######## alu_issue_ctrl ########
===== src/rtl/alu_issue_ctrl_pkg.sv =====
// ============================================================================
// Module      : alu_issue_ctrl_pkg
// Description : Shared ALU op codes, instruction opcodes, sequencer state
//               encoding and the opcode decoder used by alu_issue_ctrl.
// Revision    : 1.0 - initial release
// ============================================================================
`default_nettype none

package alu_issue_ctrl_pkg;

    // ALU op codes, as understood by the combinational ALU
    localparam logic [3:0] ALU_ADD = 4'd0;
    localparam logic [3:0] ALU_SUB = 4'd1;
    localparam logic [3:0] ALU_AND = 4'd2;
    localparam logic [3:0] ALU_OR  = 4'd4;
    localparam logic [3:0] ALU_XOR = 4'd6;
    localparam logic [3:0] ALU_SLT = 4'd7;
    localparam logic [3:0] ALU_SRL = 4'd8;
    localparam logic [3:0] ALU_SLL = 4'd12;
    localparam logic [3:0] ALU_NOT = 4'd14;

    // Instruction opcodes, instr[15:12]; 11..15 are reserved
    localparam logic [3:0] OPC_ADD  = 4'd0;
    localparam logic [3:0] OPC_SUB  = 4'd1;
    localparam logic [3:0] OPC_AND  = 4'd2;
    localparam logic [3:0] OPC_OR   = 4'd3;
    localparam logic [3:0] OPC_XOR  = 4'd4;
    localparam logic [3:0] OPC_SLT  = 4'd5;
    localparam logic [3:0] OPC_SRL  = 4'd6;
    localparam logic [3:0] OPC_SLL  = 4'd7;
    localparam logic [3:0] OPC_NOT  = 4'd8;
    localparam logic [3:0] OPC_LI   = 4'd9;
    localparam logic [3:0] OPC_ADDI = 4'd10;

    typedef enum logic [1:0] {
        ST_IDLE = 2'd0,
        ST_READ = 2'd1,
        ST_EXEC = 2'd2,
        ST_DONE = 2'd3
    } state_t;

    // Source of ALU operand b
    typedef enum logic [1:0] {
        B_REG  = 2'd0,   // rt register value
        B_ZERO = 2'd1,   // constant zero
        B_ZIMM = 2'd2,   // zero-extended immediate
        B_SIMM = 2'd3    // sign-extended immediate
    } b_sel_t;

    typedef struct packed {
        logic       legal;
        logic [3:0] op;
        logic       a_zero;   // operand a forced to zero instead of rs
        b_sel_t     b_sel;
    } decode_t;

    function automatic logic is_legal(input logic [3:0] opc);
        return (opc <= OPC_ADDI);
    endfunction

    function automatic decode_t decode(input logic [3:0] opc);
        decode_t d;
        d = '{legal: 1'b1, op: ALU_ADD, a_zero: 1'b0, b_sel: B_REG};
        case (opc)
            OPC_ADD:  d.op = ALU_ADD;
            OPC_SUB:  d.op = ALU_SUB;
            OPC_AND:  d.op = ALU_AND;
            OPC_OR:   d.op = ALU_OR;
            OPC_XOR:  d.op = ALU_XOR;
            OPC_SLT:  d.op = ALU_SLT;
            OPC_SRL:  d.op = ALU_SRL;
            OPC_SLL:  d.op = ALU_SLL;
            OPC_NOT:  begin d.op = ALU_NOT; d.b_sel = B_ZERO; end
            OPC_LI:   begin d.op = ALU_ADD; d.a_zero = 1'b1; d.b_sel = B_ZIMM; end
            OPC_ADDI: begin d.op = ALU_ADD; d.b_sel = B_SIMM; end
            default:  d.legal = 1'b0;
        endcase
        return d;
    endfunction

endpackage

`default_nettype wire


===== src/rtl/alu_issue_ctrl_reg_file_2r1w.sv =====
// ============================================================================
// Module      : reg_file_2r1w
// Description : Register file with two asynchronous read ports, one debug
//               read port and one synchronous write port. r0 reads as zero.
// Revision    : 1.0 - initial release
// ============================================================================
`default_nettype none

module reg_file_2r1w #(
    parameter int DATA_W = 16,
    parameter int REG_AW = 3
) (
    input  logic              clk,
    input  logic              rst,
    input  logic [REG_AW-1:0] ra_addr,
    output logic [DATA_W-1:0] ra_data,
    input  logic [REG_AW-1:0] rb_addr,
    output logic [DATA_W-1:0] rb_data,
    input  logic [REG_AW-1:0] dbg_addr,
    output logic [DATA_W-1:0] dbg_data,
    input  logic              we,
    input  logic [REG_AW-1:0] waddr,
    input  logic [DATA_W-1:0] wdata
);

    localparam int NREG = 2 ** REG_AW;

    logic [DATA_W-1:0] mem [NREG];

    // r0 has no storage; it is a hardwired zero
    assign mem[0] = '0;

    generate
        for (genvar i = 1; i < NREG; i++) begin : g_reg
            // One storage word per register, cleared by reset
            always_ff @(posedge clk or posedge rst) begin
                if (rst) begin
                    mem[i] <= '0;
                end else if (we && (waddr == REG_AW'(i))) begin
                    mem[i] <= wdata;
                end
            end
        end
    endgenerate

    assign ra_data  = mem[ra_addr];
    assign rb_data  = mem[rb_addr];
    assign dbg_data = mem[dbg_addr];

endmodule

`default_nettype wire


===== src/rtl/alu_issue_ctrl.sv =====
// ============================================================================
// Module      : alu_issue_ctrl
// Description : Multi-cycle execute sequencer in front of a combinational
//               16-bit ALU: accept, read operands, execute, write back and
//               hold the result until the consumer takes it.
// Revision    : 1.0 - initial release
// ============================================================================
`default_nettype none

module alu_issue_ctrl
    import alu_issue_ctrl_pkg::*;
#(
    parameter int DATA_W = 16,
    parameter int REG_AW = 3,
    parameter int IMM_W  = 6
) (
    input  logic              clk,
    input  logic              rst,
    input  logic              instr_valid,
    output logic              instr_ready,
    input  logic [15:0]       instr,
    output logic [DATA_W-1:0] alu_a,
    output logic [DATA_W-1:0] alu_b,
    output logic [3:0]        alu_op,
    input  logic [DATA_W-1:0] alu_out,
    input  logic              alu_zero,
    output logic              res_valid,
    input  logic              res_ready,
    output logic [DATA_W-1:0] res_data,
    output logic [REG_AW-1:0] res_rd,
    output logic              res_zero,
    output logic              illegal,
    input  logic [REG_AW-1:0] dbg_addr,
    output logic [DATA_W-1:0] dbg_data
);

    state_t            state;
    logic [15:0]       instr_q;
    decode_t           dec_q;
    logic [REG_AW-1:0] rd_q;
    logic [REG_AW-1:0] rs_q;
    logic [REG_AW-1:0] rt_q;
    logic [IMM_W-1:0]  imm_q;
    logic [DATA_W-1:0] rs_data;
    logic [DATA_W-1:0] rt_data;
    logic [DATA_W-1:0] b_next;

    assign dec_q = decode(instr_q[15:12]);
    assign rd_q  = instr_q[9 +: REG_AW];
    assign rs_q  = instr_q[6 +: REG_AW];
    assign rt_q  = instr_q[3 +: REG_AW];
    assign imm_q = instr_q[IMM_W-1:0];

    // Ready is masked while reset is held so nothing is offered before it lifts
    assign instr_ready = (state == ST_IDLE) && !rst;

    reg_file_2r1w #(
        .DATA_W (DATA_W),
        .REG_AW (REG_AW)
    ) u_rf (
        .clk      (clk),
        .rst      (rst),
        .ra_addr  (rs_q),
        .ra_data  (rs_data),
        .rb_addr  (rt_q),
        .rb_data  (rt_data),
        .dbg_addr (dbg_addr),
        .dbg_data (dbg_data),
        .we       (state == ST_EXEC),
        .waddr    (rd_q),
        .wdata    (alu_out)
    );

    // Operand b selection for the latched instruction
    always_comb begin
        b_next = rt_data;
        case (dec_q.b_sel)
            B_REG:   b_next = rt_data;
            B_ZERO:  b_next = '0;
            B_ZIMM:  b_next = {{(DATA_W-IMM_W){1'b0}}, imm_q};
            B_SIMM:  b_next = {{(DATA_W-IMM_W){imm_q[IMM_W-1]}}, imm_q};
            default: b_next = rt_data;
        endcase
    end

    // Sequencer: accept, operand read, execute/writeback, result hold
    always_ff @(posedge clk or posedge rst) begin
        if (rst) begin
            state     <= ST_IDLE;
            instr_q   <= '0;
            alu_a     <= '0;
            alu_b     <= '0;
            alu_op    <= '0;
            res_valid <= 1'b0;
            res_data  <= '0;
            res_rd    <= '0;
            res_zero  <= 1'b0;
            illegal   <= 1'b0;
        end else begin
            case (state)
                ST_IDLE: begin
                    if (instr_valid && instr_ready) begin
                        instr_q <= instr;
                        if (is_legal(instr[15:12])) begin
                            state <= ST_READ;
                        end else begin
                            // Reserved opcode: report straight away, no ALU pass
                            state     <= ST_DONE;
                            res_valid <= 1'b1;
                            illegal   <= 1'b1;
                            res_data  <= '0;
                            res_zero  <= 1'b0;
                            res_rd    <= instr[9 +: REG_AW];
                        end
                    end
                end
                ST_READ: begin
                    if (dec_q.legal) begin
                        alu_a  <= dec_q.a_zero ? '0 : rs_data;
                        alu_b  <= b_next;
                        alu_op <= dec_q.op;
                    end
                    state <= ST_EXEC;
                end
                ST_EXEC: begin
                    res_data  <= alu_out;
                    res_zero  <= alu_zero;
                    res_rd    <= rd_q;
                    illegal   <= 1'b0;
                    res_valid <= 1'b1;
                    state     <= ST_DONE;
                end
                ST_DONE: begin
                    if (res_ready) begin
                        res_valid <= 1'b0;
                        state     <= ST_IDLE;
                    end
                end
                default: state <= ST_IDLE;
            endcase
        end
    end

endmodule

`default_nettype wire


===== config.mk =====
export PLATFORM = sky130hd
export DESIGN_NAME = alu_issue_ctrl
export DESIGN_NICKNAME = d
export VERILOG_FILES = /design/src/rtl/alu_issue_ctrl_pkg.sv /design/src/rtl/alu_issue_ctrl_reg_file_2r1w.sv /design/src/rtl/alu_issue_ctrl.sv
export SDC_FILE = /design/constraint.sdc
export NUM_CORES = 1
export LEC_CHECK = 0
export ABC_AREA = 1
export CAP_MARGIN = 20
export CORE_ASPECT_RATIO = 0.7
export CORE_MARGIN = 2
export CORE_UTILIZATION = 45
export CTS_CLUSTER_SIZE = 24
export DETAILED_ROUTE_END_ITERATION = 10
export PLACE_DENSITY_LB_ADDON = 0.15
export SYNTH_ARGS = -nofsm -noshare
export SYNTH_HDL_FRONTEND = slang
export SYNTH_SLANG_ARGS = --single-unit
export TNS_END_PERCENT = 30

===== constraint.sdc =====
create_clock -name clk -period 6.3 [get_ports clk]
set_clock_uncertainty 0.05 [all_clocks]
set_input_delay 1.26 -clock clk [delete_from_list [all_inputs] [get_ports clk]]
set_output_delay 1.26 -clock clk [all_outputs]
set_load 0.05 [all_outputs]

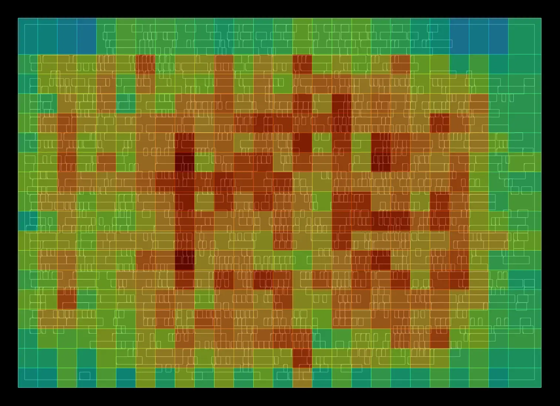
alu_issue_ctrl/final_congestion.png
M2 GR Usage: 40.0%
GR peak layer: met1
met3 Usage GRT: 7.87%
final core utilization: 53.8%
grt met1 use: 44.8%

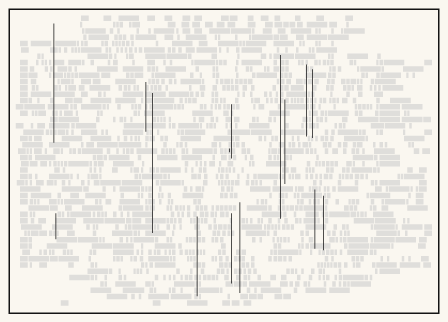
alu_issue_ctrl/met4.png
Cells faint in the background.
share of all routed wire: 1.4%
longest straight run: 70.0 um
nets with wire on the layer: 11
DR vias: 10,000
final wirelength: 33,600 um

==> impl_metrics.py <==
# Synthesis and PnR figures
metrics = {
    "cts": {
        "clkSinkCount": 188,
        "clkSlewWorstSetupHoldPaths_ps": 80,
        "htreeDepth": 4,
        "cts_made_buffers": 17,
        "postCtsSetupBuffers": 0,
        "cts_tree": "yes",
        "clk_latency_ps": 450,
    },
    "finish": {
        "clkCellAreaFrac_pct": 4.93,
        "area_growth_pct": 18.2,
        "comb_share_pct": 39.0,
        "comb_area_sq_um": 4710,
        "seq-cell-share_pct": 39.0,
        "stdcell_area_sq_um": 12100,
        "flop_area_sq_um": 4710,
        "clockBufferCount": 17,
        "seq_cells": 188,
        "buf_share_pct": 11.0,
        "fillers": 2191,
        "num-nonclk-buffers": 136,
        "antenna_cells": 0,
        "layout-drive-gt1-share_pct": 5.85,
    },
    "logic_synthesis": {
        "top_cell_area_share_pct": 46.1,
        "synth.cell_area_sq_um": 10200,
        "ys_dominant_reg_cell": "dfrtp_1",
        "avgSynthCellArea_sq_um": 7.29,
        "topCellsByArea": "dfrtp_1 46%, nand2_1 15%, o21ai_0 12%",
        "yosys_area_sq_um": 10200,
        "ys_warn_count": 0,
        "synth_seq_share_pct": 46.1,
        "async_flop_share_pct": 100,
    },
    "pwr": {
        "pwr-share-comb_pct": 52.9,
        "power.share.sequential_pct": 32.1,
        "p_int_mw": 3.52,
        "p_seq_mw": 2.32,
    },
    "final_timing": {
        "worst_slack_ps": 1130,
        "tightestPinTransition_ps": 998,
        "max-slew-margin-rel_pct": 33.3,
        "finalSetupTns_ps": 0,
        "hold_viol": 0,
        "setup_viol": 0,
    },
    "critical_path": {
        "critPathLaunch": "dbg_addr[1]",
        "arrival_ps": 3860,
        "crit_fanout": 29,
        "reg2reg_from": "state[0]",
        "crit_buf_inv": 3,
        "reg2reg_depth": 9,
        "timing.rr.end": "res_rd[1]",
    },
    "placement": {
        "placed_area_sq_um": 11500,
        "dp_cells": 1724,
        "numPortBuffers": 114,
        "dp_hpwl_um": 21500,
    },
    "die": {
        "row_count": 46,
        "die_w_um": 184,
        "num_tap_cells": 288,
    },
    "routing": {
        "drt_iter0_markers": 1395,
        "remaining_drc_errors": 0,
    },
    "min_path": {
        "hp-start": "res_data[10]",
        "min_to": "res_data[10]",
        "hold_depth": 2,
    },
    "outcome": {
        "outcome": "completed",
    },
    "global_route": {
        "grt_pass1_wl_um": 52900,
        "grt_max_degree": 114,
        "grt_antenna_before_repair": 1,
    },
}
## worst max path at each step
stage / end / slack [ps] / cells past startpoint
after floorplan: dbg_data[15] / 2270 / 6
after global placement: dbg_data[14] / 1220 / 7
after detailed placement: dbg_data[14] / 1200 / 7
after global routing: dbg_data[0] / 1020 / 7
final: dbg_data[14] / 1130 / 7
after CTS: dbg_data[14] / 1210 / 7
## cell usage in the layout (no fill, tap or decap), drive strengths merged
master	instances
clkinv	7
clkinvlp	2
clkdlybuf4s50	104
nand2	406
mux2	5
nand3	104
dfrtp	188
clkbuf	17
a21oi	104
nand4	1
o21ai	240
buf	32
inv	103
o211ai	30
nor3	2
a31oi	32
nor2	86
o21a	1
ha	5
## cell families after synthesis
logic type	share of synthesized area [%]
buffers and inverters	7.81
multiplexers	0.551
adder cells (fa/ha/maj)	0.612
AND-OR/OR-AND	21.3
AND/OR/NAND/NOR	23.7
flip-flops	46.1
## worst min-delay path: stages, from the launching register on
cell and delay, ps:
dfrtp_1 350, nand2_1 50, nand2_1 50
## state kept, by name (all words and copies together) (netlist names)
name	count
alu_a	16
alu_b	16
alu_op	4
illegal	1
instr_q	16
res_data	16
res_rd	3
res_valid	1
res_zero	1
state	2
u_rf.mem	112

######## fft_mag_peak ########
### src/rtl/fft_pkg.sv
// Shared FFT definitions: frame FSM states, {I,Q} word unpacking and bit reversal.
// Helpers work on wide fixed-size vectors; callers slice the low bits they need.
package fft_pkg;

  typedef enum logic [1:0] {
    IDLE   = 2'd0,
    ACCUM  = 2'd1,
    REPORT = 2'd2
  } state_t;

  // Sign-extended I component of a {I,Q} word with dw-bit components.
  function automatic logic [31:0] i_of(input logic [63:0] word, input int dw);
    logic [31:0] r;
    r = '0;
    for (int k = 0; k < 32; k++) r[k] = (k < dw) ? word[dw + k] : word[2*dw - 1];
    return r;
  endfunction

  function automatic logic [31:0] q_of(input logic [63:0] word, input int dw);
    logic [31:0] r;
    r = '0;
    for (int k = 0; k < 32; k++) r[k] = (k < dw) ? word[k] : word[dw - 1];
    return r;
  endfunction

  function automatic logic [31:0] bit_reverse(input logic [31:0] v, input int w);
    logic [31:0] r;
    r = '0;
    for (int k = 0; k < 32; k++) if (k < w) r[w - 1 - k] = v[k];
    return r;
  endfunction

endpackage

### src/rtl/mag_sq_pipe.sv
// I*I+Q*Q in two registered stages (squares, then sum); 2-cycle latency.
// No backpressure: a new beat may enter every cycle, sideband travels with the data.
module mag_sq_pipe
  import fft_pkg::*;
#(
  parameter int  DATA_WIDTH = 8,
  parameter int  ADDR_WIDTH = 6,
  localparam int MAG_WIDTH  = 2*DATA_WIDTH + 1
) (
  input  logic                    clk,
  input  logic                    rst,
  input  logic                    in_vld,
  input  logic [2*DATA_WIDTH-1:0] in_dat,
  input  logic                    in_last,
  input  logic                    in_err,
  input  logic [ADDR_WIDTH-1:0]   in_idx,
  output logic                    out_vld,
  output logic [MAG_WIDTH-1:0]    out_mag,
  output logic                    out_last,
  output logic                    out_err,
  output logic [ADDR_WIDTH-1:0]   out_idx
);
  localparam int SQ_WIDTH = 2*DATA_WIDTH;

  logic [31:0]                i_ext, q_ext;
  logic signed [SQ_WIDTH-1:0] i_w, q_w;
  logic                       unused_ext;

  logic [SQ_WIDTH-1:0]   ii_q, ii_d, qq_q, qq_d;
  logic                  vld1_q, vld1_d, last1_q, last1_d, err1_q, err1_d;
  logic [ADDR_WIDTH-1:0] idx1_q, idx1_d;
  logic [MAG_WIDTH-1:0]  mag_q, mag_d;
  logic                  vld2_q, vld2_d, last2_q, last2_d, err2_q, err2_d;
  logic [ADDR_WIDTH-1:0] idx2_q, idx2_d;

  always_comb begin
    i_ext = i_of(64'(in_dat), DATA_WIDTH);
    q_ext = q_of(64'(in_dat), DATA_WIDTH);
    // Low SQ_WIDTH bits of the extension already hold the sign-extended component.
    i_w   = i_ext[SQ_WIDTH-1:0];
    q_w   = q_ext[SQ_WIDTH-1:0];
    ii_d  = i_w * i_w;
    qq_d  = q_w * q_w;
    vld1_d  = in_vld;
    last1_d = in_last;
    err1_d  = in_err;
    idx1_d  = in_idx;
    mag_d   = {1'b0, ii_q} + {1'b0, qq_q};
    vld2_d  = vld1_q;
    last2_d = last1_q;
    err2_d  = err1_q;
    idx2_d  = idx1_q;
  end

  assign unused_ext = &{1'b0, i_ext[31:SQ_WIDTH], q_ext[31:SQ_WIDTH]};

  always_ff @(posedge clk) begin
    if (rst) begin
      ii_q <= '0; qq_q <= '0; vld1_q <= 1'b0; last1_q <= 1'b0; err1_q <= 1'b0; idx1_q <= '0;
      mag_q <= '0; vld2_q <= 1'b0; last2_q <= 1'b0; err2_q <= 1'b0; idx2_q <= '0;
    end else begin
      ii_q <= ii_d; qq_q <= qq_d; vld1_q <= vld1_d; last1_q <= last1_d; err1_q <= err1_d;
      idx1_q <= idx1_d;
      mag_q <= mag_d; vld2_q <= vld2_d; last2_q <= last2_d; err2_q <= err2_d; idx2_q <= idx2_d;
    end
  end

  assign out_vld  = vld2_q;
  assign out_mag  = mag_q;
  assign out_last = last2_q;
  assign out_err  = err2_q;
  assign out_idx  = idx2_q;

endmodule

### src/rtl/fft_mag_peak.sv
// Per-bin |X|^2 stream (2 cycles after input) plus per-frame peak report 1 cycle after last mag.
// No backpressure: every in_valid beat is accepted; frames may run back to back.
module fft_mag_peak
  import fft_pkg::*;
#(
  parameter int  N           = 64,
  parameter int  DATA_WIDTH  = 8,
  parameter int  ADDR_WIDTH  = $clog2(N),
  parameter int  BIT_REVERSE = 0,
  parameter int  SKIP_DC     = 1,
  localparam int MAG_WIDTH   = 2*DATA_WIDTH + 1
) (
  input  logic                    clk,
  input  logic                    rst,
  input  logic                    in_valid,
  input  logic [2*DATA_WIDTH-1:0] in_data,
  input  logic                    in_last,
  input  logic [MAG_WIDTH-1:0]    threshold,
  output logic                    mag_valid,
  output logic [MAG_WIDTH-1:0]    mag_data,
  output logic [ADDR_WIDTH-1:0]   mag_index,
  output logic                    mag_last,
  output logic                    peak_valid,
  output logic [ADDR_WIDTH-1:0]   peak_index,
  output logic [MAG_WIDTH-1:0]    peak_mag,
  output logic                    peak_hit,
  output logic                    frame_err
);
  logic [ADDR_WIDTH-1:0] cnt_q, cnt_d, nat_idx;
  logic [MAG_WIDTH-1:0]  thr_pend_q, thr_pend_d, thr_act_q, thr_act_d, thr_use;
  logic                  at_end, eff_last, beat_err, unused_rev;
  logic [31:0]           rev;

  logic                  s2_vld, s2_last, s2_err;
  logic [MAG_WIDTH-1:0]  s2_mag;
  logic [ADDR_WIDTH-1:0] s2_idx;

  state_t                state_q, state_d;
  logic [MAG_WIDTH-1:0]  max_q, max_d, max_base;
  logic [ADDR_WIDTH-1:0] idx_q, idx_d, idx_base;
  logic                  have_q, have_d, have_base, frame_start, eligible, load;
  logic                  peak_valid_q, peak_valid_d, peak_hit_q, peak_hit_d;
  logic                  frame_err_q, frame_err_d;
  logic [ADDR_WIDTH-1:0] peak_index_q, peak_index_d;
  logic [MAG_WIDTH-1:0]  peak_mag_q, peak_mag_d;

  // Input side: the bin counter closes a frame on in_last or on reaching N-1.
  always_comb begin
    at_end     = (cnt_q == ADDR_WIDTH'(N - 1));
    eff_last   = in_last || at_end;
    beat_err   = eff_last && !(in_last && at_end);
    rev        = bit_reverse(32'(cnt_q), ADDR_WIDTH);
    nat_idx    = (BIT_REVERSE != 0) ? rev[ADDR_WIDTH-1:0] : cnt_q;
    cnt_d      = cnt_q;
    thr_pend_d = thr_pend_q;
    if (in_valid) begin
      if (cnt_q == '0) thr_pend_d = threshold;
      cnt_d = eff_last ? '0 : cnt_q + ADDR_WIDTH'(1);
    end
  end

  assign unused_rev = &{1'b0, rev[31:ADDR_WIDTH]};

  mag_sq_pipe #(
    .DATA_WIDTH(DATA_WIDTH),
    .ADDR_WIDTH(ADDR_WIDTH)
  ) u_mag_sq_pipe (
    .clk     (clk),
    .rst     (rst),
    .in_vld  (in_valid),
    .in_dat  (in_data),
    .in_last (eff_last),
    .in_err  (beat_err),
    .in_idx  (nat_idx),
    .out_vld (s2_vld),
    .out_mag (s2_mag),
    .out_last(s2_last),
    .out_err (s2_err),
    .out_idx (s2_idx)
  );

  // Peak search runs on stage-2 beats; any beat outside ACCUM opens a new frame.
  always_comb begin
    state_d      = state_q;
    max_d        = max_q;
    idx_d        = idx_q;
    have_d       = have_q;
    thr_act_d    = thr_act_q;
    peak_valid_d = 1'b0;
    frame_err_d  = 1'b0;
    peak_index_d = peak_index_q;
    peak_mag_d   = peak_mag_q;
    peak_hit_d   = peak_hit_q;
    frame_start  = s2_vld && (state_q != ACCUM);
    have_base    = frame_start ? 1'b0 : have_q;
    max_base     = frame_start ? '0 : max_q;
    idx_base     = frame_start ? '0 : idx_q;
    thr_use      = frame_start ? thr_pend_q : thr_act_q;
    eligible     = !((SKIP_DC != 0) && (s2_idx == '0));
    load         = s2_vld && eligible && (!have_base || (s2_mag > max_base));
    if (state_q == REPORT) state_d = IDLE;
    if (s2_vld) begin
      thr_act_d = thr_use;
      have_d    = have_base || load;
      max_d     = load ? s2_mag : max_base;
      idx_d     = load ? s2_idx : idx_base;
      state_d   = ACCUM;
      if (s2_last) begin
        state_d      = REPORT;
        peak_valid_d = 1'b1;
        peak_index_d = idx_d;
        peak_mag_d   = max_d;
        peak_hit_d   = max_d > thr_use;
        frame_err_d  = s2_err;
      end
    end
  end

  always_ff @(posedge clk) begin
    if (rst) begin
      cnt_q <= '0; thr_pend_q <= '0; thr_act_q <= '0;
      state_q <= IDLE; max_q <= '0; idx_q <= '0; have_q <= 1'b0;
      peak_valid_q <= 1'b0; peak_index_q <= '0; peak_mag_q <= '0;
      peak_hit_q <= 1'b0; frame_err_q <= 1'b0;
    end else begin
      cnt_q <= cnt_d; thr_pend_q <= thr_pend_d; thr_act_q <= thr_act_d;
      state_q <= state_d; max_q <= max_d; idx_q <= idx_d; have_q <= have_d;
      peak_valid_q <= peak_valid_d; peak_index_q <= peak_index_d; peak_mag_q <= peak_mag_d;
      peak_hit_q <= peak_hit_d; frame_err_q <= frame_err_d;
    end
  end

  assign mag_valid  = s2_vld;
  assign mag_data   = s2_mag;
  assign mag_index  = s2_idx;
  assign mag_last   = s2_last;
  assign peak_valid = peak_valid_q;
  assign peak_index = peak_index_q;
  assign peak_mag   = peak_mag_q;
  assign peak_hit   = peak_hit_q;
  assign frame_err  = frame_err_q;

endmodule

### config.mk
export PLATFORM = sky130hd
export DESIGN_NAME = fft_mag_peak
export DESIGN_NICKNAME = d
export VERILOG_FILES = /design/src/rtl/fft_pkg.sv /design/src/rtl/mag_sq_pipe.sv /design/src/rtl/fft_mag_peak.sv
export SDC_FILE = /design/constraint.sdc
export NUM_CORES = 1
export LEC_CHECK = 0
export CAP_MARGIN = 20
export CORE_MARGIN = 2
export CORE_UTILIZATION = 35
export DETAILED_ROUTE_END_ITERATION = 8
export PLACE_DENSITY = 0.53
export RECOVER_POWER = 50
export SYNTH_ARGS = -nofsm -noshare
export SYNTH_HDL_FRONTEND = slang
export SYNTH_HIERARCHICAL = 1
export SYNTH_SLANG_ARGS = --single-unit
### constraint.sdc
create_clock -name clk -period 4.5 [get_ports clk]
set_input_delay 0.45 -clock clk [delete_from_list [all_inputs] [get_ports clk]]
set_output_delay 0.45 -clock clk [all_outputs]
set_load 0.005 [all_outputs]
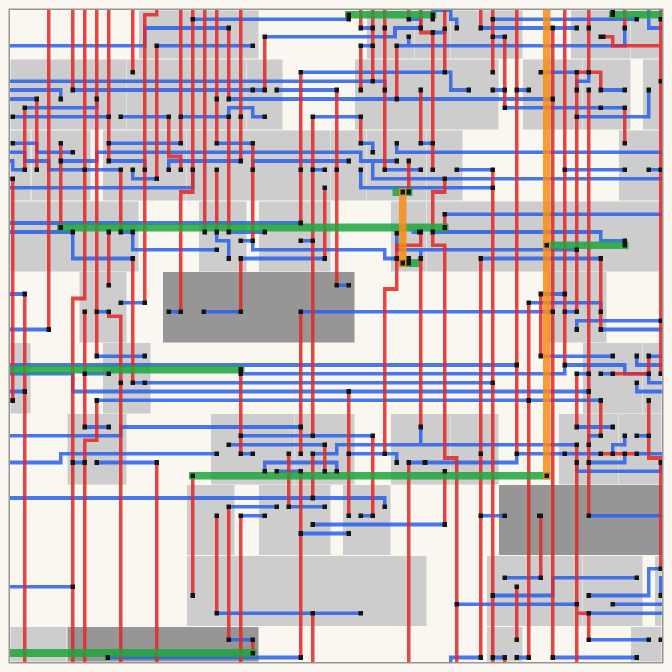
fft_mag_peak/zoom.png
Region (128, 34) to (153, 59) um. Cells in grey, sequential cells in the stronger grey; small squares are vias.
legend:
  met1:
    colour: blue
  met2:
    colour: red
  met3:
    colour: green
  met4:
    colour: orange
sequential cells in the window: 3
cells with their middle in the window: 48
most frequent: nand2_1 (5), nor3_1 (5), nand4_1 (5)

==> impl_metrics.py <==
# Synthesis and PnR figures
metrics = {
    "outcome": {
        "outcome": "complete, but fails checks",
        "violations": "max-capacitance violations, max-slew violations",
    },
    "finish": {
        "final_cell_mix": "157 x dfxtp_1, 151 x buf_4, 148 x inv_1",
        "num-nonclk-buffers": 242,
        "clkCellAreaFrac_pct": 4.16,
        "layout-drive-gt1-share_pct": 15.8,
        "dominant_cells": "logic gates",
    },
    "critical_path": {
        "critical-path-max-stage-delay_ps": 540,
    },
    "routing": {
        "remaining_drc_errors": 0,
        "wl_per_cell_um": 15.3,
    },
    "flow_run": {
        "maxCapViolations": 1,
    },
    "die": {
        "io-pin-count": 88,
        "num_tap_cells": 442,
    },
    "logic_synthesis": {
        "floorplan.nets": 1541,
        "top_cell": "dfxtp_1",
        "topCellsByArea": "dfxtp_1 27%, fa_1 16%, ha_1 11%",
    },
    "pwr": {
        "power.total_mw": 7.08,
        "power.share.sequential_pct": 24.2,
        "power_frac_clock_pct": 21.2,
        "p_leak_nw": 6.79,
    },
    "cts": {
        "clock-root-buffer": "clkbuf_16",
    },
    "final_timing": {
        "drv_slew": 56,
    },
}
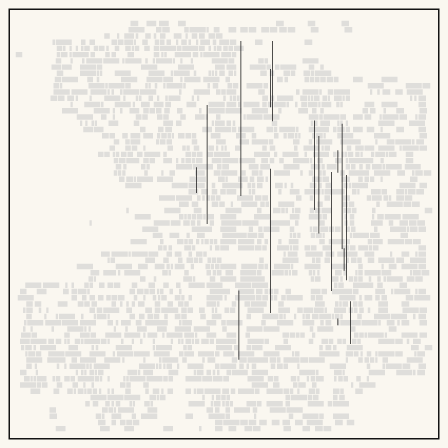
fft_mag_peak/met4.png
Cells faint in the background.
main direction: vertical
share of all routed wire: 1.8%
nets with wire on the layer: 12
wire length on this layer: 546 um
longest straight run: 67.3 um
final wirelength: 30,000 um
DR vias: 9,875

## state kept, by name, summed over array words and instances (netlist names), 2 cells and up
register and flops:
peak_mag 17, peak_index 6, u_mag_sq_pipe/qq_q 15, thr_pend_q 17
idx_q 6, u_mag_sq_pipe/idx1_q 6, state_q 2, u_mag_sq_pipe/out_idx 6
cnt_q 6, thr_act_q 17, u_mag_sq_pipe/out_mag 17, u_mag_sq_pipe/ii_q 15
max_q 17
## stage by stage
step                      std cells  worst slack (ps)  hold WS (ps)  TNS (ps)
final                          1958               152           430         0
after detailed placement       1924              -641           420     -6470
after CTS                      1956              12.2           435         0
after global routing           1958             -20.9           454     -20.9
after floorplan                1309              1.16           406         0
after global placement         1924              -505           408     -5530
## cell families after synthesis
| family | Yosys count | share of synthesized area, % |
|---|---|---|
| simple gates | 456 | 20.1 |
| buf+inv | 217 | 7.19 |
| compound gates | 204 | 12.6 |
| fa+ha+maj | 195 | 26.7 |
| flops | 157 | 26.9 |
| mux | 47 | 4.09 |
| xor+xnor | 33 | 2.47 |
## what timing repair did
action	CTS	global route
buffers inserted	0	1
pin swaps	0	15
endpoints found under the setup margin	11	12
cloned	0	1
gates resized	10	33

######## irq_dispatch_seq ########
irq_dispatch_seq/zoom.png
Region (46, 2) to (71, 27) um. Cells in grey, sequential cells in the stronger grey; small squares are vias.
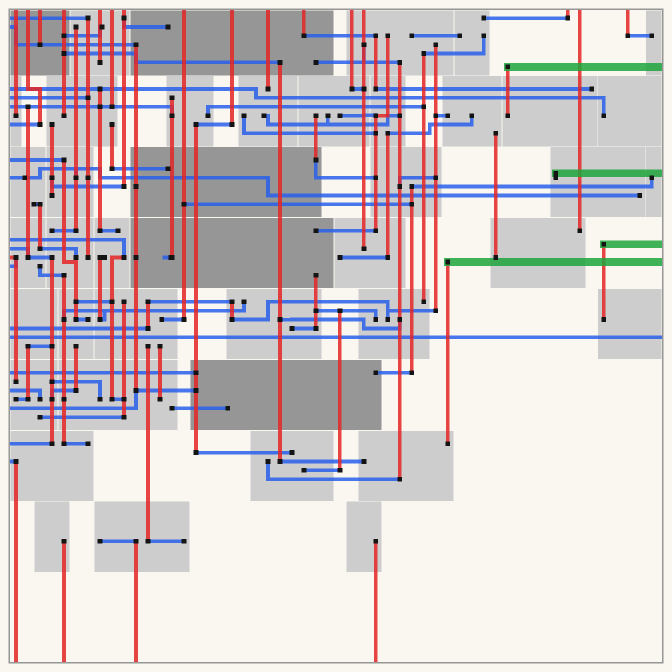
irq_dispatch_seq/pdn.png
Scale bar: 20 um. Pins as bars on the die edge. Tap cells in grey.
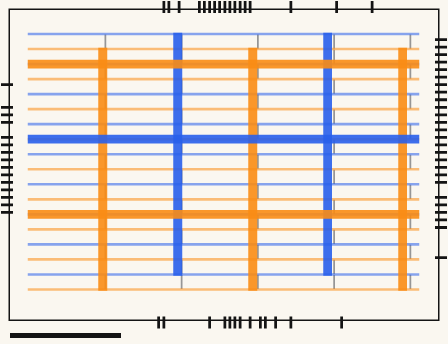
===== src/rtl/irq_dispatch_seq.sv =====
// irq_dispatch_seq
//   Interrupt dispatch sequencer for the SM83 core. Owns IME and its EI
//   delay, parks the core in HALT, and runs the 5-M-cycle service sequence
//   (two internal waits, push PC high, push PC low, load vector).
//
//   Build option: IRQ_LATE_RESAMPLE_EN
//     defined   - priority index sampled in the PUSH_HI BUS_ACK cycle; an
//                 empty sample yields VEC=0x0000 with no ACK.
//     undefined - priority index latched at W1 entry.
//
// Ports
//   CLK          core clock, one CLK = one M-cycle
//   SYNC_RES     synchronous reset, active-high
//   IRQ_PEND     IE & IF per source, bit 0 highest priority
//   BOUNDARY     current instruction completes this cycle
//   EI/DI/RETI   decoded one-cycle pulses
//   HALT         HALT opcode executed (pulse)
//   PC_IN        return address, valid at dispatch entry
//   BUS_ACK      stack write completed this cycle
//   IME          master interrupt enable
//   BUSY         sequence active or halted
//   HALTED       core parked in HALT
//   WAKE         one-cycle pulse on HALT exit
//   WR_REQ       stack write request, held until BUS_ACK
//   WR_DATA      byte to push
//   SP_DEC       SP decrement pulse before each push
//   PC_LOAD      load PC from VEC
//   VEC          service vector
//   CPU_IRQ_ACK  one-hot clear of the serviced IF bit
module irq_dispatch_seq #(
   parameter logic [15:0] VEC_BASE = 16'h0040
) (
   input  logic        CLK,
   input  logic        SYNC_RES,
   input  logic [7:0]  IRQ_PEND,
   input  logic        BOUNDARY,
   input  logic        EI,
   input  logic        DI,
   input  logic        RETI,
   input  logic        HALT,
   input  logic [15:0] PC_IN,
   input  logic        BUS_ACK,
   output logic        IME,
   output logic        BUSY,
   output logic        HALTED,
   output logic        WAKE,
   output logic        WR_REQ,
   output logic [7:0]  WR_DATA,
   output logic        SP_DEC,
   output logic        PC_LOAD,
   output logic [15:0] VEC,
   output logic [7:0]  CPU_IRQ_ACK
);

   typedef enum logic [2:0] {
      S_IDLE, S_HLT, S_W1, S_W2, S_PUSH_HI, S_PUSH_LO, S_JUMP
   } state_t;

   state_t      state, state_nxt;
   logic        ime, ei_pend, wake_q;
   logic [15:0] ret_pc;
   logic [2:0]  idx_q, pend_idx;
   logic        any_pend, enter_w1, halt_wake, boundary_idle;
`ifdef IRQ_LATE_RESAMPLE_EN
   logic        idx_vld;
`endif

   assign any_pend      = |IRQ_PEND;
   assign boundary_idle = BOUNDARY && (state == S_IDLE);

   // Lowest set bit wins: scan from the top so lower bits overwrite.
   always_comb begin
      pend_idx = '0;
      for (int unsigned i = 8; i > 0; i--) begin
         if (IRQ_PEND[i-1]) pend_idx = 3'(i - 1);
      end
   end

   always_ff @(posedge CLK) begin
      if (SYNC_RES) begin
         state   <= S_IDLE;
         ime     <= 1'b0;
         ei_pend <= 1'b0;
         wake_q  <= 1'b0;
         ret_pc  <= '0;
         idx_q   <= '0;
`ifdef IRQ_LATE_RESAMPLE_EN
         idx_vld <= 1'b0;
`endif
      end else begin
         state  <= state_nxt;
         wake_q <= halt_wake;
         if (enter_w1) ret_pc <= PC_IN;
`ifdef IRQ_LATE_RESAMPLE_EN
         if (state == S_PUSH_HI && BUS_ACK) begin
            idx_q   <= pend_idx;
            idx_vld <= any_pend;
         end
`else
         if (enter_w1) idx_q <= pend_idx;
`endif
         // ei_pend is only set after the EI cycle, so the BOUNDARY that
         // promotes it to IME is always a later one; IME itself is
         // registered, so dispatch waits for the boundary after that.
         if (DI) begin
            ime     <= 1'b0;
            ei_pend <= 1'b0;
         end else begin
            if (EI) ei_pend <= 1'b1;
            else if (ei_pend && boundary_idle) ei_pend <= 1'b0;
            if (RETI || (ei_pend && boundary_idle)) ime <= 1'b1;
         end
         // Dispatch entry overrides any concurrent IME set.
         if (enter_w1) ime <= 1'b0;
      end
   end

   always_comb begin
      state_nxt   = state;
      enter_w1    = 1'b0;
      halt_wake   = 1'b0;
      WR_REQ      = 1'b0;
      WR_DATA     = '0;
      SP_DEC      = 1'b0;
      PC_LOAD     = 1'b0;
      VEC         = '0;
      CPU_IRQ_ACK = '0;
      case (state)
         S_IDLE: begin
            if (BOUNDARY && ime && any_pend) begin
               state_nxt = S_W1;
               enter_w1  = 1'b1;
            end else if (HALT) begin
               if (any_pend) halt_wake = 1'b1;
               else          state_nxt = S_HLT;
            end
         end
         S_HLT: begin
            if (any_pend) begin
               halt_wake = 1'b1;
               if (ime) begin
                  state_nxt = S_W1;
                  enter_w1  = 1'b1;
               end else begin
                  state_nxt = S_IDLE;
               end
            end
         end
         S_W1: state_nxt = S_W2;
         S_W2: begin
            SP_DEC    = 1'b1;
            state_nxt = S_PUSH_HI;
         end
         S_PUSH_HI: begin
            WR_REQ  = 1'b1;
            WR_DATA = ret_pc[15:8];
            if (BUS_ACK) begin
               SP_DEC    = 1'b1;
               state_nxt = S_PUSH_LO;
            end
         end
         S_PUSH_LO: begin
            WR_REQ  = 1'b1;
            WR_DATA = ret_pc[7:0];
            if (BUS_ACK) state_nxt = S_JUMP;
         end
         S_JUMP: begin
            PC_LOAD   = 1'b1;
            state_nxt = S_IDLE;
`ifdef IRQ_LATE_RESAMPLE_EN
            if (idx_vld) begin
               VEC         = VEC_BASE + {10'b0, idx_q, 3'b000};
               CPU_IRQ_ACK = 8'h01 << idx_q;
            end
`else
            VEC         = VEC_BASE + {10'b0, idx_q, 3'b000};
            CPU_IRQ_ACK = 8'h01 << idx_q;
`endif
         end
         default: state_nxt = S_IDLE;
      endcase
   end

   assign IME    = ime;
   assign BUSY   = (state != S_IDLE);
   assign HALTED = (state == S_HLT);
   assign WAKE   = wake_q;

endmodule


===== config.mk =====
export PLATFORM = sky130hd
export DESIGN_NAME = irq_dispatch_seq
export DESIGN_NICKNAME = d
export VERILOG_FILES = /design/src/rtl/irq_dispatch_seq.sv
export SDC_FILE = /design/constraint.sdc
export NUM_CORES = 1
export LEC_CHECK = 0
export CORE_ASPECT_RATIO = 0.7
export CORE_MARGIN = 3
export CORE_UTILIZATION = 40
export DETAILED_ROUTE_END_ITERATION = 6
export PLACE_DENSITY = 0.8
export SYNTH_ARGS = -nofsm -noshare
export SYNTH_HDL_FRONTEND = slang
export SYNTH_SLANG_ARGS = --single-unit
export TNS_END_PERCENT = 5

===== constraint.sdc =====
create_clock -name CLK -period 2.05 [get_ports CLK]
set_input_delay 0.205 -clock CLK [delete_from_list [all_inputs] [get_ports CLK]]
set_output_delay 0.205 -clock CLK [all_outputs]
set_load 0.02 [all_outputs]

==> impl_metrics.py <==
# Synthesis and PnR figures
metrics = {
    "outcome": {
        "outcome": "completed",
    },
    "finish": {
        "postLayoutCoreUtil_pct": 64.3,
        "stdcell_area_sq_um": 2110,
        "nNetsFinal": 265,
        "fillers": 287,
        "comb_area_sq_um": 808,
    },
    "routing": {
        "wirelength_um": 3530,
        "drt-vias-per-instance": 4.75,
        "met2_length_um": 1630,
    },
    "min_path": {
        "min_to": "ret_pc[9]",
        "hp-start": "ret_pc[9]",
        "hold_path.class": "register to register",
    },
    "pwr": {
        "net-switching-power_uw": 260,
        "power.share.sequential_pct": 50.9,
        "power.total_mw": 1.00,
    },
    "critical_path": {
        "worstSetupPathType": "register to output pin",
        "start_kind": "register",
        "crit_fanout": 12,
        "rrSetupSlack_ps": 500,
        "timing.rr.end": "state[0]",
    },
    "cts": {
        "cts_tree": "yes",
        "clock-root-buffer": "clkbuf_8",
        "postCtsSetupBuffers": 0,
        "clk_latency_ps": 270,
        "cts_made_buffers": 3,
        "htreeDepth": 1,
        "cts_buffer_depth": 2,
    },
    "global_route": {
        "grt_pass1_vias": 1271,
        "grt.overflow.total": 0,
        "busiest_layer": "met2",
    },
    "logic_synthesis": {
        "topCellsByArea": "dfxtp_1 35%, mux2i_1 17%, nor2_1 9.2%",
        "synth.cell_area_sq_um": 1430,
        "ys_cells": 170,
    },
    "flow_run": {
        "tool_warnings": 26,
    },
    "final_timing": {
        "worst_clock_skew_ps": 3.69,
        "drv_slew": 0,
    },
    "die": {
        "row_count": 17,
        "io-pin-count": 71,
        "floorplanUtilization_pct": 43.7,
    },
    "placement": {
        "numPortBuffers": 58,
    },
}
Notes on irq_dispatch_seq/zoom.png above:
legend:
  met2:
    colour: red
  met3:
    colour: green
  met1:
    colour: blue
cells with their middle in the window: 38
sequential cells in the window: 4
netlist names of flops here include: state (3), IME (1)
most frequent: clkdlybuf4s50_1 (9), a21oi_1 (4)

Notes on irq_dispatch_seq/pdn.png above:
legend:
  VSS:
    colour: orange
  VDD:
    colour: blue
met1 rails: 18
met5 straps: 3
tap cells: 47
rows: 17
signal pins: 71
Die Height: 56.0 um
VDD IR max: 0.479 mV
Die W: 77.5 um
Core ar.: 3280 sq um

power by group through the flow:
stage          registers (mW)  logic [mW]  clock network [mW]
2_1_floorplan           0.522       0.113                   0
3_3_place_gp            0.521       0.195                   0
3_5_place_dp            0.521       0.199                   0
4_1_cts                 0.510       0.200               0.302
5_1_grt                 0.512       0.217               0.320
6_report                0.510       0.201               0.292
logic make-up (layout without fill, tap and decap cells):
group | Yosys count | in the layout | synth area share, %
compound gates | 21 | 21 | 9.45
buf+inv | 28 | 79 | 11.9
flops | 25 | 25 | 35.0
mux | 26 | 26 | 18.5
other cells | 1 | 12 | 0.262
simple gates | 69 | 69 | 24.8
registers in the layout, indices dropped and copies added (netlist names):
register  flops
ret_pc       16
idx_q         3
state         3
IME           1
WAKE          1
ei_pend       1
critical path, cell delays in order (launching register included):
cell and delay, ps:
dfxtp_2 360, nand2b_2 320, nor2_1 190, clkdlybuf4s50_1 620
layout make-up:
type                       instances  share of cell area, %
clock buffer                       3                   1.96
clock inverter                     1                  0.238
inverter                           7                   1.25
multi-input combinational        128                   38.4
sequential                        25                   23.9
tap                               47                   2.79
timing repair buffer              68                   31.5

######## dmem_port_arbiter ########
dmem_port_arbiter/met4.png
Cells faint in the background.
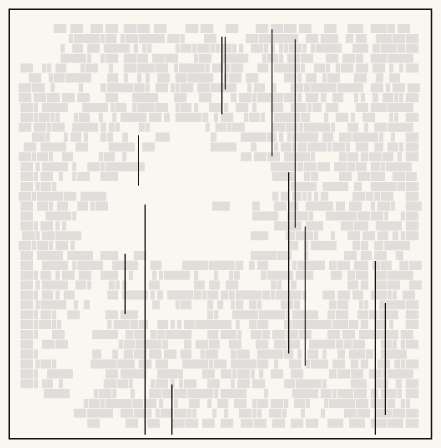
dmem_port_arbiter/zoom.png
Region (74, 17) to (99, 42) um. Cells in grey, sequential cells in the stronger grey; small squares are vias.
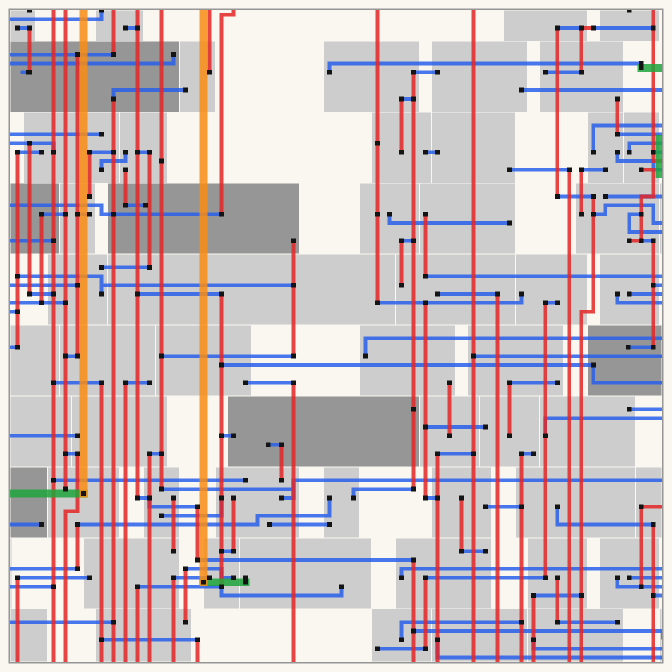
**config.mk**
```make
export PLATFORM = sky130hd
export DESIGN_NAME = dmem_port_arbiter
export DESIGN_NICKNAME = d
export VERILOG_FILES = /design/src/rtl/dmem_arb_pkg.sv /design/src/rtl/rr_arbiter2.sv /design/src/rtl/dmem_port_arbiter.sv
export SDC_FILE = /design/constraint.sdc
export NUM_CORES = 1
export LEC_CHECK = 0
export CAP_MARGIN = 20
export CORE_AREA = 2 2 114 116
export CTS_BUF_LIST = sky130_fd_sc_hd__clkbuf_8
export DETAILED_ROUTE_END_ITERATION = 12
export DIE_AREA = 0 0 116 118
export GPL_TIMING_DRIVEN = 0
export HOLD_SLACK_MARGIN = 0.05
export PLACE_DENSITY = 0.78
export SYNTH_ARGS = -nofsm -noshare
export SYNTH_HDL_FRONTEND = slang
export SYNTH_SLANG_ARGS = --single-unit
```
**constraint.sdc**
```tcl
create_clock -name clk -period 1.95 [get_ports clk]
set_clock_uncertainty 0.05 [all_clocks]
set_input_delay 0.39 -clock clk [delete_from_list [all_inputs] [get_ports clk]]
set_output_delay 0.39 -clock clk [all_outputs]
set_load 0.005 [all_outputs]
```
**src/rtl/dmem_arb_pkg.sv**
```systemverilog
// Shared definitions for the data-memory port arbiter.
//   state_t : arbiter FSM states (IDLE, ISSUE, RESP)
//   PORT_C  : grant index of the core load/store unit
//   PORT_L  : grant index of the program/data loader
package dmem_arb_pkg;

  typedef enum logic [1:0] {
    IDLE  = 2'd0,
    ISSUE = 2'd1,
    RESP  = 2'd2
  } state_t;

  localparam logic PORT_C = 1'b0;
  localparam logic PORT_L = 1'b1;

endpackage

```
**src/rtl/rr_arbiter2.sv**
```systemverilog
// Two-way round-robin pick between the core and the loader.
//   req_c, req_l : eligible requests
//   last_grant   : port granted most recently (PORT_C / PORT_L)
//   lock         : loader holds the grant; only req_l is considered
//   valid        : a winner exists
//   grant        : winning port index
module rr_arbiter2
  import dmem_arb_pkg::*;
(
  input  logic req_c,
  input  logic req_l,
  input  logic last_grant,
  input  logic lock,
  output logic valid,
  output logic grant
);

  always_comb begin
    valid = 1'b0;
    grant = PORT_C;
    if (lock) begin
      valid = req_l;
      grant = PORT_L;
    end else if (req_c && req_l) begin
      valid = 1'b1;
      grant = ~last_grant;
    end else if (req_c) begin
      valid = 1'b1;
      grant = PORT_C;
    end else if (req_l) begin
      valid = 1'b1;
      grant = PORT_L;
    end
  end

endmodule

```
**src/rtl/dmem_port_arbiter.sv**
```systemverilog
// Shares a single-ported synchronous-read data memory between the core
// (port C) and the loader (port L). Each request becomes one memory access
// (ISSUE) followed by a one-cycle ack with read data (RESP).
//   clk, rst                         : clock, synchronous active-high reset
//   c_req/c_we/c_addr/c_wdata/c_ack  : core request port
//   c_stall                          : c_req & ~c_ack
//   l_req/l_we/l_addr/l_wdata/l_ack  : loader request port
//   l_lock                           : loader keeps the grant for bursts
//   rdata                            : read data, valid while an ack is high
//   mem_en/mem_w_en/mem_addr/mem_wdata/mem_rdata : memory macro port
//   c_wait_cnt                       : saturating count of c_stall cycles
module dmem_port_arbiter
  import dmem_arb_pkg::*;
#(
  parameter int unsigned ADDR_W = 32,
  parameter int unsigned DATA_W = 32,
  parameter int unsigned CNT_W  = 16
) (
  input  logic                  clk,
  input  logic                  rst,
  input  logic                  c_req,
  input  logic [DATA_W/8-1:0]   c_we,
  input  logic [ADDR_W-1:0]     c_addr,
  input  logic [DATA_W-1:0]     c_wdata,
  output logic                  c_ack,
  output logic                  c_stall,
  input  logic                  l_req,
  input  logic [DATA_W/8-1:0]   l_we,
  input  logic [ADDR_W-1:0]     l_addr,
  input  logic [DATA_W-1:0]     l_wdata,
  output logic                  l_ack,
  input  logic                  l_lock,
  output logic [DATA_W-1:0]     rdata,
  output logic                  mem_en,
  output logic [DATA_W/8-1:0]   mem_w_en,
  output logic [ADDR_W-1:0]     mem_addr,
  output logic [DATA_W-1:0]     mem_wdata,
  input  logic [DATA_W-1:0]     mem_rdata,
  output logic [CNT_W-1:0]      c_wait_cnt
);

  state_t               state;
  state_t               state_nxt;
  logic                 gnt;
  logic                 last_grant;
  logic                 rd_q;
  logic                 elig_c;
  logic                 elig_l;
  logic                 lock_eff;
  logic                 pick_valid;
  logic                 pick;
  logic                 take;
  logic [DATA_W/8-1:0]  sel_we;
  logic [ADDR_W-1:0]    sel_addr;
  logic [DATA_W-1:0]    sel_wdata;

  assign c_stall = c_req & ~c_ack;

  // In RESP the acked port still shows req high, so it is masked out,
  // except a locked loader which keeps the grant and shuts the core out.
  always_comb begin
    elig_c   = c_req;
    elig_l   = l_req;
    lock_eff = 1'b0;
    if (state == RESP) begin
      lock_eff = l_lock && (gnt == PORT_L);
      if (gnt == PORT_C) begin
        elig_c = 1'b0;
      end else if (!l_lock) begin
        elig_l = 1'b0;
      end
    end
  end

  rr_arbiter2 u_rr (
    .req_c      (elig_c),
    .req_l      (elig_l),
    .last_grant (last_grant),
    .lock       (lock_eff),
    .valid      (pick_valid),
    .grant      (pick)
  );

  always_comb begin
    sel_we    = (pick == PORT_L) ? l_we    : c_we;
    sel_addr  = (pick == PORT_L) ? l_addr  : c_addr;
    sel_wdata = (pick == PORT_L) ? l_wdata : c_wdata;
  end

  always_comb begin
    state_nxt = state;
    unique case (state)
      IDLE:    if (pick_valid) state_nxt = ISSUE;
      ISSUE:   state_nxt = RESP;
      RESP:    state_nxt = pick_valid ? ISSUE : IDLE;
      default: state_nxt = IDLE;
    endcase
  end

  assign take = (state_nxt == ISSUE);

  // mem_addr/mem_wdata double as the request latches; mem_w_en is loaded
  // only for the ISSUE cycle so it reads zero everywhere else.
  always_ff @(posedge clk) begin
    if (rst) begin
      state      <= IDLE;
      gnt        <= PORT_C;
      last_grant <= PORT_L;
      c_ack      <= 1'b0;
      l_ack      <= 1'b0;
      rd_q       <= 1'b0;
      mem_en     <= 1'b0;
      mem_w_en   <= '0;
      mem_addr   <= '0;
      mem_wdata  <= '0;
      c_wait_cnt <= '0;
    end else begin
      state    <= state_nxt;
      mem_en   <= take;
      mem_w_en <= take ? sel_we : '0;
      if (take) begin
        gnt        <= pick;
        last_grant <= pick;
        mem_addr   <= sel_addr;
        mem_wdata  <= sel_wdata;
      end
      c_ack <= (state == ISSUE) && (gnt == PORT_C);
      l_ack <= (state == ISSUE) && (gnt == PORT_L);
      rd_q  <= (state == ISSUE) && (mem_w_en == '0);
      if (c_stall && (c_wait_cnt != '1)) begin
        c_wait_cnt <= c_wait_cnt + CNT_W'(1);
      end
    end
  end

  // The memory macro's output register is the pipeline stage for read
  // data; it is forwarded only during a read ack, zero otherwise.
  assign rdata = rd_q ? mem_rdata : '0;

endmodule

```
==> impl_metrics.py <==
# Synthesis and PnR figures
metrics = {
    "logic_synthesis": {
        "yosys-top-cells-count": "143 x nand2_1, 92 x dfxtp_1, 81 x nor2_1, 66 x a311oi_1, 32 x and2_1",
        "synth_seq_share_pct": 44.4,
        "edf_count": 0,
        "synthAdderAreaFrac_pct": 0.302,
        "synthXorXnorAreaFrac_pct": 2.11,
        "synth_cell_types": 37,
        "ys_ff": 92,
        "topCombFamilyByArea": "simple AND/OR/NAND/NOR gates",
        "compound_area_share_pct": 16.2,
    },
    "min_path": {
        "hold_path.class": "input pin to register",
        "min_to": "c_wait_cnt[15]",
    },
    "die": {
        "die_area_sq_um": 13700,
        "fp.dieH_um": 118,
        "core_area_sq_um": 12400,
        "io-pin-count": 293,
        "row_count": 41,
        "num_tap_cells": 172,
    },
    "critical_path": {
        "required_ps": 2190,
        "critPathLaunch": "l_lock",
        "crit_fanout": 10,
        "arrival_ps": 2140,
        "path_depth": 8,
        "worstPathCellList": "clkdlybuf4s50_1 -> inv_1 -> nor3_4 -> a31o_4 -> buf_4 -> buf_4 -> nand2_1 -> a311oi_1",
    },
    "finish": {
        "seq_cells": 92,
        "num-nonclk-buffers": 343,
        "nNetsFinal": 1014,
        "instances_no_fill": 1017,
        "antenna_cells": 0,
        "comb_area_sq_um": 2160,
        "fillers": 1098,
        "flop_area_sq_um": 1850,
        "seq-cell-share_pct": 23.8,
        "stdcell_area_sq_um": 7780,
        "area_growth_pct": 87.4,
        "clockBufferCount": 12,
        "buf_share_pct": 42.3,
    },
    "routing": {
        "wl_met3_um": 1260,
        "drt_first_pass_iters": 4,
        "drt_iter0_markers": 210,
        "final_antenna_net_count": 0,
        "maxUsedRoutingLayer": "met4",
        "met2_length_um": 8380,
    },
    "placement": {
        "place_ws_ps": -864,
        "gp_congestion": 0.871,
        "dp_cells": 991,
        "dp_hpwl_um": 12400,
    },
    "global_route": {
        "globalRouteMet2Util_pct": 40.9,
        "met1_usage_pct": 26.9,
        "grt.overflow.total": 0,
        "grt_pass1_vias": 4845,
    },
    "pwr": {
        "combinationalPower_mw": 1.50,
        "p_sw_share_pct": 27.2,
        "p_int_mw": 3.78,
        "p_seq_mw": 2.17,
        "net-switching-power_mw": 1.41,
    },
    "final_timing": {
        "whs_ps": 386,
        "drv_slew": 0,
        "tightestPinTransition_ps": 582,
        "setup_viol": 0,
    },
    "cts": {
        "cts_buffer_depth": 2,
        "clkSlewWorstSetupHoldPaths_ps": 90,
        "clock-root-buffer": "clkbuf_8",
    },
    "outcome": {
        "outcome": "completed",
    },
}
## Picture notes: dmem_port_arbiter/met4.png
wire length on this layer: 394 um
nets with wire on the layer: 9
main direction: vertical
final wirelength: 16,600 um
DR vias: 4,950

## Picture notes: dmem_port_arbiter/zoom.png
legend:
  met2:
    colour: red
  met3:
    colour: green
  met1:
    colour: blue
  met4:
    colour: orange
most frequent: clkdlybuf4s50_1 (16), and2_1 (9), nand2_1 (4)
sequential cells in the window: 3
netlist names of flops here include: c_wait_cnt (2), mem_wdata (1)
cells with their middle in the window: 48

layout by cell type, fill, tap and decap left out, types with 2 or more instances in the layout:
master           synthesis  final
nand4_1                  8      8
buf_2                   13     16
and3_1                   6      5
nor3_1                   5      4
dfxtp_2                  0      2
dlygate4sd2_1            0     14
xor2_1                   9      9
nand2b_1                 4      3
clkinv_2                 0      2
nand3_1                  6      6
nor3_2                   2      2
clkbuf_1                21      9
bufinv_16                0      2
and2_1                  32     31
buf_4                    3     13
clkbuf_8                 0     12
buf_6                    1      5
and4_1                   3      3
nor2_1                  81     81
clkbuf_2                 0      4
a21oi_1                  6      6
inv_1                    5      5
buf_12                   0      2
mux2i_1                  2      2
dfxtp_1                 92     89
clkbuf_4                 0      3
dlymetal6s2s_1           0     19
a311oi_2                 0      2
nand2_1                143    143
clkdlybuf4s50_1          0    258
a311oi_1                66     64
kinds of logic after synthesis:
logic type                 count (synthesis)
and+or+nand+nor                          296
xor gates and xnor gates                  10
buffers and inverters                     48
DFF                                       92
AOI/OAI and AO/OA                         79
adders and majority gates                  1
muxes                                      2

######## lcd_dfa_ram_arbiter_flat ########
lcd_dfa_ram_arbiter_flat/metal_stack.png
Two of the layers only.
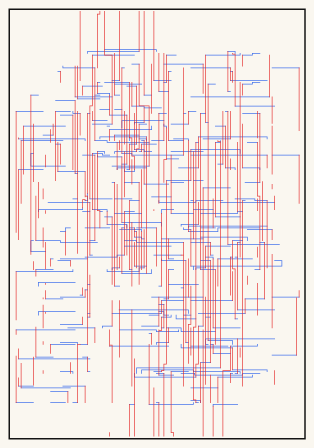
<file path="src/rtl/lcd_dfa_ram_arbiter_if.sv">
// Requester and RAM-side bus bundle for the two-port shared-RAM arbiter.
// The arbiter binds to the slave modport; the requesters and RAM bind to the master modport.
interface lcd_dfa_ram_arbiter_if #(
  parameter int ADDRESS_WIDTH = 1,
  parameter int DATA_WIDTH    = 8
);
  logic [ADDRESS_WIDTH-1:0] a_wr_address, b_wr_address;
  logic [DATA_WIDTH-1:0]    a_wr_writedata, b_wr_writedata;
  logic                     a_wr_write, b_wr_write;
  logic                     a_wr_waitrequest, b_wr_waitrequest;
  logic [ADDRESS_WIDTH-1:0] a_rd_address, b_rd_address;
  logic                     a_rd_read, b_rd_read;
  logic                     a_rd_waitrequest, b_rd_waitrequest;
  logic [DATA_WIDTH-1:0]    a_rd_readdata, b_rd_readdata;
  logic                     a_rd_readdatavalid, b_rd_readdatavalid;
  logic [ADDRESS_WIDTH-1:0] ram_wr_address;
  logic [DATA_WIDTH-1:0]    ram_wr_writedata;
  logic                     ram_wr_write;
  logic                     ram_wr_waitrequest;
  logic [ADDRESS_WIDTH-1:0] ram_rd_address;
  logic [DATA_WIDTH-1:0]    ram_rd_readdata;

  modport slave (
    input  a_wr_address, b_wr_address, a_wr_writedata, b_wr_writedata,
    input  a_wr_write, b_wr_write,
    output a_wr_waitrequest, b_wr_waitrequest,
    input  a_rd_address, b_rd_address, a_rd_read, b_rd_read,
    output a_rd_waitrequest, b_rd_waitrequest,
    output a_rd_readdata, b_rd_readdata, a_rd_readdatavalid, b_rd_readdatavalid,
    output ram_wr_address, ram_wr_writedata, ram_wr_write,
    input  ram_wr_waitrequest,
    output ram_rd_address,
    input  ram_rd_readdata
  );

  modport master (
    output a_wr_address, b_wr_address, a_wr_writedata, b_wr_writedata,
    output a_wr_write, b_wr_write,
    input  a_wr_waitrequest, b_wr_waitrequest,
    output a_rd_address, b_rd_address, a_rd_read, b_rd_read,
    input  a_rd_waitrequest, b_rd_waitrequest,
    input  a_rd_readdata, b_rd_readdata, a_rd_readdatavalid, b_rd_readdatavalid,
    input  ram_wr_address, ram_wr_writedata, ram_wr_write,
    output ram_wr_waitrequest,
    input  ram_rd_address,
    output ram_rd_readdata
  );
endinterface

</file>
<file path="src/rtl/lcd_dfa_ram_arbiter.sv">
// Round-robin arbiter sharing one RAM write port and one RAM read port between
// requesters A and B; reads return one cycle after acceptance, one outstanding at most.
module lcd_dfa_ram_arbiter #(
  parameter int ADDRESS_WIDTH = 1,
  parameter int DATA_WIDTH    = 8
) (
  input logic                    clk,
  input logic                    reset_n,
  lcd_dfa_ram_arbiter_if.slave   bus
);

  // last_q: 0 = A won last, 1 = B won last; reset to B so A wins first contention
  logic                  wlast_q, wlast_d;
  logic                  rlast_q, rlast_d;
  logic                  pend_valid_q, pend_valid_d;
  logic                  pend_owner_q, pend_owner_d;
  logic [DATA_WIDTH-1:0] a_rdata_q, a_rdata_d;
  logic [DATA_WIDTH-1:0] b_rdata_q, b_rdata_d;

  logic                     busy;
  logic                     wgnt_a, wgnt_b, wr_acc;
  logic                     rgnt_a, rgnt_b, rd_acc;
  logic                     a_strobe, b_strobe;
  logic [ADDRESS_WIDTH-1:0] wr_addr, rd_addr;
  logic [DATA_WIDTH-1:0]    wr_data;

  always_comb begin
    // reset is treated as a RAM stall so every requester sees waitrequest
    busy     = bus.ram_wr_waitrequest | ~reset_n;

    wgnt_a   = bus.a_wr_write & (~bus.b_wr_write | wlast_q);
    wgnt_b   = bus.b_wr_write & (~bus.a_wr_write | ~wlast_q);
    wr_acc   = (wgnt_a | wgnt_b) & ~busy;
    wr_addr  = wgnt_b ? bus.b_wr_address   : bus.a_wr_address;
    wr_data  = wgnt_b ? bus.b_wr_writedata : bus.a_wr_writedata;
    wlast_d  = wr_acc ? wgnt_b : wlast_q;

    rgnt_a   = bus.a_rd_read & (~bus.b_rd_read | rlast_q);
    rgnt_b   = bus.b_rd_read & (~bus.a_rd_read | ~rlast_q);
    rd_acc   = (rgnt_a | rgnt_b) & ~busy;
    rd_addr  = rgnt_b ? bus.b_rd_address : bus.a_rd_address;
    rlast_d  = rd_acc ? rgnt_b : rlast_q;

    pend_valid_d = rd_acc;
    pend_owner_d = rd_acc ? rgnt_b : pend_owner_q;

    // RAM data is routed straight through on the strobe and captured for holding
    a_strobe  = pend_valid_q & ~pend_owner_q;
    b_strobe  = pend_valid_q &  pend_owner_q;
    a_rdata_d = a_strobe ? bus.ram_rd_readdata : a_rdata_q;
    b_rdata_d = b_strobe ? bus.ram_rd_readdata : b_rdata_q;
  end

  always_ff @(posedge clk or negedge reset_n) begin
    if (!reset_n) begin
      wlast_q      <= 1'b1;
      rlast_q      <= 1'b1;
      pend_valid_q <= 1'b0;
      pend_owner_q <= 1'b0;
      a_rdata_q    <= '0;
      b_rdata_q    <= '0;
    end else begin
      wlast_q      <= wlast_d;
      rlast_q      <= rlast_d;
      pend_valid_q <= pend_valid_d;
      pend_owner_q <= pend_owner_d;
      a_rdata_q    <= a_rdata_d;
      b_rdata_q    <= b_rdata_d;
    end
  end

  assign bus.ram_wr_address     = wr_addr;
  assign bus.ram_wr_writedata   = wr_data;
  assign bus.ram_wr_write       = wr_acc;
  assign bus.a_wr_waitrequest   = busy | (bus.a_wr_write & ~wgnt_a);
  assign bus.b_wr_waitrequest   = busy | (bus.b_wr_write & ~wgnt_b);

  assign bus.ram_rd_address     = rd_addr;
  assign bus.a_rd_waitrequest   = busy | (bus.a_rd_read & ~rgnt_a);
  assign bus.b_rd_waitrequest   = busy | (bus.b_rd_read & ~rgnt_b);
  assign bus.a_rd_readdatavalid = a_strobe;
  assign bus.b_rd_readdatavalid = b_strobe;
  assign bus.a_rd_readdata      = a_rdata_d;
  assign bus.b_rd_readdata      = b_rdata_d;

endmodule
</file>
<file path="src/flat_wrapper.sv">
// flat-port wrapper written by rule: the top's interface ports become plain ports
module lcd_dfa_ram_arbiter_flat 
#(
  parameter int ADDRESS_WIDTH = 1,
  parameter int DATA_WIDTH    = 8
)
  (clk, reset_n, bus_a_wr_address, bus_b_wr_address, bus_a_wr_writedata, bus_b_wr_writedata, bus_a_wr_write, bus_b_wr_write, bus_a_wr_waitrequest, bus_b_wr_waitrequest, bus_a_rd_address, bus_b_rd_address, bus_a_rd_read, bus_b_rd_read, bus_a_rd_waitrequest, bus_b_rd_waitrequest, bus_a_rd_readdata, bus_b_rd_readdata, bus_a_rd_readdatavalid, bus_b_rd_readdatavalid, bus_ram_wr_address, bus_ram_wr_writedata, bus_ram_wr_write, bus_ram_wr_waitrequest, bus_ram_rd_address, bus_ram_rd_readdata);
  lcd_dfa_ram_arbiter_if #(.ADDRESS_WIDTH(ADDRESS_WIDTH), .DATA_WIDTH(DATA_WIDTH)) bus_i ();
  input logic clk;
  input logic reset_n;
  input wire logic [$bits(bus_i.a_wr_address)-1:0] bus_a_wr_address;
  input wire logic [$bits(bus_i.b_wr_address)-1:0] bus_b_wr_address;
  input wire logic [$bits(bus_i.a_wr_writedata)-1:0] bus_a_wr_writedata;
  input wire logic [$bits(bus_i.b_wr_writedata)-1:0] bus_b_wr_writedata;
  input wire logic [$bits(bus_i.a_wr_write)-1:0] bus_a_wr_write;
  input wire logic [$bits(bus_i.b_wr_write)-1:0] bus_b_wr_write;
  output wire logic [$bits(bus_i.a_wr_waitrequest)-1:0] bus_a_wr_waitrequest;
  output wire logic [$bits(bus_i.b_wr_waitrequest)-1:0] bus_b_wr_waitrequest;
  input wire logic [$bits(bus_i.a_rd_address)-1:0] bus_a_rd_address;
  input wire logic [$bits(bus_i.b_rd_address)-1:0] bus_b_rd_address;
  input wire logic [$bits(bus_i.a_rd_read)-1:0] bus_a_rd_read;
  input wire logic [$bits(bus_i.b_rd_read)-1:0] bus_b_rd_read;
  output wire logic [$bits(bus_i.a_rd_waitrequest)-1:0] bus_a_rd_waitrequest;
  output wire logic [$bits(bus_i.b_rd_waitrequest)-1:0] bus_b_rd_waitrequest;
  output wire logic [$bits(bus_i.a_rd_readdata)-1:0] bus_a_rd_readdata;
  output wire logic [$bits(bus_i.b_rd_readdata)-1:0] bus_b_rd_readdata;
  output wire logic [$bits(bus_i.a_rd_readdatavalid)-1:0] bus_a_rd_readdatavalid;
  output wire logic [$bits(bus_i.b_rd_readdatavalid)-1:0] bus_b_rd_readdatavalid;
  output wire logic [$bits(bus_i.ram_wr_address)-1:0] bus_ram_wr_address;
  output wire logic [$bits(bus_i.ram_wr_writedata)-1:0] bus_ram_wr_writedata;
  output wire logic [$bits(bus_i.ram_wr_write)-1:0] bus_ram_wr_write;
  input wire logic [$bits(bus_i.ram_wr_waitrequest)-1:0] bus_ram_wr_waitrequest;
  output wire logic [$bits(bus_i.ram_rd_address)-1:0] bus_ram_rd_address;
  input wire logic [$bits(bus_i.ram_rd_readdata)-1:0] bus_ram_rd_readdata;
  assign bus_i.a_wr_address = bus_a_wr_address;
  assign bus_i.b_wr_address = bus_b_wr_address;
  assign bus_i.a_wr_writedata = bus_a_wr_writedata;
  assign bus_i.b_wr_writedata = bus_b_wr_writedata;
  assign bus_i.a_wr_write = bus_a_wr_write;
  assign bus_i.b_wr_write = bus_b_wr_write;
  assign bus_a_wr_waitrequest = bus_i.a_wr_waitrequest;
  assign bus_b_wr_waitrequest = bus_i.b_wr_waitrequest;
  assign bus_i.a_rd_address = bus_a_rd_address;
  assign bus_i.b_rd_address = bus_b_rd_address;
  assign bus_i.a_rd_read = bus_a_rd_read;
  assign bus_i.b_rd_read = bus_b_rd_read;
  assign bus_a_rd_waitrequest = bus_i.a_rd_waitrequest;
  assign bus_b_rd_waitrequest = bus_i.b_rd_waitrequest;
  assign bus_a_rd_readdata = bus_i.a_rd_readdata;
  assign bus_b_rd_readdata = bus_i.b_rd_readdata;
  assign bus_a_rd_readdatavalid = bus_i.a_rd_readdatavalid;
  assign bus_b_rd_readdatavalid = bus_i.b_rd_readdatavalid;
  assign bus_ram_wr_address = bus_i.ram_wr_address;
  assign bus_ram_wr_writedata = bus_i.ram_wr_writedata;
  assign bus_ram_wr_write = bus_i.ram_wr_write;
  assign bus_i.ram_wr_waitrequest = bus_ram_wr_waitrequest;
  assign bus_ram_rd_address = bus_i.ram_rd_address;
  assign bus_i.ram_rd_readdata = bus_ram_rd_readdata;
  lcd_dfa_ram_arbiter #(.ADDRESS_WIDTH(ADDRESS_WIDTH), .DATA_WIDTH(DATA_WIDTH)) u_core (.clk(clk), .reset_n(reset_n), .bus(bus_i));
endmodule
</file>
<file path="config.mk">
export PLATFORM = sky130hd
export DESIGN_NAME = lcd_dfa_ram_arbiter_flat
export DESIGN_NICKNAME = d
export VERILOG_FILES = /design/src/rtl/lcd_dfa_ram_arbiter_if.sv /design/src/rtl/lcd_dfa_ram_arbiter.sv /design/src/flat_wrapper.sv
export SDC_FILE = /design/constraint.sdc
export NUM_CORES = 1
export LEC_CHECK = 0
export CORE_AREA = 4 4 51 76
export CTS_CLUSTER_SIZE = 30
export DETAILED_ROUTE_END_ITERATION = 10
export DIE_AREA = 0 0 55 80
export HOLD_SLACK_MARGIN = 0.03
export MAX_ROUTING_LAYER = met4
export PLACE_DENSITY_LB_ADDON = 0.2
export SLEW_MARGIN = 15
export SYNTH_ARGS = -nofsm -noshare
export SYNTH_HDL_FRONTEND = slang
export SYNTH_SLANG_ARGS = --single-unit
</file>
<file path="constraint.sdc">
create_clock -name clk -period 1.15 [get_ports clk]
set_input_delay 0.23 -clock clk [delete_from_list [all_inputs] [get_ports clk]]
set_output_delay 0.23 -clock clk [all_outputs]
set_load 0.1 [all_outputs]
</file>
==> impl_metrics.py <==
# Synthesis and PnR figures
metrics = {
    "outcome": {
        "outcome": "complete, but fails checks",
        "violations": "negative hold slack, negative setup slack",
    },
    "critical_path": {
        "arrival_ps": 1520,
        "cp_top_family": "flip-flops",
        "path_depth": 4,
        "critical-path-max-stage-delay_ps": 570,
        "start_kind": "register",
    },
    "placement": {
        "numPortBuffers": 67,
    },
    "finish": {
        "dominant_cells": "non-clock buffers",
        "seq_cells": 20,
        "postLayoutCoreUtil_pct": 82.0,
        "instances_no_fill": 212,
    },
    "pwr": {
        "power_per_cell_area_nw_per_um2": 2210,
    },
    "logic_synthesis": {
        "top_cell_area_share_pct": 47.1,
        "ys_ff": 20,
        "yosys-top-cells-count": "26 x mux2_2, 18 x dfrtp_1, 5 x nand2_1, 4 x nor2b_1, 3 x a22o_1",
        "floorplan.nets": 106,
        "ys_warn_count": 0,
    },
    "final_timing": {
        "worst_slack_ps": -598,
        "worst_clock_skew_ps": 0.807,
        "whs_ps": -69.2,
        "setup_viol": 44,
        "hold_viol": 18,
    },
    "die": {
        "row_count": 25,
    },
    "cts": {
        "clkSinkCount": 20,
        "clk_latency_ps": 250,
    },
}
## Picture notes: lcd_dfa_ram_arbiter_flat/metal_stack.png
legend:
  met2:
    colour: red
    wire_length: 2,110 um
  met1:
    colour: blue
    wire_length: 1,200 um
WL/cell: 17.2 um
GRT Util Overall: 18.0%
final wirelength: 3640 um
DR vias: 975

## registers in the layout, summed over array words and instances, names as in the netlist
name,cells
u_core.wlast_q,1
u_core.pend_owner_q,1
u_core.pend_valid_q,1
u_core.b_rdata_q,8
u_core.a_rdata_q,8
u_core.rlast_q,1
## power breakdown
group          switching (mW)  total [mW]  internal, mW
sequential              0.100        1.03         0.934
clock                   0.193       0.425         0.232
combinational            2.47        4.25          1.78
total                    2.76        5.71          2.95
## metal layers
layer  share of wire (%)  GRT usage (%)  wire length, um  vias up
li1                    -              -                -      458
met5                   0              -                0        -
met1                  33           18.2             1200      460
met2                  58           33.1             2110       55
met4                 1.1           7.30               41        0
met3                 7.9           2.24              287        2
## cells by family (layout without fill, tap and decap cells)
| kind of cell | count (synthesis) | after routing | synth area share [%] |
|---|---|---|---|
| multiplexers | 26 | 26 | 30.6 |
| AND/OR/NAND/NOR | 13 | 13 | 7.20 |
| AND-OR/OR-AND | 9 | 9 | 8.12 |
| flip-flops | 20 | 20 | 52.6 |
| buffers and inverters | 3 | 104 | 1.44 |
## what timing repair did
action	in CTS	in global routing
setup endpoints to repair	45	50
buffers inserted	12	12
endpoints found under the hold margin	18	18
cloned	2	0
pin swaps	4	2
resized	49	14

######## fetch_sequencer ########
==> src/rtl/fetch_sequencer.sv <==
// fetch_sequencer: fetch/decode/execute control FSM driving PC strobes and instruction reads
module fetch_sequencer #(
    parameter int ADDR_W  = 8,
    parameter int DATA_W  = 8,
    parameter int TIMEOUT = 15
) (
    input  logic              clk,
    input  logic              reset_n,
    input  logic              run,
    input  logic              halt_req,
    input  logic [ADDR_W-1:0] pc,
    output logic              pc_inc,
    output logic              pc_load,
    output logic [ADDR_W-1:0] pc_load_addr,
    output logic              mem_req,
    output logic [ADDR_W-1:0] mem_addr,
    input  logic              mem_ack,
    input  logic [DATA_W-1:0] mem_rdata,
    output logic [DATA_W-1:0] ir,
    output logic              ir_valid,
    input  logic              exec_done,
    input  logic              branch_taken,
    input  logic [ADDR_W-1:0] branch_target,
    output logic [2:0]        state_o,
    output logic              halted,
    output logic              fault
);
    localparam int CW = $clog2(TIMEOUT + 1);
    typedef enum logic [2:0] {
        IDLE   = 3'd0,
        FETCH  = 3'd1,
        DECODE = 3'd2,
        EXEC   = 3'd3,
        SYNC   = 3'd4,
        HALT   = 3'd5,
        FAULT  = 3'd6
    } state_t;
    state_t        state, nxt;
    logic [CW-1:0] wait_cnt;
    logic          halt_pend, br_pend;
    logic          active;
    assign active = (state == FETCH) || (state == DECODE) || (state == EXEC) || (state == SYNC);
    // next-state decode; the unused encoding falls back to IDLE
    always_comb begin
        nxt = IDLE;
        case (state)
            IDLE:    nxt = run ? FETCH : IDLE;
            FETCH:   nxt = mem_ack ? DECODE : (wait_cnt == CW'(TIMEOUT - 1)) ? FAULT : FETCH;
            DECODE:  nxt = EXEC;
            EXEC:    nxt = exec_done ? SYNC : EXEC;
            SYNC:    nxt = (halt_pend || halt_req) ? HALT : FETCH;
            HALT:    nxt = HALT;
            FAULT:   nxt = FAULT;
            default: nxt = IDLE;
        endcase
    end
    // state register
    always_ff @(posedge clk or negedge reset_n) begin
        if (!reset_n) state <= IDLE;
        else          state <= nxt;
    end
    // instruction latch, ack watchdog, sticky halt and pending branch bookkeeping
    always_ff @(posedge clk or negedge reset_n) begin
        if (!reset_n) begin
            ir           <= '0;
            wait_cnt     <= '0;
            halt_pend    <= 1'b0;
            br_pend      <= 1'b0;
            pc_load_addr <= '0;
        end else begin
            if (state == FETCH) begin
                if (mem_ack) begin
                    ir       <= mem_rdata;
                    wait_cnt <= '0;
                end else begin
                    wait_cnt <= wait_cnt + CW'(1);
                end
            end
            if (active && halt_req) halt_pend <= 1'b1;
            if (state == EXEC && exec_done) begin
                br_pend <= branch_taken;
                if (branch_taken) pc_load_addr <= branch_target;
            end
            if (state == SYNC) br_pend <= 1'b0;
        end
    end
    assign mem_req  = (state == FETCH);
    assign mem_addr = (state == FETCH) ? pc : '0;
    assign pc_inc   = (state == DECODE);
    assign ir_valid = (state == DECODE);
    assign pc_load  = (state == SYNC) && br_pend;
    assign halted   = (state == HALT);
    assign fault    = (state == FAULT);
    assign state_o  = state;
endmodule

==> config.mk <==
export PLATFORM = sky130hd
export DESIGN_NAME = fetch_sequencer
export DESIGN_NICKNAME = d
export VERILOG_FILES = /design/src/rtl/fetch_sequencer.sv
export SDC_FILE = /design/constraint.sdc
export NUM_CORES = 1
export LEC_CHECK = 0
export CORE_MARGIN = 5
export CORE_UTILIZATION = 34
export CTS_CLUSTER_DIAMETER = 150
export CTS_CLUSTER_SIZE = 8
export DETAILED_ROUTE_END_ITERATION = 6
export HOLD_SLACK_MARGIN = 0.1
export PLACE_DENSITY = 0.74
export SYNTH_ARGS = -nofsm -noshare
export SYNTH_HDL_FRONTEND = slang
export SYNTH_SLANG_ARGS = --single-unit
==> constraint.sdc <==
create_clock -name clk -period 1.5 [get_ports clk]
set_input_delay 0.225 -clock clk [delete_from_list [all_inputs] [get_ports clk]]
set_output_delay 0.225 -clock clk [all_outputs]
set_load 0.01 [all_outputs]
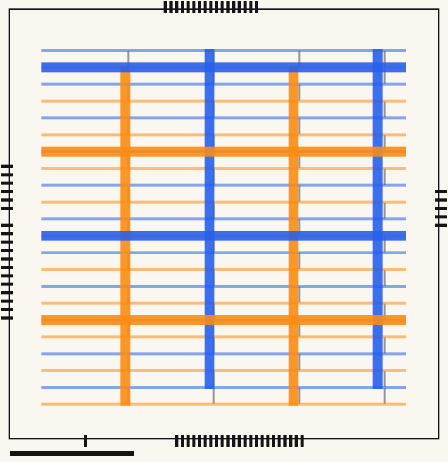
fetch_sequencer/pdn.png
Scale bar: 20 um. Pins as bars on the die edge. Tap cells in grey.
legend:
  VSS:
    colour: orange
  VDD:
    colour: blue
tap cells: 46
met1 rails: 22
met5 straps: 4
met4 straps: 4
signal pins: 64
Die W: 69.1 um
Core ar.: 3360 sq um
VDD IR max: 0.995 mV
Die Height: 69.1 um

==> impl_metrics.py <==
# Synthesis and PnR figures
metrics = {
    "pwr": {
        "p_clk_uw": 312,
        "power.share.sequential_pct": 29.8,
        "power_per_cell_area_nw_per_um2": 1780,
        "maxPowerGroup": "combinational logic",
        "pwr-share-comb_pct": 62.1,
        "combinationalPower_mw": 2.39,
        "p_seq_mw": 1.15,
        "p_sw_share_pct": 36.5,
        "net-switching-power_mw": 1.41,
    },
    "critical_path": {
        "cp_top_family": "simple AND/OR/NAND/NOR gates",
        "critPathLaunch": "state_o[2]",
        "crit_slowest_cell": "or3b_4",
        "start_kind": "register",
        "required_ps": 1270,
        "arrival_ps": 1520,
        "critPathCaptureType": "output pin",
        "critical-path-max-stage-delay_ps": 440,
        "reg2reg_depth": 4,
        "reg2reg_from": "state_o[2]",
        "path_depth": 4,
    },
    "global_route": {
        "globalRouteMet2Util_pct": 28.6,
        "grt_pass1_wl_um": 5800,
        "busiest_layer": "met2",
        "met1_usage_pct": 15.3,
        "grt_max_degree": 26,
    },
    "cts": {
        "cts_made_buffers": 3,
        "clock-root-buffer": "clkbuf_4",
        "cts_tree": "yes",
        "clkSlewWorstSetupHoldPaths_ps": 150,
        "clk_latency_ps": 320,
        "clkSinkCount": 25,
        "htreeDepth": 1,
    },
    "final_timing": {
        "fmax_mhz": 574,
        "setup_viol": 21,
        "whs_ps": 239,
        "worst_slack_ps": -243,
        "hold_viol": 0,
        "fin_crit_ps": 1740,
    },
    "logic_synthesis": {
        "compound_area_share_pct": 10.1,
        "avgSynthCellArea_sq_um": 11.9,
        "synth_seq_share_pct": 52.7,
        "topCombFamilyByArea": "multiplexers",
        "synthAdderAreaFrac_pct": 2.11,
        "synth.cell_area_sq_um": 1190,
        "floorplan.nets": 133,
        "synth.area.mux_share_pct": 15.2,
    },
    "finish": {
        "fillers": 283,
        "antenna_cells": 0,
        "layout-drive-gt1-share_pct": 42.4,
    },
    "routing": {
        "final_antenna_net_count": 0,
        "met2_length_um": 2040,
    },
    "min_path": {
        "hold_path.class": "input pin to asynchronous set/reset pin",
    },
    "outcome": {
        "violations": "negative setup slack",
        "outcome": "complete, but fails checks",
    },
    "die": {
        "row_count": 21,
        "io-pin-count": 64,
    },
    "placement": {
        "numPortBuffers": 63,
    },
}
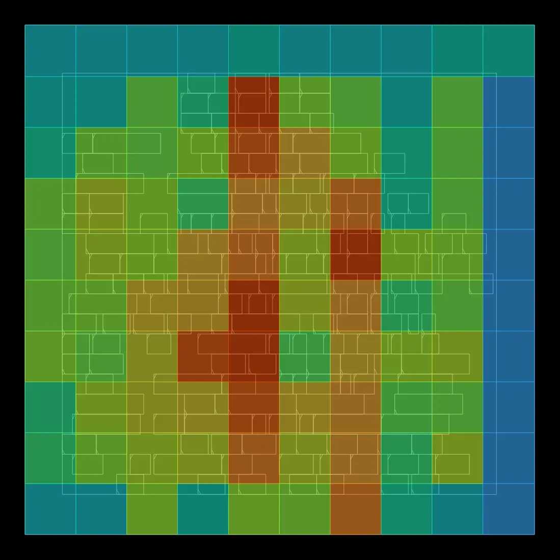
fetch_sequencer/final_congestion.png
final core utilization: 64.1%
WL/cell: 15.3 um

==> Yosys cell counts (all sizes together) <==
library cell  instances  area, sq um
and3                  2         12.5
or3                   1         6.26
and3b                 1         8.76
and2                  8         50.1
nand3                 5         25.0
a211oi                1         7.51
mux2                 16          180
o31ai                 1         7.51
nor3b                 2         15.0
nand2b                1         6.26
o311ai                2         17.5
or3b                  1         8.76
dfrtp                25          626
buf                   3         23.8
inv                   6         22.5
a21o                  2         15.0
nand2                 1         3.75
xnor2                 1         8.76
o41ai                 2         17.5
o21ai                 5         25.0
a21oi                 3         15.0
clkbuf                3         11.3
nor2                  3         27.5
a311oi                1         8.76
nor2b                 1         6.26
ha                    2         25.0
a31oi                 1         6.26
==> cell type report <==
cell class | instances | area, sq um | area share (%)
repair buffers | 84 | 828 | 38.4
flip-flops and latches | 25 | 626 | 29.0
multi-input cells | 64 | 583 | 27.0
well taps | 46 | 57.6 | 2.67
inverters | 6 | 25.0 | 1.16
clock buffers | 3 | 22.5 | 1.04
clock inverters | 1 | 7.51 | 0.348
repair inverters | 1 | 7.51 | 0.348

######## mem_port_arbiter ########
$ cat config.mk
export PLATFORM = sky130hd
export DESIGN_NAME = mem_port_arbiter
export DESIGN_NICKNAME = d
export VERILOG_FILES = /design/src/rtl/mem_port_arbiter.sv
export SDC_FILE = /design/constraint.sdc
export NUM_CORES = 1
export LEC_CHECK = 0
export CAP_MARGIN = 0
export CORE_MARGIN = 8
export CORE_UTILIZATION = 38
export DETAILED_ROUTE_END_ITERATION = 7
export PLACE_DENSITY = 0.88
export SETUP_SLACK_MARGIN = 0.15
export SLEW_MARGIN = 30
export SYNTH_ARGS = -nofsm -noshare
export SYNTH_HDL_FRONTEND = slang
export SYNTH_SLANG_ARGS = --single-unit
$ cat constraint.sdc
create_clock -name clk -period 3.7 [get_ports clk]
set_input_delay 0.555 -clock clk [delete_from_list [all_inputs] [get_ports clk]]
set_output_delay 0.555 -clock clk [all_outputs]
set_load 0.005 [all_outputs]
$ cat src/rtl/mem_port_arbiter.sv
// Single-outstanding-transaction arbiter sharing one memory port between
// instruction fetch and the data stage, with a timeout watchdog and stalls.
module mem_port_arbiter #(
  parameter int DATA_W  = 32,
  parameter int TIMEOUT = 16
) (
  input  logic              clk,
  input  logic              srst,
  input  logic              if_req,
  input  logic [DATA_W-1:0] if_addr,
  output logic [DATA_W-1:0] if_rdata,
  output logic              if_valid,
  input  logic              flush_f,
  input  logic              dm_req,
  input  logic              dm_we,
  input  logic [DATA_W-1:0] dm_addr,
  input  logic [DATA_W-1:0] dm_wdata,
  output logic [DATA_W-1:0] dm_rdata,
  output logic              dm_done,
  output logic              stall_f,
  output logic              stall_m,
  output logic              mem_req,
  output logic              mem_we,
  output logic [DATA_W-1:0] mem_addr,
  output logic [DATA_W-1:0] mem_wdata,
  input  logic              mem_ready,
  input  logic [DATA_W-1:0] mem_rdata,
  output logic              bus_err,
  output logic              err_sticky,
  output logic [1:0]        dbg_state
);

  // Memory handshake: mem_req rises with mem_addr/mem_we/mem_wdata and they
  // stay frozen until the first cycle mem_ready=1 (read data valid that same
  // cycle) or the watchdog fires; mem_req then drops for at least one cycle.
  typedef enum logic [1:0] {
    IDLE    = 2'd0,
    IF_WAIT = 2'd1,
    DM_WAIT = 2'd2
  } state_t;

  localparam int CNT_W = $clog2(TIMEOUT);
  localparam logic [CNT_W-1:0] CNT_LAST = CNT_W'(TIMEOUT - 1);

  state_t            state_q, state_d;
  logic [CNT_W-1:0]  cnt_q, cnt_d;
  logic              kill_q, kill_d;
  logic              mem_req_d, mem_we_d;
  logic [DATA_W-1:0] mem_addr_d, mem_wdata_d;
  logic              timeout;

  assign timeout   = (state_q != IDLE) && !mem_ready && (cnt_q == CNT_LAST);
  assign bus_err   = timeout;
  assign dbg_state = state_q;
  assign stall_m   = dm_req && !dm_done;
  assign stall_f   = (if_req && !if_valid) || (state_q != IDLE);

  always_ff @(posedge clk or posedge srst) begin
    if (srst) begin
      state_q    <= IDLE;
      cnt_q      <= '0;
      kill_q     <= 1'b0;
      err_sticky <= 1'b0;
      mem_req    <= 1'b0;
      mem_we     <= 1'b0;
      mem_addr   <= '0;
      mem_wdata  <= '0;
    end else begin
      state_q    <= state_d;
      cnt_q      <= cnt_d;
      kill_q     <= kill_d;
      err_sticky <= err_sticky | timeout;
      mem_req    <= mem_req_d;
      mem_we     <= mem_we_d;
      mem_addr   <= mem_addr_d;
      mem_wdata  <= mem_wdata_d;
    end
  end

  always_comb begin
    state_d     = state_q;
    cnt_d       = cnt_q;
    kill_d      = kill_q;
    mem_req_d   = mem_req;
    mem_we_d    = mem_we;
    mem_addr_d  = mem_addr;
    mem_wdata_d = mem_wdata;
    if_valid    = 1'b0;
    if_rdata    = '0;
    dm_done     = 1'b0;
    dm_rdata    = '0;
    case (state_q)
      IDLE: begin
        cnt_d  = '0;
        kill_d = 1'b0;
        // Data first: it belongs to the older instruction.
        if (dm_req) begin
          mem_req_d   = 1'b1;
          mem_we_d    = dm_we;
          mem_addr_d  = dm_addr;
          mem_wdata_d = dm_wdata;
          state_d     = DM_WAIT;
        end else if (if_req && !flush_f) begin
          mem_req_d   = 1'b1;
          mem_we_d    = 1'b0;
          mem_addr_d  = if_addr;
          mem_wdata_d = '0;
          state_d     = IF_WAIT;
        end
      end
      IF_WAIT: begin
        if (mem_ready || timeout) begin
          state_d   = IDLE;
          mem_req_d = 1'b0;
          cnt_d     = '0;
          kill_d    = 1'b0;
          // A flushed fetch still finishes on the bus but is never delivered.
          if (!kill_q && !flush_f) begin
            if_valid = 1'b1;
            if_rdata = mem_ready ? mem_rdata : '0;
          end
        end else begin
          cnt_d = cnt_q + CNT_W'(1);
          if (flush_f) kill_d = 1'b1;
        end
      end
      DM_WAIT: begin
        if (mem_ready || timeout) begin
          state_d   = IDLE;
          mem_req_d = 1'b0;
          cnt_d     = '0;
          dm_done   = 1'b1;
          dm_rdata  = mem_ready ? mem_rdata : '0;
        end else begin
          cnt_d = cnt_q + CNT_W'(1);
        end
      end
      default: state_d = IDLE;
    endcase
  end

endmodule
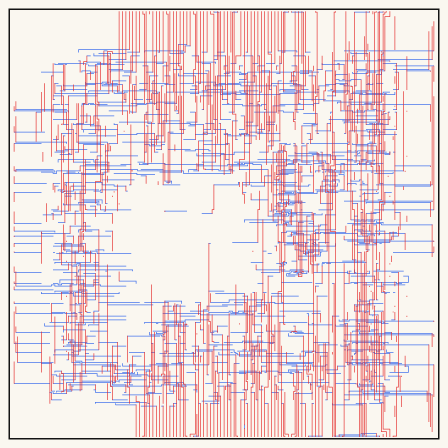
mem_port_arbiter/metal_stack.png
Two of the layers only.
legend:
  met2:
    colour: red
    wire_length: 7,510 um
  met1:
    colour: blue
    wire_length: 4,720 um
DR vias: 3,535
final wirelength: 13,900 um
WL/cell: 19.5 um
GRT Util Overall: 19.7%

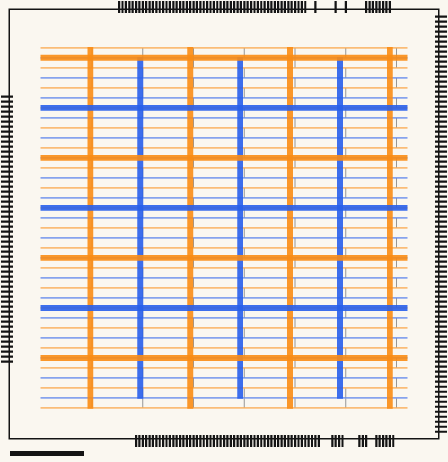
mem_port_arbiter/pdn.png
Scale bar: 20 um. Pins as bars on the die edge. Tap cells in grey.
legend:
  VSS:
    colour: orange
  VDD:
    colour: blue
met4 straps: 7
met1 rails: 37
met5 straps: 7
rows: 36
signal pins: 273
Die Height: 116 um
Core ar.: 9770 sq um

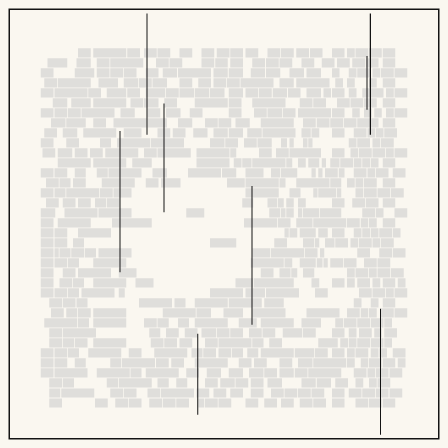
mem_port_arbiter/met4.png
Cells faint in the background.
nets with wire on the layer: 7
wire length on this layer: 240 um
main direction: vertical
longest straight run: 38.1 um

## through the flow
stage / area, sq um / setup WS (ps)
global route: 6870 / 393
global placement: 6650 / 854
finish: 6870 / 581
floorplan: 3830 / 1260
CTS: 6860 / 586
detailed placement: 6650 / 776
## cell type report
class	instances	area share, %
clock inverters	5	1.15
flip-flops and latches	74	27.0
clock buffers	10	2.00
repair buffers	278	40.4
multi-input cells	205	26.6
well taps	133	2.42
diodes	2	0.0729
inverters	8	0.437
## synth_stat cells (all sizes together)
master   instances  share of area (%)
nand3            1               0.13
ha               5                1.6
clkbuf          10               0.98
o32ai            1               0.23
or2              1               0.16
a32o             1               0.26
nor2b            1               0.36
o2111ai          1               0.23
nand2            3               0.29
mux2i            1               0.26
inv              8               0.78
a21o             2               0.39
nor4             1               0.16
o2bb2ai          1               0.23
nand2b           2               0.33
o22ai            1               0.16
nor4b            3               0.85
o221ai           1               0.23
nand4b           1               0.23
nand4            1               0.16
o21ai            6               0.88
dfrtp           74                 48
a22o            33                7.6
and4b            1               0.26
mux2            64                 20
buf             17                2.6
nor2             4               0.39
and3            32                5.2
nor3             1               0.13
a311o            1               0.26
and2            35                5.7
==> impl_metrics.py <==
# Synthesis and PnR figures
metrics = {
    "finish": {
        "area_growth_pct": 79.5,
        "fillers": 726,
    },
    "logic_synthesis": {
        "compound_area_share_pct": 10.4,
        "topCombFamilyByArea": "multiplexers",
        "floorplan.nets": 454,
        "synth_cell_types": 36,
    },
    "critical_path": {
        "reg2reg_depth": 5,
        "crit_buf_inv": 2,
        "critPathCaptureType": "output pin",
        "crit_slowest_cell": "clkdlybuf4s50_1",
    },
    "routing": {
        "drt_first_pass_iters": 4,
        "drt-vias-per-instance": 4.94,
    },
    "min_path": {
        "hold_depth": 1,
    },
    "outcome": {
        "outcome": "completed",
    },
    "global_route": {
        "met3_usage_pct": 6.57,
        "busiest_layer": "met2",
    },
    "flow_run": {
        "maxCapViolations": 0,
    },
    "placement": {
        "numPortBuffers": 272,
    },
    "pwr": {
        "maxPowerGroup": "combinational logic",
    },
}

######## shift_register_univ ########
===== src/rtl/shift_register_univ.sv =====
// shift_register_univ: parametrised universal shift/rotate/load register with saturating shift counter and word-done flag
module shift_register_univ #(
  parameter int WIDTH = 4,
  parameter int CW = $clog2(WIDTH + 1)
) (
  input  logic             clk,
  input  logic             rst,
  input  logic             en,
  input  logic [1:0]       mode,
  input  logic             dir,
  input  logic             d,
  input  logic [WIDTH-1:0] pin,
  output logic [WIDTH-1:0] out,
  output logic             sout,
  output logic [CW-1:0]    cnt,
  output logic             done
);
  logic             shift, load, in_r, in_l;
  logic [WIDTH-1:0] shifted, out_nxt;
  logic [CW-1:0]    cnt_inc, cnt_nxt;
  logic             done_nxt;
  always_comb begin
    shift    = mode[0];
    load     = mode == 2'b10;
    in_r     = mode[1] ? out[0] : d;
    in_l     = mode[1] ? out[WIDTH-1] : d;
    shifted  = dir ? {out[WIDTH-2:0], in_l} : {in_r, out[WIDTH-1:1]};
    cnt_inc  = (cnt == CW'(WIDTH)) ? cnt : cnt + CW'(1);
    out_nxt  = load ? pin : shift ? shifted : out;
    cnt_nxt  = load ? '0 : shift ? cnt_inc : cnt;
    done_nxt = load ? 1'b0 : shift ? (cnt_inc == CW'(WIDTH)) : done;
    sout     = dir ? out[WIDTH-1] : out[0];
  end
  always_ff @(posedge clk) begin
    if (rst) begin
      out  <= '0;
      cnt  <= '0;
      done <= 1'b0;
    end else if (en) begin
      out  <= out_nxt;
      cnt  <= cnt_nxt;
      done <= done_nxt;
    end
  end
endmodule


===== config.mk =====
export PLATFORM = sky130hd
export DESIGN_NAME = shift_register_univ
export DESIGN_NICKNAME = d
export VERILOG_FILES = /design/src/rtl/shift_register_univ.sv
export SDC_FILE = /design/constraint.sdc
export NUM_CORES = 1
export LEC_CHECK = 0
export CORE_AREA = 2 2 39 41
export CTS_CLUSTER_SIZE = 20
export DETAILED_ROUTE_END_ITERATION = 10
export DIE_AREA = 0 0 41 43
export HOLD_SLACK_MARGIN = 0.12
export PLACE_DENSITY = 0.69
export SLEW_MARGIN = 20
export SYNTH_ARGS = -nofsm -noshare
export SYNTH_HDL_FRONTEND = slang
export SYNTH_SLANG_ARGS = --single-unit
export TNS_END_PERCENT = 30

===== constraint.sdc =====
create_clock -name clk -period 4.5 [get_ports clk]
set_clock_uncertainty 0.1 [all_clocks]
set_input_delay 0.9 -clock clk [delete_from_list [all_inputs] [get_ports clk]]
set_output_delay 0.9 -clock clk [all_outputs]
set_load 0.03 [all_outputs]

==> impl_metrics.py <==
# Synthesis and PnR figures
metrics = {
    "logic_synthesis": {
        "synth_top_cell_by_area": "dfxtp_1",
        "ys_warn_count": 0,
        "ys_dominant_reg_cell": "dfxtp_1",
        "yosys_area_sq_um": 480,
    },
    "outcome": {
        "outcome": "completed",
    },
    "pwr": {
        "power.share.sequential_pct": 43.5,
        "p_sw_share_pct": 28.6,
        "p_seq_uw": 77.4,
    },
    "finish": {
        "fillers": 146,
        "nNetsFinal": 90,
        "lay_top_count": "clkdlybuf4s50_1",
        "clkCellAreaFrac_pct": 3.22,
        "flop_area_sq_um": 160,
        "n_all_inverters": 4,
        "seq-cell-share_pct": 22.9,
    },
    "placement": {
        "placed_area_sq_um": 677,
        "gp_congestion": 0.737,
        "dp_hpwl_um": 819,
    },
    "routing": {
        "drt-vias-per-instance": 5.35,
        "wl_per_cell_um": 11.8,
        "maxUsedRoutingLayer": "met3",
        "wl_met1_um": 483,
    },
    "final_timing": {
        "worst_slack_ps": 977,
        "tightestPinTransition_ps": 771,
        "finalClockPeriodUsage_pct": 78.3,
    },
    "cts": {
        "postCtsSetupBuffers": 0,
    },
    "critical_path": {
        "worstSetupPathType": "input pin to output pin",
    },
    "die": {
        "num_tap_cells": 16,
    },
}
worst min path at each step:
stage / slack, ps / from / to / cells past startpoint
6_report: 360 / done / done / 2
5_1_grt: 390 / done / done / 2
4_1_cts: 370 / done / done / 2
3_5_place_dp: 360 / done / done / 2
3_3_place_gp: 350 / done / done / 2
2_1_floorplan: 490 / done / done / 2
cells by family (layout without fill, tap and decap cells):
family                   count (synthesis)  after routing  share of synthesized area, %
AND/OR/NAND/NOR                         16             16                          16.1
flip-flops                               8              8                          33.3
multiplexers                             5              5                          10.7
AND-OR/OR-AND                           17             17                          26.8
XOR/XNOR                                 1              1                          1.82
adder cells (fa/ha/maj)                  2              2                          5.21
buffers and inverters                    7             26                          5.99
per-stage QoR:
| stage | instances | total power, mW |
|---|---|---|
| 4_1_cts | 91 | 0.181 |
| 3_5_place_dp | 88 | 0.124 |
| 6_report | 91 | 0.178 |
| 5_1_grt | 91 | 0.189 |
| 2_1_floorplan | 56 | 0.104 |
| 3_3_place_gp | 88 | 0.124 |
worst max-delay path, delay by kind of cell:
kind                   cells  cell delay [ps]
multiplexers               1              370
buffers and inverters      2             1250
state kept, by name, summed over array words and instances (netlist names):
signal / count
out: 4
cnt: 3
done: 1
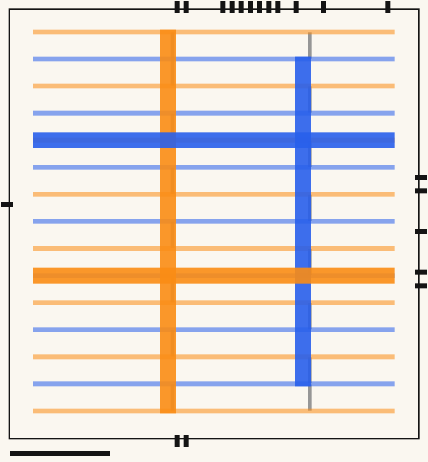
shift_register_univ/pdn.png
Scale bar: 10 um. Pins as bars on the die edge. Tap cells in grey.
legend:
  VSS:
    colour: orange
  VDD:
    colour: blue
met4 straps: 2
met5 straps: 2
Die W: 41 um
VDD IR max: 0.108 mV
Die Height: 43 um


######## count_toggle_bank ########
count_toggle_bank/pdn.png
Scale bar: 100 um. Pins as bars on the die edge. Tap cells in grey.
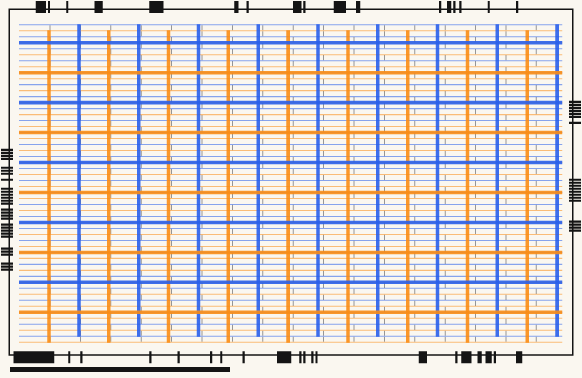
count_toggle_bank/metal_stack.png
Two of the layers only.
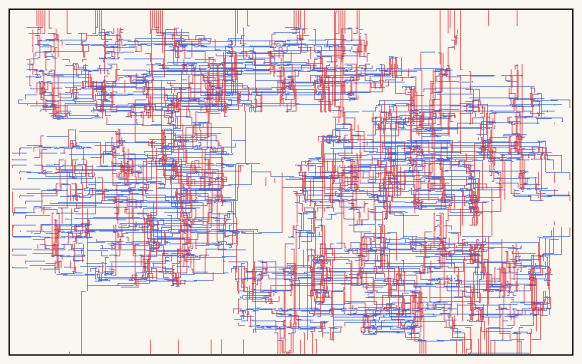
<file path="config.mk">
export PLATFORM = sky130hd
export DESIGN_NAME = count_toggle_bank
export DESIGN_NICKNAME = d
export VERILOG_FILES = /design/src/rtl/count_toggle_bank.sv
export SDC_FILE = /design/constraint.sdc
export NUM_CORES = 1
export LEC_CHECK = 0
export CAP_MARGIN = 20
export CORE_ASPECT_RATIO = 0.6
export CORE_MARGIN = 4
export CORE_UTILIZATION = 25
export CTS_BUF_LIST = sky130_fd_sc_hd__clkbuf_8
export DETAILED_ROUTE_END_ITERATION = 8
export PLACE_DENSITY = 0.42
export SLEW_MARGIN = 10
export SYNTH_ARGS = -nofsm -noshare
export SYNTH_HDL_FRONTEND = slang
export SYNTH_SLANG_ARGS = --single-unit
</file>
<file path="constraint.sdc">
create_clock -name i_clk -period 3.2 [get_ports i_clk]
set_clock_uncertainty 0.1 [all_clocks]
set_input_delay 0.64 -clock i_clk [delete_from_list [all_inputs] [get_ports i_clk]]
set_output_delay 0.64 -clock i_clk [all_outputs]
set_load 0.02 [all_outputs]
</file>
<file path="src/rtl/count_toggle_bank.sv">
// count_toggle_bank
//
// A bank of NUM_CH independent count-and-toggle channels for the memory
// game's LEDs and tone enables. Each channel divides i_clk by a runtime
// limit and produces a square wave (TOGGLE), a one-cycle tick (PULSE) or
// a finite burst of blinks with a completion pulse (BURST).
//
// Build option:
//   COUNT_TOGGLE_BANK_BURST_EN  defined   -> BURST mode (mode 2) compiled in
//                               undefined -> mode 2 behaves as TOGGLE,
//                                            i_start/i_burst ignored,
//                                            o_busy/o_done stay 0
//
// Parameters:
//   NUM_CH   number of channels
//   CNT_W    width of each period counter / limit field
//   BURST_W  width of each burst-count field
//
// Ports:
//   i_clk    system clock, rising edge
//   i_rst_n  asynchronous active-low reset
//   i_en     per-channel count enable (low freezes the channel)
//   i_clr    per-channel synchronous clear
//   i_mode   per-channel mode, ch k at [2k+1:2k] (0 toggle, 1 pulse,
//            2 burst, 3 toggle)
//   i_limit  per-channel period in enabled cycles, ch k at [CNT_W*k +: CNT_W]
//   i_start  per-channel burst start pulse
//   i_burst  per-channel blink count, sampled with i_start
//   o_out    per-channel registered output
//   o_busy   channel is running a burst
//   o_done   one-cycle pulse when a burst completes
//
// Per-channel FSM (only meaningful in BURST mode):
//   state   | meaning
//   IDLE    | no burst in progress; counter frozen while in BURST mode
//   RUN     | burst in progress; each tick flips o_out and uses one toggle

module count_toggle_bank #(
   parameter int NUM_CH  = 4,
   parameter int CNT_W   = 24,
   parameter int BURST_W = 4
) (
   input  logic                      i_clk,
   input  logic                      i_rst_n,
   input  logic [NUM_CH-1:0]         i_en,
   input  logic [NUM_CH-1:0]         i_clr,
   input  logic [2*NUM_CH-1:0]       i_mode,
   input  logic [CNT_W*NUM_CH-1:0]   i_limit,
   input  logic [NUM_CH-1:0]         i_start,
   input  logic [BURST_W*NUM_CH-1:0] i_burst,
   output logic [NUM_CH-1:0]         o_out,
   output logic [NUM_CH-1:0]         o_busy,
   output logic [NUM_CH-1:0]         o_done
);

   typedef enum logic {
      ST_IDLE = 1'b0,
      ST_RUN  = 1'b1
   } state_t;

   for (genvar g = 0; g < NUM_CH; g++) begin : g_ch
      logic [CNT_W-1:0]   lim;
      logic [1:0]         mode;
      logic [BURST_W-1:0] blinks;
      logic               is_burst;

      state_t             r_state, nxt_state;
      logic [CNT_W-1:0]   r_count, nxt_count;
      logic [BURST_W:0]   r_rem, nxt_rem;
      logic               r_out, nxt_out;
      logic               r_done, nxt_done;
      logic               active;
      logic               tick;

      assign lim    = i_limit[CNT_W*g +: CNT_W];
      assign mode   = i_mode[2*g +: 2];
      assign blinks = i_burst[BURST_W*g +: BURST_W];

`ifdef COUNT_TOGGLE_BANK_BURST_EN
      assign is_burst = (mode == 2'd2);
`else
      // With bursts compiled out the burst path below is never taken, so
      // r_state stays IDLE and r_done stays 0.
      assign is_burst = 1'b0;
`endif

      always_ff @(posedge i_clk or negedge i_rst_n) begin
         if (!i_rst_n) begin
            r_state <= ST_IDLE;
            r_count <= '0;
            r_rem   <= '0;
            r_out   <= 1'b0;
            r_done  <= 1'b0;
         end else begin
            r_state <= nxt_state;
            r_count <= nxt_count;
            r_rem   <= nxt_rem;
            r_out   <= nxt_out;
            r_done  <= nxt_done;
         end
      end

      always_comb begin
         nxt_state = r_state;
         nxt_count = r_count;
         nxt_rem   = r_rem;
         nxt_out   = r_out;
         nxt_done  = 1'b0;

         // In BURST mode the counter only advances while a burst runs.
         active = i_en[g] && (!is_burst || (r_state == ST_RUN));
         // >= rather than == so a limit lowered below the current count
         // still ticks on the next enabled cycle instead of wrapping.
         tick   = active && (lim != '0) && (r_count >= (lim - CNT_W'(1)));

         if (i_clr[g]) begin
            nxt_state = ST_IDLE;
            nxt_count = '0;
            nxt_rem   = '0;
            nxt_out   = 1'b0;
         end else if (is_burst && i_start[g]) begin
            nxt_count = '0;
            nxt_out   = 1'b0;
            nxt_rem   = {blinks, 1'b0};
            if (blinks == '0) begin
               nxt_state = ST_IDLE;
               nxt_done  = 1'b1;
            end else begin
               nxt_state = ST_RUN;
            end
         end else begin
            if (!is_burst) begin
               nxt_state = ST_IDLE;
               nxt_rem   = '0;
            end

            if (active) begin
               if (lim == '0 || tick) nxt_count = '0;
               else                   nxt_count = r_count + CNT_W'(1);
            end

            case (mode)
               2'd1: nxt_out = tick;
               2'd2: begin
                  if (tick) begin
                     if (is_burst && (r_rem <= (BURST_W+1)'(1))) begin
                        nxt_out   = 1'b0;
                        nxt_rem   = '0;
                        nxt_state = ST_IDLE;
                        nxt_done  = 1'b1;
                     end else begin
                        nxt_out = ~r_out;
                        if (is_burst) nxt_rem = r_rem - (BURST_W+1)'(1);
                     end
                  end
               end
               default: begin
                  if (tick) nxt_out = ~r_out;
               end
            endcase
         end
      end

      always_comb begin
         o_out[g]  = r_out;
         o_busy[g] = (r_state == ST_RUN);
         o_done[g] = r_done;
      end
   end

endmodule

</file>
==> impl_metrics.py <==
# Synthesis and PnR figures
metrics = {
    "placement": {
        "placed_area_sq_um": 12600,
        "dp_hpwl_um": 21900,
        "dp_cells": 1870,
    },
    "finish": {
        "lay_top_count": "buf_4",
        "fillers": 3570,
        "clockBufferCount": 10,
        "seq-cell-share_pct": 17.6,
        "n_all_inverters": 36,
        "seq_cells": 100,
        "buf_share_pct": 23.4,
        "stdcell_area_sq_um": 14200,
        "clkCellAreaFrac_pct": 1.42,
        "postLayoutCoreUtil_pct": 40.0,
        "num-nonclk-buffers": 368,
        "comb_area_sq_um": 7450,
        "nNetsFinal": 1693,
        "instances_no_fill": 1927,
    },
    "final_timing": {
        "finalClockPeriodUsage_pct": 133,
        "worst_slack_ps": -1040,
        "fin_crit_ps": 4240,
        "rsz0062_at_grt": "yes",
        "finalSetupTns_ps": -81570,
        "setup_viol": 100,
        "max-slew-margin-rel_pct": 51.7,
    },
    "die": {
        "io-pin-count": 146,
        "row_count": 53,
        "num_tap_cells": 467,
        "floorplanUtilization_pct": 25.8,
    },
    "logic_synthesis": {
        "top_cell_area_share_pct": 27.3,
        "synth_top_cell_by_area": "dfrtp_1",
        "ys_dominant_reg_cell": "dfrtp_1",
        "ys_warn_count": 0,
    },
    "min_path": {
        "hold_path.class": "input pin to asynchronous set/reset pin",
    },
    "routing": {
        "final_antenna_net_count": 0,
        "maxUsedRoutingLayer": "met4",
        "met2_length_um": 12200,
    },
    "outcome": {
        "violations": "negative setup slack",
        "outcome": "complete, but fails checks",
    },
    "critical_path": {
        "worstSetupPathType": "input pin to register",
        "rrSetupSlack_ps": 220,
        "critPathCaptureType": "register",
        "reg2reg_depth": 12,
        "critPathLaunch": "i_limit[31]",
        "arrival_ps": 4470,
        "required_ps": 3420,
    },
    "global_route": {
        "grt_antenna_before_repair": 0,
        "busiest_layer": "met1",
        "grt_max_degree": 44,
    },
    "cts": {
        "htreeDepth": 3,
        "postCtsSetupBuffers": 32,
        "cts.repair.resized": 230,
        "cts_buffer_depth": 2,
        "cts_tree": "yes",
    },
    "pwr": {
        "p_leak_nw": 6.06,
        "power.total_mw": 2.99,
    },
}
## Picture notes: count_toggle_bank/pdn.png
legend:
  VSS:
    colour: orange
  VDD:
    colour: blue
rows: 53
met1 rails: 54
Core ar.: 35,500 sq um
Die Height: 156 um
Die W: 255 um
VDD IR max: 0.151 mV

## Picture notes: count_toggle_bank/metal_stack.png
legend:
  met2:
    colour: red
    wire_length: 12,200 um
  met1:
    colour: blue
    wire_length: 16,600 um
DR vias: 9,412
GRT Util Overall: 15.0%
WL/cell: 15.6 um

## logic make-up (layout without fill, tap and decap cells)
| group | after synthesis | after routing | share of synthesized area (%) |
|---|---|---|---|
| buffers and inverters | 78 | 420 | 3.89 |
| AND-OR/OR-AND | 209 | 209 | 15.8 |
| multiplexers | 19 | 19 | 2.10 |
| other | 1 | 8 | 0.0409 |
| AND/OR/NAND/NOR | 507 | 509 | 28.0 |
| XOR/XNOR | 91 | 91 | 8.70 |
| adder cells (fa/ha/maj) | 104 | 104 | 14.2 |
| flip-flops | 100 | 100 | 27.3 |
## report_power, final
part,switching [mW],internal (mW)
combinational,0.365,0.419
sequential,0.0126,1.27
clock,0.534,0.384
total,0.911,2.08
## critical path, cell delays in order
cell and delay [ps]:
buf_6 100, or4_4 520, or2_1 240, or3_4 420
nor4_4 260, or3b_4 420, xor2_2 150, ha_1 310
nand4_1 160, buf_4 180, buf_4 120, o21ai_2 270
nor4_4 70, buf_6 170, buf_6 120, a21o_1 140
a22o_1 170
## flip-flops by register name, indices dropped and copies added, names as in the netlist
| name | cells |
|---|---|
| g_ch.r_count | 96 |
| g_ch.r_out | 4 |

######## lcplc_input_sequencer ########
lcplc_input_sequencer/metal_stack.png
Two of the layers only.
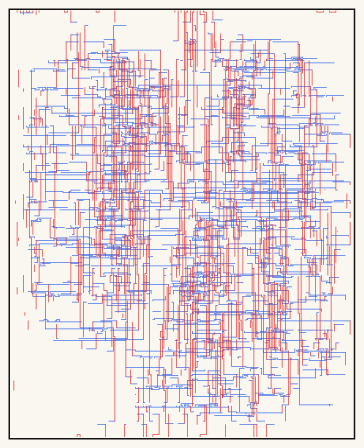
<file path="src/rtl/lcplc_seq_pkg.sv">
// Shared types and default parameter constants for the LCPLC input sequencer.
package lcplc_seq_pkg;

    localparam int unsigned DEF_DATA_WIDTH         = 16;
    localparam int unsigned DEF_MAX_SLICE_SIZE_LOG = 8;
    localparam int unsigned DEF_BAND_WIDTH         = 10;
    localparam int unsigned DEF_BLOCK_WIDTH        = 16;

    typedef enum logic [1:0] {
        ST_IDLE  = 2'd0,
        ST_RUN   = 2'd1,
        ST_FLUSH = 2'd2
    } seq_state_e;

endpackage

</file>
<file path="src/rtl/lcplc_nested_counter.sv">
// One level of the nested col/row/band/blk counter: counts handshakes up to
// a latched limit, wraps to zero there and reports a carry to the next level.
module lcplc_nested_counter #(
    parameter int unsigned WIDTH = 8
) (
    input  logic             clk,
    input  logic             rst,
    input  logic             clr,
    input  logic             step,
    input  logic [WIDTH-1:0] limit,
    output logic [WIDTH-1:0] value,
    output logic             at_last,
    output logic             carry
);

    logic [WIDTH-1:0] value_q;
    logic [WIDTH-1:0] value_d;

    assign value   = value_q;
    assign at_last = (value_q == limit);
    assign carry   = step && at_last;

    // Next count: clear on new image, wrap at the limit, else increment on step.
    always_comb begin
        value_d = value_q;
        if (clr) begin
            value_d = '0;
        end else if (step) begin
            if (at_last) begin
                value_d = '0;
            end else begin
                value_d = value_q + WIDTH'(1);
            end
        end else begin
            value_d = value_q;
        end
    end

    // Count register with asynchronous active-low reset.
    always_ff @(posedge clk or negedge rst) begin
        if (!rst) begin
            value_q <= '0;
        end else begin
            value_q <= value_d;
        end
    end

endmodule

</file>
<file path="src/rtl/lcplc_input_sequencer.sv">
// LCPLC input sequencer: passes raw samples straight through to the coder and
// tags each with end-of-row/slice/band-set/image flags from nested counters.
// Optional macro LCPLC_SEQ_CFG_CHECK_EN rejects configs whose slice exceeds
// 2**MAX_SLICE_SIZE_LOG samples and reports it on a sticky cfg_error.
module lcplc_input_sequencer
    import lcplc_seq_pkg::*;
#(
    parameter int unsigned DATA_WIDTH         = DEF_DATA_WIDTH,
    parameter int unsigned MAX_SLICE_SIZE_LOG = DEF_MAX_SLICE_SIZE_LOG,
    parameter int unsigned BAND_WIDTH         = DEF_BAND_WIDTH,
    parameter int unsigned BLOCK_WIDTH        = DEF_BLOCK_WIDTH
) (
    input  logic                          clk,
    input  logic                          rst,
    input  logic                          cfg_valid,
    output logic                          cfg_ready,
    input  logic [MAX_SLICE_SIZE_LOG-1:0] cfg_cols_m1,
    input  logic [MAX_SLICE_SIZE_LOG-1:0] cfg_rows_m1,
    input  logic [BAND_WIDTH-1:0]         cfg_bands_m1,
    input  logic [BLOCK_WIDTH-1:0]        cfg_blocks_m1,
    input  logic                          s_valid,
    output logic                          s_ready,
    input  logic [DATA_WIDTH-1:0]         s_data,
    output logic                          x_valid,
    input  logic                          x_ready,
    output logic [DATA_WIDTH-1:0]         x_data,
    output logic                          x_last_r,
    output logic                          x_last_s,
    output logic                          x_last_b,
    output logic                          x_last_i,
    input  logic                          out_valid,
    input  logic                          out_ready,
    input  logic                          out_last,
    output logic                          busy,
    output logic                          done,
    output logic                          cfg_error
);

    localparam int unsigned SW = MAX_SLICE_SIZE_LOG;

    seq_state_e             state_q, state_d;
    logic [SW-1:0]          cols_q, cols_d, rows_q, rows_d;
    logic [BAND_WIDTH-1:0]  bands_q, bands_d;
    logic [BLOCK_WIDTH-1:0] blocks_q, blocks_d;
    logic                   done_q, done_d;

    logic                   run_s, hs_s, accept_s, cnt_clr_s;
    logic                   col_last_s, row_last_s, band_last_s, blk_last_s;
    logic                   col_carry_s, row_carry_s, band_carry_s, blk_carry_s;
    logic [SW-1:0]          col_val_s, row_val_s;
    logic [BAND_WIDTH-1:0]  band_val_s;
    logic [BLOCK_WIDTH-1:0] blk_val_s;

    // Zero-latency pass-through while running; everything gated off otherwise.
    assign run_s     = (state_q == ST_RUN);
    assign x_valid   = run_s && s_valid;
    assign s_ready   = run_s && x_ready;
    assign x_data    = s_data;
    assign hs_s      = x_valid && x_ready;
    assign cfg_ready = (state_q == ST_IDLE);
    assign busy      = (state_q != ST_IDLE);
    assign done      = done_q;

    // Flags only mean something alongside a valid sample.
    assign x_last_r = x_valid && col_last_s;
    assign x_last_s = x_last_r && row_last_s;
    assign x_last_b = x_last_s && band_last_s;
    assign x_last_i = x_last_b && blk_last_s;

`ifdef LCPLC_SEQ_CFG_CHECK_EN
    localparam int unsigned PW = 2 * SW + 2;
    logic [PW-1:0] slice_size_s;
    logic          slice_too_big_s;
    logic          cfg_error_q, cfg_error_d;

    assign slice_size_s    = PW'((PW'(cfg_cols_m1) + PW'(1)) * (PW'(cfg_rows_m1) + PW'(1)));
    assign slice_too_big_s = (slice_size_s > (PW'(1) << SW));
    assign accept_s        = cfg_valid && cfg_ready && !slice_too_big_s;
    assign cfg_error       = cfg_error_q;

    // Sticky error: set by a rejected config, cleared by the next accepted one.
    always_comb begin
        cfg_error_d = cfg_error_q;
        if (cfg_valid && cfg_ready) begin
            cfg_error_d = slice_too_big_s;
        end else begin
            cfg_error_d = cfg_error_q;
        end
    end

    // Error flag register.
    always_ff @(posedge clk or negedge rst) begin
        if (!rst) begin
            cfg_error_q <= 1'b0;
        end else begin
            cfg_error_q <= cfg_error_d;
        end
    end
`else
    assign accept_s  = cfg_valid && cfg_ready;
    assign cfg_error = 1'b0;
`endif

    // Next-state, config latch and done pulse.
    always_comb begin
        state_d   = state_q;
        cols_d    = cols_q;
        rows_d    = rows_q;
        bands_d   = bands_q;
        blocks_d  = blocks_q;
        done_d    = 1'b0;
        cnt_clr_s = 1'b0;
        case (state_q)
            ST_IDLE: begin
                if (accept_s) begin
                    cols_d    = cfg_cols_m1;
                    rows_d    = cfg_rows_m1;
                    bands_d   = cfg_bands_m1;
                    blocks_d  = cfg_blocks_m1;
                    cnt_clr_s = 1'b1;
                    state_d   = ST_RUN;
                end else begin
                    state_d = ST_IDLE;
                end
            end
            ST_RUN: begin
                // Coder-output last events are deliberately ignored here.
                if (hs_s && x_last_i) begin
                    state_d = ST_FLUSH;
                end else begin
                    state_d = ST_RUN;
                end
            end
            ST_FLUSH: begin
                if (out_valid && out_ready && out_last) begin
                    done_d  = 1'b1;
                    state_d = ST_IDLE;
                end else begin
                    state_d = ST_FLUSH;
                end
            end
            default: begin
                state_d = ST_IDLE;
            end
        endcase
    end

    // State, latched config and done registers.
    always_ff @(posedge clk or negedge rst) begin
        if (!rst) begin
            state_q  <= ST_IDLE;
            cols_q   <= '0;
            rows_q   <= '0;
            bands_q  <= '0;
            blocks_q <= '0;
            done_q   <= 1'b0;
        end else begin
            state_q  <= state_d;
            cols_q   <= cols_d;
            rows_q   <= rows_d;
            bands_q  <= bands_d;
            blocks_q <= blocks_d;
            done_q   <= done_d;
        end
    end

    lcplc_nested_counter #(.WIDTH(SW)) u_col (
        .clk(clk), .rst(rst), .clr(cnt_clr_s), .step(hs_s), .limit(cols_q),
        .value(col_val_s), .at_last(col_last_s), .carry(col_carry_s)
    );

    lcplc_nested_counter #(.WIDTH(SW)) u_row (
        .clk(clk), .rst(rst), .clr(cnt_clr_s), .step(col_carry_s), .limit(rows_q),
        .value(row_val_s), .at_last(row_last_s), .carry(row_carry_s)
    );

    lcplc_nested_counter #(.WIDTH(BAND_WIDTH)) u_band (
        .clk(clk), .rst(rst), .clr(cnt_clr_s), .step(row_carry_s), .limit(bands_q),
        .value(band_val_s), .at_last(band_last_s), .carry(band_carry_s)
    );

    lcplc_nested_counter #(.WIDTH(BLOCK_WIDTH)) u_blk (
        .clk(clk), .rst(rst), .clr(cnt_clr_s), .step(band_carry_s), .limit(blocks_q),
        .value(blk_val_s), .at_last(blk_last_s), .carry(blk_carry_s)
    );

endmodule

</file>
<file path="config.mk">
export PLATFORM = sky130hd
export DESIGN_NAME = lcplc_input_sequencer
export DESIGN_NICKNAME = d
export VERILOG_FILES = /design/src/rtl/lcplc_seq_pkg.sv /design/src/rtl/lcplc_nested_counter.sv /design/src/rtl/lcplc_input_sequencer.sv
export SDC_FILE = /design/constraint.sdc
export NUM_CORES = 1
export LEC_CHECK = 0
export CAP_MARGIN = 20
export CORE_ASPECT_RATIO = 1.25
export CORE_UTILIZATION = 40
export CTS_CLUSTER_SIZE = 28
export DETAILED_ROUTE_END_ITERATION = 16
export SLEW_MARGIN = 25
export SYNTH_ARGS = -nofsm -noshare
export SYNTH_HDL_FRONTEND = slang
export SYNTH_SLANG_ARGS = --single-unit
</file>
<file path="constraint.sdc">
create_clock -name clk -period 2 [get_ports clk]
set_input_delay 0.5 -clock clk [delete_from_list [all_inputs] [get_ports clk]]
set_output_delay 0.5 -clock clk [all_outputs]
set_load 0.005 [all_outputs]
</file>
==> impl_metrics.py <==
# Synthesis and PnR figures
metrics = {
    "routing": {
        "wl_met1_um": 5100,
        "drt_first_pass_iters": 4,
    },
    "critical_path": {
        "critical-path-max-stage-delay_ps": 390,
        "rrSetupSlack_ps": -150,
        "arrival_ps": 1970,
        "crit_buf_inv": 3,
    },
    "outcome": {
        "outcome": "complete, but fails checks",
        "violations": "negative setup slack",
    },
    "die": {
        "fp.dieH_um": 125,
    },
    "logic_synthesis": {
        "compound_area_share_pct": 9.39,
        "simple_gate_area_share_pct": 28.0,
    },
    "pwr": {
        "power_per_cell_area_nw_per_um2": 949,
    },
    "final_timing": {
        "worst_slack_ps": -466,
        "fmax_mhz": 405,
        "setup_viol": 26,
    },
}
## Picture notes: lcplc_input_sequencer/metal_stack.png
legend:
  met2:
    colour: red
    wire_length: 6,110 um
  met1:
    colour: blue
    wire_length: 5,100 um
DR vias: 4,093
final wirelength: 11,800 um
WL/cell: 14.1 um
GRT Util Overall: 20.2%

-- power by group through the flow --
| stage | registers, mW | clock network (mW) | logic (mW) |
|---|---|---|---|
| 2_1_floorplan | 2.57 | 0 | 1.36 |
| 3_3_place_gp | 2.62 | 0 | 2.14 |
| 3_5_place_dp | 2.63 | 0 | 2.20 |
| 4_1_cts | 2.61 | 1.58 | 2.39 |
| 5_1_grt | 2.67 | 1.65 | 2.72 |
| 6_report | 2.61 | 1.55 | 2.43 |
-- area by class of cell --
class                   count  area, sq um  area share, %
clock buffers              13          260           3.75
clock inverters             1         5.00         0.0722
inverters                   4         15.0          0.217
multi-input cells         397         2770           40.0
flip-flops and latches     87         2180           31.4
well taps                 161          201           2.91
repair buffers            168         1500           21.6
-- worst max path at each step --
stage	from	to	cells past startpoint
2_1_floorplan	u_row.value[5]	x_last_s	6
3_3_place_gp	u_band.value[8]	x_last_i	7
3_5_place_dp	u_band.value[8]	x_last_i	7
4_1_cts	u_band.value[2]	x_last_i	8
5_1_grt	bands_q[2]	x_last_i	8
6_report	bands_q[2]	x_last_i	8

######## pipeline_hazard_ctrl ########
[src/rtl/pipeline_hazard_ctrl.sv]
// pipeline_hazard_ctrl: IF/ID and PC sequencing for load-use, branch flush and MDU occupancy.
// Optional HAZARD_STALL_CNT_EN adds a wrapping count of cycles with wir=0.
module pipeline_hazard_ctrl #(
  parameter int MDU_LAT = 32,
  parameter int CNT_W   = 8
) (
  input  logic        clk,
  input  logic        clrn,
  input  logic [4:0]  id_rs,
  input  logic [4:0]  id_rt,
  input  logic        id_use_rs,
  input  logic        id_use_rt,
  input  logic        ex_wreg,
  input  logic        ex_m2reg,
  input  logic [4:0]  ex_rn,
  input  logic        id_branch_tk,
  input  logic        id_mdu_start,
  output logic        wpc,
  output logic        wir,
  output logic        if_flush,
  output logic        id_bubble,
  output logic        mdu_busy,
  output logic [31:0] stall_count
);
  localparam logic [0:0] RUN  = 1'b0;
  localparam logic [0:0] BUSY = 1'b1;
  logic [0:0]       state;
  logic [CNT_W-1:0] cnt;
  logic             lu, stall, start;
  assign lu = ex_wreg & ex_m2reg & (ex_rn != 5'd0) &
              ((id_use_rs & (id_rs == ex_rn)) | (id_use_rt & (id_rt == ex_rn)));
  // While clrn is low the pipeline is released, so every stall term is gated by clrn.
  assign mdu_busy  = state == BUSY;
  assign stall     = clrn & (mdu_busy | lu);
  assign start     = clrn & ~stall & id_mdu_start;
  assign wpc       = ~stall;
  assign wir       = ~stall;
  assign id_bubble = stall;
  assign if_flush  = clrn & ~stall & id_branch_tk;
  always_ff @(posedge clk or negedge clrn) begin
    if (!clrn) begin
      state <= RUN;
      cnt   <= '0;
    end else if (mdu_busy) begin
      cnt   <= (cnt == '0) ? '0 : cnt - 1'b1;
      state <= (cnt == '0) ? RUN : BUSY;
    end else if (start) begin
      state <= BUSY;
      cnt   <= CNT_W'(MDU_LAT - 2);
    end
  end
`ifdef HAZARD_STALL_CNT_EN
  always_ff @(posedge clk or negedge clrn) begin
    if (!clrn) stall_count <= '0;
    else if (!wir) stall_count <= stall_count + 32'd1;
  end
`else
  assign stall_count = 32'd0;
`endif
endmodule

[config.mk]
export PLATFORM = sky130hd
export DESIGN_NAME = pipeline_hazard_ctrl
export DESIGN_NICKNAME = d
export VERILOG_FILES = /design/src/rtl/pipeline_hazard_ctrl.sv
export SDC_FILE = /design/constraint.sdc
export NUM_CORES = 1
export LEC_CHECK = 0
export CORE_UTILIZATION = 33
export CTS_CLUSTER_SIZE = 20
export DETAILED_ROUTE_END_ITERATION = 16
export PLACE_DENSITY_LB_ADDON = 0.15
export SETUP_SLACK_MARGIN = 0.5
export SYNTH_ARGS = -nofsm -noshare
export SYNTH_HDL_FRONTEND = slang
export SYNTH_SLANG_ARGS = --single-unit
[constraint.sdc]
create_clock -name clk -period 2.2 [get_ports clk]
set_clock_uncertainty 0.05 [all_clocks]
set_input_delay 0.55 -clock clk [delete_from_list [all_inputs] [get_ports clk]]
set_output_delay 0.55 -clock clk [all_outputs]
set_load 0.02 [all_outputs]
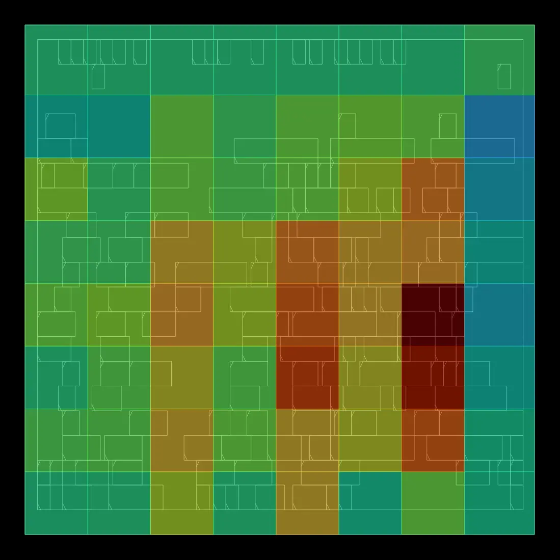
pipeline_hazard_ctrl/final_congestion.png
met3 Usage GRT: 2.79%
final core utilization: 49.3%
WL/cell: 11.8 um
GR peak layer: met2

==> impl_metrics.py <==
# Synthesis and PnR figures
metrics = {
    "outcome": {
        "outcome": "complete, but fails checks",
        "violations": "negative setup slack",
    },
    "logic_synthesis": {
        "async_flop_share_pct": 100,
        "simple_gate_area_share_pct": 19.8,
        "syn_inst": 118,
        "ys_ff": 9,
        "topCellsByArea": "buf_4 26%, dfrtp_1 23%, xor2_1 7.3%",
        "avgSynthCellArea_sq_um": 8.15,
        "synth_seq_share_pct": 23.4,
    },
    "min_path": {
        "hold_path.class": "register to register",
    },
    "final_timing": {
        "worst_slack_ps": -280,
        "hold_viol": 0,
        "setup_viol": 4,
    },
    "pwr": {
        "power_frac_clock_pct": 11.9,
        "power.total_mw": 1.11,
        "p_leak_nw": 0.632,
        "pwr-share-comb_pct": 58.2,
    },
    "die": {
        "die_area_sq_um": 3140,
        "floorplanUtilization_pct": 34.9,
    },
    "placement": {
        "place_ws_ps": -1160,
    },
    "global_route": {
        "grt_pass1_wl_um": 3580,
    },
}
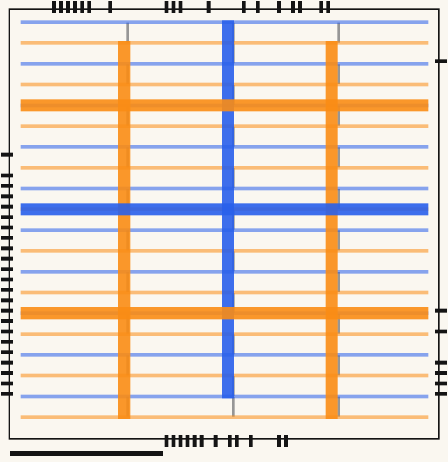
pipeline_hazard_ctrl/pdn.png
Scale bar: 20 um. Pins as bars on the die edge. Tap cells in grey.
legend:
  VSS:
    colour: orange
  VDD:
    colour: blue
rows: 19
signal pins: 60
met5 straps: 3
met1 rails: 20
tap cells: 31
Die Height: 56.0 um
Core ar.: 2760 sq um

-- how the worst max path moves through the flow --
stage / to / slack [ps]
detailed placement: id_bubble / -1160
CTS: if_flush / -280
global placement: id_bubble / -1130
finish: if_flush / -280
floorplan: wpc / -70
global route: if_flush / -360
-- final cells by class --
| cell class | instances | area share, % |
|---|---|---|
| multi-input cells | 100 | 51.5 |
| repair buffers | 37 | 25.5 |
| flip-flops and latches | 9 | 16.6 |
| well taps | 31 | 2.85 |
| clock buffers | 4 | 1.93 |
| inverters | 6 | 1.66 |
-- timing repair --
action                     4_1_cts  5_1_grt
hold endpoints to repair         0        0
setup endpoints to repair       14       14
buffers inserted                 2        1
gates resized                   91       15
pin swaps                       16        3
-- per-layer routing --
| metal | share of wire (%) | global-route usage [%] |
|---|---|---|
| met1 | 38 | 16.5 |
| met2 | 56 | 27.2 |
| met3 | 5.0 | 2.79 |
| met4 | 0.63 | 5.92 |
| met5 | 0 | 0 |
-- sequential cells by signal (all words and copies together) (netlist names) --
| register | count |
|---|---|
| mdu_busy | 1 |
| cnt | 8 |
-- kinds of logic after synthesis --
logic type	Yosys count
mux	2
simple gates	34
buf+inv	40
compound gates	20
xor+xnor	10
flops	9
fa+ha+maj	2
other cells	1

######## rr_arbiter8 ########
rr_arbiter8/metal_stack.png
Two of the layers only.
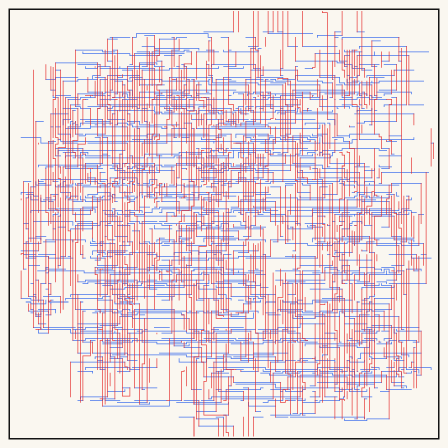
rr_arbiter8/final_congestion.png
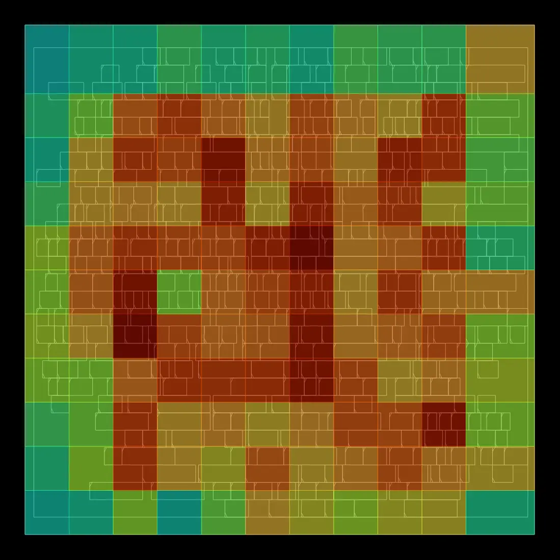
`config.mk`:
```
export PLATFORM = sky130hd
export DESIGN_NAME = rr_arbiter8
export DESIGN_NICKNAME = d
export VERILOG_FILES = /design/src/rtl/rr_arbiter8_pkg.sv /design/src/rtl/rr_arbiter8_decoder.sv /design/src/rtl/rr_arbiter8.sv
export SDC_FILE = /design/constraint.sdc
export NUM_CORES = 1
export LEC_CHECK = 0
export CAP_MARGIN = 20
export CORE_MARGIN = 1
export CORE_UTILIZATION = 55
export DETAILED_ROUTE_END_ITERATION = 6
export PLACE_DENSITY = 0.79
export SLEW_MARGIN = 0
export SYNTH_ARGS = -nofsm -noshare
export SYNTH_HDL_FRONTEND = slang
export SYNTH_SLANG_ARGS = --single-unit
```
`constraint.sdc`:
```
create_clock -name clk -period 3.8 [get_ports clk]
set_clock_uncertainty 0.2 [all_clocks]
set_input_delay 0.76 -clock clk [delete_from_list [all_inputs] [get_ports clk]]
set_output_delay 0.76 -clock clk [all_outputs]
set_load 0.05 [all_outputs]
```
`src/rtl/rr_arbiter8_pkg.sv`:
```
// Shared constants and state encoding for the 8-way round-robin arbiter.
package rr_arbiter8_pkg;
    localparam int NUM_REQ      = 8;
    localparam int IDX_W        = 3;
    localparam int HOLD_MAX_DEF = 8;
    localparam int CNT_W_DEF    = 4;

    typedef enum logic {
        ST_IDLE  = 1'b0,
        ST_GRANT = 1'b1
    } state_t;
endpackage

```
`src/rtl/rr_arbiter8_decoder.sv`:
```
// Binary-to-one-hot decoder used on the one-hot select path.
module decoder #(
    parameter int IN_W = 3
) (
    input  logic [IN_W-1:0]        N,
    output logic [(1<<IN_W)-1:0]   output_vector
);
    genvar gi;
    generate
        for (gi = 0; gi < (1 << IN_W); gi++) begin : g_dec
            assign output_vector[gi] = (N == IN_W'(gi));
        end
    endgenerate
endmodule

```
`src/rtl/rr_arbiter8.sv`:
```
// Round-robin arbiter for 8 requesters: holds a grant until release or hold
// timeout, and presents the owner both as an index and as a one-hot vector.
module rr_arbiter8
    import rr_arbiter8_pkg::*;
#(
    parameter int HOLD_MAX = HOLD_MAX_DEF,
    parameter int CNT_W    = CNT_W_DEF
) (
    input  logic               clk,
    input  logic               rst,
    input  logic [NUM_REQ-1:0] req,
    output logic [NUM_REQ-1:0] gnt,
    output logic [IDX_W-1:0]   gnt_idx,
    output logic               gnt_valid,
    output logic [CNT_W-1:0]   hold_cnt
);
    localparam logic [CNT_W-1:0] CNT_MAX   = '1;
    localparam logic [CNT_W-1:0] HOLD_LAST = CNT_W'((HOLD_MAX > 0) ? HOLD_MAX - 1 : 0);
    localparam logic             TIMEOUT_EN = (HOLD_MAX != 0);

    state_t             state_reg;
    logic [IDX_W-1:0]   ptr_reg;
    logic [IDX_W-1:0]   gnt_idx_reg;
    logic               gnt_valid_reg;
    logic [CNT_W-1:0]   hold_cnt_reg;
    logic [NUM_REQ-1:0] owner_onehot;
    logic [NUM_REQ-1:0] others;
    logic               timeout;

    // First set bit of r after position p, wrapping; p itself is checked last.
    function automatic logic [IDX_W-1:0] next_idx(input logic [IDX_W-1:0] p,
                                                  input logic [NUM_REQ-1:0] r);
        logic [IDX_W-1:0] res;
        logic [IDX_W-1:0] cand;
        logic             found;
        res   = p;
        found = 1'b0;
        for (int k = 1; k <= NUM_REQ; k++) begin
            cand = p + IDX_W'(k);
            if (!found && r[cand]) begin
                res   = cand;
                found = 1'b1;
            end
        end
        return res;
    endfunction

    decoder #(.IN_W(IDX_W)) u_decoder (
        .N             (gnt_idx_reg),
        .output_vector (owner_onehot)
    );

    assign others  = req & ~owner_onehot;
    assign timeout = TIMEOUT_EN && (hold_cnt_reg == HOLD_LAST) && (others != '0);

    always_ff @(posedge clk or posedge rst) begin
        if (rst) begin
            state_reg     <= ST_IDLE;
            ptr_reg       <= IDX_W'(NUM_REQ - 1);
            gnt_idx_reg   <= '0;
            gnt_valid_reg <= 1'b0;
            hold_cnt_reg  <= '0;
        end else if (state_reg == ST_IDLE) begin
            if (req != '0) begin
                state_reg     <= ST_GRANT;
                gnt_idx_reg   <= next_idx(ptr_reg, req);
                gnt_valid_reg <= 1'b1;
                hold_cnt_reg  <= '0;
            end
        end else begin
            if (!req[gnt_idx_reg]) begin
                // Release wins over a coincident timeout; both give the same result.
                ptr_reg      <= gnt_idx_reg;
                hold_cnt_reg <= '0;
                if (req != '0) begin
                    gnt_idx_reg <= next_idx(gnt_idx_reg, req);
                end else begin
                    state_reg     <= ST_IDLE;
                    gnt_valid_reg <= 1'b0;
                end
            end else if (timeout) begin
                ptr_reg      <= gnt_idx_reg;
                gnt_idx_reg  <= next_idx(gnt_idx_reg, others);
                hold_cnt_reg <= '0;
            end else if (hold_cnt_reg != CNT_MAX) begin
                hold_cnt_reg <= hold_cnt_reg + 1'b1;
            end
        end
    end

    assign gnt       = owner_onehot & {NUM_REQ{gnt_valid_reg}};
    assign gnt_idx   = gnt_idx_reg;
    assign gnt_valid = gnt_valid_reg;
    assign hold_cnt  = hold_cnt_reg;
endmodule

```
==> impl_metrics.py <==
# Synthesis and PnR figures
metrics = {
    "die": {
        "io-pin-count": 26,
        "row_count": 27,
        "core_area_sq_um": 5680,
        "num_tap_cells": 72,
        "floorplanUtilization_pct": 58.5,
    },
    "finish": {
        "nNetsFinal": 487,
        "fillers": 442,
        "seq_cells": 12,
        "comb_cells": 326,
        "num-nonclk-buffers": 104,
        "buf_share_pct": 20.7,
        "final_cell_mix": "78 x buf_4, 29 x mux4_2, 28 x nand2_1",
        "n_all_inverters": 20,
        "postLayoutCoreUtil_pct": 73.8,
        "layout-drive-gt1-share_pct": 32.2,
        "instances_no_fill": 538,
    },
    "logic_synthesis": {
        "synth.cell_area_sq_um": 3320,
        "edf_count": 0,
        "syn_inst": 389,
        "simple_gate_area_share_pct": 21.0,
        "ys_ff": 12,
        "top_cell": "mux4_2",
        "topCombFamilyByArea": "multiplexers",
        "ys_warn_count": 0,
        "synthXorXnorAreaFrac_pct": 2.11,
        "ys_dominant_reg_cell": "dfrtp_1",
        "ys_cells": 389,
    },
    "critical_path": {
        "worstPathCellList": "ha_1 -> ha_1 -> mux4_2 -> o211ai_1 -> o221a_2 -> nand3_2 -> or3_1 -> o221ai_2 -> a311oi_1 -> mux2_4",
        "start_kind": "register",
        "required_ps": 3730,
        "arrival_ps": 3610,
        "crit_slowest_cell": "ha_1",
        "critical-path-max-stage-delay_ps": 540,
    },
    "routing": {
        "remaining_drc_errors": 0,
        "drt_iter0_markers": 381,
        "wl_per_cell_um": 19.8,
        "drt-vias-per-instance": 6.88,
    },
    "final_timing": {
        "finalSetupTns_ps": 0,
        "max-slew-margin-rel_pct": 63.7,
        "setup_viol": 0,
        "tightestPinTransition_ps": 539,
    },
    "cts": {
        "cts_tree": "yes",
        "cts_buffer_depth": 2,
        "hold_buffers": 0,
        "clkSinkCount": 12,
    },
    "placement": {
        "dp_cells": 534,
        "gp_congestion": 1.01,
        "numPortBuffers": 25,
    },
    "outcome": {
        "outcome": "completed",
    },
    "global_route": {
        "grt_max_degree": 34,
        "grt_pass1_wl_um": 17400,
    },
}
About rr_arbiter8/metal_stack.png:
legend:
  met2:
    colour: red
    wire_length: 5,170 um
  met1:
    colour: blue
    wire_length: 4,430 um
final wirelength: 10,700 um
DR vias: 3,699

About rr_arbiter8/final_congestion.png:
M2 GR Usage: 58.5%
met3 Usage GRT: 2.86%
grt met1 use: 45.6%
GRT Util Overall: 34.9%

-- path summary, 6_finish.rpt --
check	startpoint	end	slack, ps	depth (start not counted)
setup / recovery	gnt_idx[0]	gnt_idx[1]	110	10
hold / removal	ptr_reg[2]	ptr_reg[2]	320	2
setup reg to reg	gnt_idx[0]	gnt_idx[1]	110	10
hold reg to reg	ptr_reg[2]	ptr_reg[2]	320	2
max in group asynchronous	rst	gnt_idx[2]	2430	2
min in group asynchronous	rst	hold_cnt[3]	620	2
-- metal layers --
| layer | part of all wire, % | track usage [%] | up-vias |
|---|---|---|---|
| li1 | - | - | 1670 |
| met5 | 0 | 0 | - |
| met2 | 49 | 58.5 | 198 |
| met4 | 3.0 | 15.1 | 0 |
| met3 | 6.8 | 2.86 | 28 |
| met1 | 42 | 45.6 | 1803 |
-- per-stage QoR --
step           instance area, sq um  setup slack, ps
6_report                       4190              113
5_1_grt                        4190             5.02
4_1_cts                        4140             54.0
2_1_floorplan                  3330             19.3
3_3_place_gp                   4090            -79.4
3_5_place_dp                   4090             -165
-- repair_timing --
action / in CTS / in global routing
resized: 0 / 13
hold endpoints to repair: 0 / 0
endpoints found under the setup margin: 0 / 3

######## inv_shift_row_stage ########
inv_shift_row_stage/pdn.png
Scale bar: 50 um. Pins as bars on the die edge. Tap cells in grey.
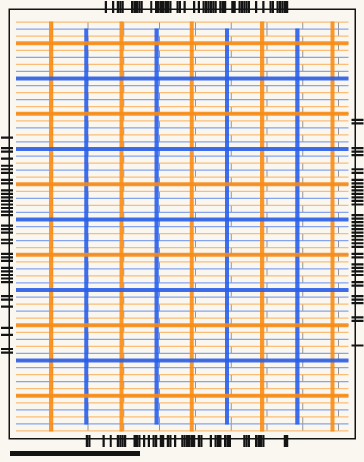
<file path="config.mk">
export PLATFORM = sky130hd
export DESIGN_NAME = inv_shift_row_stage
export DESIGN_NICKNAME = d
export VERILOG_FILES = /design/src/rtl/inv_shift_row_stage.sv
export SDC_FILE = /design/constraint.sdc
export NUM_CORES = 1
export LEC_CHECK = 0
export ABC_AREA = 1
export CAP_MARGIN = 10
export CORE_ASPECT_RATIO = 1.25
export CORE_MARGIN = 2
export CORE_UTILIZATION = 45
export CTS_CLUSTER_SIZE = 14
export DETAILED_ROUTE_END_ITERATION = 7
export PLACE_DENSITY = 0.81
export SYNTH_ARGS = -nofsm -noshare
export SYNTH_HDL_FRONTEND = slang
export SYNTH_SLANG_ARGS = --single-unit
export TNS_END_PERCENT = 30
</file>
<file path="constraint.sdc">
create_clock -name clk -period 22.6 [get_ports clk]
set_input_delay 3.39 -clock clk [delete_from_list [all_inputs] [get_ports clk]]
set_output_delay 3.39 -clock clk [all_outputs]
set_load 0.005 [all_outputs]
</file>
<file path="src/rtl/inv_shift_row_stage.sv">
// rtl/inv_shift_row_stage.sv - column-serial InvShiftRows stage with registered 128-bit output.
// Three column beats are staged in an assembly register; the fourth beat completes and permutes the block.
module inv_shift_row_stage #(
  parameter int DATA_WIDTH = 128,
  parameter int COL_WIDTH  = DATA_WIDTH / 4
) (
  input  logic                  clk,
  input  logic                  reset,
  input  logic                  invShiftRow_col_valid_in,
  input  logic [COL_WIDTH-1:0]  invShiftRow_col_in,
  output logic                  invShiftRow_col_ready_out,
  input  logic                  invShiftRow_flush_in,
  output logic [DATA_WIDTH-1:0] invShiftRow_data_out,
  output logic                  invShiftRow_valid_out,
  input  logic                  invShiftRow_ready_in,
  output logic                  invShiftRow_busy_out
);

  localparam int ASM_WIDTH = DATA_WIDTH - COL_WIDTH;

  logic [1:0]            cnt_q, cnt_d;
  logic [ASM_WIDTH-1:0]  asm_q, asm_d;
  logic [DATA_WIDTH-1:0] data_q, data_d;
  logic                  valid_q, valid_d;
  logic                  accept;

  // Byte b(r+4c) of the result comes from row r, column (c-r) mod 4 of the input.
  function automatic logic [127:0] inv_shift_rows(input logic [127:0] s);
    logic [127:0] o;
    o = '0;
    for (int c = 0; c < 4; c++) begin
      for (int r = 0; r < 4; r++) begin
        o[127-8*(r+4*c) -: 8] = s[127-8*(r+4*((c-r+4)%4)) -: 8];
      end
    end
    return o;
  endfunction

  assign invShiftRow_col_ready_out = !invShiftRow_flush_in &&
                                     ((cnt_q != 2'd3) || !valid_q || invShiftRow_ready_in);
  assign accept               = invShiftRow_col_valid_in && invShiftRow_col_ready_out;
  assign invShiftRow_data_out  = data_q;
  assign invShiftRow_valid_out = valid_q;
  assign invShiftRow_busy_out  = (cnt_q != 2'd0);

  always_comb begin
    cnt_d   = cnt_q;
    asm_d   = asm_q;
    data_d  = data_q;
    valid_d = valid_q;
    if (valid_q && invShiftRow_ready_in) begin
      valid_d = 1'b0;
    end
    if (invShiftRow_flush_in) begin
      cnt_d = 2'd0;
    end else if (accept) begin
      if (cnt_q == 2'd3) begin
        // A completing beat overrides the drain above so back-to-back blocks keep valid high.
        data_d  = inv_shift_rows({asm_q, invShiftRow_col_in});
        valid_d = 1'b1;
        cnt_d   = 2'd0;
      end else begin
        case (cnt_q)
          2'd0:    asm_d[95:64] = invShiftRow_col_in;
          2'd1:    asm_d[63:32] = invShiftRow_col_in;
          default: asm_d[31:0]  = invShiftRow_col_in;
        endcase
        cnt_d = cnt_q + 2'd1;
      end
    end
  end

  always_ff @(posedge clk or posedge reset) begin
    if (reset) begin
      cnt_q   <= 2'd0;
      asm_q   <= '0;
      data_q  <= '0;
      valid_q <= 1'b0;
    end else begin
      cnt_q   <= cnt_d;
      asm_q   <= asm_d;
      data_q  <= data_d;
      valid_q <= valid_d;
    end
  end

endmodule

</file>
==> impl_metrics.py <==
# Synthesis and PnR figures
metrics = {
    "finish": {
        "layout-drive-gt1-share_pct": 17.9,
        "instances_no_fill": 1311,
        "stdcell_area_sq_um": 11600,
        "largest_register_ffs": 128,
        "fillers": 1685,
        "area_growth_pct": 24.6,
    },
    "final_timing": {
        "setup_viol": 0,
        "max-slew-margin-rel_pct": 30.8,
        "rsz0062_at_grt": "no",
        "fmax_mhz": 126,
    },
    "outcome": {
        "outcome": "completed",
    },
    "logic_synthesis": {
        "ys_cells": 876,
        "ys_warn_count": 0,
        "syn_inst": 876,
        "yosys_area_sq_um": 9350,
    },
    "cts": {
        "clk_latency_ps": 490,
        "postCtsSetupBuffers": 0,
        "cts_tree": "yes",
        "cts_buffer_depth": 3,
    },
    "routing": {
        "final_antenna_net_count": 0,
        "wl_per_cell_um": 13.9,
    },
    "placement": {
        "dp_hpwl_um": 11600,
        "place_ws_ps": 14630,
        "dp_cells": 1271,
        "gp_congestion": 0.744,
    },
    "critical_path": {
        "critPathCaptureType": "output pin",
        "reg2reg_from": "cnt_q[0]",
        "start_kind": "input pin",
        "rrSetupSlack_ps": 19610,
        "crit_fanout": 3,
        "required_ps": 19210,
        "cp-endpoint": "invShiftRow_col_ready_out",
    },
    "flow_run": {
        "tool_warnings": 28,
    },
    "min_path": {
        "hold_path.class": "register to register",
        "hp-start": "asm_q[15]",
        "min_to": "asm_q[15]",
        "hold_depth": 2,
    },
    "global_route": {
        "track_usage_pct": 16.7,
        "met1_usage_pct": 21.3,
        "grt_pass1_wl_um": 30300,
        "grt_pass1_vias": 5962,
    },
    "die": {
        "fp.dieH_um": 165,
    },
}
About inv_shift_row_stage/pdn.png:
legend:
  VSS:
    colour: orange
  VDD:
    colour: blue
signal pins: 168
met1 rails: 59
met4 straps: 9
VDD IR max: 0.0730 mV
Core ar.: 20,200 sq um

## where the power goes
group / switching [mW] / internal (mW)
Combinational: 0.140 / 0.168
Clock: 0.151 / 0.221
Sequential: 0.0599 / 0.518
Total: 0.351 / 0.908
## cells in the mapped netlist, types with 2 or more instances
master      n
o21ai_1    68
clkbuf_1    2
ha_1        3
dfrtp_1   227
o21ai_0    18
nand3_1     5
inv_1     133
buf_6      43
o21ai_2   138
buf_4       2
nand3_4     3
nand2_1   228
## critical path, cell delays in order
cell and delay (ps):
clkdlybuf4s50_1 490, a31oi_1 170, clkdlybuf4s50_1 530
## area by class of cell
cell class | count | area [sq um] | share of cell area (%)
flip-flops and latches | 227 | 5680 | 48.8
multi-input cells | 468 | 2660 | 22.8
repair buffers | 172 | 1710 | 14.7
clock buffers | 34 | 687 | 5.90
inverters | 134 | 510 | 4.38
well taps | 270 | 338 | 2.90
clock inverters | 6 | 62.6 | 0.537
## cells by family after synthesis
kind of cell	share of synthesized area (%)
AND-OR/OR-AND	17.6
AND/OR/NAND/NOR	10.4
adder cells (fa/ha/maj)	0.402
buffers and inverters	10.8
flip-flops	60.8

######## seq_sub_divider8 ########
<file path="src/rtl/seq_sub_divider8.sv">
// seq_sub_divider8: multi-cycle restoring divider, one quotient bit per clock,
// built around a single WIDTH+1-bit compare/subtract.
// Optional feature: define DIV_SIGNED_EN for two's-complement operands
// (adds a FIX state that applies the result signs; latency WIDTH+2).
module seq_sub_divider8 #(
  parameter int WIDTH = 8
) (
  input  logic             clk,
  input  logic             rst_n,
  input  logic             start,
  input  logic [WIDTH-1:0] dividend,
  input  logic [WIDTH-1:0] divisor,
  output logic             busy,
  output logic             done,
  output logic [WIDTH-1:0] quotient,
  output logic [WIDTH-1:0] remainder,
  output logic             div_zero
);
  localparam int CW = $clog2(WIDTH);

  typedef enum logic [1:0] {IDLE, RUN, FIX, DONE} state_t;

  state_t           state;
  logic [WIDTH-1:0] q_r;     // dividend shift register, becomes the quotient
  logic [WIDTH-1:0] r_r;     // partial remainder; always < divisor so WIDTH bits hold it
  logic [WIDTH-1:0] dvs;     // latched divisor (magnitude in signed mode)
  logic [CW-1:0]    cnt;
  logic             fin;     // last iteration done, results ready to publish
  logic             dz;      // divisor was zero at accept
  logic [WIDTH:0]   rs;      // shifted partial remainder R'
  logic [WIDTH-1:0] diff;
  logic             ge;
  logic             accept;
  logic [WIDTH-1:0] dnd_ld;
  logic [WIDTH-1:0] dvs_ld;
`ifdef DIV_SIGNED_EN
  logic             neg_q;
  logic             neg_r;
`endif

  // Datapath: one shift/compare/subtract step plus operand conditioning at accept
  always_comb begin
    rs     = {r_r, q_r[WIDTH-1]};
    ge     = (rs >= {1'b0, dvs});
    // when ge holds the difference is < divisor, so the low WIDTH bits are exact
    diff   = rs[WIDTH-1:0] - dvs;
    accept = start && (state == IDLE || state == DONE);
`ifdef DIV_SIGNED_EN
    dnd_ld = dividend[WIDTH-1] ? -dividend : dividend;
    dvs_ld = divisor[WIDTH-1]  ? -divisor  : divisor;
`else
    dnd_ld = dividend;
    dvs_ld = divisor;
`endif
    // divide-by-zero reports the raw dividend as remainder, so keep it unmodified
    if (divisor == '0) dnd_ld = dividend;
  end

  // Control FSM, iteration registers and registered outputs
  always_ff @(posedge clk) begin
    if (!rst_n) begin
      state     <= IDLE;
      busy      <= 1'b0;
      done      <= 1'b0;
      quotient  <= '0;
      remainder <= '0;
      div_zero  <= 1'b0;
      q_r       <= '0;
      r_r       <= '0;
      dvs       <= '0;
      cnt       <= '0;
      fin       <= 1'b0;
      dz        <= 1'b0;
`ifdef DIV_SIGNED_EN
      neg_q     <= 1'b0;
      neg_r     <= 1'b0;
`endif
    end else begin
      done <= 1'b0;
      case (state)
        IDLE, DONE: begin
          if (accept) begin
            q_r      <= dnd_ld;
            r_r      <= '0;
            dvs      <= dvs_ld;
            cnt      <= CW'(WIDTH-1);
            dz       <= (divisor == '0);
            // a zero divisor skips the iterations and publishes on the next edge
            fin      <= (divisor == '0);
            busy     <= (divisor != '0);
            div_zero <= 1'b0;
            state    <= RUN;
`ifdef DIV_SIGNED_EN
            neg_q    <= dividend[WIDTH-1] ^ divisor[WIDTH-1];
            neg_r    <= dividend[WIDTH-1];
`endif
          end else begin
            state <= IDLE;
          end
        end
        RUN: begin
          if (!fin) begin
            q_r <= {q_r[WIDTH-2:0], ge};
            r_r <= ge ? diff : rs[WIDTH-1:0];
            if (cnt == '0) begin
              fin  <= 1'b1;
              busy <= 1'b0;
            end else begin
              cnt <= cnt - CW'(1);
            end
          end else begin
            fin <= 1'b0;
`ifdef DIV_SIGNED_EN
            if (!dz) begin
              state <= FIX;
              q_r   <= neg_q ? -q_r : q_r;
              r_r   <= neg_r ? -r_r : r_r;
            end else
`endif
            begin
              state     <= DONE;
              done      <= 1'b1;
              quotient  <= dz ? '1 : q_r;
              remainder <= dz ? q_r : r_r;
              div_zero  <= dz;
            end
          end
        end
        FIX: begin
          state     <= DONE;
          done      <= 1'b1;
          quotient  <= q_r;
          remainder <= r_r;
          div_zero  <= 1'b0;
        end
        default: state <= IDLE;
      endcase
    end
  end
endmodule

</file>
<file path="config.mk">
export PLATFORM = sky130hd
export DESIGN_NAME = seq_sub_divider8
export DESIGN_NICKNAME = d
export VERILOG_FILES = /design/src/rtl/seq_sub_divider8.sv
export SDC_FILE = /design/constraint.sdc
export NUM_CORES = 1
export LEC_CHECK = 0
export ABC_CLOCK_PERIOD_IN_PS = 2500
export CAP_MARGIN = 5
export CELL_PAD_IN_SITES_DETAIL_PLACEMENT = 1
export CELL_PAD_IN_SITES_GLOBAL_PLACEMENT = 1
export CORE_MARGIN = 3
export CORE_UTILIZATION = 40
export CTS_BUF_LIST = sky130_fd_sc_hd__clkbuf_4
export CTS_CLUSTER_SIZE = 16
export DETAILED_ROUTE_END_ITERATION = 16
export DONT_BUFFER_PORTS = 1
export GPL_TIMING_DRIVEN = 1
export HOLD_SLACK_MARGIN = 0.03
export PLACE_DENSITY = 0.68
export REMOVE_ABC_BUFFERS = 1
export SYNTH_ARGS = -nofsm -noshare
export SYNTH_HDL_FRONTEND = slang
export SYNTH_SLANG_ARGS = --single-unit
export TNS_END_PERCENT = 5
</file>
<file path="constraint.sdc">
create_clock -name clk -period 2.5 [get_ports clk]
set_input_delay 0.5 -clock clk [delete_from_list [all_inputs] [get_ports clk]]
set_output_delay 0.5 -clock clk [all_outputs]
set_load 0.02 [all_outputs]
</file>
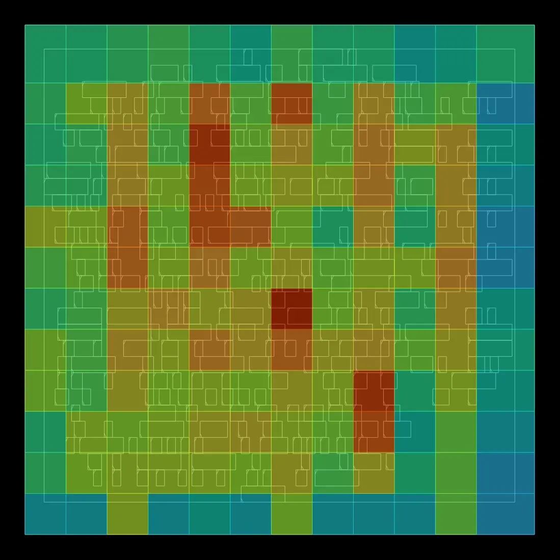
seq_sub_divider8/final_congestion.png
WL/cell: 15.7 um
grt met1 use: 22.3%
final core utilization: 45.0%
GR peak layer: met2
GRT Util Overall: 17.3%

==> layer usage <==
layer	global-route usage (%)	part of all wire [%]	vias to the layer above
li1	-	-	1096
met1	22.3	47	982
met2	28.3	46	37
met3	4.90	4.8	10
met4	5.18	1.6	0
met5	0	0	-
==> metrics by stage <==
stage | util (%) | hold slack [ps] | cell area [sq um] | total power, mW
finish | 45.0 | 247 | 2710 | 4.01
CTS | 45.0 | 225 | 2710 | 4.07
floorplan | - | 436 | 2470 | 2.95
detailed placement | 43.6 | 447 | 2630 | 3.56
global route | 45.0 | 207 | 2710 | 4.41
global placement | 43.6 | 445 | 2630 | 3.50
==> power by group through the flow <==
stage	Combinational (mW)	Clock (mW)	Sequential, mW
finish	2.10	0.501	1.41
global route	2.41	0.556	1.45
CTS	2.13	0.523	1.41
detailed placement	2.12	0	1.43
global placement	2.07	0	1.43
floorplan	1.60	0	1.36
==> state kept, by name, summed over array words and instances, names as in the netlist <==
| name | flops |
|---|---|
| div_zero | 1 |
| quotient | 8 |
| cnt | 3 |
| dz | 1 |
| state | 2 |
| fin | 1 |
| busy | 1 |
| remainder | 8 |
| dvs | 8 |
| q_r | 8 |
| done | 1 |
| r_r | 8 |
==> impl_metrics.py <==
# Synthesis and PnR figures
metrics = {
    "finish": {
        "seq-cell-share_pct": 36.9,
        "final_cell_mix": "50 x dfxtp_1, 46 x nor2_1, 42 x nand2_1",
        "clkCellAreaFrac_pct": 3.18,
        "n_all_inverters": 17,
        "comb_area_sq_um": 1410,
        "seq_cells": 50,
    },
    "critical_path": {
        "critical-path-max-stage-delay_ps": 520,
        "required_ps": 2790,
        "timing.rr.end": "r_r[2]",
        "crit_fanout": 9,
        "rrSetupSlack_ps": 200,
    },
    "logic_synthesis": {
        "compound_area_share_pct": 20.9,
        "yosys-top-cells-count": "50 x dfxtp_1, 46 x nor2_1, 42 x nand2_1, 25 x a211oi_1, 21 x a21oi_1",
    },
    "cts": {
        "postCtsSetupBuffers": 0,
    },
    "placement": {
        "dp_cells": 379,
        "place_ws_ps": 195,
    },
    "routing": {
        "final_antenna_net_count": 0,
        "drt-vias-per-instance": 5.49,
    },
    "outcome": {
        "outcome": "completed",
    },
    "pwr": {
        "power_per_cell_area_nw_per_um2": 1480,
        "vdd_ir_drop_max_mv": 0.616,
    },
}

######## reminder_alert_flat ########
**src/rtl/alert_pkg.sv**
```systemverilog
// alert_pkg: shared state encoding and default timing constants for reminder_alert
package alert_pkg;
   typedef enum logic [1:0] {IDLE, ALERT, SNOOZE, ESCALATE} alert_state_t;
   localparam int ACK_TIMEOUT_DEF  = 30;
   localparam int SNOOZE_TICKS_DEF = 10;
   localparam int DRINK_DELTA_DEF  = 2;
endpackage

```
**src/rtl/reminder_alert_if.sv**
```systemverilog
// reminder_alert_if: timer and board I/O bundle seen by the reminder alert block
interface reminder_alert_if #(parameter int MISS_W = 4);
   logic              tick;
   logic              remind;
   logic [3:0]        waterLevel;
   logic              ackBtn;
   logic              snoozeBtn;
   logic              alertLed;
   logic              buzzer;
   logic              alertActive;
   logic [MISS_W-1:0] missedCount;
   logic [1:0]        alertState;
   modport master (output tick, remind, waterLevel, ackBtn, snoozeBtn,
                   input alertLed, buzzer, alertActive, missedCount, alertState);
   modport slave (input tick, remind, waterLevel, ackBtn, snoozeBtn,
                  output alertLed, buzzer, alertActive, missedCount, alertState);
endinterface

```
**src/rtl/btn_sync_edge.sv**
```systemverilog
// btn_sync_edge: 2-FF synchronizer for a raw pushbutton followed by a rising-edge pulse
module btn_sync_edge (
   input  logic clk,
   input  logic reset,
   input  logic btn,
   output logic pulse
);
   logic [2:0] sr;
   always_ff @(posedge clk or negedge reset)
      if (!reset) sr <= '0;
      else sr <= {sr[1:0], btn};
   assign pulse = sr[1] & ~sr[2];
endmodule

```
**src/rtl/reminder_alert.sv**
```systemverilog
// reminder_alert: remind level -> blinking/solid alert with ack, snooze, drink clear and miss count.
// Define REMINDER_BUZZER_EN to drive an intermittent buzzer in ESCALATE; otherwise buzzer stays 0.
module reminder_alert
   import alert_pkg::*;
#(
   parameter int ACK_TIMEOUT  = ACK_TIMEOUT_DEF,
   parameter int SNOOZE_TICKS = SNOOZE_TICKS_DEF,
   parameter int DRINK_DELTA  = DRINK_DELTA_DEF,
   parameter int MISS_W       = 4
) (
   input logic             clk,
   input logic             reset,
   reminder_alert_if.slave io
);
   localparam int CNT_W = $clog2((ACK_TIMEOUT > SNOOZE_TICKS ? ACK_TIMEOUT : SNOOZE_TICKS) + 1);
   alert_state_t      state, state_n;
   logic [CNT_W-1:0]  cnt, cnt_n;
   logic [3:0]        ref_lvl, ref_n;
   logic              blink, blink_n;
   logic [MISS_W-1:0] miss, miss_n;
   logic              rem_q, rem_edge, ack_edge, snz_edge, drink, miss_inc;
   btn_sync_edge u_ack (.clk(clk), .reset(reset), .btn(io.ackBtn), .pulse(ack_edge));
   btn_sync_edge u_snz (.clk(clk), .reset(reset), .btn(io.snoozeBtn), .pulse(snz_edge));
   assign rem_edge = io.remind & ~rem_q;
   // widened to 5 bits so level + delta never wraps
   assign drink = {1'b0, ref_lvl} >= ({1'b0, io.waterLevel} + 5'(DRINK_DELTA));
   always_comb begin
      state_n  = state;
      cnt_n    = cnt;
      ref_n    = ref_lvl;
      blink_n  = blink;
      miss_inc = 1'b0;
      if (state == IDLE) begin
         if (rem_edge) begin
            state_n = ALERT;
            cnt_n   = '0;
            ref_n   = io.waterLevel;
            blink_n = 1'b0;
         end
      end else if (drink || (ack_edge && state != SNOOZE)) begin
         state_n = IDLE;
      end else if (rem_edge) begin
         miss_inc = 1'b1;
         state_n  = ALERT;
         cnt_n    = '0;
         ref_n    = io.waterLevel;
         blink_n  = 1'b0;
      end else if (state == ALERT && snz_edge) begin
         state_n = SNOOZE;
         cnt_n   = '0;
      end else if (io.tick) begin
         if (state == ALERT && cnt == CNT_W'(ACK_TIMEOUT - 1)) begin
            state_n  = ESCALATE;
            miss_inc = 1'b1;
         end else if (state == SNOOZE && cnt == CNT_W'(SNOOZE_TICKS - 1)) begin
            state_n = ALERT;
            cnt_n   = '0;
            blink_n = 1'b0;
         end else begin
            cnt_n   = state == ESCALATE ? cnt : cnt + 1'b1;
            blink_n = state == SNOOZE ? blink : ~blink;
         end
      end
      miss_n = (miss_inc && !(&miss)) ? miss + 1'b1 : miss;
   end
   always_ff @(posedge clk or negedge reset)
      if (!reset) begin
         state          <= IDLE;
         cnt            <= '0;
         ref_lvl        <= '0;
         blink          <= 1'b0;
         miss           <= '0;
         rem_q          <= 1'b0;
         io.alertLed    <= 1'b0;
         io.buzzer      <= 1'b0;
         io.alertActive <= 1'b0;
      end else begin
         state          <= state_n;
         cnt            <= cnt_n;
         ref_lvl        <= ref_n;
         blink          <= blink_n;
         miss           <= miss_n;
         rem_q          <= io.remind;
         io.alertLed    <= state_n == ALERT ? blink_n : state_n == ESCALATE;
         io.alertActive <= state_n == ALERT || state_n == ESCALATE;
`ifdef REMINDER_BUZZER_EN
         io.buzzer      <= (state_n == ESCALATE) & blink_n;
`else
         io.buzzer      <= 1'b0;
`endif
      end
   assign io.missedCount = miss;
   assign io.alertState  = state;
endmodule

```
**src/flat_wrapper.sv**
```systemverilog
// flat-port wrapper written by rule: the top's interface ports become plain ports
module reminder_alert_flat import alert_pkg::*;
#(
   parameter int ACK_TIMEOUT  = ACK_TIMEOUT_DEF,
   parameter int SNOOZE_TICKS = SNOOZE_TICKS_DEF,
   parameter int DRINK_DELTA  = DRINK_DELTA_DEF,
   parameter int MISS_W       = 4
)
  (clk, reset, io_tick, io_remind, io_waterLevel, io_ackBtn, io_snoozeBtn, io_alertLed, io_buzzer, io_alertActive, io_missedCount, io_alertState);
  reminder_alert_if #(.MISS_W(MISS_W)) io_i ();
  input logic clk;
  input logic reset;
  input wire logic [$bits(io_i.tick)-1:0] io_tick;
  input wire logic [$bits(io_i.remind)-1:0] io_remind;
  input wire logic [$bits(io_i.waterLevel)-1:0] io_waterLevel;
  input wire logic [$bits(io_i.ackBtn)-1:0] io_ackBtn;
  input wire logic [$bits(io_i.snoozeBtn)-1:0] io_snoozeBtn;
  output wire logic [$bits(io_i.alertLed)-1:0] io_alertLed;
  output wire logic [$bits(io_i.buzzer)-1:0] io_buzzer;
  output wire logic [$bits(io_i.alertActive)-1:0] io_alertActive;
  output wire logic [$bits(io_i.missedCount)-1:0] io_missedCount;
  output wire logic [$bits(io_i.alertState)-1:0] io_alertState;
  assign io_i.tick = io_tick;
  assign io_i.remind = io_remind;
  assign io_i.waterLevel = io_waterLevel;
  assign io_i.ackBtn = io_ackBtn;
  assign io_i.snoozeBtn = io_snoozeBtn;
  assign io_alertLed = io_i.alertLed;
  assign io_buzzer = io_i.buzzer;
  assign io_alertActive = io_i.alertActive;
  assign io_missedCount = io_i.missedCount;
  assign io_alertState = io_i.alertState;
  reminder_alert #(.ACK_TIMEOUT(ACK_TIMEOUT), .SNOOZE_TICKS(SNOOZE_TICKS), .DRINK_DELTA(DRINK_DELTA), .MISS_W(MISS_W)) u_core (.clk(clk), .reset(reset), .io(io_i));
endmodule
```
**config.mk**
```make
export PLATFORM = sky130hd
export DESIGN_NAME = reminder_alert_flat
export DESIGN_NICKNAME = d
export VERILOG_FILES = /design/src/rtl/alert_pkg.sv /design/src/rtl/reminder_alert_if.sv /design/src/rtl/btn_sync_edge.sv /design/src/rtl/reminder_alert.sv /design/src/flat_wrapper.sv
export SDC_FILE = /design/constraint.sdc
export NUM_CORES = 1
export LEC_CHECK = 0
export CAP_MARGIN = 30
export CORE_ASPECT_RATIO = 0.5
export CORE_MARGIN = 3
export CORE_UTILIZATION = 45
export DETAILED_ROUTE_END_ITERATION = 12
export PLACE_DENSITY = 0.74
export SLEW_MARGIN = 10
export SYNTH_ARGS = -nofsm -noshare
export SYNTH_HDL_FRONTEND = slang
export SYNTH_SLANG_ARGS = --single-unit
```
**constraint.sdc**
```tcl
create_clock -name clk -period 3.24 [get_ports clk]
set_clock_uncertainty 0.05 [all_clocks]
set_input_delay 0.648 -clock clk [delete_from_list [all_inputs] [get_ports clk]]
set_output_delay 0.648 -clock clk [all_outputs]
set_load 0.005 [all_outputs]
```
==> impl_metrics.py <==
# Synthesis and PnR figures
metrics = {
    "placement": {
        "placed_area_sq_um": 1600,
        "place_ws_ps": 138,
        "dp_cells": 175,
    },
    "global_route": {
        "grt.overflow.total": 0,
    },
    "critical_path": {
        "critical-path-max-stage-delay_ps": 470,
    },
    "pwr": {
        "net-switching-power_uw": 429,
        "p_sw_share_pct": 35.9,
        "power.share.sequential_pct": 39.6,
    },
    "finish": {
        "layout-drive-gt1-share_pct": 15.5,
        "comb_share_pct": 42.5,
        "num-nonclk-buffers": 20,
        "nNetsFinal": 161,
        "stdcell_area_sq_um": 1650,
        "n_all_inverters": 9,
    },
    "cts": {
        "clk_latency_ps": 280,
        "clock-root-buffer": "clkbuf_8",
        "clkSinkCount": 25,
        "clkSlewWorstSetupHoldPaths_ps": 90,
    },
    "logic_synthesis": {
        "floorplan.nets": 138,
        "ys_dominant_reg_cell": "dfrtp_1",
        "topCellsByArea": "dfrtp_1 46%, ha_1 7.3%, mux2_2 3.3%",
        "synthAdderAreaFrac_pct": 7.30,
    },
    "die": {
        "row_count": 13,
        "io-pin-count": 19,
        "floorplanUtilization_pct": 49.9,
    },
    "final_timing": {
        "fmax_mhz": 354,
    },
    "outcome": {
        "outcome": "completed",
    },
    "routing": {
        "wl_per_cell_um": 14.7,
        "remaining_drc_errors": 0,
    },
}
[synth_stat cells, drive strengths merged, types with 3 or more instances]
library cell	n
dfrtp	25
inv	9
ha	8
nand2	8
mux2	5
nand3	5
o21ai	4
xnor2	4
a2bb2oi	3
a31oi	3
and3	3
nand2b	3
o21a	3
o32ai	3
[sequential cells by signal, indices dropped and copies added (netlist names)]
name,cells
u_core.cnt,5
u_core.rem_q,1
u_core.ref_lvl,4
u_core.io.alertActive,1
u_core.io.alertLed,1
u_core.u_snz.sr,3
u_core.io.alertState,2
u_core.u_ack.sr,3
u_core.blink,1
u_core.io.missedCount,4
[metal layers]
metal  wire, um  share of wire (%)  global-route usage, %
met1       1360                 52                   20.4
met2       1170                 44                   24.1
met3        108                4.1                   5.65
met4          0                  0                   4.17
met5          0                  0                      0
[worst max-delay path, delay by kind of cell]
| family | cells | cell delay, ps |
|---|---|---|
| compound gates | 4 | 980 |
| fa+ha+maj | 2 | 610 |
| buf+inv | 2 | 510 |
| simple gates | 1 | 210 |
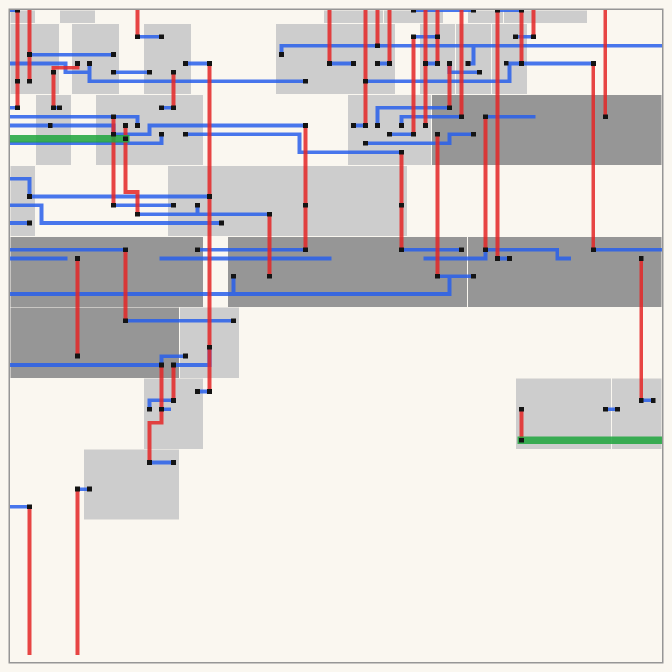
reminder_alert_flat/zoom.png
Region (51, 0) to (76, 25) um. Cells in grey, sequential cells in the stronger grey; small squares are vias.
legend:
  met3:
    colour: green
  met2:
    colour: red
  met1:
    colour: blue
cells with their middle in the window: 22
sequential cells in the window: 5
netlist names of flops here include: u_core.cnt (2)
most frequent: dfrtp_1 (5), inv_1 (3)

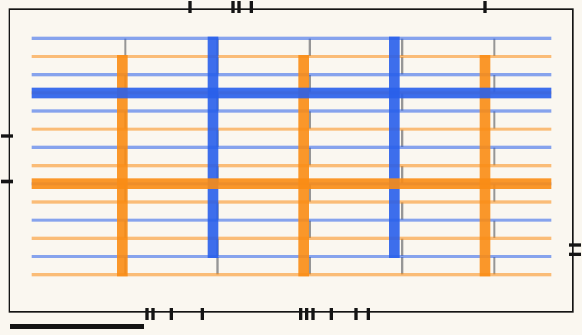
reminder_alert_flat/pdn.png
Scale bar: 20 um. Pins as bars on the die edge. Tap cells in grey.
legend:
  VDD:
    colour: blue
  VSS:
    colour: orange
met5 straps: 2
met4 straps: 5
VDD IR max: 0.352 mV
Core ar.: 2750 sq um
Die W: 84.1 um

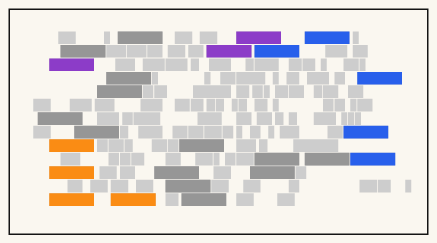
reminder_alert_flat/registers.png
Other sequential cells in the stronger grey, the rest of the logic in the fainter grey.
legend:
  u_core.io.missedCount:
    colour: orange
    sequential_cells: 4
    where: lower left
  u_core.cnt:
    colour: blue
    sequential_cells: 5
  u_core.u_ack.sr:
    colour: purple
    sequential_cells: 3
not coloured: 13
register fraction of the total cell area: 38.0%
final core utilization: 59.9%
register area: 626 sq um
Seq. pwr: 474 uW


######## rx_uart ########
rx_uart/metal_stack.png
Two of the layers only.
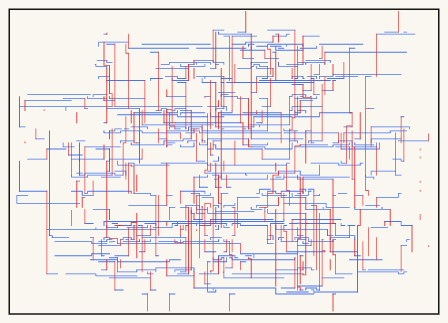
rx_uart/pdn.png
Scale bar: 20 um. Pins as bars on the die edge. Tap cells in grey.
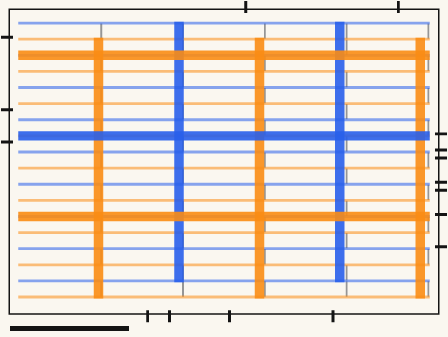
File: config.mk
export PLATFORM = sky130hd
export DESIGN_NAME = rx_uart
export DESIGN_NICKNAME = d
export VERILOG_FILES = /design/src/rtl/rx_uart.sv
export SDC_FILE = /design/constraint.sdc
export NUM_CORES = 1
export LEC_CHECK = 0
export ABC_AREA = 1
export CAP_MARGIN = 20
export CORE_ASPECT_RATIO = 0.7
export CORE_UTILIZATION = 50
export DETAILED_ROUTE_END_ITERATION = 6
export PLACE_DENSITY = 0.81
export SLEW_MARGIN = 20
export SYNTH_ARGS = -nofsm -noshare
export SYNTH_HDL_FRONTEND = slang
export SYNTH_SLANG_ARGS = --single-unit
File: constraint.sdc
create_clock -name i_clock -period 3.65 [get_ports i_clock]
set_input_delay 0.73 -clock i_clock [delete_from_list [all_inputs] [get_ports i_clock]]
set_output_delay 0.73 -clock i_clock [all_outputs]
set_load 0.1 [all_outputs]
File: src/rtl/rx_uart.sv
// UART receiver, 16x oversampled. Frame format: 1 start bit, DBIT data bits
// (LSB first), an optional parity bit and a stop bit of SB_TICK ticks.
// Every bit is sampled at its midpoint. Each completed frame, good or bad,
// produces a one-clock done pulse together with its data and error flags.
module rx_uart #(
   parameter int DBIT    = 8,
   parameter int SB_TICK = 16,
   parameter int PAR_EN  = 0,
   parameter int PAR_ODD = 0
) (
   input  logic            i_clock,
   input  logic            i_reset,
   input  logic            i_rx,
   input  logic            i_s_tick,
   output logic [DBIT-1:0] o_data,
   output logic            o_rx_done_tick,
   output logic            o_frame_err,
   output logic            o_parity_err,
   output logic            o_busy
);

   // Tick counter must reach SB_TICK-1, which needs 5 bits for stop bits longer than 1.
   localparam int TW = (SB_TICK > 16) ? 5 : 4;
   localparam int BW = (DBIT > 1) ? $clog2(DBIT) : 1;

   localparam logic [TW-1:0] T_MID  = TW'(7);
   localparam logic [TW-1:0] T_END  = TW'(15);
   localparam logic [TW-1:0] T_STOP = TW'(SB_TICK - 1);
   localparam logic [BW-1:0] N_LAST = BW'(DBIT - 1);
   localparam logic          HAS_PAR = (PAR_EN != 0);
   localparam logic          ODD     = (PAR_ODD != 0);

   typedef enum logic [2:0] {
      IDLE   = 3'd0,
      START  = 3'd1,
      DATA   = 3'd2,
      PARITY = 3'd3,
      STOP   = 3'd4
   } state_t;

   state_t          state, state_n;
   logic [TW-1:0]   s_reg, s_n;
   logic [BW-1:0]   n_reg, n_n;
   logic [DBIT-1:0] sh_reg, sh_n;
   logic            perr_pend, perr_pend_n;
   logic [DBIT-1:0] data_n;
   logic            done_n, ferr_n, perr_n;

   logic            rx_p0, rx_p1;
   logic            rx_s;

   assign rx_s = rx_p1;

   // Two-flop synchronizer for the asynchronous serial line; resets to idle-high.
   always_ff @(posedge i_clock or negedge i_reset) begin
      if (!i_reset) begin
         rx_p0 <= 1'b1;
         rx_p1 <= 1'b1;
      end else begin
         rx_p0 <= i_rx;
         rx_p1 <= rx_p0;
      end
   end

   // State, counters, shift register and all registered outputs.
   always_ff @(posedge i_clock or negedge i_reset) begin
      if (!i_reset) begin
         state          <= IDLE;
         s_reg          <= '0;
         n_reg          <= '0;
         sh_reg         <= '0;
         perr_pend      <= 1'b0;
         o_data         <= '0;
         o_rx_done_tick <= 1'b0;
         o_frame_err    <= 1'b0;
         o_parity_err   <= 1'b0;
         o_busy         <= 1'b0;
      end else begin
         state          <= state_n;
         s_reg          <= s_n;
         n_reg          <= n_n;
         sh_reg         <= sh_n;
         perr_pend      <= perr_pend_n;
         o_data         <= data_n;
         o_rx_done_tick <= done_n;
         o_frame_err    <= ferr_n;
         o_parity_err   <= perr_n;
         o_busy         <= (state_n != IDLE);
      end
   end

   // Next-state logic: counters only move on baud ticks; outputs hold unless a frame completes.
   always_comb begin
      state_n     = state;
      s_n         = s_reg;
      n_n         = n_reg;
      sh_n        = sh_reg;
      perr_pend_n = perr_pend;
      data_n      = o_data;
      done_n      = 1'b0;
      ferr_n      = o_frame_err;
      perr_n      = o_parity_err;

      case (state)
         IDLE: begin
            if (!rx_s) begin
               state_n = START;
               s_n     = '0;
            end
         end

         START: begin
            if (i_s_tick) begin
               if (s_reg == T_MID) begin
                  if (!rx_s) begin
                     state_n     = DATA;
                     s_n         = '0;
                     n_n         = '0;
                     perr_pend_n = 1'b0;
                  end else begin
                     // Line went back high before mid start bit: treat as a glitch.
                     state_n = IDLE;
                  end
               end else begin
                  s_n = s_reg + 1'b1;
               end
            end
         end

         DATA: begin
            if (i_s_tick) begin
               if (s_reg == T_END) begin
                  s_n  = '0;
                  sh_n = {rx_s, sh_reg[DBIT-1:1]};
                  if (n_reg == N_LAST) begin
                     state_n = HAS_PAR ? PARITY : STOP;
                  end else begin
                     n_n = n_reg + 1'b1;
                  end
               end else begin
                  s_n = s_reg + 1'b1;
               end
            end
         end

         PARITY: begin
            if (i_s_tick) begin
               if (s_reg == T_END) begin
                  s_n         = '0;
                  perr_pend_n = rx_s ^ (^sh_reg) ^ ODD;
                  state_n     = STOP;
               end else begin
                  s_n = s_reg + 1'b1;
               end
            end
         end

         STOP: begin
            if (i_s_tick) begin
               if (s_reg == T_STOP) begin
                  data_n  = sh_reg;
                  ferr_n  = ~rx_s;
                  perr_n  = perr_pend;
                  done_n  = 1'b1;
                  state_n = IDLE;
               end else begin
                  s_n = s_reg + 1'b1;
               end
            end
         end

         default: begin
            state_n = IDLE;
         end
      endcase
   end

endmodule

==> impl_metrics.py <==
# Synthesis and PnR figures
metrics = {
    "logic_synthesis": {
        "top_cell_area_share_pct": 44.9,
        "yosys_area_sq_um": 1730,
        "ys_warn_count": 0,
        "synth.cell_area_sq_um": 1730,
        "edf_count": 0,
        "syn_inst": 210,
        "synth_cell_types": 23,
        "topCellsByArea": "dfrtp_1 45%, nand2_1 18%, o21ai_2 5.1%",
        "synth_seq_share_pct": 48.0,
    },
    "cts": {
        "cts_buffer_depth": 2,
        "clock-root-buffer": "clkbuf_8",
        "clk_latency_ps": 280,
        "cts_made_buffers": 5,
    },
    "flow_run": {
        "maxCapViolations": 0,
    },
    "finish": {
        "flop_area_sq_um": 828,
        "final_cell_mix": "82 x nand2_1, 31 x dfrtp_1, 19 x inv_1",
        "lay_top_count": "nand2_1",
        "postLayoutCoreUtil_pct": 62.5,
        "buf_share_pct": 7.86,
        "seq-cell-share_pct": 41.3,
        "clockBufferCount": 7,
        "num-nonclk-buffers": 16,
        "fillers": 281,
        "comb_share_pct": 38.7,
        "seq_cells": 33,
        "dominant_cells": "sequential cells",
    },
    "placement": {
        "placed_area_sq_um": 1920,
        "dp_hpwl_um": 2180,
        "numPortBuffers": 15,
    },
    "pwr": {
        "power_per_cell_area_nw_per_um2": 493,
        "p_leak_nw": 0.989,
        "power.share.sequential_pct": 45.1,
        "p_sw_share_pct": 34.0,
    },
    "global_route": {
        "busiest_layer": "met1",
        "grt.overflow.total": 0,
    },
    "outcome": {
        "outcome": "completed",
    },
    "critical_path": {
        "worstPathCellList": "clkdlybuf4s50_1",
        "rrSetupSlack_ps": 2050,
        "crit_buf_inv": 1,
        "cp_top_family": "buffers and inverters",
    },
    "routing": {
        "final_antenna_net_count": 0,
        "wirelength_um": 2890,
        "drt_first_pass_iters": 4,
    },
    "final_timing": {
        "hold_viol": 0,
        "max-slew-margin-rel_pct": 35.6,
    },
    "min_path": {
        "hp-start": "rx_p0",
    },
}
Notes on rx_uart/metal_stack.png above:
legend:
  met2:
    colour: red
    wire_length: 1,130 um
  met1:
    colour: blue
    wire_length: 1,580 um
WL/cell: 10.4 um
GRT Util Overall: 19.0%

Notes on rx_uart/pdn.png above:
legend:
  VSS:
    colour: orange
  VDD:
    colour: blue
met5 straps: 3
tap cells: 47
met4 straps: 5
signal pins: 16
met1 rails: 18
VDD IR max: 0.243 mV
Core ar.: 3210 sq um
Die W: 72.2 um

## power groups by stage
stage | clock network [mW] | logic, mW | registers, mW
after floorplan | 0 | 0.218 | 0.451
after global placement | 0 | 0.265 | 0.451
after detailed placement | 0 | 0.271 | 0.453
after CTS | 0.279 | 0.273 | 0.446
after global routing | 0.297 | 0.316 | 0.451
final | 0.272 | 0.270 | 0.446
## logic make-up after synthesis
logic type | count (synthesis) | synth area share [%]
AOI/OAI and AO/OA | 30 | 12.1
and+or+nand+nor | 115 | 30.1
adders and majority gates | 3 | 2.17
DFF | 33 | 48.0
buffers and inverters | 28 | 7.10
xor gates and xnor gates | 1 | 0.507
## synth_stat cells (2+ instances only)
library cell / count
nand3_1: 11
nand2_4: 3
nor2_4: 3
o21ai_2: 10
inv_2: 6
o21ai_0: 4
nand2_2: 4
nand2_1: 82
o21ai_1: 11
nor2_1: 7
dfstp_2: 2
ha_1: 3
o211ai_2: 2
nand3_2: 2
nor2_2: 3
inv_1: 19
dfrtp_1: 31
buf_6: 2
## routing by layer
layer,routed length (um),vias to the layer above
met2,1130,26
met1,1580,579
met4,52,0
met3,131,7
li1,-,705
met5,0,-

######## iir_coeff_ctrl_flat ########
iir_coeff_ctrl_flat/zoom.png
Region (85, 20) to (110, 45) um. Cells in grey, sequential cells in the stronger grey; small squares are vias.
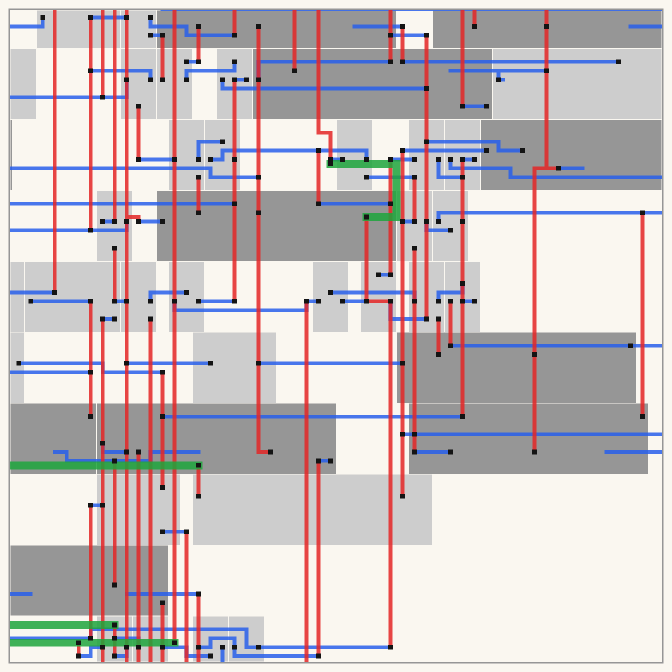
iir_coeff_ctrl_flat/pdn.png
Scale bar: 50 um. Pins as bars on the die edge. Tap cells in grey.
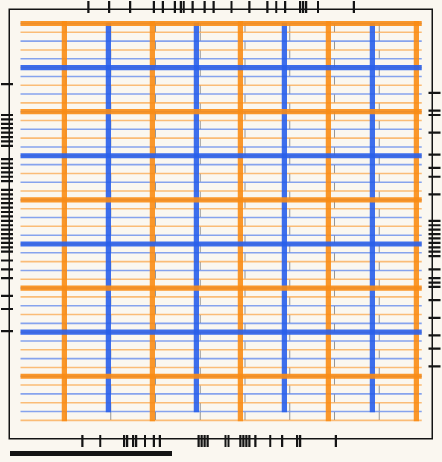
[config.mk]
export PLATFORM = sky130hd
export DESIGN_NAME = iir_coeff_ctrl_flat
export DESIGN_NICKNAME = d
export VERILOG_FILES = /design/src/rtl/iir_coeff_if.sv /design/src/rtl/iir_coeff_ctrl.sv /design/src/flat_wrapper.sv
export SDC_FILE = /design/constraint.sdc
export NUM_CORES = 1
export LEC_CHECK = 0
export ABC_AREA = 1
export CORE_AREA = 3 3 127 129
export DETAILED_ROUTE_END_ITERATION = 7
export DIE_AREA = 0 0 130 132
export GPL_TIMING_DRIVEN = 0
export PLACE_DENSITY = 0.81
export REMOVE_ABC_BUFFERS = 1
export SLEW_MARGIN = 20
export SYNTH_ARGS = -nofsm -noshare
export SYNTH_HDL_FRONTEND = slang
export SYNTH_HIERARCHICAL = 1
export SYNTH_SLANG_ARGS = --single-unit
[constraint.sdc]
create_clock -name clk -period 2.4 [get_ports clk]
set_clock_uncertainty 0.1 [all_clocks]
set_input_delay 0.24 -clock clk [delete_from_list [all_inputs] [get_ports clk]]
set_output_delay 0.24 -clock clk [all_outputs]
set_load 0.05 [all_outputs]
[src/rtl/iir_coeff_if.sv]
// iir_coeff_if: control/coefficient bundle for the biquad coefficient controller.
//   master : control side -- drives writes, commit and the sample tick,
//            observes the active coefficients and status pulses.
//   slave  : iir_coeff_ctrl -- the mirror image.
// Signals:
//   wr_en/wr_addr/wr_data : shadow write (addr 0..4 = b0,b1,b2,a1,a2)
//   commit                : check the shadow set and apply it
//   sample_tick           : audio sample boundary pulse
//   b0,b1,b2,a1,a2        : active coefficients (signed Q2.14)
//   busy, wr_rej, commit_err, swap_done : status
interface iir_coeff_if #(
  parameter int COEF_W = 16
);
  logic                     wr_en;
  logic [2:0]               wr_addr;
  logic signed [COEF_W-1:0] wr_data;
  logic                     commit;
  logic                     sample_tick;
  logic signed [COEF_W-1:0] b0, b1, b2, a1, a2;
  logic                     busy;
  logic                     wr_rej;
  logic                     commit_err;
  logic                     swap_done;

  modport master (
    output wr_en, wr_addr, wr_data, commit, sample_tick,
    input  b0, b1, b2, a1, a2, busy, wr_rej, commit_err, swap_done
  );

  modport slave (
    input  wr_en, wr_addr, wr_data, commit, sample_tick,
    output b0, b1, b2, a1, a2, busy, wr_rej, commit_err, swap_done
  );
endinterface

[src/rtl/iir_coeff_ctrl.sv]
// iir_coeff_ctrl: shadow/active coefficient banks for a biquad IIR.
// Writes land in the shadow bank while idle; a commit runs a one-cycle
// stability (triangle) check on the shadow a1/a2 and, if it passes, waits
// for the next sample_tick to copy all five shadow values to the active
// bank on a single edge, so the filter never sees a mixed set.
// Ports:
//   clk   : system clock
//   reset : asynchronous active-low reset (both banks -> unity passthrough)
//   bus   : iir_coeff_if.slave (writes, commit, tick in; coefs/status out)

// One coefficient: shadow register plus its active copy.
module iir_coeff_slot #(
  parameter int                       COEF_W  = 16,
  parameter logic signed [COEF_W-1:0] RST_VAL = '0
) (
  input  logic              clk,
  input  logic              reset,
  input  logic              ld,
  input  logic              swap,
  input  logic [COEF_W-1:0] din,
  output logic [COEF_W-1:0] shadow,
  output logic [COEF_W-1:0] active
);
  // ld (IDLE only) and swap (PENDING only) are mutually exclusive.
  always_ff @(posedge clk or negedge reset) begin
    if (!reset) begin
      shadow <= RST_VAL;
      active <= RST_VAL;
    end else begin
      if (ld)   shadow <= din;
      if (swap) active <= shadow;
    end
  end
endmodule

module iir_coeff_ctrl #(
  parameter int COEF_W = 16,
  parameter int ONE_Q  = 16384
) (
  input  logic         clk,
  input  logic         reset,
  iir_coeff_if.slave   bus
);
  localparam int NUM_COEF = 5;
  localparam int EXT_W    = COEF_W + 2;
  localparam logic signed [EXT_W-1:0] ONE_X = EXT_W'(ONE_Q);

  typedef enum logic [1:0] {IDLE, CHECK, PENDING} state_t;

  state_t state, state_nxt;
  logic   wr_ok, swap, chk_pass, commit_err_nxt;

  logic [NUM_COEF-1:0][COEF_W-1:0] shadow, active;

  assign wr_ok = bus.wr_en && (state == IDLE) && (bus.wr_addr <= 3'd4);

  genvar i;
  generate
    for (i = 0; i < NUM_COEF; i++) begin : g_slot
      iir_coeff_slot #(
        .COEF_W  (COEF_W),
        .RST_VAL ((i == 0) ? COEF_W'(ONE_Q) : COEF_W'(0))
      ) u_slot (
        .clk    (clk),
        .reset  (reset),
        .ld     (wr_ok && (bus.wr_addr == 3'(i))),
        .swap   (swap),
        .din    (bus.wr_data),
        .shadow (shadow[i]),
        .active (active[i])
      );
    end
  endgenerate

  // Triangle test on the shadow a1/a2. Two guard bits let |-2^(W-1)| and
  // ONE_Q + a2 be represented exactly.
  logic signed [EXT_W-1:0] a1_x, a2_x, a1_abs, a2_abs, a1_bound;

  always_comb begin
    a1_x     = {{2{shadow[3][COEF_W-1]}}, shadow[3]};
    a2_x     = {{2{shadow[4][COEF_W-1]}}, shadow[4]};
    a1_abs   = a1_x[EXT_W-1] ? -a1_x : a1_x;
    a2_abs   = a2_x[EXT_W-1] ? -a2_x : a2_x;
    a1_bound = ONE_X + a2_x;
    chk_pass = (a2_abs < ONE_X) && (a1_abs < a1_bound);
  end

  always_ff @(posedge clk or negedge reset) begin
    if (!reset) state <= IDLE;
    else        state <= state_nxt;
  end

  always_comb begin
    state_nxt      = state;
    swap           = 1'b0;
    commit_err_nxt = 1'b0;
    case (state)
      IDLE:    if (bus.commit) state_nxt = CHECK;
      CHECK: begin
        if (chk_pass) state_nxt = PENDING;
        else begin
          state_nxt      = IDLE;
          commit_err_nxt = 1'b1;
        end
      end
      PENDING: begin
        if (bus.sample_tick) begin
          swap      = 1'b1;
          state_nxt = IDLE;
        end
      end
      default: state_nxt = IDLE;
    endcase
  end

  // Status pulses are registered: visible the cycle after their cause.
  logic wr_rej_q, commit_err_q, swap_done_q;

  always_ff @(posedge clk or negedge reset) begin
    if (!reset) begin
      wr_rej_q     <= 1'b0;
      commit_err_q <= 1'b0;
      swap_done_q  <= 1'b0;
    end else begin
      wr_rej_q     <= bus.wr_en && !wr_ok;
      commit_err_q <= commit_err_nxt;
      swap_done_q  <= swap;
    end
  end

  assign bus.b0         = active[0];
  assign bus.b1         = active[1];
  assign bus.b2         = active[2];
  assign bus.a1         = active[3];
  assign bus.a2         = active[4];
  assign bus.busy       = (state != IDLE);
  assign bus.wr_rej     = wr_rej_q;
  assign bus.commit_err = commit_err_q;
  assign bus.swap_done  = swap_done_q;
endmodule

[src/flat_wrapper.sv]
// flat-port wrapper written by rule: the top's interface ports become plain ports
module iir_coeff_ctrl_flat 
#(
  parameter int COEF_W = 16,
  parameter int ONE_Q  = 16384
)
  (clk, reset, bus_wr_en, bus_wr_addr, bus_wr_data, bus_commit, bus_sample_tick, bus_b0, bus_b1, bus_b2, bus_a1, bus_a2, bus_busy, bus_wr_rej, bus_commit_err, bus_swap_done);
  iir_coeff_if #(.COEF_W(COEF_W)) bus_i ();
  input  logic clk;
  input  logic reset;
  input wire logic [$bits(bus_i.wr_en)-1:0] bus_wr_en;
  input wire logic [$bits(bus_i.wr_addr)-1:0] bus_wr_addr;
  input wire logic [$bits(bus_i.wr_data)-1:0] bus_wr_data;
  input wire logic [$bits(bus_i.commit)-1:0] bus_commit;
  input wire logic [$bits(bus_i.sample_tick)-1:0] bus_sample_tick;
  output wire logic [$bits(bus_i.b0)-1:0] bus_b0;
  output wire logic [$bits(bus_i.b1)-1:0] bus_b1;
  output wire logic [$bits(bus_i.b2)-1:0] bus_b2;
  output wire logic [$bits(bus_i.a1)-1:0] bus_a1;
  output wire logic [$bits(bus_i.a2)-1:0] bus_a2;
  output wire logic [$bits(bus_i.busy)-1:0] bus_busy;
  output wire logic [$bits(bus_i.wr_rej)-1:0] bus_wr_rej;
  output wire logic [$bits(bus_i.commit_err)-1:0] bus_commit_err;
  output wire logic [$bits(bus_i.swap_done)-1:0] bus_swap_done;
  assign bus_i.wr_en = bus_wr_en;
  assign bus_i.wr_addr = bus_wr_addr;
  assign bus_i.wr_data = bus_wr_data;
  assign bus_i.commit = bus_commit;
  assign bus_i.sample_tick = bus_sample_tick;
  assign bus_b0 = bus_i.b0;
  assign bus_b1 = bus_i.b1;
  assign bus_b2 = bus_i.b2;
  assign bus_a1 = bus_i.a1;
  assign bus_a2 = bus_i.a2;
  assign bus_busy = bus_i.busy;
  assign bus_wr_rej = bus_i.wr_rej;
  assign bus_commit_err = bus_i.commit_err;
  assign bus_swap_done = bus_i.swap_done;
  iir_coeff_ctrl #(.COEF_W(COEF_W), .ONE_Q(ONE_Q)) u_core (.clk(clk), .reset(reset), .bus(bus_i));
endmodule
==> impl_metrics.py <==
# Synthesis and PnR figures
metrics = {
    "global_route": {
        "met1_usage_pct": 30.1,
        "grt_pass1_vias": 5597,
    },
    "final_timing": {
        "fmax_mhz": 375,
        "worst_slack_ps": -269,
        "max-slew-margin-rel_pct": 46.6,
        "setup_viol": 2,
        "rsz0062_at_grt": "yes",
    },
    "logic_synthesis": {
        "simple_gate_area_share_pct": 30.7,
        "synthAdderAreaFrac_pct": 3.38,
        "topCellsByArea": "dfrtp_1 55%, nand2_1 27%, buf_6 4.6%",
        "synth.area.mux_share_pct": 0,
        "topCombFamilyByArea": "simple AND/OR/NAND/NOR gates",
        "ys_ff": 165,
    },
    "routing": {
        "vias": 5863,
        "maxUsedRoutingLayer": "met4",
        "wirelength_um": 17900,
    },
    "critical_path": {
        "critPathLaunch": "u_core/g_slot[3].u_slot/shadow[0]",
        "rrSetupSlack_ps": -270,
        "critPathCaptureType": "register",
        "crit_fanout": 3,
    },
    "finish": {
        "area_growth_pct": 24.6,
        "stdcell_area_sq_um": 9230,
        "postLayoutCoreUtil_pct": 60.9,
    },
    "outcome": {
        "violations": "negative setup slack",
        "outcome": "complete, but fails checks",
    },
    "flow_run": {
        "tool_warnings": 29,
    },
    "pwr": {
        "pwr-share-comb_pct": 48.0,
        "p_sw_share_pct": 45.4,
        "power.share.sequential_pct": 34.0,
    },
    "placement": {
        "gp_congestion": 0.812,
    },
}
About iir_coeff_ctrl_flat/zoom.png:
legend:
  met1:
    colour: blue
  met3:
    colour: green
  met2:
    colour: red
sequential cells in the window: 9
most frequent: nand2_1 (22), dfrtp_1 (9), inv_6 (2)
netlist names of flops here include: u_core/g_slot.u_slot/active (5), u_core/g_slot.u_slot/shadow (4)
cells with their middle in the window: 37

About iir_coeff_ctrl_flat/pdn.png:
legend:
  VSS:
    colour: orange
  VDD:
    colour: blue
signal pins: 108
tap cells: 188
rows: 45
met4 straps: 9
VDD IR max: 0.795 mV
Die Height: 132 um
Die W: 130 um
Core ar.: 15,100 sq um

[cell usage in the layout, fill, tap and decap left out, types with 3 or more instances in the layout]
cell	count
a21oi_1	6
buf_16	3
buf_4	10
clkbuf_16	17
clkdlybuf4s50_1	106
clkinv_2	4
clkinvlp_4	3
dfrtp_1	163
ha_1	19
inv_1	42
inv_6	11
nand2_1	529
nand2_2	5
nand3_1	7
nand4_1	3
nor2_1	26
nor2_2	5
nor4_4	3
o21ai_0	4
xnor2_1	4
xor2_1	7
[power by group through the flow]
stage	registers, mW	logic [mW]	clock network [mW]
detailed placement	5.04	7.02	0
global placement	5.02	6.80	0
finish	5.03	7.08	2.66
CTS	5.02	7.12	2.72
floorplan	7.28	2.40	0
global route	5.21	7.70	2.85
[state kept, by name (all words and copies together), names as in the netlist]
register,count
u_core/bus.commit_err,1
u_core/bus.swap_done,1
u_core/bus.wr_rej,1
u_core/g_slot.u_slot/active,80
u_core/g_slot.u_slot/shadow,80
u_core/state,2
[cell type report]
class | count | area share [%]
sequential | 165 | 44.8
multi-input combinational | 632 | 30.0
timing repair buffer | 124 | 13.8
clock buffer | 20 | 4.84
inverter | 52 | 2.66
tap | 188 | 2.55
clock inverter | 12 | 1.40

######## piso_serializer ########
piso_serializer/pdn.png
Scale bar: 10 um. Pins as bars on the die edge. Tap cells in grey.
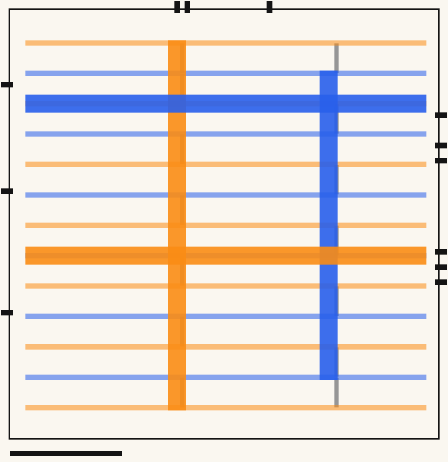
piso_serializer/metal_stack.png
Two of the layers only.
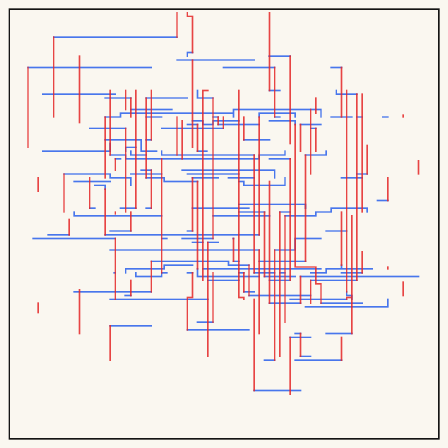
piso_serializer/registers.png
Other sequential cells in the stronger grey, the rest of the logic in the fainter grey.
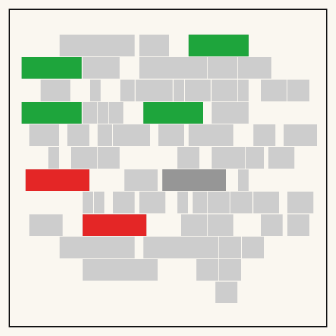
## src/rtl/piso_serializer.sv

```systemverilog
// Parallel-in / serial-out converter with valid/ready handshakes on both sides.
// A word is accepted while idle, or on the cycle its predecessor's last bit
// leaves, so a continuous supply of words streams out at one bit per clock.
module piso_serializer #(
  parameter int WIDTH     = 4,
  parameter bit MSB_FIRST = 1'b1
) (
  input  logic             clk,
  input  logic             sync_rst,
  input  logic             in_valid,
  output logic             in_ready,
  input  logic [WIDTH-1:0] in_data,
  output logic             ser_out,
  output logic             ser_valid,
  output logic             ser_last,
  input  logic             ser_ready
);

  localparam int CNT_W = $clog2(WIDTH);
  localparam logic [CNT_W-1:0] CNT_MAX = CNT_W'(WIDTH - 1);

  typedef enum logic {
    IDLE  = 1'b0,
    SHIFT = 1'b1
  } state_t;

  state_t             state_reg, state_next;
  logic [WIDTH-1:0]   shift_reg, shift_next;
  logic [WIDTH-1:0]   shift_adv;
  logic [CNT_W-1:0]   cnt_reg, cnt_next;
  logic               out_bit;
  logic               in_shift;
  logic               word_xfer;
  logic               bit_xfer;

  // Shift register advanced by one position toward the output end, zero filled.
  for (genvar gi = 0; gi < WIDTH; gi++) begin : g_adv
    if (MSB_FIRST) begin : g_msb
      if (gi == 0) begin : g_fill
        assign shift_adv[gi] = 1'b0;
      end else begin : g_move
        assign shift_adv[gi] = shift_reg[gi-1];
      end
    end else begin : g_lsb
      if (gi == WIDTH - 1) begin : g_fill
        assign shift_adv[gi] = 1'b0;
      end else begin : g_move
        assign shift_adv[gi] = shift_reg[gi+1];
      end
    end
  end

  assign out_bit = MSB_FIRST ? shift_reg[WIDTH-1] : shift_reg[0];

  // Handshake outputs and next-state decode; reset forces every output low.
  always_comb begin
    state_next = state_reg;
    shift_next = shift_reg;
    cnt_next   = cnt_reg;

    in_shift  = !sync_rst && (state_reg == SHIFT);
    ser_valid = in_shift;
    ser_last  = in_shift && (cnt_reg == CNT_MAX);
    ser_out   = in_shift && out_bit;
    // A new word may enter only when nothing is held or the held word is
    // leaving this very cycle, which makes in_ready follow ser_ready.
    in_ready  = !sync_rst && ((state_reg == IDLE) || (ser_last && ser_ready));

    word_xfer = in_valid && in_ready;
    bit_xfer  = ser_valid && ser_ready;

    case (state_reg)
      IDLE: begin
        if (word_xfer) begin
          shift_next = in_data;
          cnt_next   = '0;
          state_next = SHIFT;
        end
      end
      SHIFT: begin
        if (bit_xfer) begin
          if (cnt_reg != CNT_MAX) begin
            shift_next = shift_adv;
            cnt_next   = cnt_reg + 1'b1;
          end else if (word_xfer) begin
            shift_next = in_data;
            cnt_next   = '0;
          end else begin
            shift_next = '0;
            cnt_next   = '0;
            state_next = IDLE;
          end
        end
      end
      default: begin
        state_next = IDLE;
      end
    endcase
  end

  // State, data and bit-count registers; reset wins over any handshake.
  always_ff @(posedge clk) begin
    if (sync_rst) begin
      state_reg <= IDLE;
      shift_reg <= '0;
      cnt_reg   <= '0;
    end else begin
      state_reg <= state_next;
      shift_reg <= shift_next;
      cnt_reg   <= cnt_next;
    end
  end

endmodule

```

## config.mk

```make
export PLATFORM = sky130hd
export DESIGN_NAME = piso_serializer
export DESIGN_NICKNAME = d
export VERILOG_FILES = /design/src/rtl/piso_serializer.sv
export SDC_FILE = /design/constraint.sdc
export NUM_CORES = 1
export LEC_CHECK = 0
export CAP_MARGIN = 20
export CORE_UTILIZATION = 30
export CTS_BUF_LIST = sky130_fd_sc_hd__clkbuf_16
export CTS_CLUSTER_DIAMETER = 80
export CTS_CLUSTER_SIZE = 14
export DETAILED_ROUTE_END_ITERATION = 16
export PLACE_DENSITY = 0.67
export SETUP_SLACK_MARGIN = 0.05
export SLEW_MARGIN = 20
export SYNTH_ARGS = -nofsm -noshare
export SYNTH_HDL_FRONTEND = slang
export SYNTH_SLANG_ARGS = --single-unit
export TNS_END_PERCENT = 10
```

## constraint.sdc

```tcl
create_clock -name clk -period 1.25 [get_ports clk]
set_clock_uncertainty 0.15 [all_clocks]
set_input_delay 0.375 -clock clk [delete_from_list [all_inputs] [get_ports clk]]
set_output_delay 0.375 -clock clk [all_outputs]
set_load 0.02 [all_outputs]
```

==> impl_metrics.py <==
# Synthesis and PnR figures
metrics = {
    "global_route": {
        "grt.overflow.total": 0,
        "met3_usage_pct": 3.49,
        "grt_pass1_wl_um": 1770,
        "grt_pass1_vias": 419,
    },
    "logic_synthesis": {
        "compound_area_share_pct": 26.3,
        "synth.cell_area_sq_um": 395,
        "ys_cells": 42,
        "synth_seq_share_pct": 35.4,
        "syn_inst": 42,
        "synthAdderAreaFrac_pct": 3.16,
        "simple_gate_area_share_pct": 19.0,
        "synth.area.mux_share_pct": 9.49,
        "floorplan.nets": 51,
        "ys_warn_count": 0,
        "topCellsByArea": "dfxtp_1 35%, a211oi_2 9.5%, a21oi_1 8.9%",
        "topCombFamilyByArea": "AND-OR/OR-AND gates",
        "top_cell_area_share_pct": 35.4,
        "yosys-top-cells-count": "7 x a21oi_1, 7 x dfxtp_1, 7 x nor2_1, 3 x a211oi_2, 3 x o21ai_1",
    },
    "final_timing": {
        "fmax_mhz": 636,
        "finalClockPeriodUsage_pct": 126,
        "tightestPinTransition_ps": 225,
        "drv_slew": 0,
        "worst_slack_ps": -323,
        "setup_viol": 11,
        "finalSetupTns_ps": -2350,
        "max-slew-margin-rel_pct": 84.7,
    },
    "routing": {
        "wl_met3_um": 51,
        "wl_met1_um": 439,
    },
    "die": {
        "row_count": 12,
        "io-pin-count": 12,
    },
    "outcome": {
        "outcome": "complete, but fails checks",
        "violations": "negative setup slack",
    },
    "pwr": {
        "power_frac_clock_pct": 57.2,
        "vdd_ir_drop_max_mv": 0.980,
        "p_sw_share_pct": 21.1,
        "p_leak_nw": 0.299,
    },
    "placement": {
        "place_ws_ps": -1060,
        "numPortBuffers": 11,
        "gp_congestion": 0.735,
    },
    "cts": {
        "clock-root-buffer": "clkbuf_16",
        "clkSinkCount": 7,
        "clkSlewWorstSetupHoldPaths_ps": 40,
        "hold_buffers": 0,
        "htreeDepth": 1,
    },
    "finish": {
        "instances_no_fill": 81,
        "largest_register_ffs": 4,
        "layout-drive-gt1-share_pct": 62.7,
        "antenna_cells": 0,
        "area_growth_pct": 82.0,
        "lay_top_count": "buf_4",
        "nNetsFinal": 77,
        "fillers": 98,
    },
    "critical_path": {
        "worstSetupPathType": "register to output pin",
        "critPathCaptureType": "output pin",
    },
}
Notes on piso_serializer/pdn.png above:
legend:
  VSS:
    colour: orange
  VDD:
    colour: blue
met5 straps: 2
signal pins: 12
met4 straps: 2
Core ar.: 1170 sq um
Die Height: 38.3 um

Notes on piso_serializer/metal_stack.png above:
legend:
  met1:
    colour: blue
    wire_length: 439 um
  met2:
    colour: red
    wire_length: 470 um
final wirelength: 1000 um
DR vias: 406
WL/cell: 12.3 um
GRT Util Overall: 18.5%

Notes on piso_serializer/registers.png above:
legend:
  cnt_reg:
    colour: red
    sequential_cells: 2
  shift_reg:
    colour: green
    sequential_cells: 4
not coloured: 1
register area: 144 sq um
final core utilization: 61.4%
Seq. pwr: 250 uW
register fraction of the total cell area: 20.0%

[path summary, 6_finish.rpt]
kind / from / endpoint / slack, ps / cells after the start
setup / recovery: cnt_reg[0] / in_ready / -320 / 4
hold / removal: shift_reg[0] / shift_reg[0] / 300 / 2
setup reg to reg: cnt_reg[0] / shift_reg[0] / -260 / 6
hold reg to reg: shift_reg[0] / shift_reg[0] / 300 / 2
[cell type report]
cell class              instances  area share [%]
flip-flops and latches          7            20.0
well taps                      14            2.43
clock inverters                 1           0.522
clock buffers                   3            10.4
repair buffers                 23            27.3
multi-input cells              32            38.8
inverters                       1           0.522
[power by group through the flow]
stage / registers (mW) / clock network, mW / logic (mW)
after floorplan: 0.249 / 0 / 0.0895
after global placement: 0.251 / 0 / 0.140
after detailed placement: 0.251 / 0 / 0.141
after CTS: 0.249 / 0.547 / 0.147
after global routing: 0.251 / 0.560 / 0.161
final: 0.250 / 0.532 / 0.148
[repair_timing]
action                     CTS  global route
pin swaps                    4             0
setup endpoints to repair   10            11
setup buffers                5             0
resized                     38             1
[worst max-delay path: stages (launching register included)]
cell	delay, ps
dfxtp_2	350
ha_4	140
nand2_2	70
a21oi_2	120
buf_4	150

######## float_div ########
float_div/final_congestion.png
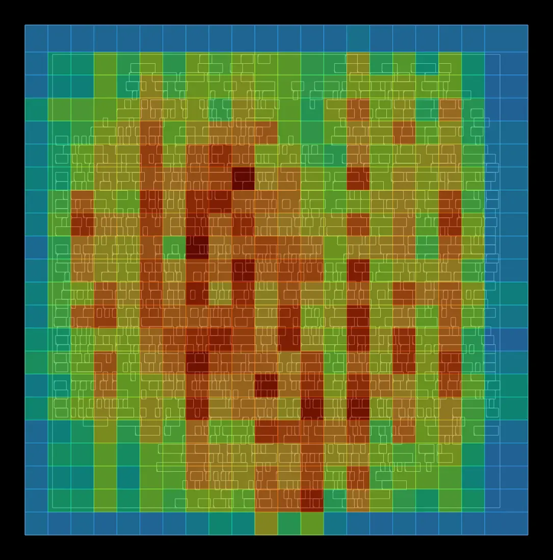
float_div/pdn.png
Scale bar: 50 um. Pins as bars on the die edge. Tap cells in grey.
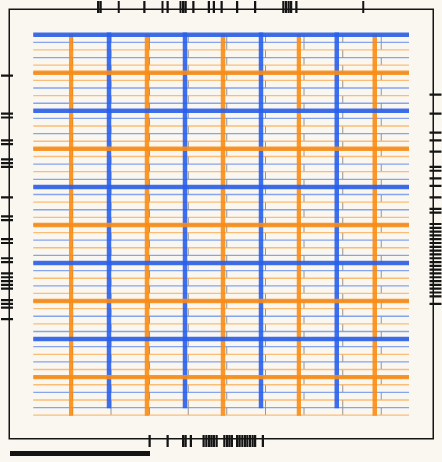
float_div/metal_stack.png
Two of the layers only.
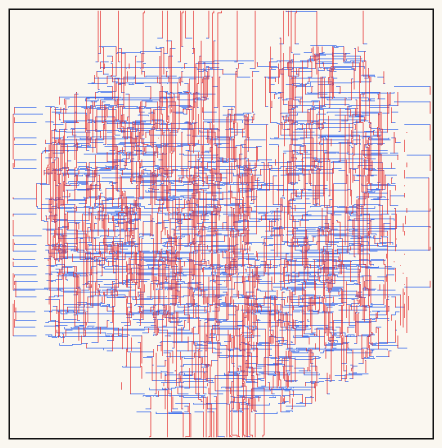
[src/rtl/float_div.sv]
// rtl/float_div.sv - multi-cycle floating-point divider (restoring mantissa division)
// Purpose: divides op1 by op2 in the float_pack format (bias 2^(N_exposant-1)-1,
//          implicit leading one, exponent 0 means zero, no denormals/NaN/Inf).
//          Fixed latency: done pulses N_mantisse+3 edges after the start edge.
// Ports:
//   clk      - single clock, rising edge
//   reset    - synchronous active-high reset
//   start    - operation request, sampled only while idle
//   op1/op2  - dividend / divisor, packed {sign, exponent, mantissa}
//   busy     - operation in flight (includes the done cycle)
//   done     - one-cycle pulse, result and div_zero valid
//   result   - quotient, held until the next done
//   div_zero - divisor was zero, updated with done
module float_div #(
  parameter int N_mantisse = 23,
  parameter int N_exposant = 8
) (
  input  logic                           clk,
  input  logic                           reset,
  input  logic                           start,
  input  logic [N_exposant+N_mantisse:0] op1,
  input  logic [N_exposant+N_mantisse:0] op2,
  output logic                           busy,
  output logic                           done,
  output logic [N_exposant+N_mantisse:0] result,
  output logic                           div_zero
);

  localparam int W  = 1 + N_exposant + N_mantisse;
  localparam int QW = N_mantisse + 2;          // quotient bits: 1 integer + N_mantisse+1 fraction
  localparam int CW = $clog2(QW + 1);
  localparam int EW = N_exposant + 2;          // signed exponent arithmetic width

  localparam logic [EW-1:0]         D_E   = EW'((1 << (N_exposant - 1)) - 1);
  localparam logic [EW-1:0]         E_TOP = EW'((1 << N_exposant) - 2);
  localparam logic [N_exposant-1:0] E_SAT = N_exposant'((1 << N_exposant) - 2);

  typedef enum logic [1:0] {S_IDLE, S_DIVIDE, S_NORM} state_t;

  state_t                  r_state;
  state_t                  w_next;
  logic                    r_sign;
  logic [N_exposant-1:0]   r_e1;
  logic [N_exposant-1:0]   r_e2;
  logic [N_mantisse:0]     r_div;
  logic [QW-1:0]           r_rem;
  logic [QW-1:0]           r_quo;
  logic [CW-1:0]           r_cnt;
  logic                    r_done;
  logic [W-1:0]            r_result;
  logic                    r_div_zero;

  logic [QW-1:0]           w_dsr;
  logic                    w_ge;
  logic [QW-1:0]           w_keep;
  logic [QW-1:0]           w_rem_next;
  logic                    w_shift;
  logic [N_mantisse-1:0]   w_mant;
  logic [EW-1:0]           w_exp;
  logic [W-1:0]            w_res;
  logic                    w_dz;

  // State register
  always_ff @(posedge clk) begin
    if (reset) r_state <= S_IDLE;
    else       r_state <= w_next;
  end

  // Next-state logic
  always_comb begin
    w_next = r_state;
    case (r_state)
      S_IDLE:   if (start) w_next = S_DIVIDE;
      S_DIVIDE: if (r_cnt == CW'(QW - 1)) w_next = S_NORM;
      S_NORM:   w_next = S_IDLE;
      default:  w_next = S_IDLE;
    endcase
  end

  // One restoring-division step: the partial remainder stays below twice the
  // divisor, so QW bits are enough to hold it after the left shift.
  always_comb begin
    w_dsr      = {1'b0, r_div};
    w_ge       = (r_rem >= w_dsr);
    w_keep     = w_ge ? (r_rem - w_dsr) : r_rem;
    w_rem_next = {w_keep[QW-2:0], 1'b0};
  end

  // Normalisation and special cases. Quotient lies in [0.5, 2): if the integer
  // bit is clear the leading one sits one position lower and the exponent drops.
  always_comb begin
    w_shift = ~r_quo[QW-1];
    w_mant  = r_quo[QW-1] ? r_quo[QW-2:1] : r_quo[QW-3:0];
    w_exp   = {2'b00, r_e1} - {2'b00, r_e2} + D_E - {{(EW-1){1'b0}}, w_shift};
    w_dz    = 1'b0;
    if (r_e2 == '0) begin
      w_res = {r_sign, E_SAT, {N_mantisse{1'b1}}};
      w_dz  = 1'b1;
    end else if ((r_e1 == '0) || w_exp[EW-1] || (w_exp == '0)) begin
      w_res = {r_sign, {(W-1){1'b0}}};
    end else if (w_exp > E_TOP) begin
      w_res = {r_sign, E_SAT, {N_mantisse{1'b1}}};
    end else begin
      w_res = {r_sign, w_exp[N_exposant-1:0], w_mant};
    end
  end

  // Datapath
  always_ff @(posedge clk) begin
    if (reset) begin
      r_done     <= 1'b0;
      r_result   <= '0;
      r_div_zero <= 1'b0;
      r_cnt      <= '0;
      r_sign     <= 1'b0;
      r_e1       <= '0;
      r_e2       <= '0;
      r_div      <= '0;
      r_rem      <= '0;
      r_quo      <= '0;
    end else begin
      r_done <= 1'b0;
      case (r_state)
        S_IDLE: begin
          if (start) begin
            r_sign <= op1[W-1] ^ op2[W-1];
            r_e1   <= op1[W-2:N_mantisse];
            r_e2   <= op2[W-2:N_mantisse];
            r_div  <= {1'b1, op2[N_mantisse-1:0]};
            r_rem  <= {1'b0, 1'b1, op1[N_mantisse-1:0]};
            r_quo  <= '0;
            r_cnt  <= '0;
          end
        end
        S_DIVIDE: begin
          r_rem <= w_rem_next;
          r_quo <= {r_quo[QW-2:0], w_ge};
          r_cnt <= r_cnt + CW'(1);
        end
        S_NORM: begin
          r_result   <= w_res;
          r_div_zero <= w_dz;
          r_done     <= 1'b1;
        end
        default: ;
      endcase
    end
  end

  assign busy     = (r_state != S_IDLE) || r_done;
  assign done     = r_done;
  assign result   = r_result;
  assign div_zero = r_div_zero;

endmodule

[config.mk]
export PLATFORM = sky130hd
export DESIGN_NAME = float_div
export DESIGN_NICKNAME = d
export VERILOG_FILES = /design/src/rtl/float_div.sv
export SDC_FILE = /design/constraint.sdc
export NUM_CORES = 1
export LEC_CHECK = 0
export CAP_MARGIN = 25
export CELL_PAD_IN_SITES_DETAIL_PLACEMENT = 1
export CELL_PAD_IN_SITES_GLOBAL_PLACEMENT = 1
export CORE_AREA = 8 8 143 145
export DETAILED_ROUTE_END_ITERATION = 7
export DIE_AREA = 0 0 151 153
export GPL_ROUTABILITY_DRIVEN = 0
export GPL_TIMING_DRIVEN = 0
export MAX_ROUTING_LAYER = met4
export PLACE_DENSITY = 0.83
export SYNTH_ARGS = -nofsm -noshare
export SYNTH_HDL_FRONTEND = slang
export SYNTH_SLANG_ARGS = --single-unit
[constraint.sdc]
create_clock -name clk -period 4.8 [get_ports clk]
set_input_delay 0.72 -clock clk [delete_from_list [all_inputs] [get_ports clk]]
set_output_delay 0.72 -clock clk [all_outputs]
set_load 0.03 [all_outputs]
==> impl_metrics.py <==
# Synthesis and PnR figures
metrics = {
    "outcome": {
        "outcome": "completed",
    },
    "logic_synthesis": {
        "yosys_area_sq_um": 7350,
        "async_flop_share_pct": 0,
        "syn_inst": 880,
        "synth_cell_types": 61,
        "ys_ff": 132,
        "ys_warn_count": 0,
        "top_cell_area_share_pct": 36.0,
        "edf_count": 0,
        "ys_cells": 880,
        "ys_dominant_reg_cell": "dfxtp_1",
    },
    "critical_path": {
        "critPathCaptureType": "register",
        "reg2reg_from": "r_e2[1]",
        "rrSetupSlack_ps": 680,
        "start_kind": "register",
        "worstPathCellList": "inv_1 -> ha_1 -> nor2b_1 -> o31a_1 -> o311a_1 -> or2_2 -> ha_1 -> a21oi_1 -> o21a_1 -> nor2b_1 -> a22o_2 -> nor2_1 -> a41oi_1 -> a211oi_1 -> buf_2 -> a211oi_2",
        "reg2reg_depth": 16,
        "crit_buf_inv": 2,
        "required_ps": 5100,
        "critical-path-max-stage-delay_ps": 390,
        "worstSetupPathType": "register to register",
        "cp-endpoint": "result[9]",
        "critPathLaunch": "r_e2[1]",
    },
    "routing": {
        "drt-vias-per-instance": 5.47,
        "final_antenna_net_count": 0,
        "drt_iter0_markers": 209,
        "remaining_drc_errors": 0,
        "drt_first_pass_iters": 4,
    },
    "finish": {
        "seq_cells": 132,
        "fillers": 2197,
        "n_all_inverters": 47,
        "buf_share_pct": 13.5,
        "comb_area_sq_um": 4280,
        "seq-cell-share_pct": 28.6,
        "comb_share_pct": 46.4,
        "nNetsFinal": 1110,
    },
    "flow_run": {
        "tool_warnings": 27,
        "maxCapViolations": 0,
    },
    "final_timing": {
        "drv_slew": 0,
        "setup_viol": 0,
        "rsz0062_at_grt": "no",
        "finalSetupTns_ps": 0,
        "finalClockPeriodUsage_pct": 85.8,
        "worst_clock_skew_ps": 12.8,
        "max-slew-margin-rel_pct": 33.6,
    },
    "min_path": {
        "min_to": "r_div[12]",
        "hp-start": "r_div[12]",
    },
    "die": {
        "row_count": 50,
        "io-pin-count": 102,
    },
    "cts": {
        "hold_buffers": 0,
        "cts_made_buffers": 17,
        "postCtsSetupBuffers": 0,
        "htreeDepth": 4,
        "clkSinkCount": 132,
        "cts.repair.resized": 0,
        "clk_latency_ps": 440,
        "clkSlewWorstSetupHoldPaths_ps": 70,
    },
    "global_route": {
        "grt_antenna_before_repair": 0,
        "grt_pass1_vias": 7196,
        "grt_max_degree": 17,
    },
    "placement": {
        "numPortBuffers": 100,
    },
    "pwr": {
        "power.share.sequential_pct": 32.2,
        "combinationalPower_mw": 1.20,
        "p_sw_share_pct": 35.5,
    },
}
Notes on float_div/final_congestion.png above:
GR peak layer: met2
WL/cell: 18.0 um

Notes on float_div/pdn.png above:
legend:
  VSS:
    colour: orange
  VDD:
    colour: blue
signal pins: 102
met1 rails: 51
tap cells: 234
rows: 50
met4 straps: 9
Die Height: 153 um
VDD IR max: 0.285 mV
Core ar.: 18,300 sq um
Die W: 151 um

Notes on float_div/metal_stack.png above:
legend:
  met2:
    colour: red
    wire_length: 11,300 um
  met1:
    colour: blue
    wire_length: 9,940 um
DR vias: 6,821
final wirelength: 22,400 um

-- metal layers --
| metal | GRT usage, % | vias to the layer above | wire [um] |
|---|---|---|---|
| met4 | 6.84 | 0 | 435 |
| met5 | - | - | 0 |
| li1 | - | 3361 | - |
| met3 | 3.63 | 31 | 716 |
| met2 | 35.0 | 117 | 11300 |
| met1 | 23.3 | 3312 | 9940 |
-- registers in the layout (all words and copies together), names as in the netlist --
name / cells
done: 1
r_quo: 25
div_zero: 1
r_sign: 1
r_rem: 25
r_e2: 8
r_e1: 8
result: 32
r_state: 2
r_cnt: 5
r_div: 24
-- kinds of logic after synthesis --
kind of cell / synth area share (%)
and+or+nand+nor: 16.9
AOI/OAI and AO/OA: 25.0
DFF: 36.0
buffers and inverters: 5.72
adders and majority gates: 7.80
muxes: 5.76
xor gates and xnor gates: 2.86
-- per-stage QoR --
stage          worst slack (ps)  hold WS (ps)  instances  util, %
6_report                    684           456       1246     50.5
4_1_cts                     687           448       1246     50.5
2_1_floorplan              1150           423        880        -
3_3_place_gp                781           436       1214     47.3
3_5_place_dp                754           438       1214     47.3
5_1_grt                     403           473       1246     50.5

######## p2s ########
p2s/final_congestion.png
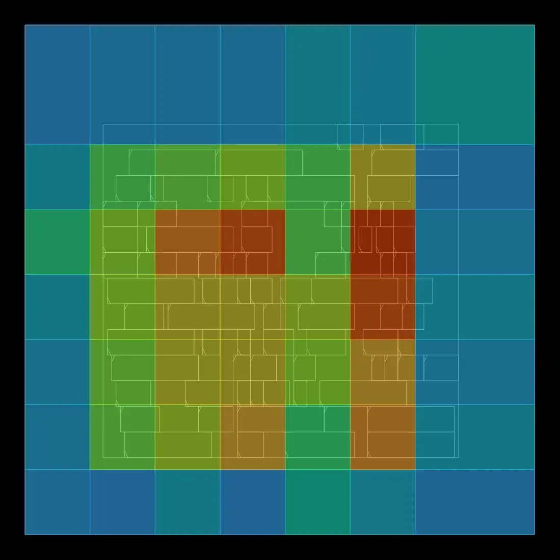
p2s/registers.png
Other sequential cells in the stronger grey, the rest of the logic in the fainter grey.
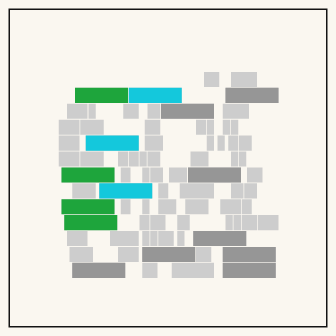
## src/rtl/p2s_pkg.sv

```systemverilog
// ---------------------------------------------------------------------------
// p2s_pkg -- shared definitions for the parallel-to-serial converter.
//
//   state_t    : serializer FSM states (IDLE / SHIFT / PARITY). PARITY is
//                only entered when the design is built with P2S_PARITY_EN.
//   cnt_width  : width of a counter that must hold the values 0..width.
// ---------------------------------------------------------------------------
package p2s_pkg;

  typedef enum logic [1:0] {
    IDLE   = 2'd0,  // shift register empty
    SHIFT  = 2'd1,  // emitting data bits
    PARITY = 2'd2   // emitting the trailing even-parity bit
  } state_t;

  // Bits needed to count from 0 up to and including 'width'.
  function automatic int cnt_width(input int width);
    return $clog2(width + 1);
  endfunction

endpackage

```

## src/rtl/p2s_buf.sv

```systemverilog
// ---------------------------------------------------------------------------
// p2s_buf -- one-entry holding register between the producer and the
// shift register.
//
// Ports
//   clk        in   clock, rising edge
//   rst        in   asynchronous active-high reset (entry becomes empty)
//   load       in   write load_data into the entry on this edge
//   load_data  in   [WIDTH] word to store
//   take       in   the consumer removes the stored word on this edge
//   full       out  the entry holds a word
//   data       out  [WIDTH] stored word
//
// load and take on the same edge is legal: the old word leaves and the new
// one takes its place, so the entry stays full.
// ---------------------------------------------------------------------------
module p2s_buf
  import p2s_pkg::*;
#(
  parameter int WIDTH = 4
) (
  input  logic             clk,
  input  logic             rst,
  input  logic             load,
  input  logic [WIDTH-1:0] load_data,
  input  logic             take,
  output logic             full,
  output logic [WIDTH-1:0] data
);

  always_ff @(posedge clk or posedge rst) begin
    if (rst) begin
      full <= 1'b0;
      // NOTE: the data register is cleared as well so a discarded word can
      // never leak out after reset; 'full' alone would be enough for
      // correctness, the clear just keeps the entry deterministic.
      data <= '0;
    end else begin
      if (load) begin
        data <= load_data;
      end
      if (load) begin
        full <= 1'b1;
      end else if (take) begin
        full <= 1'b0;
      end
    end
  end

endmodule

```

## src/rtl/p2s.sv

```systemverilog
// ---------------------------------------------------------------------------
// p2s -- parallel-to-serial converter with a one-word holding buffer.
//
// Parameters
//   WIDTH      parallel word width, 2..32
//   MSB_FIRST  1: bit WIDTH-1 goes out first; 0: bit 0 goes out first
//
// Ports
//   clk            in   clock, rising edge
//   rst            in   asynchronous active-high reset
//   p2s_en         in   shift enable; low freezes shifting and buffer transfer
//   data_in        in   [WIDTH] parallel word
//   data_in_valid  in   data_in holds a valid word
//   data_in_ready  out  holding buffer is empty (combinational)
//   data_out       out  serial bit (registered, 0 when not valid)
//   data_out_valid out  data_out carries a bit this cycle (registered)
//   frame_start    out  first bit of a word (registered)
//
// Build option
//   P2S_PARITY_EN  when defined, each frame is followed by one even-parity
//                  bit (XOR of the word); otherwise a frame is WIDTH bits.
//
// A word accepted on edge N is moved into the shifter on edge N+1 (if the
// shifter is free) and its first bit is visible right after that edge. When
// the last bit of a frame completes and the buffer is full, the shifter
// reloads on the same edge, so back-to-back words stream with no gap.
// ---------------------------------------------------------------------------
module p2s
  import p2s_pkg::*;
#(
  parameter int WIDTH     = 4,
  parameter bit MSB_FIRST = 1'b1
) (
  input  logic             clk,
  input  logic             rst,
  input  logic             p2s_en,
  input  logic [WIDTH-1:0] data_in,
  input  logic             data_in_valid,
  output logic             data_in_ready,
  output logic             data_out,
  output logic             data_out_valid,
  output logic             frame_start
);

  localparam int CNT_W = cnt_width(WIDTH);
  localparam logic [CNT_W-1:0] CNT_LAST = CNT_W'(WIDTH);
  localparam logic [CNT_W-1:0] CNT_ONE  = CNT_W'(1);

  state_t           state;
  logic [WIDTH-1:0] shreg;     // bits still to be sent, next one at the head
  logic [CNT_W-1:0] cnt;       // data bits of the current word already sent
`ifdef P2S_PARITY_EN
  logic             parity;    // even parity of the word in the shifter
`endif

  logic             buf_full;
  logic [WIDTH-1:0] buf_data;
  logic             load;
  logic             take;
  logic             frame_done;

  // Head of a word in transmit order.
  function automatic logic head_bit(input logic [WIDTH-1:0] w);
    return MSB_FIRST ? w[WIDTH-1] : w[0];
  endfunction

  // Drop the head bit so the next one moves into the head position.
  function automatic logic [WIDTH-1:0] advance(input logic [WIDTH-1:0] w);
    return MSB_FIRST ? (w << 1) : (w >> 1);
  endfunction

  assign data_in_ready = !buf_full;
  assign load          = data_in_valid && data_in_ready;

  // The edge that finishes the last serial bit of the current frame.
`ifdef P2S_PARITY_EN
  assign frame_done = (state == PARITY);
`else
  assign frame_done = (state == SHIFT) && (cnt == CNT_LAST);
`endif

  // Buffer-to-shifter transfer: shifter idle or just finishing a frame.
  assign take = p2s_en && buf_full && ((state == IDLE) || frame_done);

  p2s_buf #(
    .WIDTH(WIDTH)
  ) u_buf (
    .clk      (clk),
    .rst      (rst),
    .load     (load),
    .load_data(data_in),
    .take     (take),
    .full     (buf_full),
    .data     (buf_data)
  );

  always_ff @(posedge clk or posedge rst) begin
    if (rst) begin
      state          <= IDLE;
      shreg          <= '0;
      cnt            <= '0;
      data_out       <= 1'b0;
      data_out_valid <= 1'b0;
      frame_start    <= 1'b0;
`ifdef P2S_PARITY_EN
      parity         <= 1'b0;
`endif
    end else if (!p2s_en) begin
      // Frozen: the position within the frame holds; the serial line shows
      // no bit, so data_out is parked at 0 alongside data_out_valid.
      data_out       <= 1'b0;
      data_out_valid <= 1'b0;
      frame_start    <= 1'b0;
    end else if (take) begin
      // NOTE: all state here uses non-blocking assignments so every register
      // samples pre-edge values, e.g. buf_data is read before the buffer
      // updates on the same edge.
      state          <= SHIFT;
      shreg          <= advance(buf_data);
      cnt            <= CNT_ONE;
      data_out       <= head_bit(buf_data);
      data_out_valid <= 1'b1;
      frame_start    <= 1'b1;
`ifdef P2S_PARITY_EN
      parity         <= ^buf_data;
`endif
    end else begin
      frame_start <= 1'b0;
      case (state)
        SHIFT: begin
          if (cnt == CNT_LAST) begin
`ifdef P2S_PARITY_EN
            state          <= PARITY;
            cnt            <= '0;
            shreg          <= '0;
            data_out       <= parity;
            data_out_valid <= 1'b1;
`else
            // Last bit done and nothing buffered: go idle.
            state          <= IDLE;
            cnt            <= '0;
            shreg          <= '0;
            data_out       <= 1'b0;
            data_out_valid <= 1'b0;
`endif
          end else begin
            shreg          <= advance(shreg);
            cnt            <= cnt + CNT_ONE;
            data_out       <= head_bit(shreg);
            data_out_valid <= 1'b1;
          end
        end
`ifdef P2S_PARITY_EN
        PARITY: begin
          // Parity bit done and nothing buffered: go idle.
          state          <= IDLE;
          data_out       <= 1'b0;
          data_out_valid <= 1'b0;
        end
`endif
        default: begin
          state          <= IDLE;
          data_out       <= 1'b0;
          data_out_valid <= 1'b0;
        end
      endcase
    end
  end

endmodule

```

## config.mk

```make
export PLATFORM = sky130hd
export DESIGN_NAME = p2s
export DESIGN_NICKNAME = d
export VERILOG_FILES = /design/src/rtl/p2s_pkg.sv /design/src/rtl/p2s_buf.sv /design/src/rtl/p2s.sv
export SDC_FILE = /design/constraint.sdc
export NUM_CORES = 1
export LEC_CHECK = 0
export CAP_MARGIN = 20
export CORE_MARGIN = 8
export CORE_UTILIZATION = 49
export CTS_CLUSTER_SIZE = 25
export DETAILED_ROUTE_END_ITERATION = 7
export PLACE_DENSITY = 0.79
export SYNTH_ARGS = -nofsm -noshare
export SYNTH_HDL_FRONTEND = slang
export SYNTH_SLANG_ARGS = --single-unit
```

## constraint.sdc

```tcl
create_clock -name clk -period 1.51 [get_ports clk]
set_input_delay 0.151 -clock clk [delete_from_list [all_inputs] [get_ports clk]]
set_output_delay 0.151 -clock clk [all_outputs]
set_load 0.05 [all_outputs]
```

==> impl_metrics.py <==
# Synthesis and PnR figures
metrics = {
    "outcome": {
        "outcome": "completed",
    },
    "placement": {
        "dp_cells": 89,
        "numPortBuffers": 11,
        "gp_congestion": 0.788,
    },
    "pwr": {
        "maxPowerGroup": "sequential cells",
        "power.share.sequential_pct": 44.8,
        "power.total_mw": 1.55,
        "p_int_uw": 943,
        "combinationalPower_uw": 625,
        "p_leak_nw": 0.393,
        "power_per_cell_area_nw_per_um2": 1800,
        "pwr-share-comb_pct": 40.4,
    },
    "critical_path": {
        "cp-endpoint": "cnt[0]",
        "crit_fanout": 5,
        "critPathCaptureType": "register",
        "worstSetupPathType": "register to register",
        "critPathLaunch": "cnt[0]",
        "start_kind": "register",
        "timing.rr.end": "cnt[0]",
    },
    "logic_synthesis": {
        "synth.cell_area_sq_um": 709,
        "avgSynthCellArea_sq_um": 10.9,
        "synthXorXnorAreaFrac_pct": 0,
        "topCombFamilyByArea": "AND-OR/OR-AND gates",
        "floorplan.nets": 75,
        "simple_gate_area_share_pct": 15.0,
        "synth.area.mux_share_pct": 6.35,
        "compound_area_share_pct": 17.6,
        "ys_ff": 15,
        "edf_count": 0,
    },
    "finish": {
        "largest_register_ffs": 4,
        "fillers": 117,
        "antenna_cells": 0,
        "nNetsFinal": 89,
        "largest_register": "u_buf.data",
        "area_growth_pct": 20.8,
        "lay_top_count": "dfrtp_1",
        "stdcell_area_sq_um": 857,
        "final_cell_mix": "15 x dfrtp_1, 7 x clkdlybuf4s50_1, 6 x inv_1",
    },
    "cts": {
        "cts_buffer_depth": 2,
        "clkSinkCount": 15,
        "cts_tree": "yes",
        "htreeDepth": 1,
        "hold_buffers": 0,
        "cts.repair.resized": 0,
        "clock-root-buffer": "clkbuf_4",
    },
    "final_timing": {
        "setup_viol": 0,
        "rsz0062_at_grt": "no",
        "max-slew-margin-rel_pct": 63.2,
        "worst_clock_skew_ps": 0.593,
    },
    "flow_run": {
        "maxCapViolations": 0,
        "tool_warnings": 27,
    },
    "die": {
        "die_w_um": 54.1,
        "die_area_sq_um": 2920,
        "floorplanUtilization_pct": 53.2,
        "core_area_sq_um": 1330,
    },
    "min_path": {
        "hold_path.class": "input pin to asynchronous set/reset pin",
    },
    "routing": {
        "remaining_drc_errors": 0,
        "drt-vias-per-instance": 5.44,
        "wirelength_um": 1310,
        "final_antenna_net_count": 0,
        "vias": 506,
    },
    "global_route": {
        "grt_pass1_vias": 567,
        "grt_pass1_wl_um": 2370,
    },
}
## Picture notes: p2s/final_congestion.png
WL/cell: 14.1 um
M2 GR Usage: 18.0%

## Picture notes: p2s/registers.png
legend:
  u_buf.data:
    colour: green
    sequential_cells: 4
    where: middle left
  shreg:
    colour: cyan
    sequential_cells: 3
not coloured: 8
register fraction of the total cell area: 43.8%
final core utilization: 64.3%
Seq. pwr: 694 uW

cell usage after synthesis, drive strengths merged (2+ instances only):
cell type / n / area share (%)
inv: 6 / 3.2
a21boi: 2 / 2.6
dfrtp: 15 / 53
nor2: 4 / 2.1
a21oi: 5 / 5.1
nand2: 7 / 4.4
a31oi: 3 / 2.6
ha: 2 / 3.5
nand3: 5 / 3.5
mux2: 4 / 6.3
worst max-delay path: stages, from the launching register on:
cell     delay [ps]
dfrtp_1         380
inv_1            70
ha_1            260
nand2_2         150
a21oi_4          90
o31a_1          300
routing by layer:
| metal | wire, um | global-route usage, % | part of all wire [%] | vias to the layer above |
|---|---|---|---|---|
| li1 | - | - | - | 247 |
| met1 | 568 | 12.3 | 43 | 246 |
| met2 | 692 | 18.0 | 53 | 11 |
| met3 | 49 | 4.41 | 3.7 | 2 |
| met4 | 3 | 6.15 | 0.23 | 0 |
| met5 | 0 | 0 | 0 | - |
area by class of cell:
class | count | area [sq um] | area share [%]
timing repair buffer | 11 | 113 | 13.1
multi-input combinational | 42 | 302 | 35.2
tap | 15 | 18.8 | 2.19
inverter | 6 | 22.5 | 2.63
sequential | 15 | 375 | 43.8
clock buffer | 4 | 26.3 | 3.07

######## cpu_sequencer_flat ########
==> config.mk <==
export PLATFORM = sky130hd
export DESIGN_NAME = cpu_sequencer_flat
export DESIGN_NICKNAME = d
export VERILOG_FILES = /design/src/rtl/cpu_sequencer_if.sv /design/src/rtl/cpu_sequencer.sv /design/src/flat_wrapper.sv
export SDC_FILE = /design/constraint.sdc
export NUM_CORES = 1
export LEC_CHECK = 0
export CORE_MARGIN = 5
export CORE_UTILIZATION = 28
export DETAILED_ROUTE_END_ITERATION = 12
export GPL_ROUTABILITY_DRIVEN = 0
export PLACE_DENSITY = 0.58
export SLEW_MARGIN = 20
export SYNTH_ARGS = -nofsm -noshare
export SYNTH_HDL_FRONTEND = slang
export SYNTH_SLANG_ARGS = --single-unit
==> constraint.sdc <==
create_clock -name clk -period 1.5 [get_ports clk]
set_clock_uncertainty 0.15 [all_clocks]
set_input_delay 0.375 -clock clk [delete_from_list [all_inputs] [get_ports clk]]
set_output_delay 0.375 -clock clk [all_outputs]
set_load 0.1 [all_outputs]
==> src/rtl/cpu_sequencer_if.sv <==
// Handshake and status bundle between the CPU sequencer and its environment.
interface cpu_sequencer_if #(
  parameter int unsigned COUNT_WIDTH = 8
);
  logic                   enable;
  logic                   mem_ack;
  logic [3:0]             instr_in;
  logic [2:0]             state;
  logic                   mem_req;
  logic                   ir_load;
  logic                   alu_en;
  logic                   reg_we;
  logic                   pc_inc;
  logic [COUNT_WIDTH-1:0] count;
  logic                   halted;
  logic                   fault;

  // Sequencer side: it masters the memory request.
  modport master (
    input  enable, mem_ack, instr_in,
    output state, mem_req, ir_load, alu_en, reg_we, pc_inc, count, halted, fault
  );

  // Environment side: run control, memory responder and observer.
  modport slave (
    output enable, mem_ack, instr_in,
    input  state, mem_req, ir_load, alu_en, reg_we, pc_inc, count, halted, fault
  );
endinterface

==> src/rtl/cpu_sequencer.sv <==
// Multi-cycle instruction sequencer: fetch/decode/execute/mem/writeback with
// a memory-wait timeout that traps into an absorbing HALT state.
module cpu_sequencer #(
  parameter int unsigned COUNT_WIDTH = 8,
  parameter int unsigned MEM_TIMEOUT = 15
) (
  input  logic            clk,
  input  logic            rst_n,
  cpu_sequencer_if.master bus
);

  localparam int unsigned WAIT_W = (MEM_TIMEOUT < 1) ? 1 : $clog2(MEM_TIMEOUT + 1);

  typedef enum logic [2:0] {
    S_IDLE      = 3'd0,
    S_FETCH     = 3'd1,
    S_DECODE    = 3'd2,
    S_EXECUTE   = 3'd3,
    S_MEM       = 3'd4,
    S_WRITEBACK = 3'd5,
    S_HALT      = 3'd6
  } state_t;

  state_t                 state_q, state_d;
  logic [3:0]             opcode_q, opcode_d;
  logic [WAIT_W-1:0]      wait_q, wait_d;
  logic [COUNT_WIDTH-1:0] count_q, count_d;
  logic                   fault_q, fault_d;
  logic                   timeout_c;

  // An ack on the final allowed cycle wins over the timeout.
  assign timeout_c = (wait_q == WAIT_W'(MEM_TIMEOUT)) && !bus.mem_ack;

  // Next-state, datapath register updates; wait counter is zero outside FETCH/MEM.
  always_comb begin
    state_d  = state_q;
    opcode_d = opcode_q;
    wait_d   = '0;
    count_d  = count_q;
    fault_d  = fault_q;
    case (state_q)
      S_IDLE: begin
        if (bus.enable) state_d = S_FETCH;
      end
      S_FETCH: begin
        if (bus.mem_ack) begin
          opcode_d = bus.instr_in;
          state_d  = S_DECODE;
        end else if (timeout_c) begin
          state_d = S_HALT;
          fault_d = 1'b1;
        end else begin
          wait_d = wait_q + WAIT_W'(1);
        end
      end
      S_DECODE: state_d = S_EXECUTE;
      S_EXECUTE: begin
        if (opcode_q == 4'hF)  state_d = S_HALT;
        else if (opcode_q[3])  state_d = S_MEM;
        else                   state_d = S_WRITEBACK;
      end
      S_MEM: begin
        if (bus.mem_ack) begin
          state_d = S_WRITEBACK;
        end else if (timeout_c) begin
          state_d = S_HALT;
          fault_d = 1'b1;
        end else begin
          wait_d = wait_q + WAIT_W'(1);
        end
      end
      S_WRITEBACK: begin
        count_d = count_q + COUNT_WIDTH'(1);
        state_d = bus.enable ? S_FETCH : S_IDLE;
      end
      S_HALT:  state_d = S_HALT;
      default: state_d = S_IDLE;
    endcase
  end

  // State and datapath registers, asynchronously cleared.
  always_ff @(posedge clk or negedge rst_n) begin
    if (!rst_n) begin
      state_q  <= S_IDLE;
      opcode_q <= '0;
      wait_q   <= '0;
      count_q  <= '0;
      fault_q  <= 1'b0;
    end else begin
      state_q  <= state_d;
      opcode_q <= opcode_d;
      wait_q   <= wait_d;
      count_q  <= count_d;
      fault_q  <= fault_d;
    end
  end

  // Moore decodes of the state register; ir_load also qualifies with mem_ack.
  assign bus.state   = state_q;
  assign bus.mem_req = (state_q == S_FETCH) || (state_q == S_MEM);
  assign bus.ir_load = (state_q == S_FETCH) && bus.mem_ack;
  assign bus.alu_en  = (state_q == S_EXECUTE);
  assign bus.reg_we  = (state_q == S_WRITEBACK);
  assign bus.pc_inc  = (state_q == S_WRITEBACK);
  assign bus.halted  = (state_q == S_HALT);
  assign bus.count   = count_q;
  assign bus.fault   = fault_q;

endmodule

==> src/flat_wrapper.sv <==
// flat-port wrapper written by rule: the top's interface ports become plain ports
module cpu_sequencer_flat 
#(
  parameter int unsigned COUNT_WIDTH = 8,
  parameter int unsigned MEM_TIMEOUT = 15
)
  (clk, rst_n, bus_enable, bus_mem_ack, bus_instr_in, bus_state, bus_mem_req, bus_ir_load, bus_alu_en, bus_reg_we, bus_pc_inc, bus_count, bus_halted, bus_fault);
  cpu_sequencer_if #(.COUNT_WIDTH(COUNT_WIDTH)) bus_i ();
  input  logic clk;
  input  logic rst_n;
  input wire logic [$bits(bus_i.enable)-1:0] bus_enable;
  input wire logic [$bits(bus_i.mem_ack)-1:0] bus_mem_ack;
  input wire logic [$bits(bus_i.instr_in)-1:0] bus_instr_in;
  output wire logic [$bits(bus_i.state)-1:0] bus_state;
  output wire logic [$bits(bus_i.mem_req)-1:0] bus_mem_req;
  output wire logic [$bits(bus_i.ir_load)-1:0] bus_ir_load;
  output wire logic [$bits(bus_i.alu_en)-1:0] bus_alu_en;
  output wire logic [$bits(bus_i.reg_we)-1:0] bus_reg_we;
  output wire logic [$bits(bus_i.pc_inc)-1:0] bus_pc_inc;
  output wire logic [$bits(bus_i.count)-1:0] bus_count;
  output wire logic [$bits(bus_i.halted)-1:0] bus_halted;
  output wire logic [$bits(bus_i.fault)-1:0] bus_fault;
  assign bus_i.enable = bus_enable;
  assign bus_i.mem_ack = bus_mem_ack;
  assign bus_i.instr_in = bus_instr_in;
  assign bus_state = bus_i.state;
  assign bus_mem_req = bus_i.mem_req;
  assign bus_ir_load = bus_i.ir_load;
  assign bus_alu_en = bus_i.alu_en;
  assign bus_reg_we = bus_i.reg_we;
  assign bus_pc_inc = bus_i.pc_inc;
  assign bus_count = bus_i.count;
  assign bus_halted = bus_i.halted;
  assign bus_fault = bus_i.fault;
  cpu_sequencer #(.COUNT_WIDTH(COUNT_WIDTH), .MEM_TIMEOUT(MEM_TIMEOUT)) u_core (.clk(clk), .rst_n(rst_n), .bus(bus_i));
endmodule
==> impl_metrics.py <==
# Synthesis and PnR figures
metrics = {
    "finish": {
        "area_growth_pct": 111,
        "num-nonclk-buffers": 64,
        "instances_no_fill": 188,
        "flop_area_sq_um": 520,
        "comb_share_pct": 26.1,
        "seq_cells": 20,
    },
    "die": {
        "row_count": 20,
    },
    "final_timing": {
        "setup_viol": 26,
        "worst_slack_ps": -463,
    },
    "critical_path": {
        "critPathLaunch": "u_core.bus.state[1]",
    },
    "outcome": {
        "violations": "negative setup slack",
        "outcome": "complete, but fails checks",
    },
    "logic_synthesis": {
        "synth_seq_share_pct": 54.9,
        "synth_top_cell_by_area": "dfrtp_1",
    },
    "routing": {
        "vias": 865,
    },
}
==> timing repair <==
item,4_1_cts,5_1_grt
buffers inserted,9,18
setup endpoints to repair,22,29
gates resized,25,21
endpoints found under the hold margin,0,0
pin swaps,6,10
==> worst min path at each step <==
stage | slack (ps) | end | from | depth (start not counted)
detailed placement | 350 | u_core.opcode_q[2] | u_core.opcode_q[2] | 1
global route | 260 | u_core.opcode_q[0] | rst_n | 2
finish | 250 | u_core.opcode_q[0] | rst_n | 2
CTS | 250 | u_core.wait_q[0] | rst_n | 2
floorplan | -70 | u_core.bus.count[0] | rst_n | 0
global placement | 350 | u_core.opcode_q[0] | u_core.opcode_q[0] | 1
==> state kept, by name, indices dropped and copies added, names as in the netlist <==
signal and count:
u_core.bus.fault 1, u_core.bus.state 3, u_core.bus.count 8, u_core.wait_q 4, u_core.opcode_q 4
==> metrics by stage <==
stage               setup WS [ps]  total power [mW]
floorplan                    -947              2.52
global placement             -389              3.44
detailed placement           -419              3.46
CTS                          -430              4.07
global route                 -499              4.56
finish                       -463              4.40
==> worst register-to-register path: stages (launching register included) <==
cell and delay [ps]:
dfrtp_4 500, and3b_2 260, buf_6 120, buf_6 100, buf_6 100, and4_4 200
buf_4 130, xor2_1 130
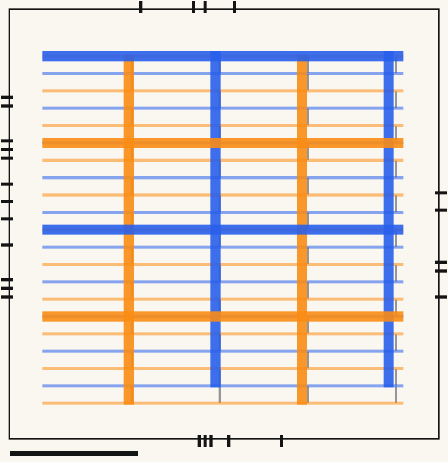
cpu_sequencer_flat/pdn.png
Scale bar: 20 um. Pins as bars on the die edge. Tap cells in grey.
legend:
  VDD:
    colour: blue
  VSS:
    colour: orange
tap cells: 44
signal pins: 26
Core ar.: 3080 sq um
Die Height: 67.1 um
VDD IR max: 1.43 mV
Die W: 67.1 um

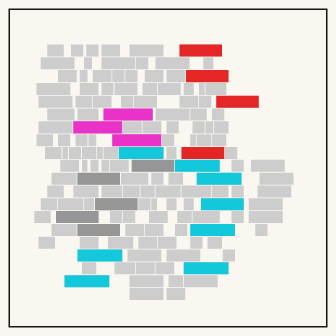
cpu_sequencer_flat/registers.png
Other sequential cells in the stronger grey, the rest of the logic in the fainter grey.
legend:
  u_core.bus.count:
    colour: cyan
    sequential_cells: 8
  u_core.bus.state:
    colour: magenta
    sequential_cells: 3
  u_core.wait_q:
    colour: red
    sequential_cells: 4
register fraction of the total cell area: 27.0%
final core utilization: 62.6%


######## hazard_ctrl ########
hazard_ctrl/metal_stack.png
Two of the layers only.
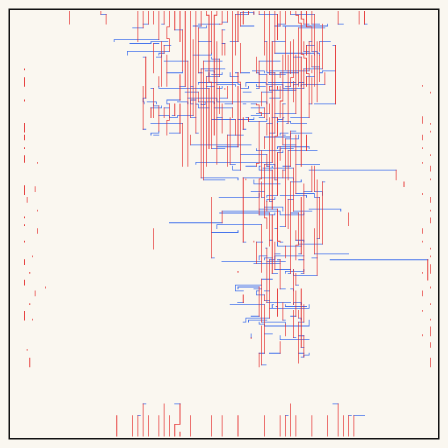
hazard_ctrl/zoom.png
Region (44, 6) to (69, 31) um. Cells in grey, sequential cells in the stronger grey; small squares are vias.
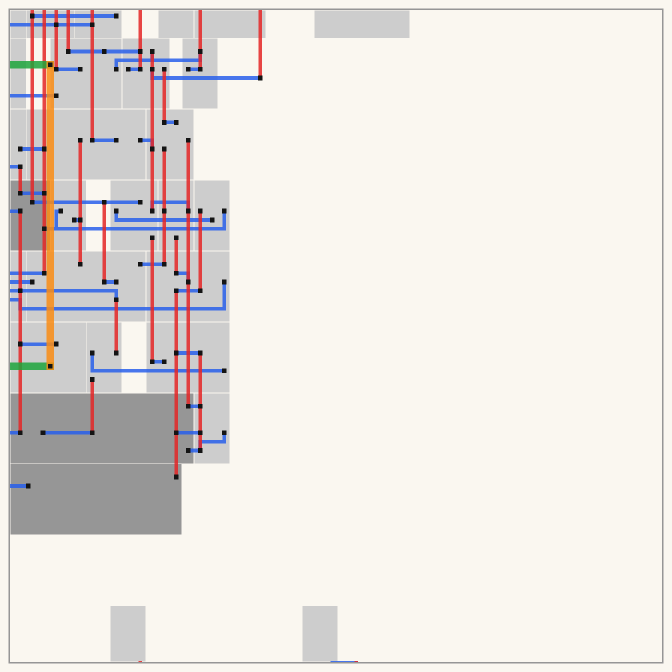
hazard_ctrl/pdn.png
Scale bar: 20 um. Pins as bars on the die edge. Tap cells in grey.
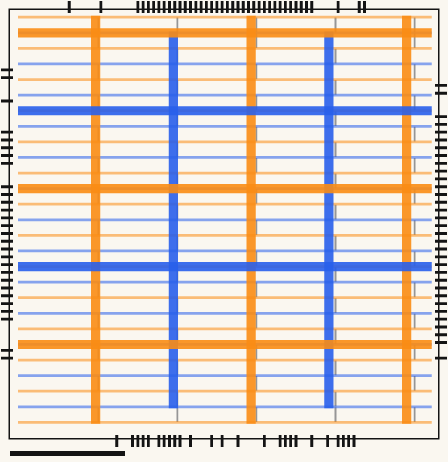
File: src/rtl/hazard_ctrl.sv
// hazard_ctrl: pipeline hazard and sequencing controller for the 5-stage RV32 core.
// Produces stall/flush controls for the PC, IF/ID and ID/EX registers from
// load-use hazards, taken-branch redirects and multi-cycle EX operations.
// All control outputs are combinational from the state and the current inputs.
// Optional performance counters are built only when HAZARD_PERF_EN is defined;
// otherwise the counter outputs are tied to zero.
module hazard_ctrl #(
    parameter int REDIRECT_LAT = 1,   // extra ifid_flush cycles after a redirect (0..15)
    parameter int CNT_W        = 32   // performance counter width
) (
    input  logic             clk,
    input  logic             reset,
    input  logic [4:0]       id_rs1,
    input  logic [4:0]       id_rs2,
    input  logic             id_use_rs1,
    input  logic             id_use_rs2,
    input  logic             ex_mem_read,
    input  logic [4:0]       ex_rd,
    input  logic             ex_branch_taken,
    input  logic             ex_mc_valid,
    input  logic             mc_done,
    output logic             pc_stall,
    output logic             ifid_stall,
    output logic             ifid_flush,
    output logic             idex_bubble,
    output logic             ex_hold,
    output logic             mc_go,
    output logic [CNT_W-1:0] load_use_cnt,
    output logic [CNT_W-1:0] flush_cnt,
    output logic [CNT_W-1:0] mc_stall_cnt
);

    typedef enum logic [1:0] {
        RUN     = 2'd0,
        FLUSH   = 2'd1,
        MC_WAIT = 2'd2
    } state_t;

    state_t     state;
    state_t     state_nxt;
    logic [3:0] fcnt;
    logic [3:0] fcnt_nxt;
    logic       lu;

    // Load-use hazard: a load in EX writes a register the ID instruction reads.
    always_comb begin
        lu = ex_mem_read && (ex_rd != 5'd0) &&
             ((id_use_rs1 && (id_rs1 == ex_rd)) ||
              (id_use_rs2 && (id_rs2 == ex_rd)));
    end

    // State and flush-window down-counter register.
    always_ff @(posedge clk) begin
        if (reset) begin
            state <= RUN;
            fcnt  <= 4'd0;
        end else begin
            state <= state_nxt;
            fcnt  <= fcnt_nxt;
        end
    end

    // Next-state and output decode; everything is forced low while reset is held.
    always_comb begin
        state_nxt   = state;
        fcnt_nxt    = fcnt;
        pc_stall    = 1'b0;
        ifid_stall  = 1'b0;
        ifid_flush  = 1'b0;
        idex_bubble = 1'b0;
        ex_hold     = 1'b0;
        mc_go       = 1'b0;

        if (!reset) begin
            unique case (state)
                RUN: begin
                    if (ex_branch_taken) begin
                        // Redirect wins over everything; the ID instruction is wrong-path.
                        ifid_flush  = 1'b1;
                        idex_bubble = 1'b1;
                        if (REDIRECT_LAT > 0) begin
                            state_nxt = FLUSH;
                            fcnt_nxt  = 4'(REDIRECT_LAT);
                        end
                    end else if (ex_mc_valid) begin
                        // Launch the multi-cycle unit; a done seen this cycle is stale.
                        mc_go      = 1'b1;
                        pc_stall   = 1'b1;
                        ifid_stall = 1'b1;
                        ex_hold    = 1'b1;
                        state_nxt  = MC_WAIT;
                    end else if (lu) begin
                        // One bubble lets the load reach MEM, after which LU clears.
                        pc_stall    = 1'b1;
                        ifid_stall  = 1'b1;
                        idex_bubble = 1'b1;
                    end
                end

                FLUSH: begin
                    // ID holds a NOP, so hazards and multi-cycle requests are ignored,
                    // as is an (illegal) further taken branch.
                    ifid_flush = 1'b1;
                    if (fcnt <= 4'd1) begin
                        state_nxt = RUN;
                        fcnt_nxt  = 4'd0;
                    end else begin
                        fcnt_nxt = fcnt - 4'd1;
                    end
                end

                MC_WAIT: begin
                    if (mc_done) begin
                        // Release in the done cycle so the result moves on immediately.
                        state_nxt = RUN;
                    end else begin
                        pc_stall   = 1'b1;
                        ifid_stall = 1'b1;
                        ex_hold    = 1'b1;
                    end
                end

                default: begin
                    state_nxt = RUN;
                    fcnt_nxt  = 4'd0;
                end
            endcase
        end
    end

`ifdef HAZARD_PERF_EN
    logic [CNT_W-1:0] lu_cnt_q;
    logic [CNT_W-1:0] fl_cnt_q;
    logic [CNT_W-1:0] mc_cnt_q;

    function automatic logic [CNT_W-1:0] sat_inc(input logic [CNT_W-1:0] v);
        if (&v) begin
            return v;
        end
        return v + {{(CNT_W-1){1'b0}}, 1'b1};
    endfunction

    // Event counters. A bubble with a stall is only produced by the LU case,
    // and a bubble with a flush only by an accepted redirect.
    always_ff @(posedge clk) begin
        if (reset) begin
            lu_cnt_q <= '0;
            fl_cnt_q <= '0;
            mc_cnt_q <= '0;
        end else begin
            if (idex_bubble && ifid_stall) begin
                lu_cnt_q <= sat_inc(lu_cnt_q);
            end
            if (idex_bubble && ifid_flush) begin
                fl_cnt_q <= sat_inc(fl_cnt_q);
            end
            if (ex_hold) begin
                mc_cnt_q <= sat_inc(mc_cnt_q);
            end
        end
    end

    assign load_use_cnt = lu_cnt_q;
    assign flush_cnt    = fl_cnt_q;
    assign mc_stall_cnt = mc_cnt_q;
`else
    assign load_use_cnt = '0;
    assign flush_cnt    = '0;
    assign mc_stall_cnt = '0;
`endif

endmodule

File: config.mk
export PLATFORM = sky130hd
export DESIGN_NAME = hazard_ctrl
export DESIGN_NICKNAME = d
export VERILOG_FILES = /design/src/rtl/hazard_ctrl.sv
export SDC_FILE = /design/constraint.sdc
export NUM_CORES = 1
export LEC_CHECK = 0
export ABC_AREA = 1
export ABC_CLOCK_PERIOD_IN_PS = 1390
export CORE_UTILIZATION = 25
export DETAILED_ROUTE_END_ITERATION = 10
export PLACE_DENSITY = 0.76
export SLEW_MARGIN = 20
export SYNTH_ARGS = -nofsm -noshare
export SYNTH_HDL_FRONTEND = slang
export SYNTH_SLANG_ARGS = --single-unit
File: constraint.sdc
create_clock -name clk -period 1.39 [get_ports clk]
set_input_delay 0.3475 -clock clk [delete_from_list [all_inputs] [get_ports clk]]
set_output_delay 0.3475 -clock clk [all_outputs]
set_load 0.02 [all_outputs]
==> impl_metrics.py <==
# Synthesis and PnR figures
metrics = {
    "outcome": {
        "violations": "negative setup slack",
        "outcome": "complete, but fails checks",
    },
    "critical_path": {
        "critPathLaunch": "state[1]",
        "worstPathCellList": "nor2_4 -> nand2_2 -> inv_2 -> buf_4 -> nand4_1 -> nand2_4 -> buf_6",
        "critPathCaptureType": "output pin",
        "critical-path-max-stage-delay_ps": 330,
        "crit_fanout": 3,
        "arrival_ps": 1280,
    },
    "flow_run": {
        "maxCapViolations": 0,
    },
    "finish": {
        "instances_no_fill": 319,
        "antenna_cells": 0,
        "comb_area_sq_um": 850,
        "fillers": 546,
    },
    "placement": {
        "dp_cells": 309,
    },
    "final_timing": {
        "finalSetupTns_ps": -964,
        "setup_viol": 5,
        "whs_ps": 490,
        "fin_crit_ps": 1630,
        "worst_slack_ps": -240,
    },
    "pwr": {
        "power.total_mw": 1.06,
        "pwr-share-comb_pct": 56.4,
        "vdd_ir_drop_max_mv": 0.207,
        "power_frac_clock_pct": 23.9,
    },
    "routing": {
        "drt-vias-per-instance": 3.34,
        "drt_first_pass_iters": 4,
        "final_antenna_net_count": 0,
        "wirelength_um": 2380,
    },
    "global_route": {
        "met1_usage_pct": 7.46,
        "grt_pass1_wl_um": 3080,
        "grt_max_degree": 7,
    },
    "cts": {
        "cts_made_buffers": 3,
    },
    "logic_synthesis": {
        "top_cell_area_share_pct": 55.1,
        "edf_count": 0,
        "ys_warn_count": 0,
        "synthXorXnorAreaFrac_pct": 1.33,
        "syn_inst": 206,
    },
    "die": {
        "io-pin-count": 125,
    },
}
## Picture notes: hazard_ctrl/metal_stack.png
legend:
  met1:
    colour: blue
    wire_length: 749 um
  met2:
    colour: red
    wire_length: 1,340 um
GRT Util Overall: 7.16%
WL/cell: 7.45 um

## Picture notes: hazard_ctrl/zoom.png
legend:
  met4:
    colour: orange
  met3:
    colour: green
  met1:
    colour: blue
  met2:
    colour: red
most frequent: nor2_1 (3)
sequential cells in the window: 2
netlist names of flops here include: fcnt (2)
cells with their middle in the window: 19

## Picture notes: hazard_ctrl/pdn.png
legend:
  VDD:
    colour: blue
  VSS:
    colour: orange
signal pins: 125
met1 rails: 27
tap cells: 70
Die Height: 74.7 um
Die W: 74.7 um

==> layout make-up <==
type	instances	area share [%]
Multi-Input combinational cell	173	52.9
Timing Repair Buffer	43	24.9
Sequential cell	6	7.79
Inverter	24	6.39
Tap cell	70	5.45
Clock buffer	3	2.57
==> cells in the final DEF (no fill, tap or decap), types with 2 or more instances in the layout <==
master           netlist  layout
ha_1                   2       2
nand4_1                2       2
inv_4                  0       5
nand2_2                1      17
buf_4                 97      18
inv_2                  9      10
inv_1                 15       9
a21oi_1                4       3
clkdlybuf4s15_1        0       2
a21oi_2                2       2
nor2_1                16      11
nor2_4                 0       4
nand3_2                0       2
buf_8                  0       4
o21ai_1                3       3
buf_2                  0       2
buf_6                  0      12
dlygate4sd2_1          0       4
clkbuf_8               0       3
nand2_4                0       2
xor2_1                 2       2
dfxtp_1                6       4
nand3_1                5       3
conb_1                 1      96
a21oi_4                1       2
nand2_1               35      17
==> power groups by stage <==
stage	Combinational [mW]	Clock, mW	Sequential [mW]
finish	0.600	0.254	0.210
global route	0.658	0.270	0.211
CTS	0.543	0.257	0.208
detailed placement	0.532	0	0.209
global placement	0.525	0	0.209
floorplan	0.598	0	0.209

######## uart_tx ########
uart_tx/met4.png
Cells faint in the background.
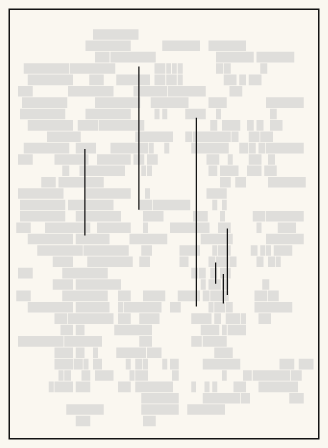
## src/rtl/uart_pkg.sv

```systemverilog
// Shared UART definitions: frame constants, transmitter state encoding and
// the clocks-per-bit helper used to size the bit timer.
package uart_pkg;

  localparam int DATA_BITS = 8;
  localparam int STOP_BITS = 1;

  typedef enum logic [1:0] {
    IDLE,
    START,
    DATA,
    STOP
  } tx_state_t;

  function automatic int clks_per_bit(input int clk_hz, input int baud);
    return clk_hz / baud;
  endfunction

endpackage

```

## src/rtl/uart_tx_fifo.sv

```systemverilog
// Single-clock byte FIFO with first-word fall-through: rd_data always shows
// the head entry, so the consumer pops and uses it on the same edge.
module uart_tx_fifo #(
  parameter int DEPTH = 4
) (
  input  logic       clk,
  input  logic       rst_n,
  input  logic       wr_en,
  input  logic [7:0] wr_data,
  input  logic       rd_en,
  output logic [7:0] rd_data,
  output logic       full,
  output logic       empty
);

  localparam int PTR_W = $clog2(DEPTH);
  localparam int CNT_W = $clog2(DEPTH + 1);

  logic [7:0]       mem [DEPTH];
  logic [PTR_W-1:0] wr_ptr;
  logic [PTR_W-1:0] rd_ptr;
  logic [CNT_W-1:0] count;
  logic             push;
  logic             pop;

  assign push    = wr_en && !full;
  assign pop     = rd_en && !empty;
  assign full    = (count == CNT_W'(DEPTH));
  assign empty   = (count == '0);
  assign rd_data = mem[rd_ptr];

  // Pointers wrap on their own because DEPTH is a power of two.
  always_ff @(posedge clk or negedge rst_n) begin
    if (!rst_n) begin
      wr_ptr <= '0;
      rd_ptr <= '0;
      count  <= '0;
    end else begin
      if (push) wr_ptr <= wr_ptr + PTR_W'(1);
      if (pop)  rd_ptr <= rd_ptr + PTR_W'(1);
      case ({push, pop})
        2'b10:   count <= count + CNT_W'(1);
        2'b01:   count <= count - CNT_W'(1);
        default: count <= count;
      endcase
    end
  end

  always_ff @(posedge clk) begin
    if (push) mem[wr_ptr] <= wr_data;
  end

endmodule

```

## src/rtl/uart_tx.sv

```systemverilog
// 8N1 UART transmitter, LSB first, idle-high, fed from a small FIFO so queued
// bytes go out back-to-back with no idle gap between frames.
//   state | meaning
//   IDLE  | line high, waiting for a queued byte
//   START | start bit (low) for one bit time
//   DATA  | shifting out 8 data bits, LSB first
//   STOP  | stop bit (high); chains straight into START if more is queued
module uart_tx
  import uart_pkg::*;
#(
  parameter int BAUD       = 115200,
  parameter int CLK_HZ     = 25000000,
  parameter int FIFO_DEPTH = 4
) (
  input  logic       clk,
  input  logic       rst_n,
  input  logic [7:0] data,
  input  logic       valid,
  output logic       ready,
  output logic       tx,
  output logic       busy
);

  localparam int CPB   = clks_per_bit(CLK_HZ, BAUD);
  localparam int CNT_W = (CPB > 1) ? $clog2(CPB) : 1;
  localparam logic [CNT_W-1:0] CNT_LAST = CNT_W'(CPB - 1);

  tx_state_t        state;
  tx_state_t        state_next;
  logic [CNT_W-1:0] cnt;
  logic [CNT_W-1:0] cnt_next;
  logic [2:0]       bit_idx;
  logic [2:0]       bit_next;
  logic [7:0]       shift;
  logic [7:0]       shift_next;
  logic             tx_next;
  logic             busy_next;
  logic             pop;
  logic             bit_done;
  logic [7:0]       fifo_data;
  logic             fifo_full;
  logic             fifo_empty;

  assign ready    = !fifo_full;
  assign bit_done = (cnt == CNT_LAST);

  uart_tx_fifo #(
    .DEPTH(FIFO_DEPTH)
  ) u_fifo (
    .clk    (clk),
    .rst_n  (rst_n),
    .wr_en  (valid && ready),
    .wr_data(data),
    .rd_en  (pop),
    .rd_data(fifo_data),
    .full   (fifo_full),
    .empty  (fifo_empty)
  );

  always_comb begin
    state_next = state;
    cnt_next   = cnt + CNT_W'(1);
    bit_next   = bit_idx;
    shift_next = shift;
    pop        = 1'b0;
    case (state)
      IDLE: begin
        cnt_next = '0;
        if (!fifo_empty) begin
          pop        = 1'b1;
          shift_next = fifo_data;
          state_next = START;
        end
      end
      START: begin
        if (bit_done) begin
          cnt_next   = '0;
          bit_next   = '0;
          state_next = DATA;
        end
      end
      DATA: begin
        if (bit_done) begin
          cnt_next   = '0;
          shift_next = {1'b0, shift[7:1]};
          if (bit_idx == 3'(DATA_BITS - 1)) state_next = STOP;
          else                               bit_next   = bit_idx + 3'd1;
        end
      end
      STOP: begin
        if (bit_done) begin
          cnt_next = '0;
          if (!fifo_empty) begin
            pop        = 1'b1;
            shift_next = fifo_data;
            state_next = START;
          end else begin
            state_next = IDLE;
          end
        end
      end
      default: state_next = IDLE;
    endcase

    // tx and busy are registered, so they are derived from the next state.
    case (state_next)
      START:   tx_next = 1'b0;
      DATA:    tx_next = shift_next[0];
      default: tx_next = 1'b1;
    endcase
    busy_next = (state_next != IDLE);
  end

  always_ff @(posedge clk or negedge rst_n) begin
    if (!rst_n) begin
      state   <= IDLE;
      cnt     <= '0;
      bit_idx <= '0;
      shift   <= '0;
      tx      <= 1'b1;
      busy    <= 1'b0;
    end else begin
      state   <= state_next;
      cnt     <= cnt_next;
      bit_idx <= bit_next;
      shift   <= shift_next;
      tx      <= tx_next;
      busy    <= busy_next;
    end
  end

endmodule

```

## config.mk

```make
export PLATFORM = sky130hd
export DESIGN_NAME = uart_tx
export DESIGN_NICKNAME = d
export VERILOG_FILES = /design/src/rtl/uart_pkg.sv /design/src/rtl/uart_tx_fifo.sv /design/src/rtl/uart_tx.sv
export SDC_FILE = /design/constraint.sdc
export NUM_CORES = 1
export LEC_CHECK = 0
export CAP_MARGIN = 20
export CELL_PAD_IN_SITES_DETAIL_PLACEMENT = 0
export CELL_PAD_IN_SITES_GLOBAL_PLACEMENT = 1
export CORE_ASPECT_RATIO = 1.4
export CORE_MARGIN = 1
export CORE_UTILIZATION = 40
export DETAILED_ROUTE_END_ITERATION = 8
export PLACE_DENSITY_LB_ADDON = 0.08
export SLEW_MARGIN = 20
export SYNTH_ARGS = -nofsm -noshare
export SYNTH_HDL_FRONTEND = slang
export SYNTH_SLANG_ARGS = --single-unit
```

## constraint.sdc

```tcl
create_clock -name clk -period 2.57 [get_ports clk]
set_input_delay 0.514 -clock clk [delete_from_list [all_inputs] [get_ports clk]]
set_output_delay 0.514 -clock clk [all_outputs]
set_load 0.02 [all_outputs]
```

==> impl_metrics.py <==
# Synthesis and PnR figures
metrics = {
    "final_timing": {
        "hold_viol": 0,
        "whs_ps": 479,
        "worst_clock_skew_ps": 8.04,
        "finalClockPeriodUsage_pct": 93.9,
        "finalSetupTns_ps": 0,
    },
    "critical_path": {
        "required_ps": 2830,
        "cp-endpoint": "u_fifo.count[2]",
        "reg2reg_from": "cnt[0]",
        "crit_buf_inv": 2,
        "crit_fanout": 6,
        "worstPathCellList": "inv_1 -> ha_1 -> and3b_4 -> a31oi_4 -> nor3_4 -> ha_2 -> inv_1 -> fa_1 -> xor2_1 -> nor2_1 -> xor2_1",
        "rrSetupSlack_ps": 160,
        "cp_top_family": "adder cells",
        "critPathCaptureType": "register",
        "crit_slowest_cell": "dfrtp_1",
        "critPathLaunch": "cnt[0]",
    },
    "finish": {
        "area_growth_pct": 15.6,
        "comb_area_sq_um": 1080,
        "dominant_cells": "sequential cells",
        "clockBufferCount": 9,
        "layout-drive-gt1-share_pct": 16.8,
        "stdcell_area_sq_um": 3330,
        "clkCellAreaFrac_pct": 5.94,
        "num-nonclk-buffers": 18,
        "nNetsFinal": 258,
        "comb_cells": 129,
        "final_cell_mix": "32 x edfxtp_1, 29 x dfrtp_1, 21 x nand2_1",
    },
    "cts": {
        "clkSinkCount": 62,
        "clock-root-buffer": "clkbuf_8",
        "htreeDepth": 3,
        "cts_made_buffers": 9,
        "cts_tree": "yes",
        "clkSlewWorstSetupHoldPaths_ps": 70,
    },
    "logic_synthesis": {
        "synth.cell_area_sq_um": 2880,
        "synthXorXnorAreaFrac_pct": 3.65,
        "topCellsByArea": "edfxtp_1 33%, dfrtp_1 25%, mux4_2 6.3%",
        "ys_ff": 62,
        "synth.area.mux_share_pct": 6.60,
        "topCombFamilyByArea": "simple AND/OR/NAND/NOR gates",
        "ys_cells": 212,
        "synth_seq_share_pct": 59.5,
        "yosys-top-cells-count": "32 x edfxtp_1, 29 x dfrtp_1, 21 x nand2_1, 13 x ha_1, 13 x inv_1",
        "simple_gate_area_share_pct": 11.7,
        "edf_count": 32,
    },
    "pwr": {
        "p_clk_uw": 842,
        "power.total_mw": 2.44,
        "power_per_cell_area_nw_per_um2": 732,
        "p_leak_nw": 1.30,
        "p_sw_share_pct": 26.9,
    },
    "die": {
        "row_count": 36,
    },
    "placement": {
        "numPortBuffers": 13,
        "placed_area_sq_um": 3120,
    },
    "outcome": {
        "outcome": "completed",
    },
    "routing": {
        "drt_first_pass_iters": 4,
        "wl_per_cell_um": 16.3,
        "remaining_drc_errors": 0,
    },
    "flow_run": {
        "maxCapViolations": 0,
    },
}
Notes on uart_tx/met4.png above:
longest straight run: 44.9 um
share of all routed wire: 2.3%
main direction: vertical
final wirelength: 5420 um
DR vias: 1,744

## sequential cells by signal, summed over array words and instances (netlist names), 2 cells and up
name	cells
u_fifo.mem	32
cnt	8
shift	8
bit_idx	3
u_fifo.count	3
state	2
u_fifo.rd_ptr	2
u_fifo.wr_ptr	2
## how the worst min path moves through the flow
stage          slack [ps]     start          to
2_1_floorplan         220     rst_n  bit_idx[0]
3_3_place_gp          460  shift[5]    shift[4]
3_5_place_dp          460  shift[5]    shift[4]
4_1_cts               490  shift[5]    shift[4]
5_1_grt               510  shift[5]    shift[4]
6_report              480  shift[5]    shift[4]
## logic make-up after synthesis
group                      count (synthesis)
AOI/OAI and AO/OA                         31
DFF                                       62
buffers and inverters                     21
xor gates and xnor gates                  12
muxes                                      9
and+or+nand+nor                           63
adders and majority gates                 14
## per-layer routing
metal	vias to the layer above	GRT usage, %	wire, um
li1	820	-	-
met2	40	30.6	3070
met5	-	0	0
met4	0	7.99	126
met1	869	17.1	2080
met3	15	3.25	145


==> notes/layouts.md <==
Pictures saved along the way, in no particular order.

Register map, names as in the netlist.
shot_01.png
Other cells in grey.
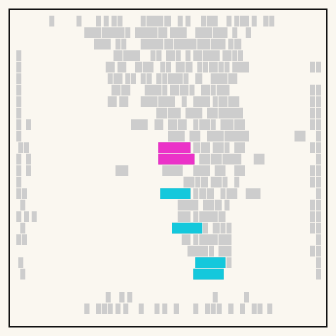
shot_02.png
Other sequential cells in the stronger grey, the rest of the logic in the fainter grey.
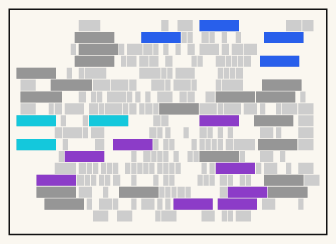
shot_03.png
Other sequential cells in the stronger grey, the rest of the logic in the fainter grey.
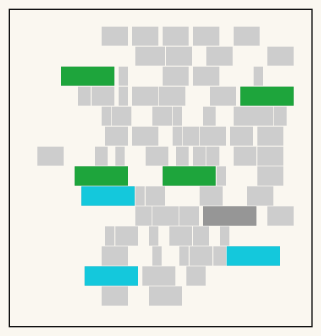
shot_04.png
Other sequential cells in the stronger grey, the rest of the logic in the fainter grey.
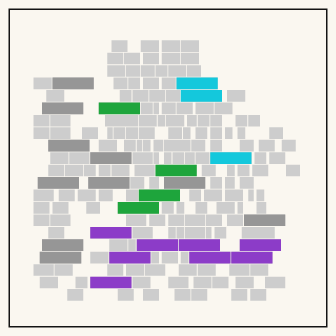
shot_05.png
Other sequential cells in the stronger grey, the rest of the logic in the fainter grey.
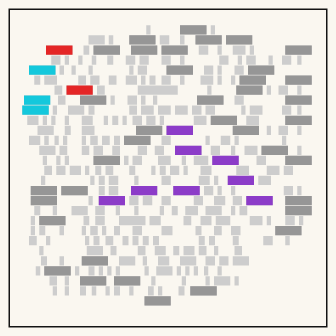
shot_06.png
Other sequential cells in the stronger grey, the rest of the logic in the fainter grey.
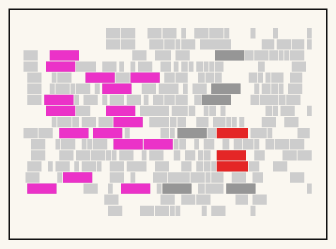
shot_02.png -> rx_uart
shot_04.png -> fetch_sequencer
shot_06.png -> irq_dispatch_seq
shot_01.png -> hazard_ctrl
shot_05.png -> seq_sub_divider8
shot_03.png -> shift_register_univ
- most cells: shot_05.png
- most sequential cells: shot_05.png


==> notes/layouts.md <==
Pictures saved along the way, in no particular order.

Floorplan with the power grid.
Plate I
Scale bar: 50 um. Pins as bars on the die edge. Tap cells in grey.
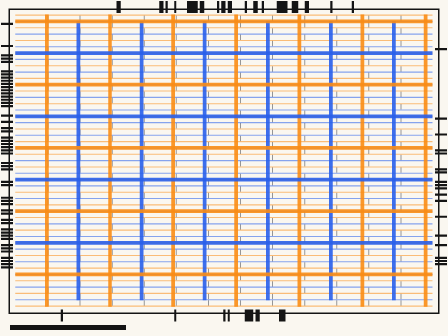
Plate II
Scale bar: 50 um. Pins as bars on the die edge. Tap cells in grey.
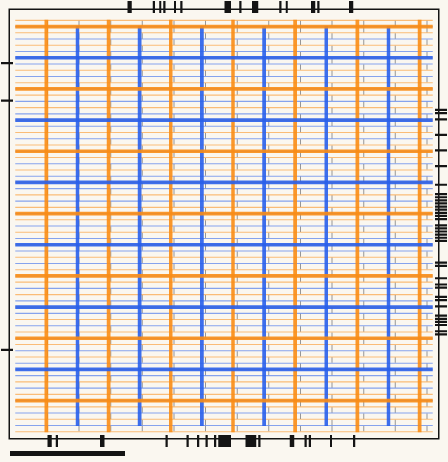
Plate III
Scale bar: 20 um. Pins as bars on the die edge. Tap cells in grey.
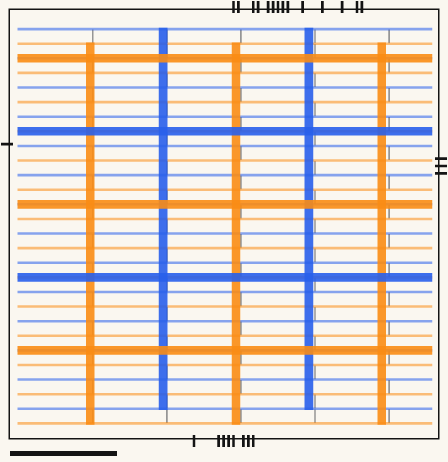
Plate IV
Scale bar: 20 um. Pins as bars on the die edge. Tap cells in grey.
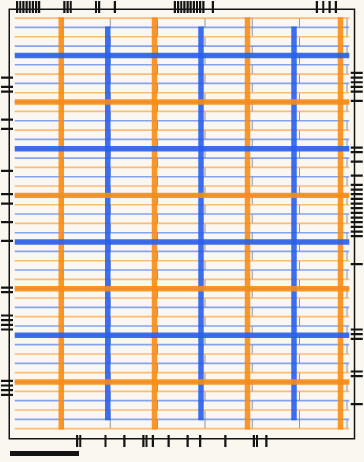
Plate V
Scale bar: 20 um. Pins as bars on the die edge. Tap cells in grey.
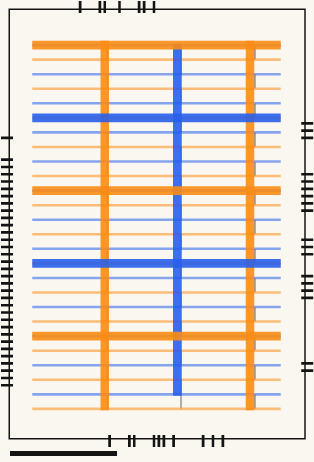
Plate VI
Scale bar: 20 um. Pins as bars on the die edge. Tap cells in grey.
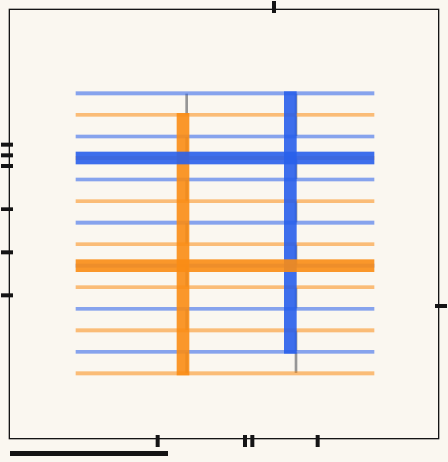
Plate III is rr_arbiter8.
Plate VI is p2s.
Plate II is fft_mag_peak.
Plate IV is lcplc_input_sequencer.
Plate V is lcd_dfa_ram_arbiter_flat.
Plate I is alu_issue_ctrl.

Key to Plate I:
legend:
  VDD:
    colour: blue
  VSS:
    colour: orange
tap cells: 288
rows: 46

No activity file was given, so power comes from the tool's default toggle rates.
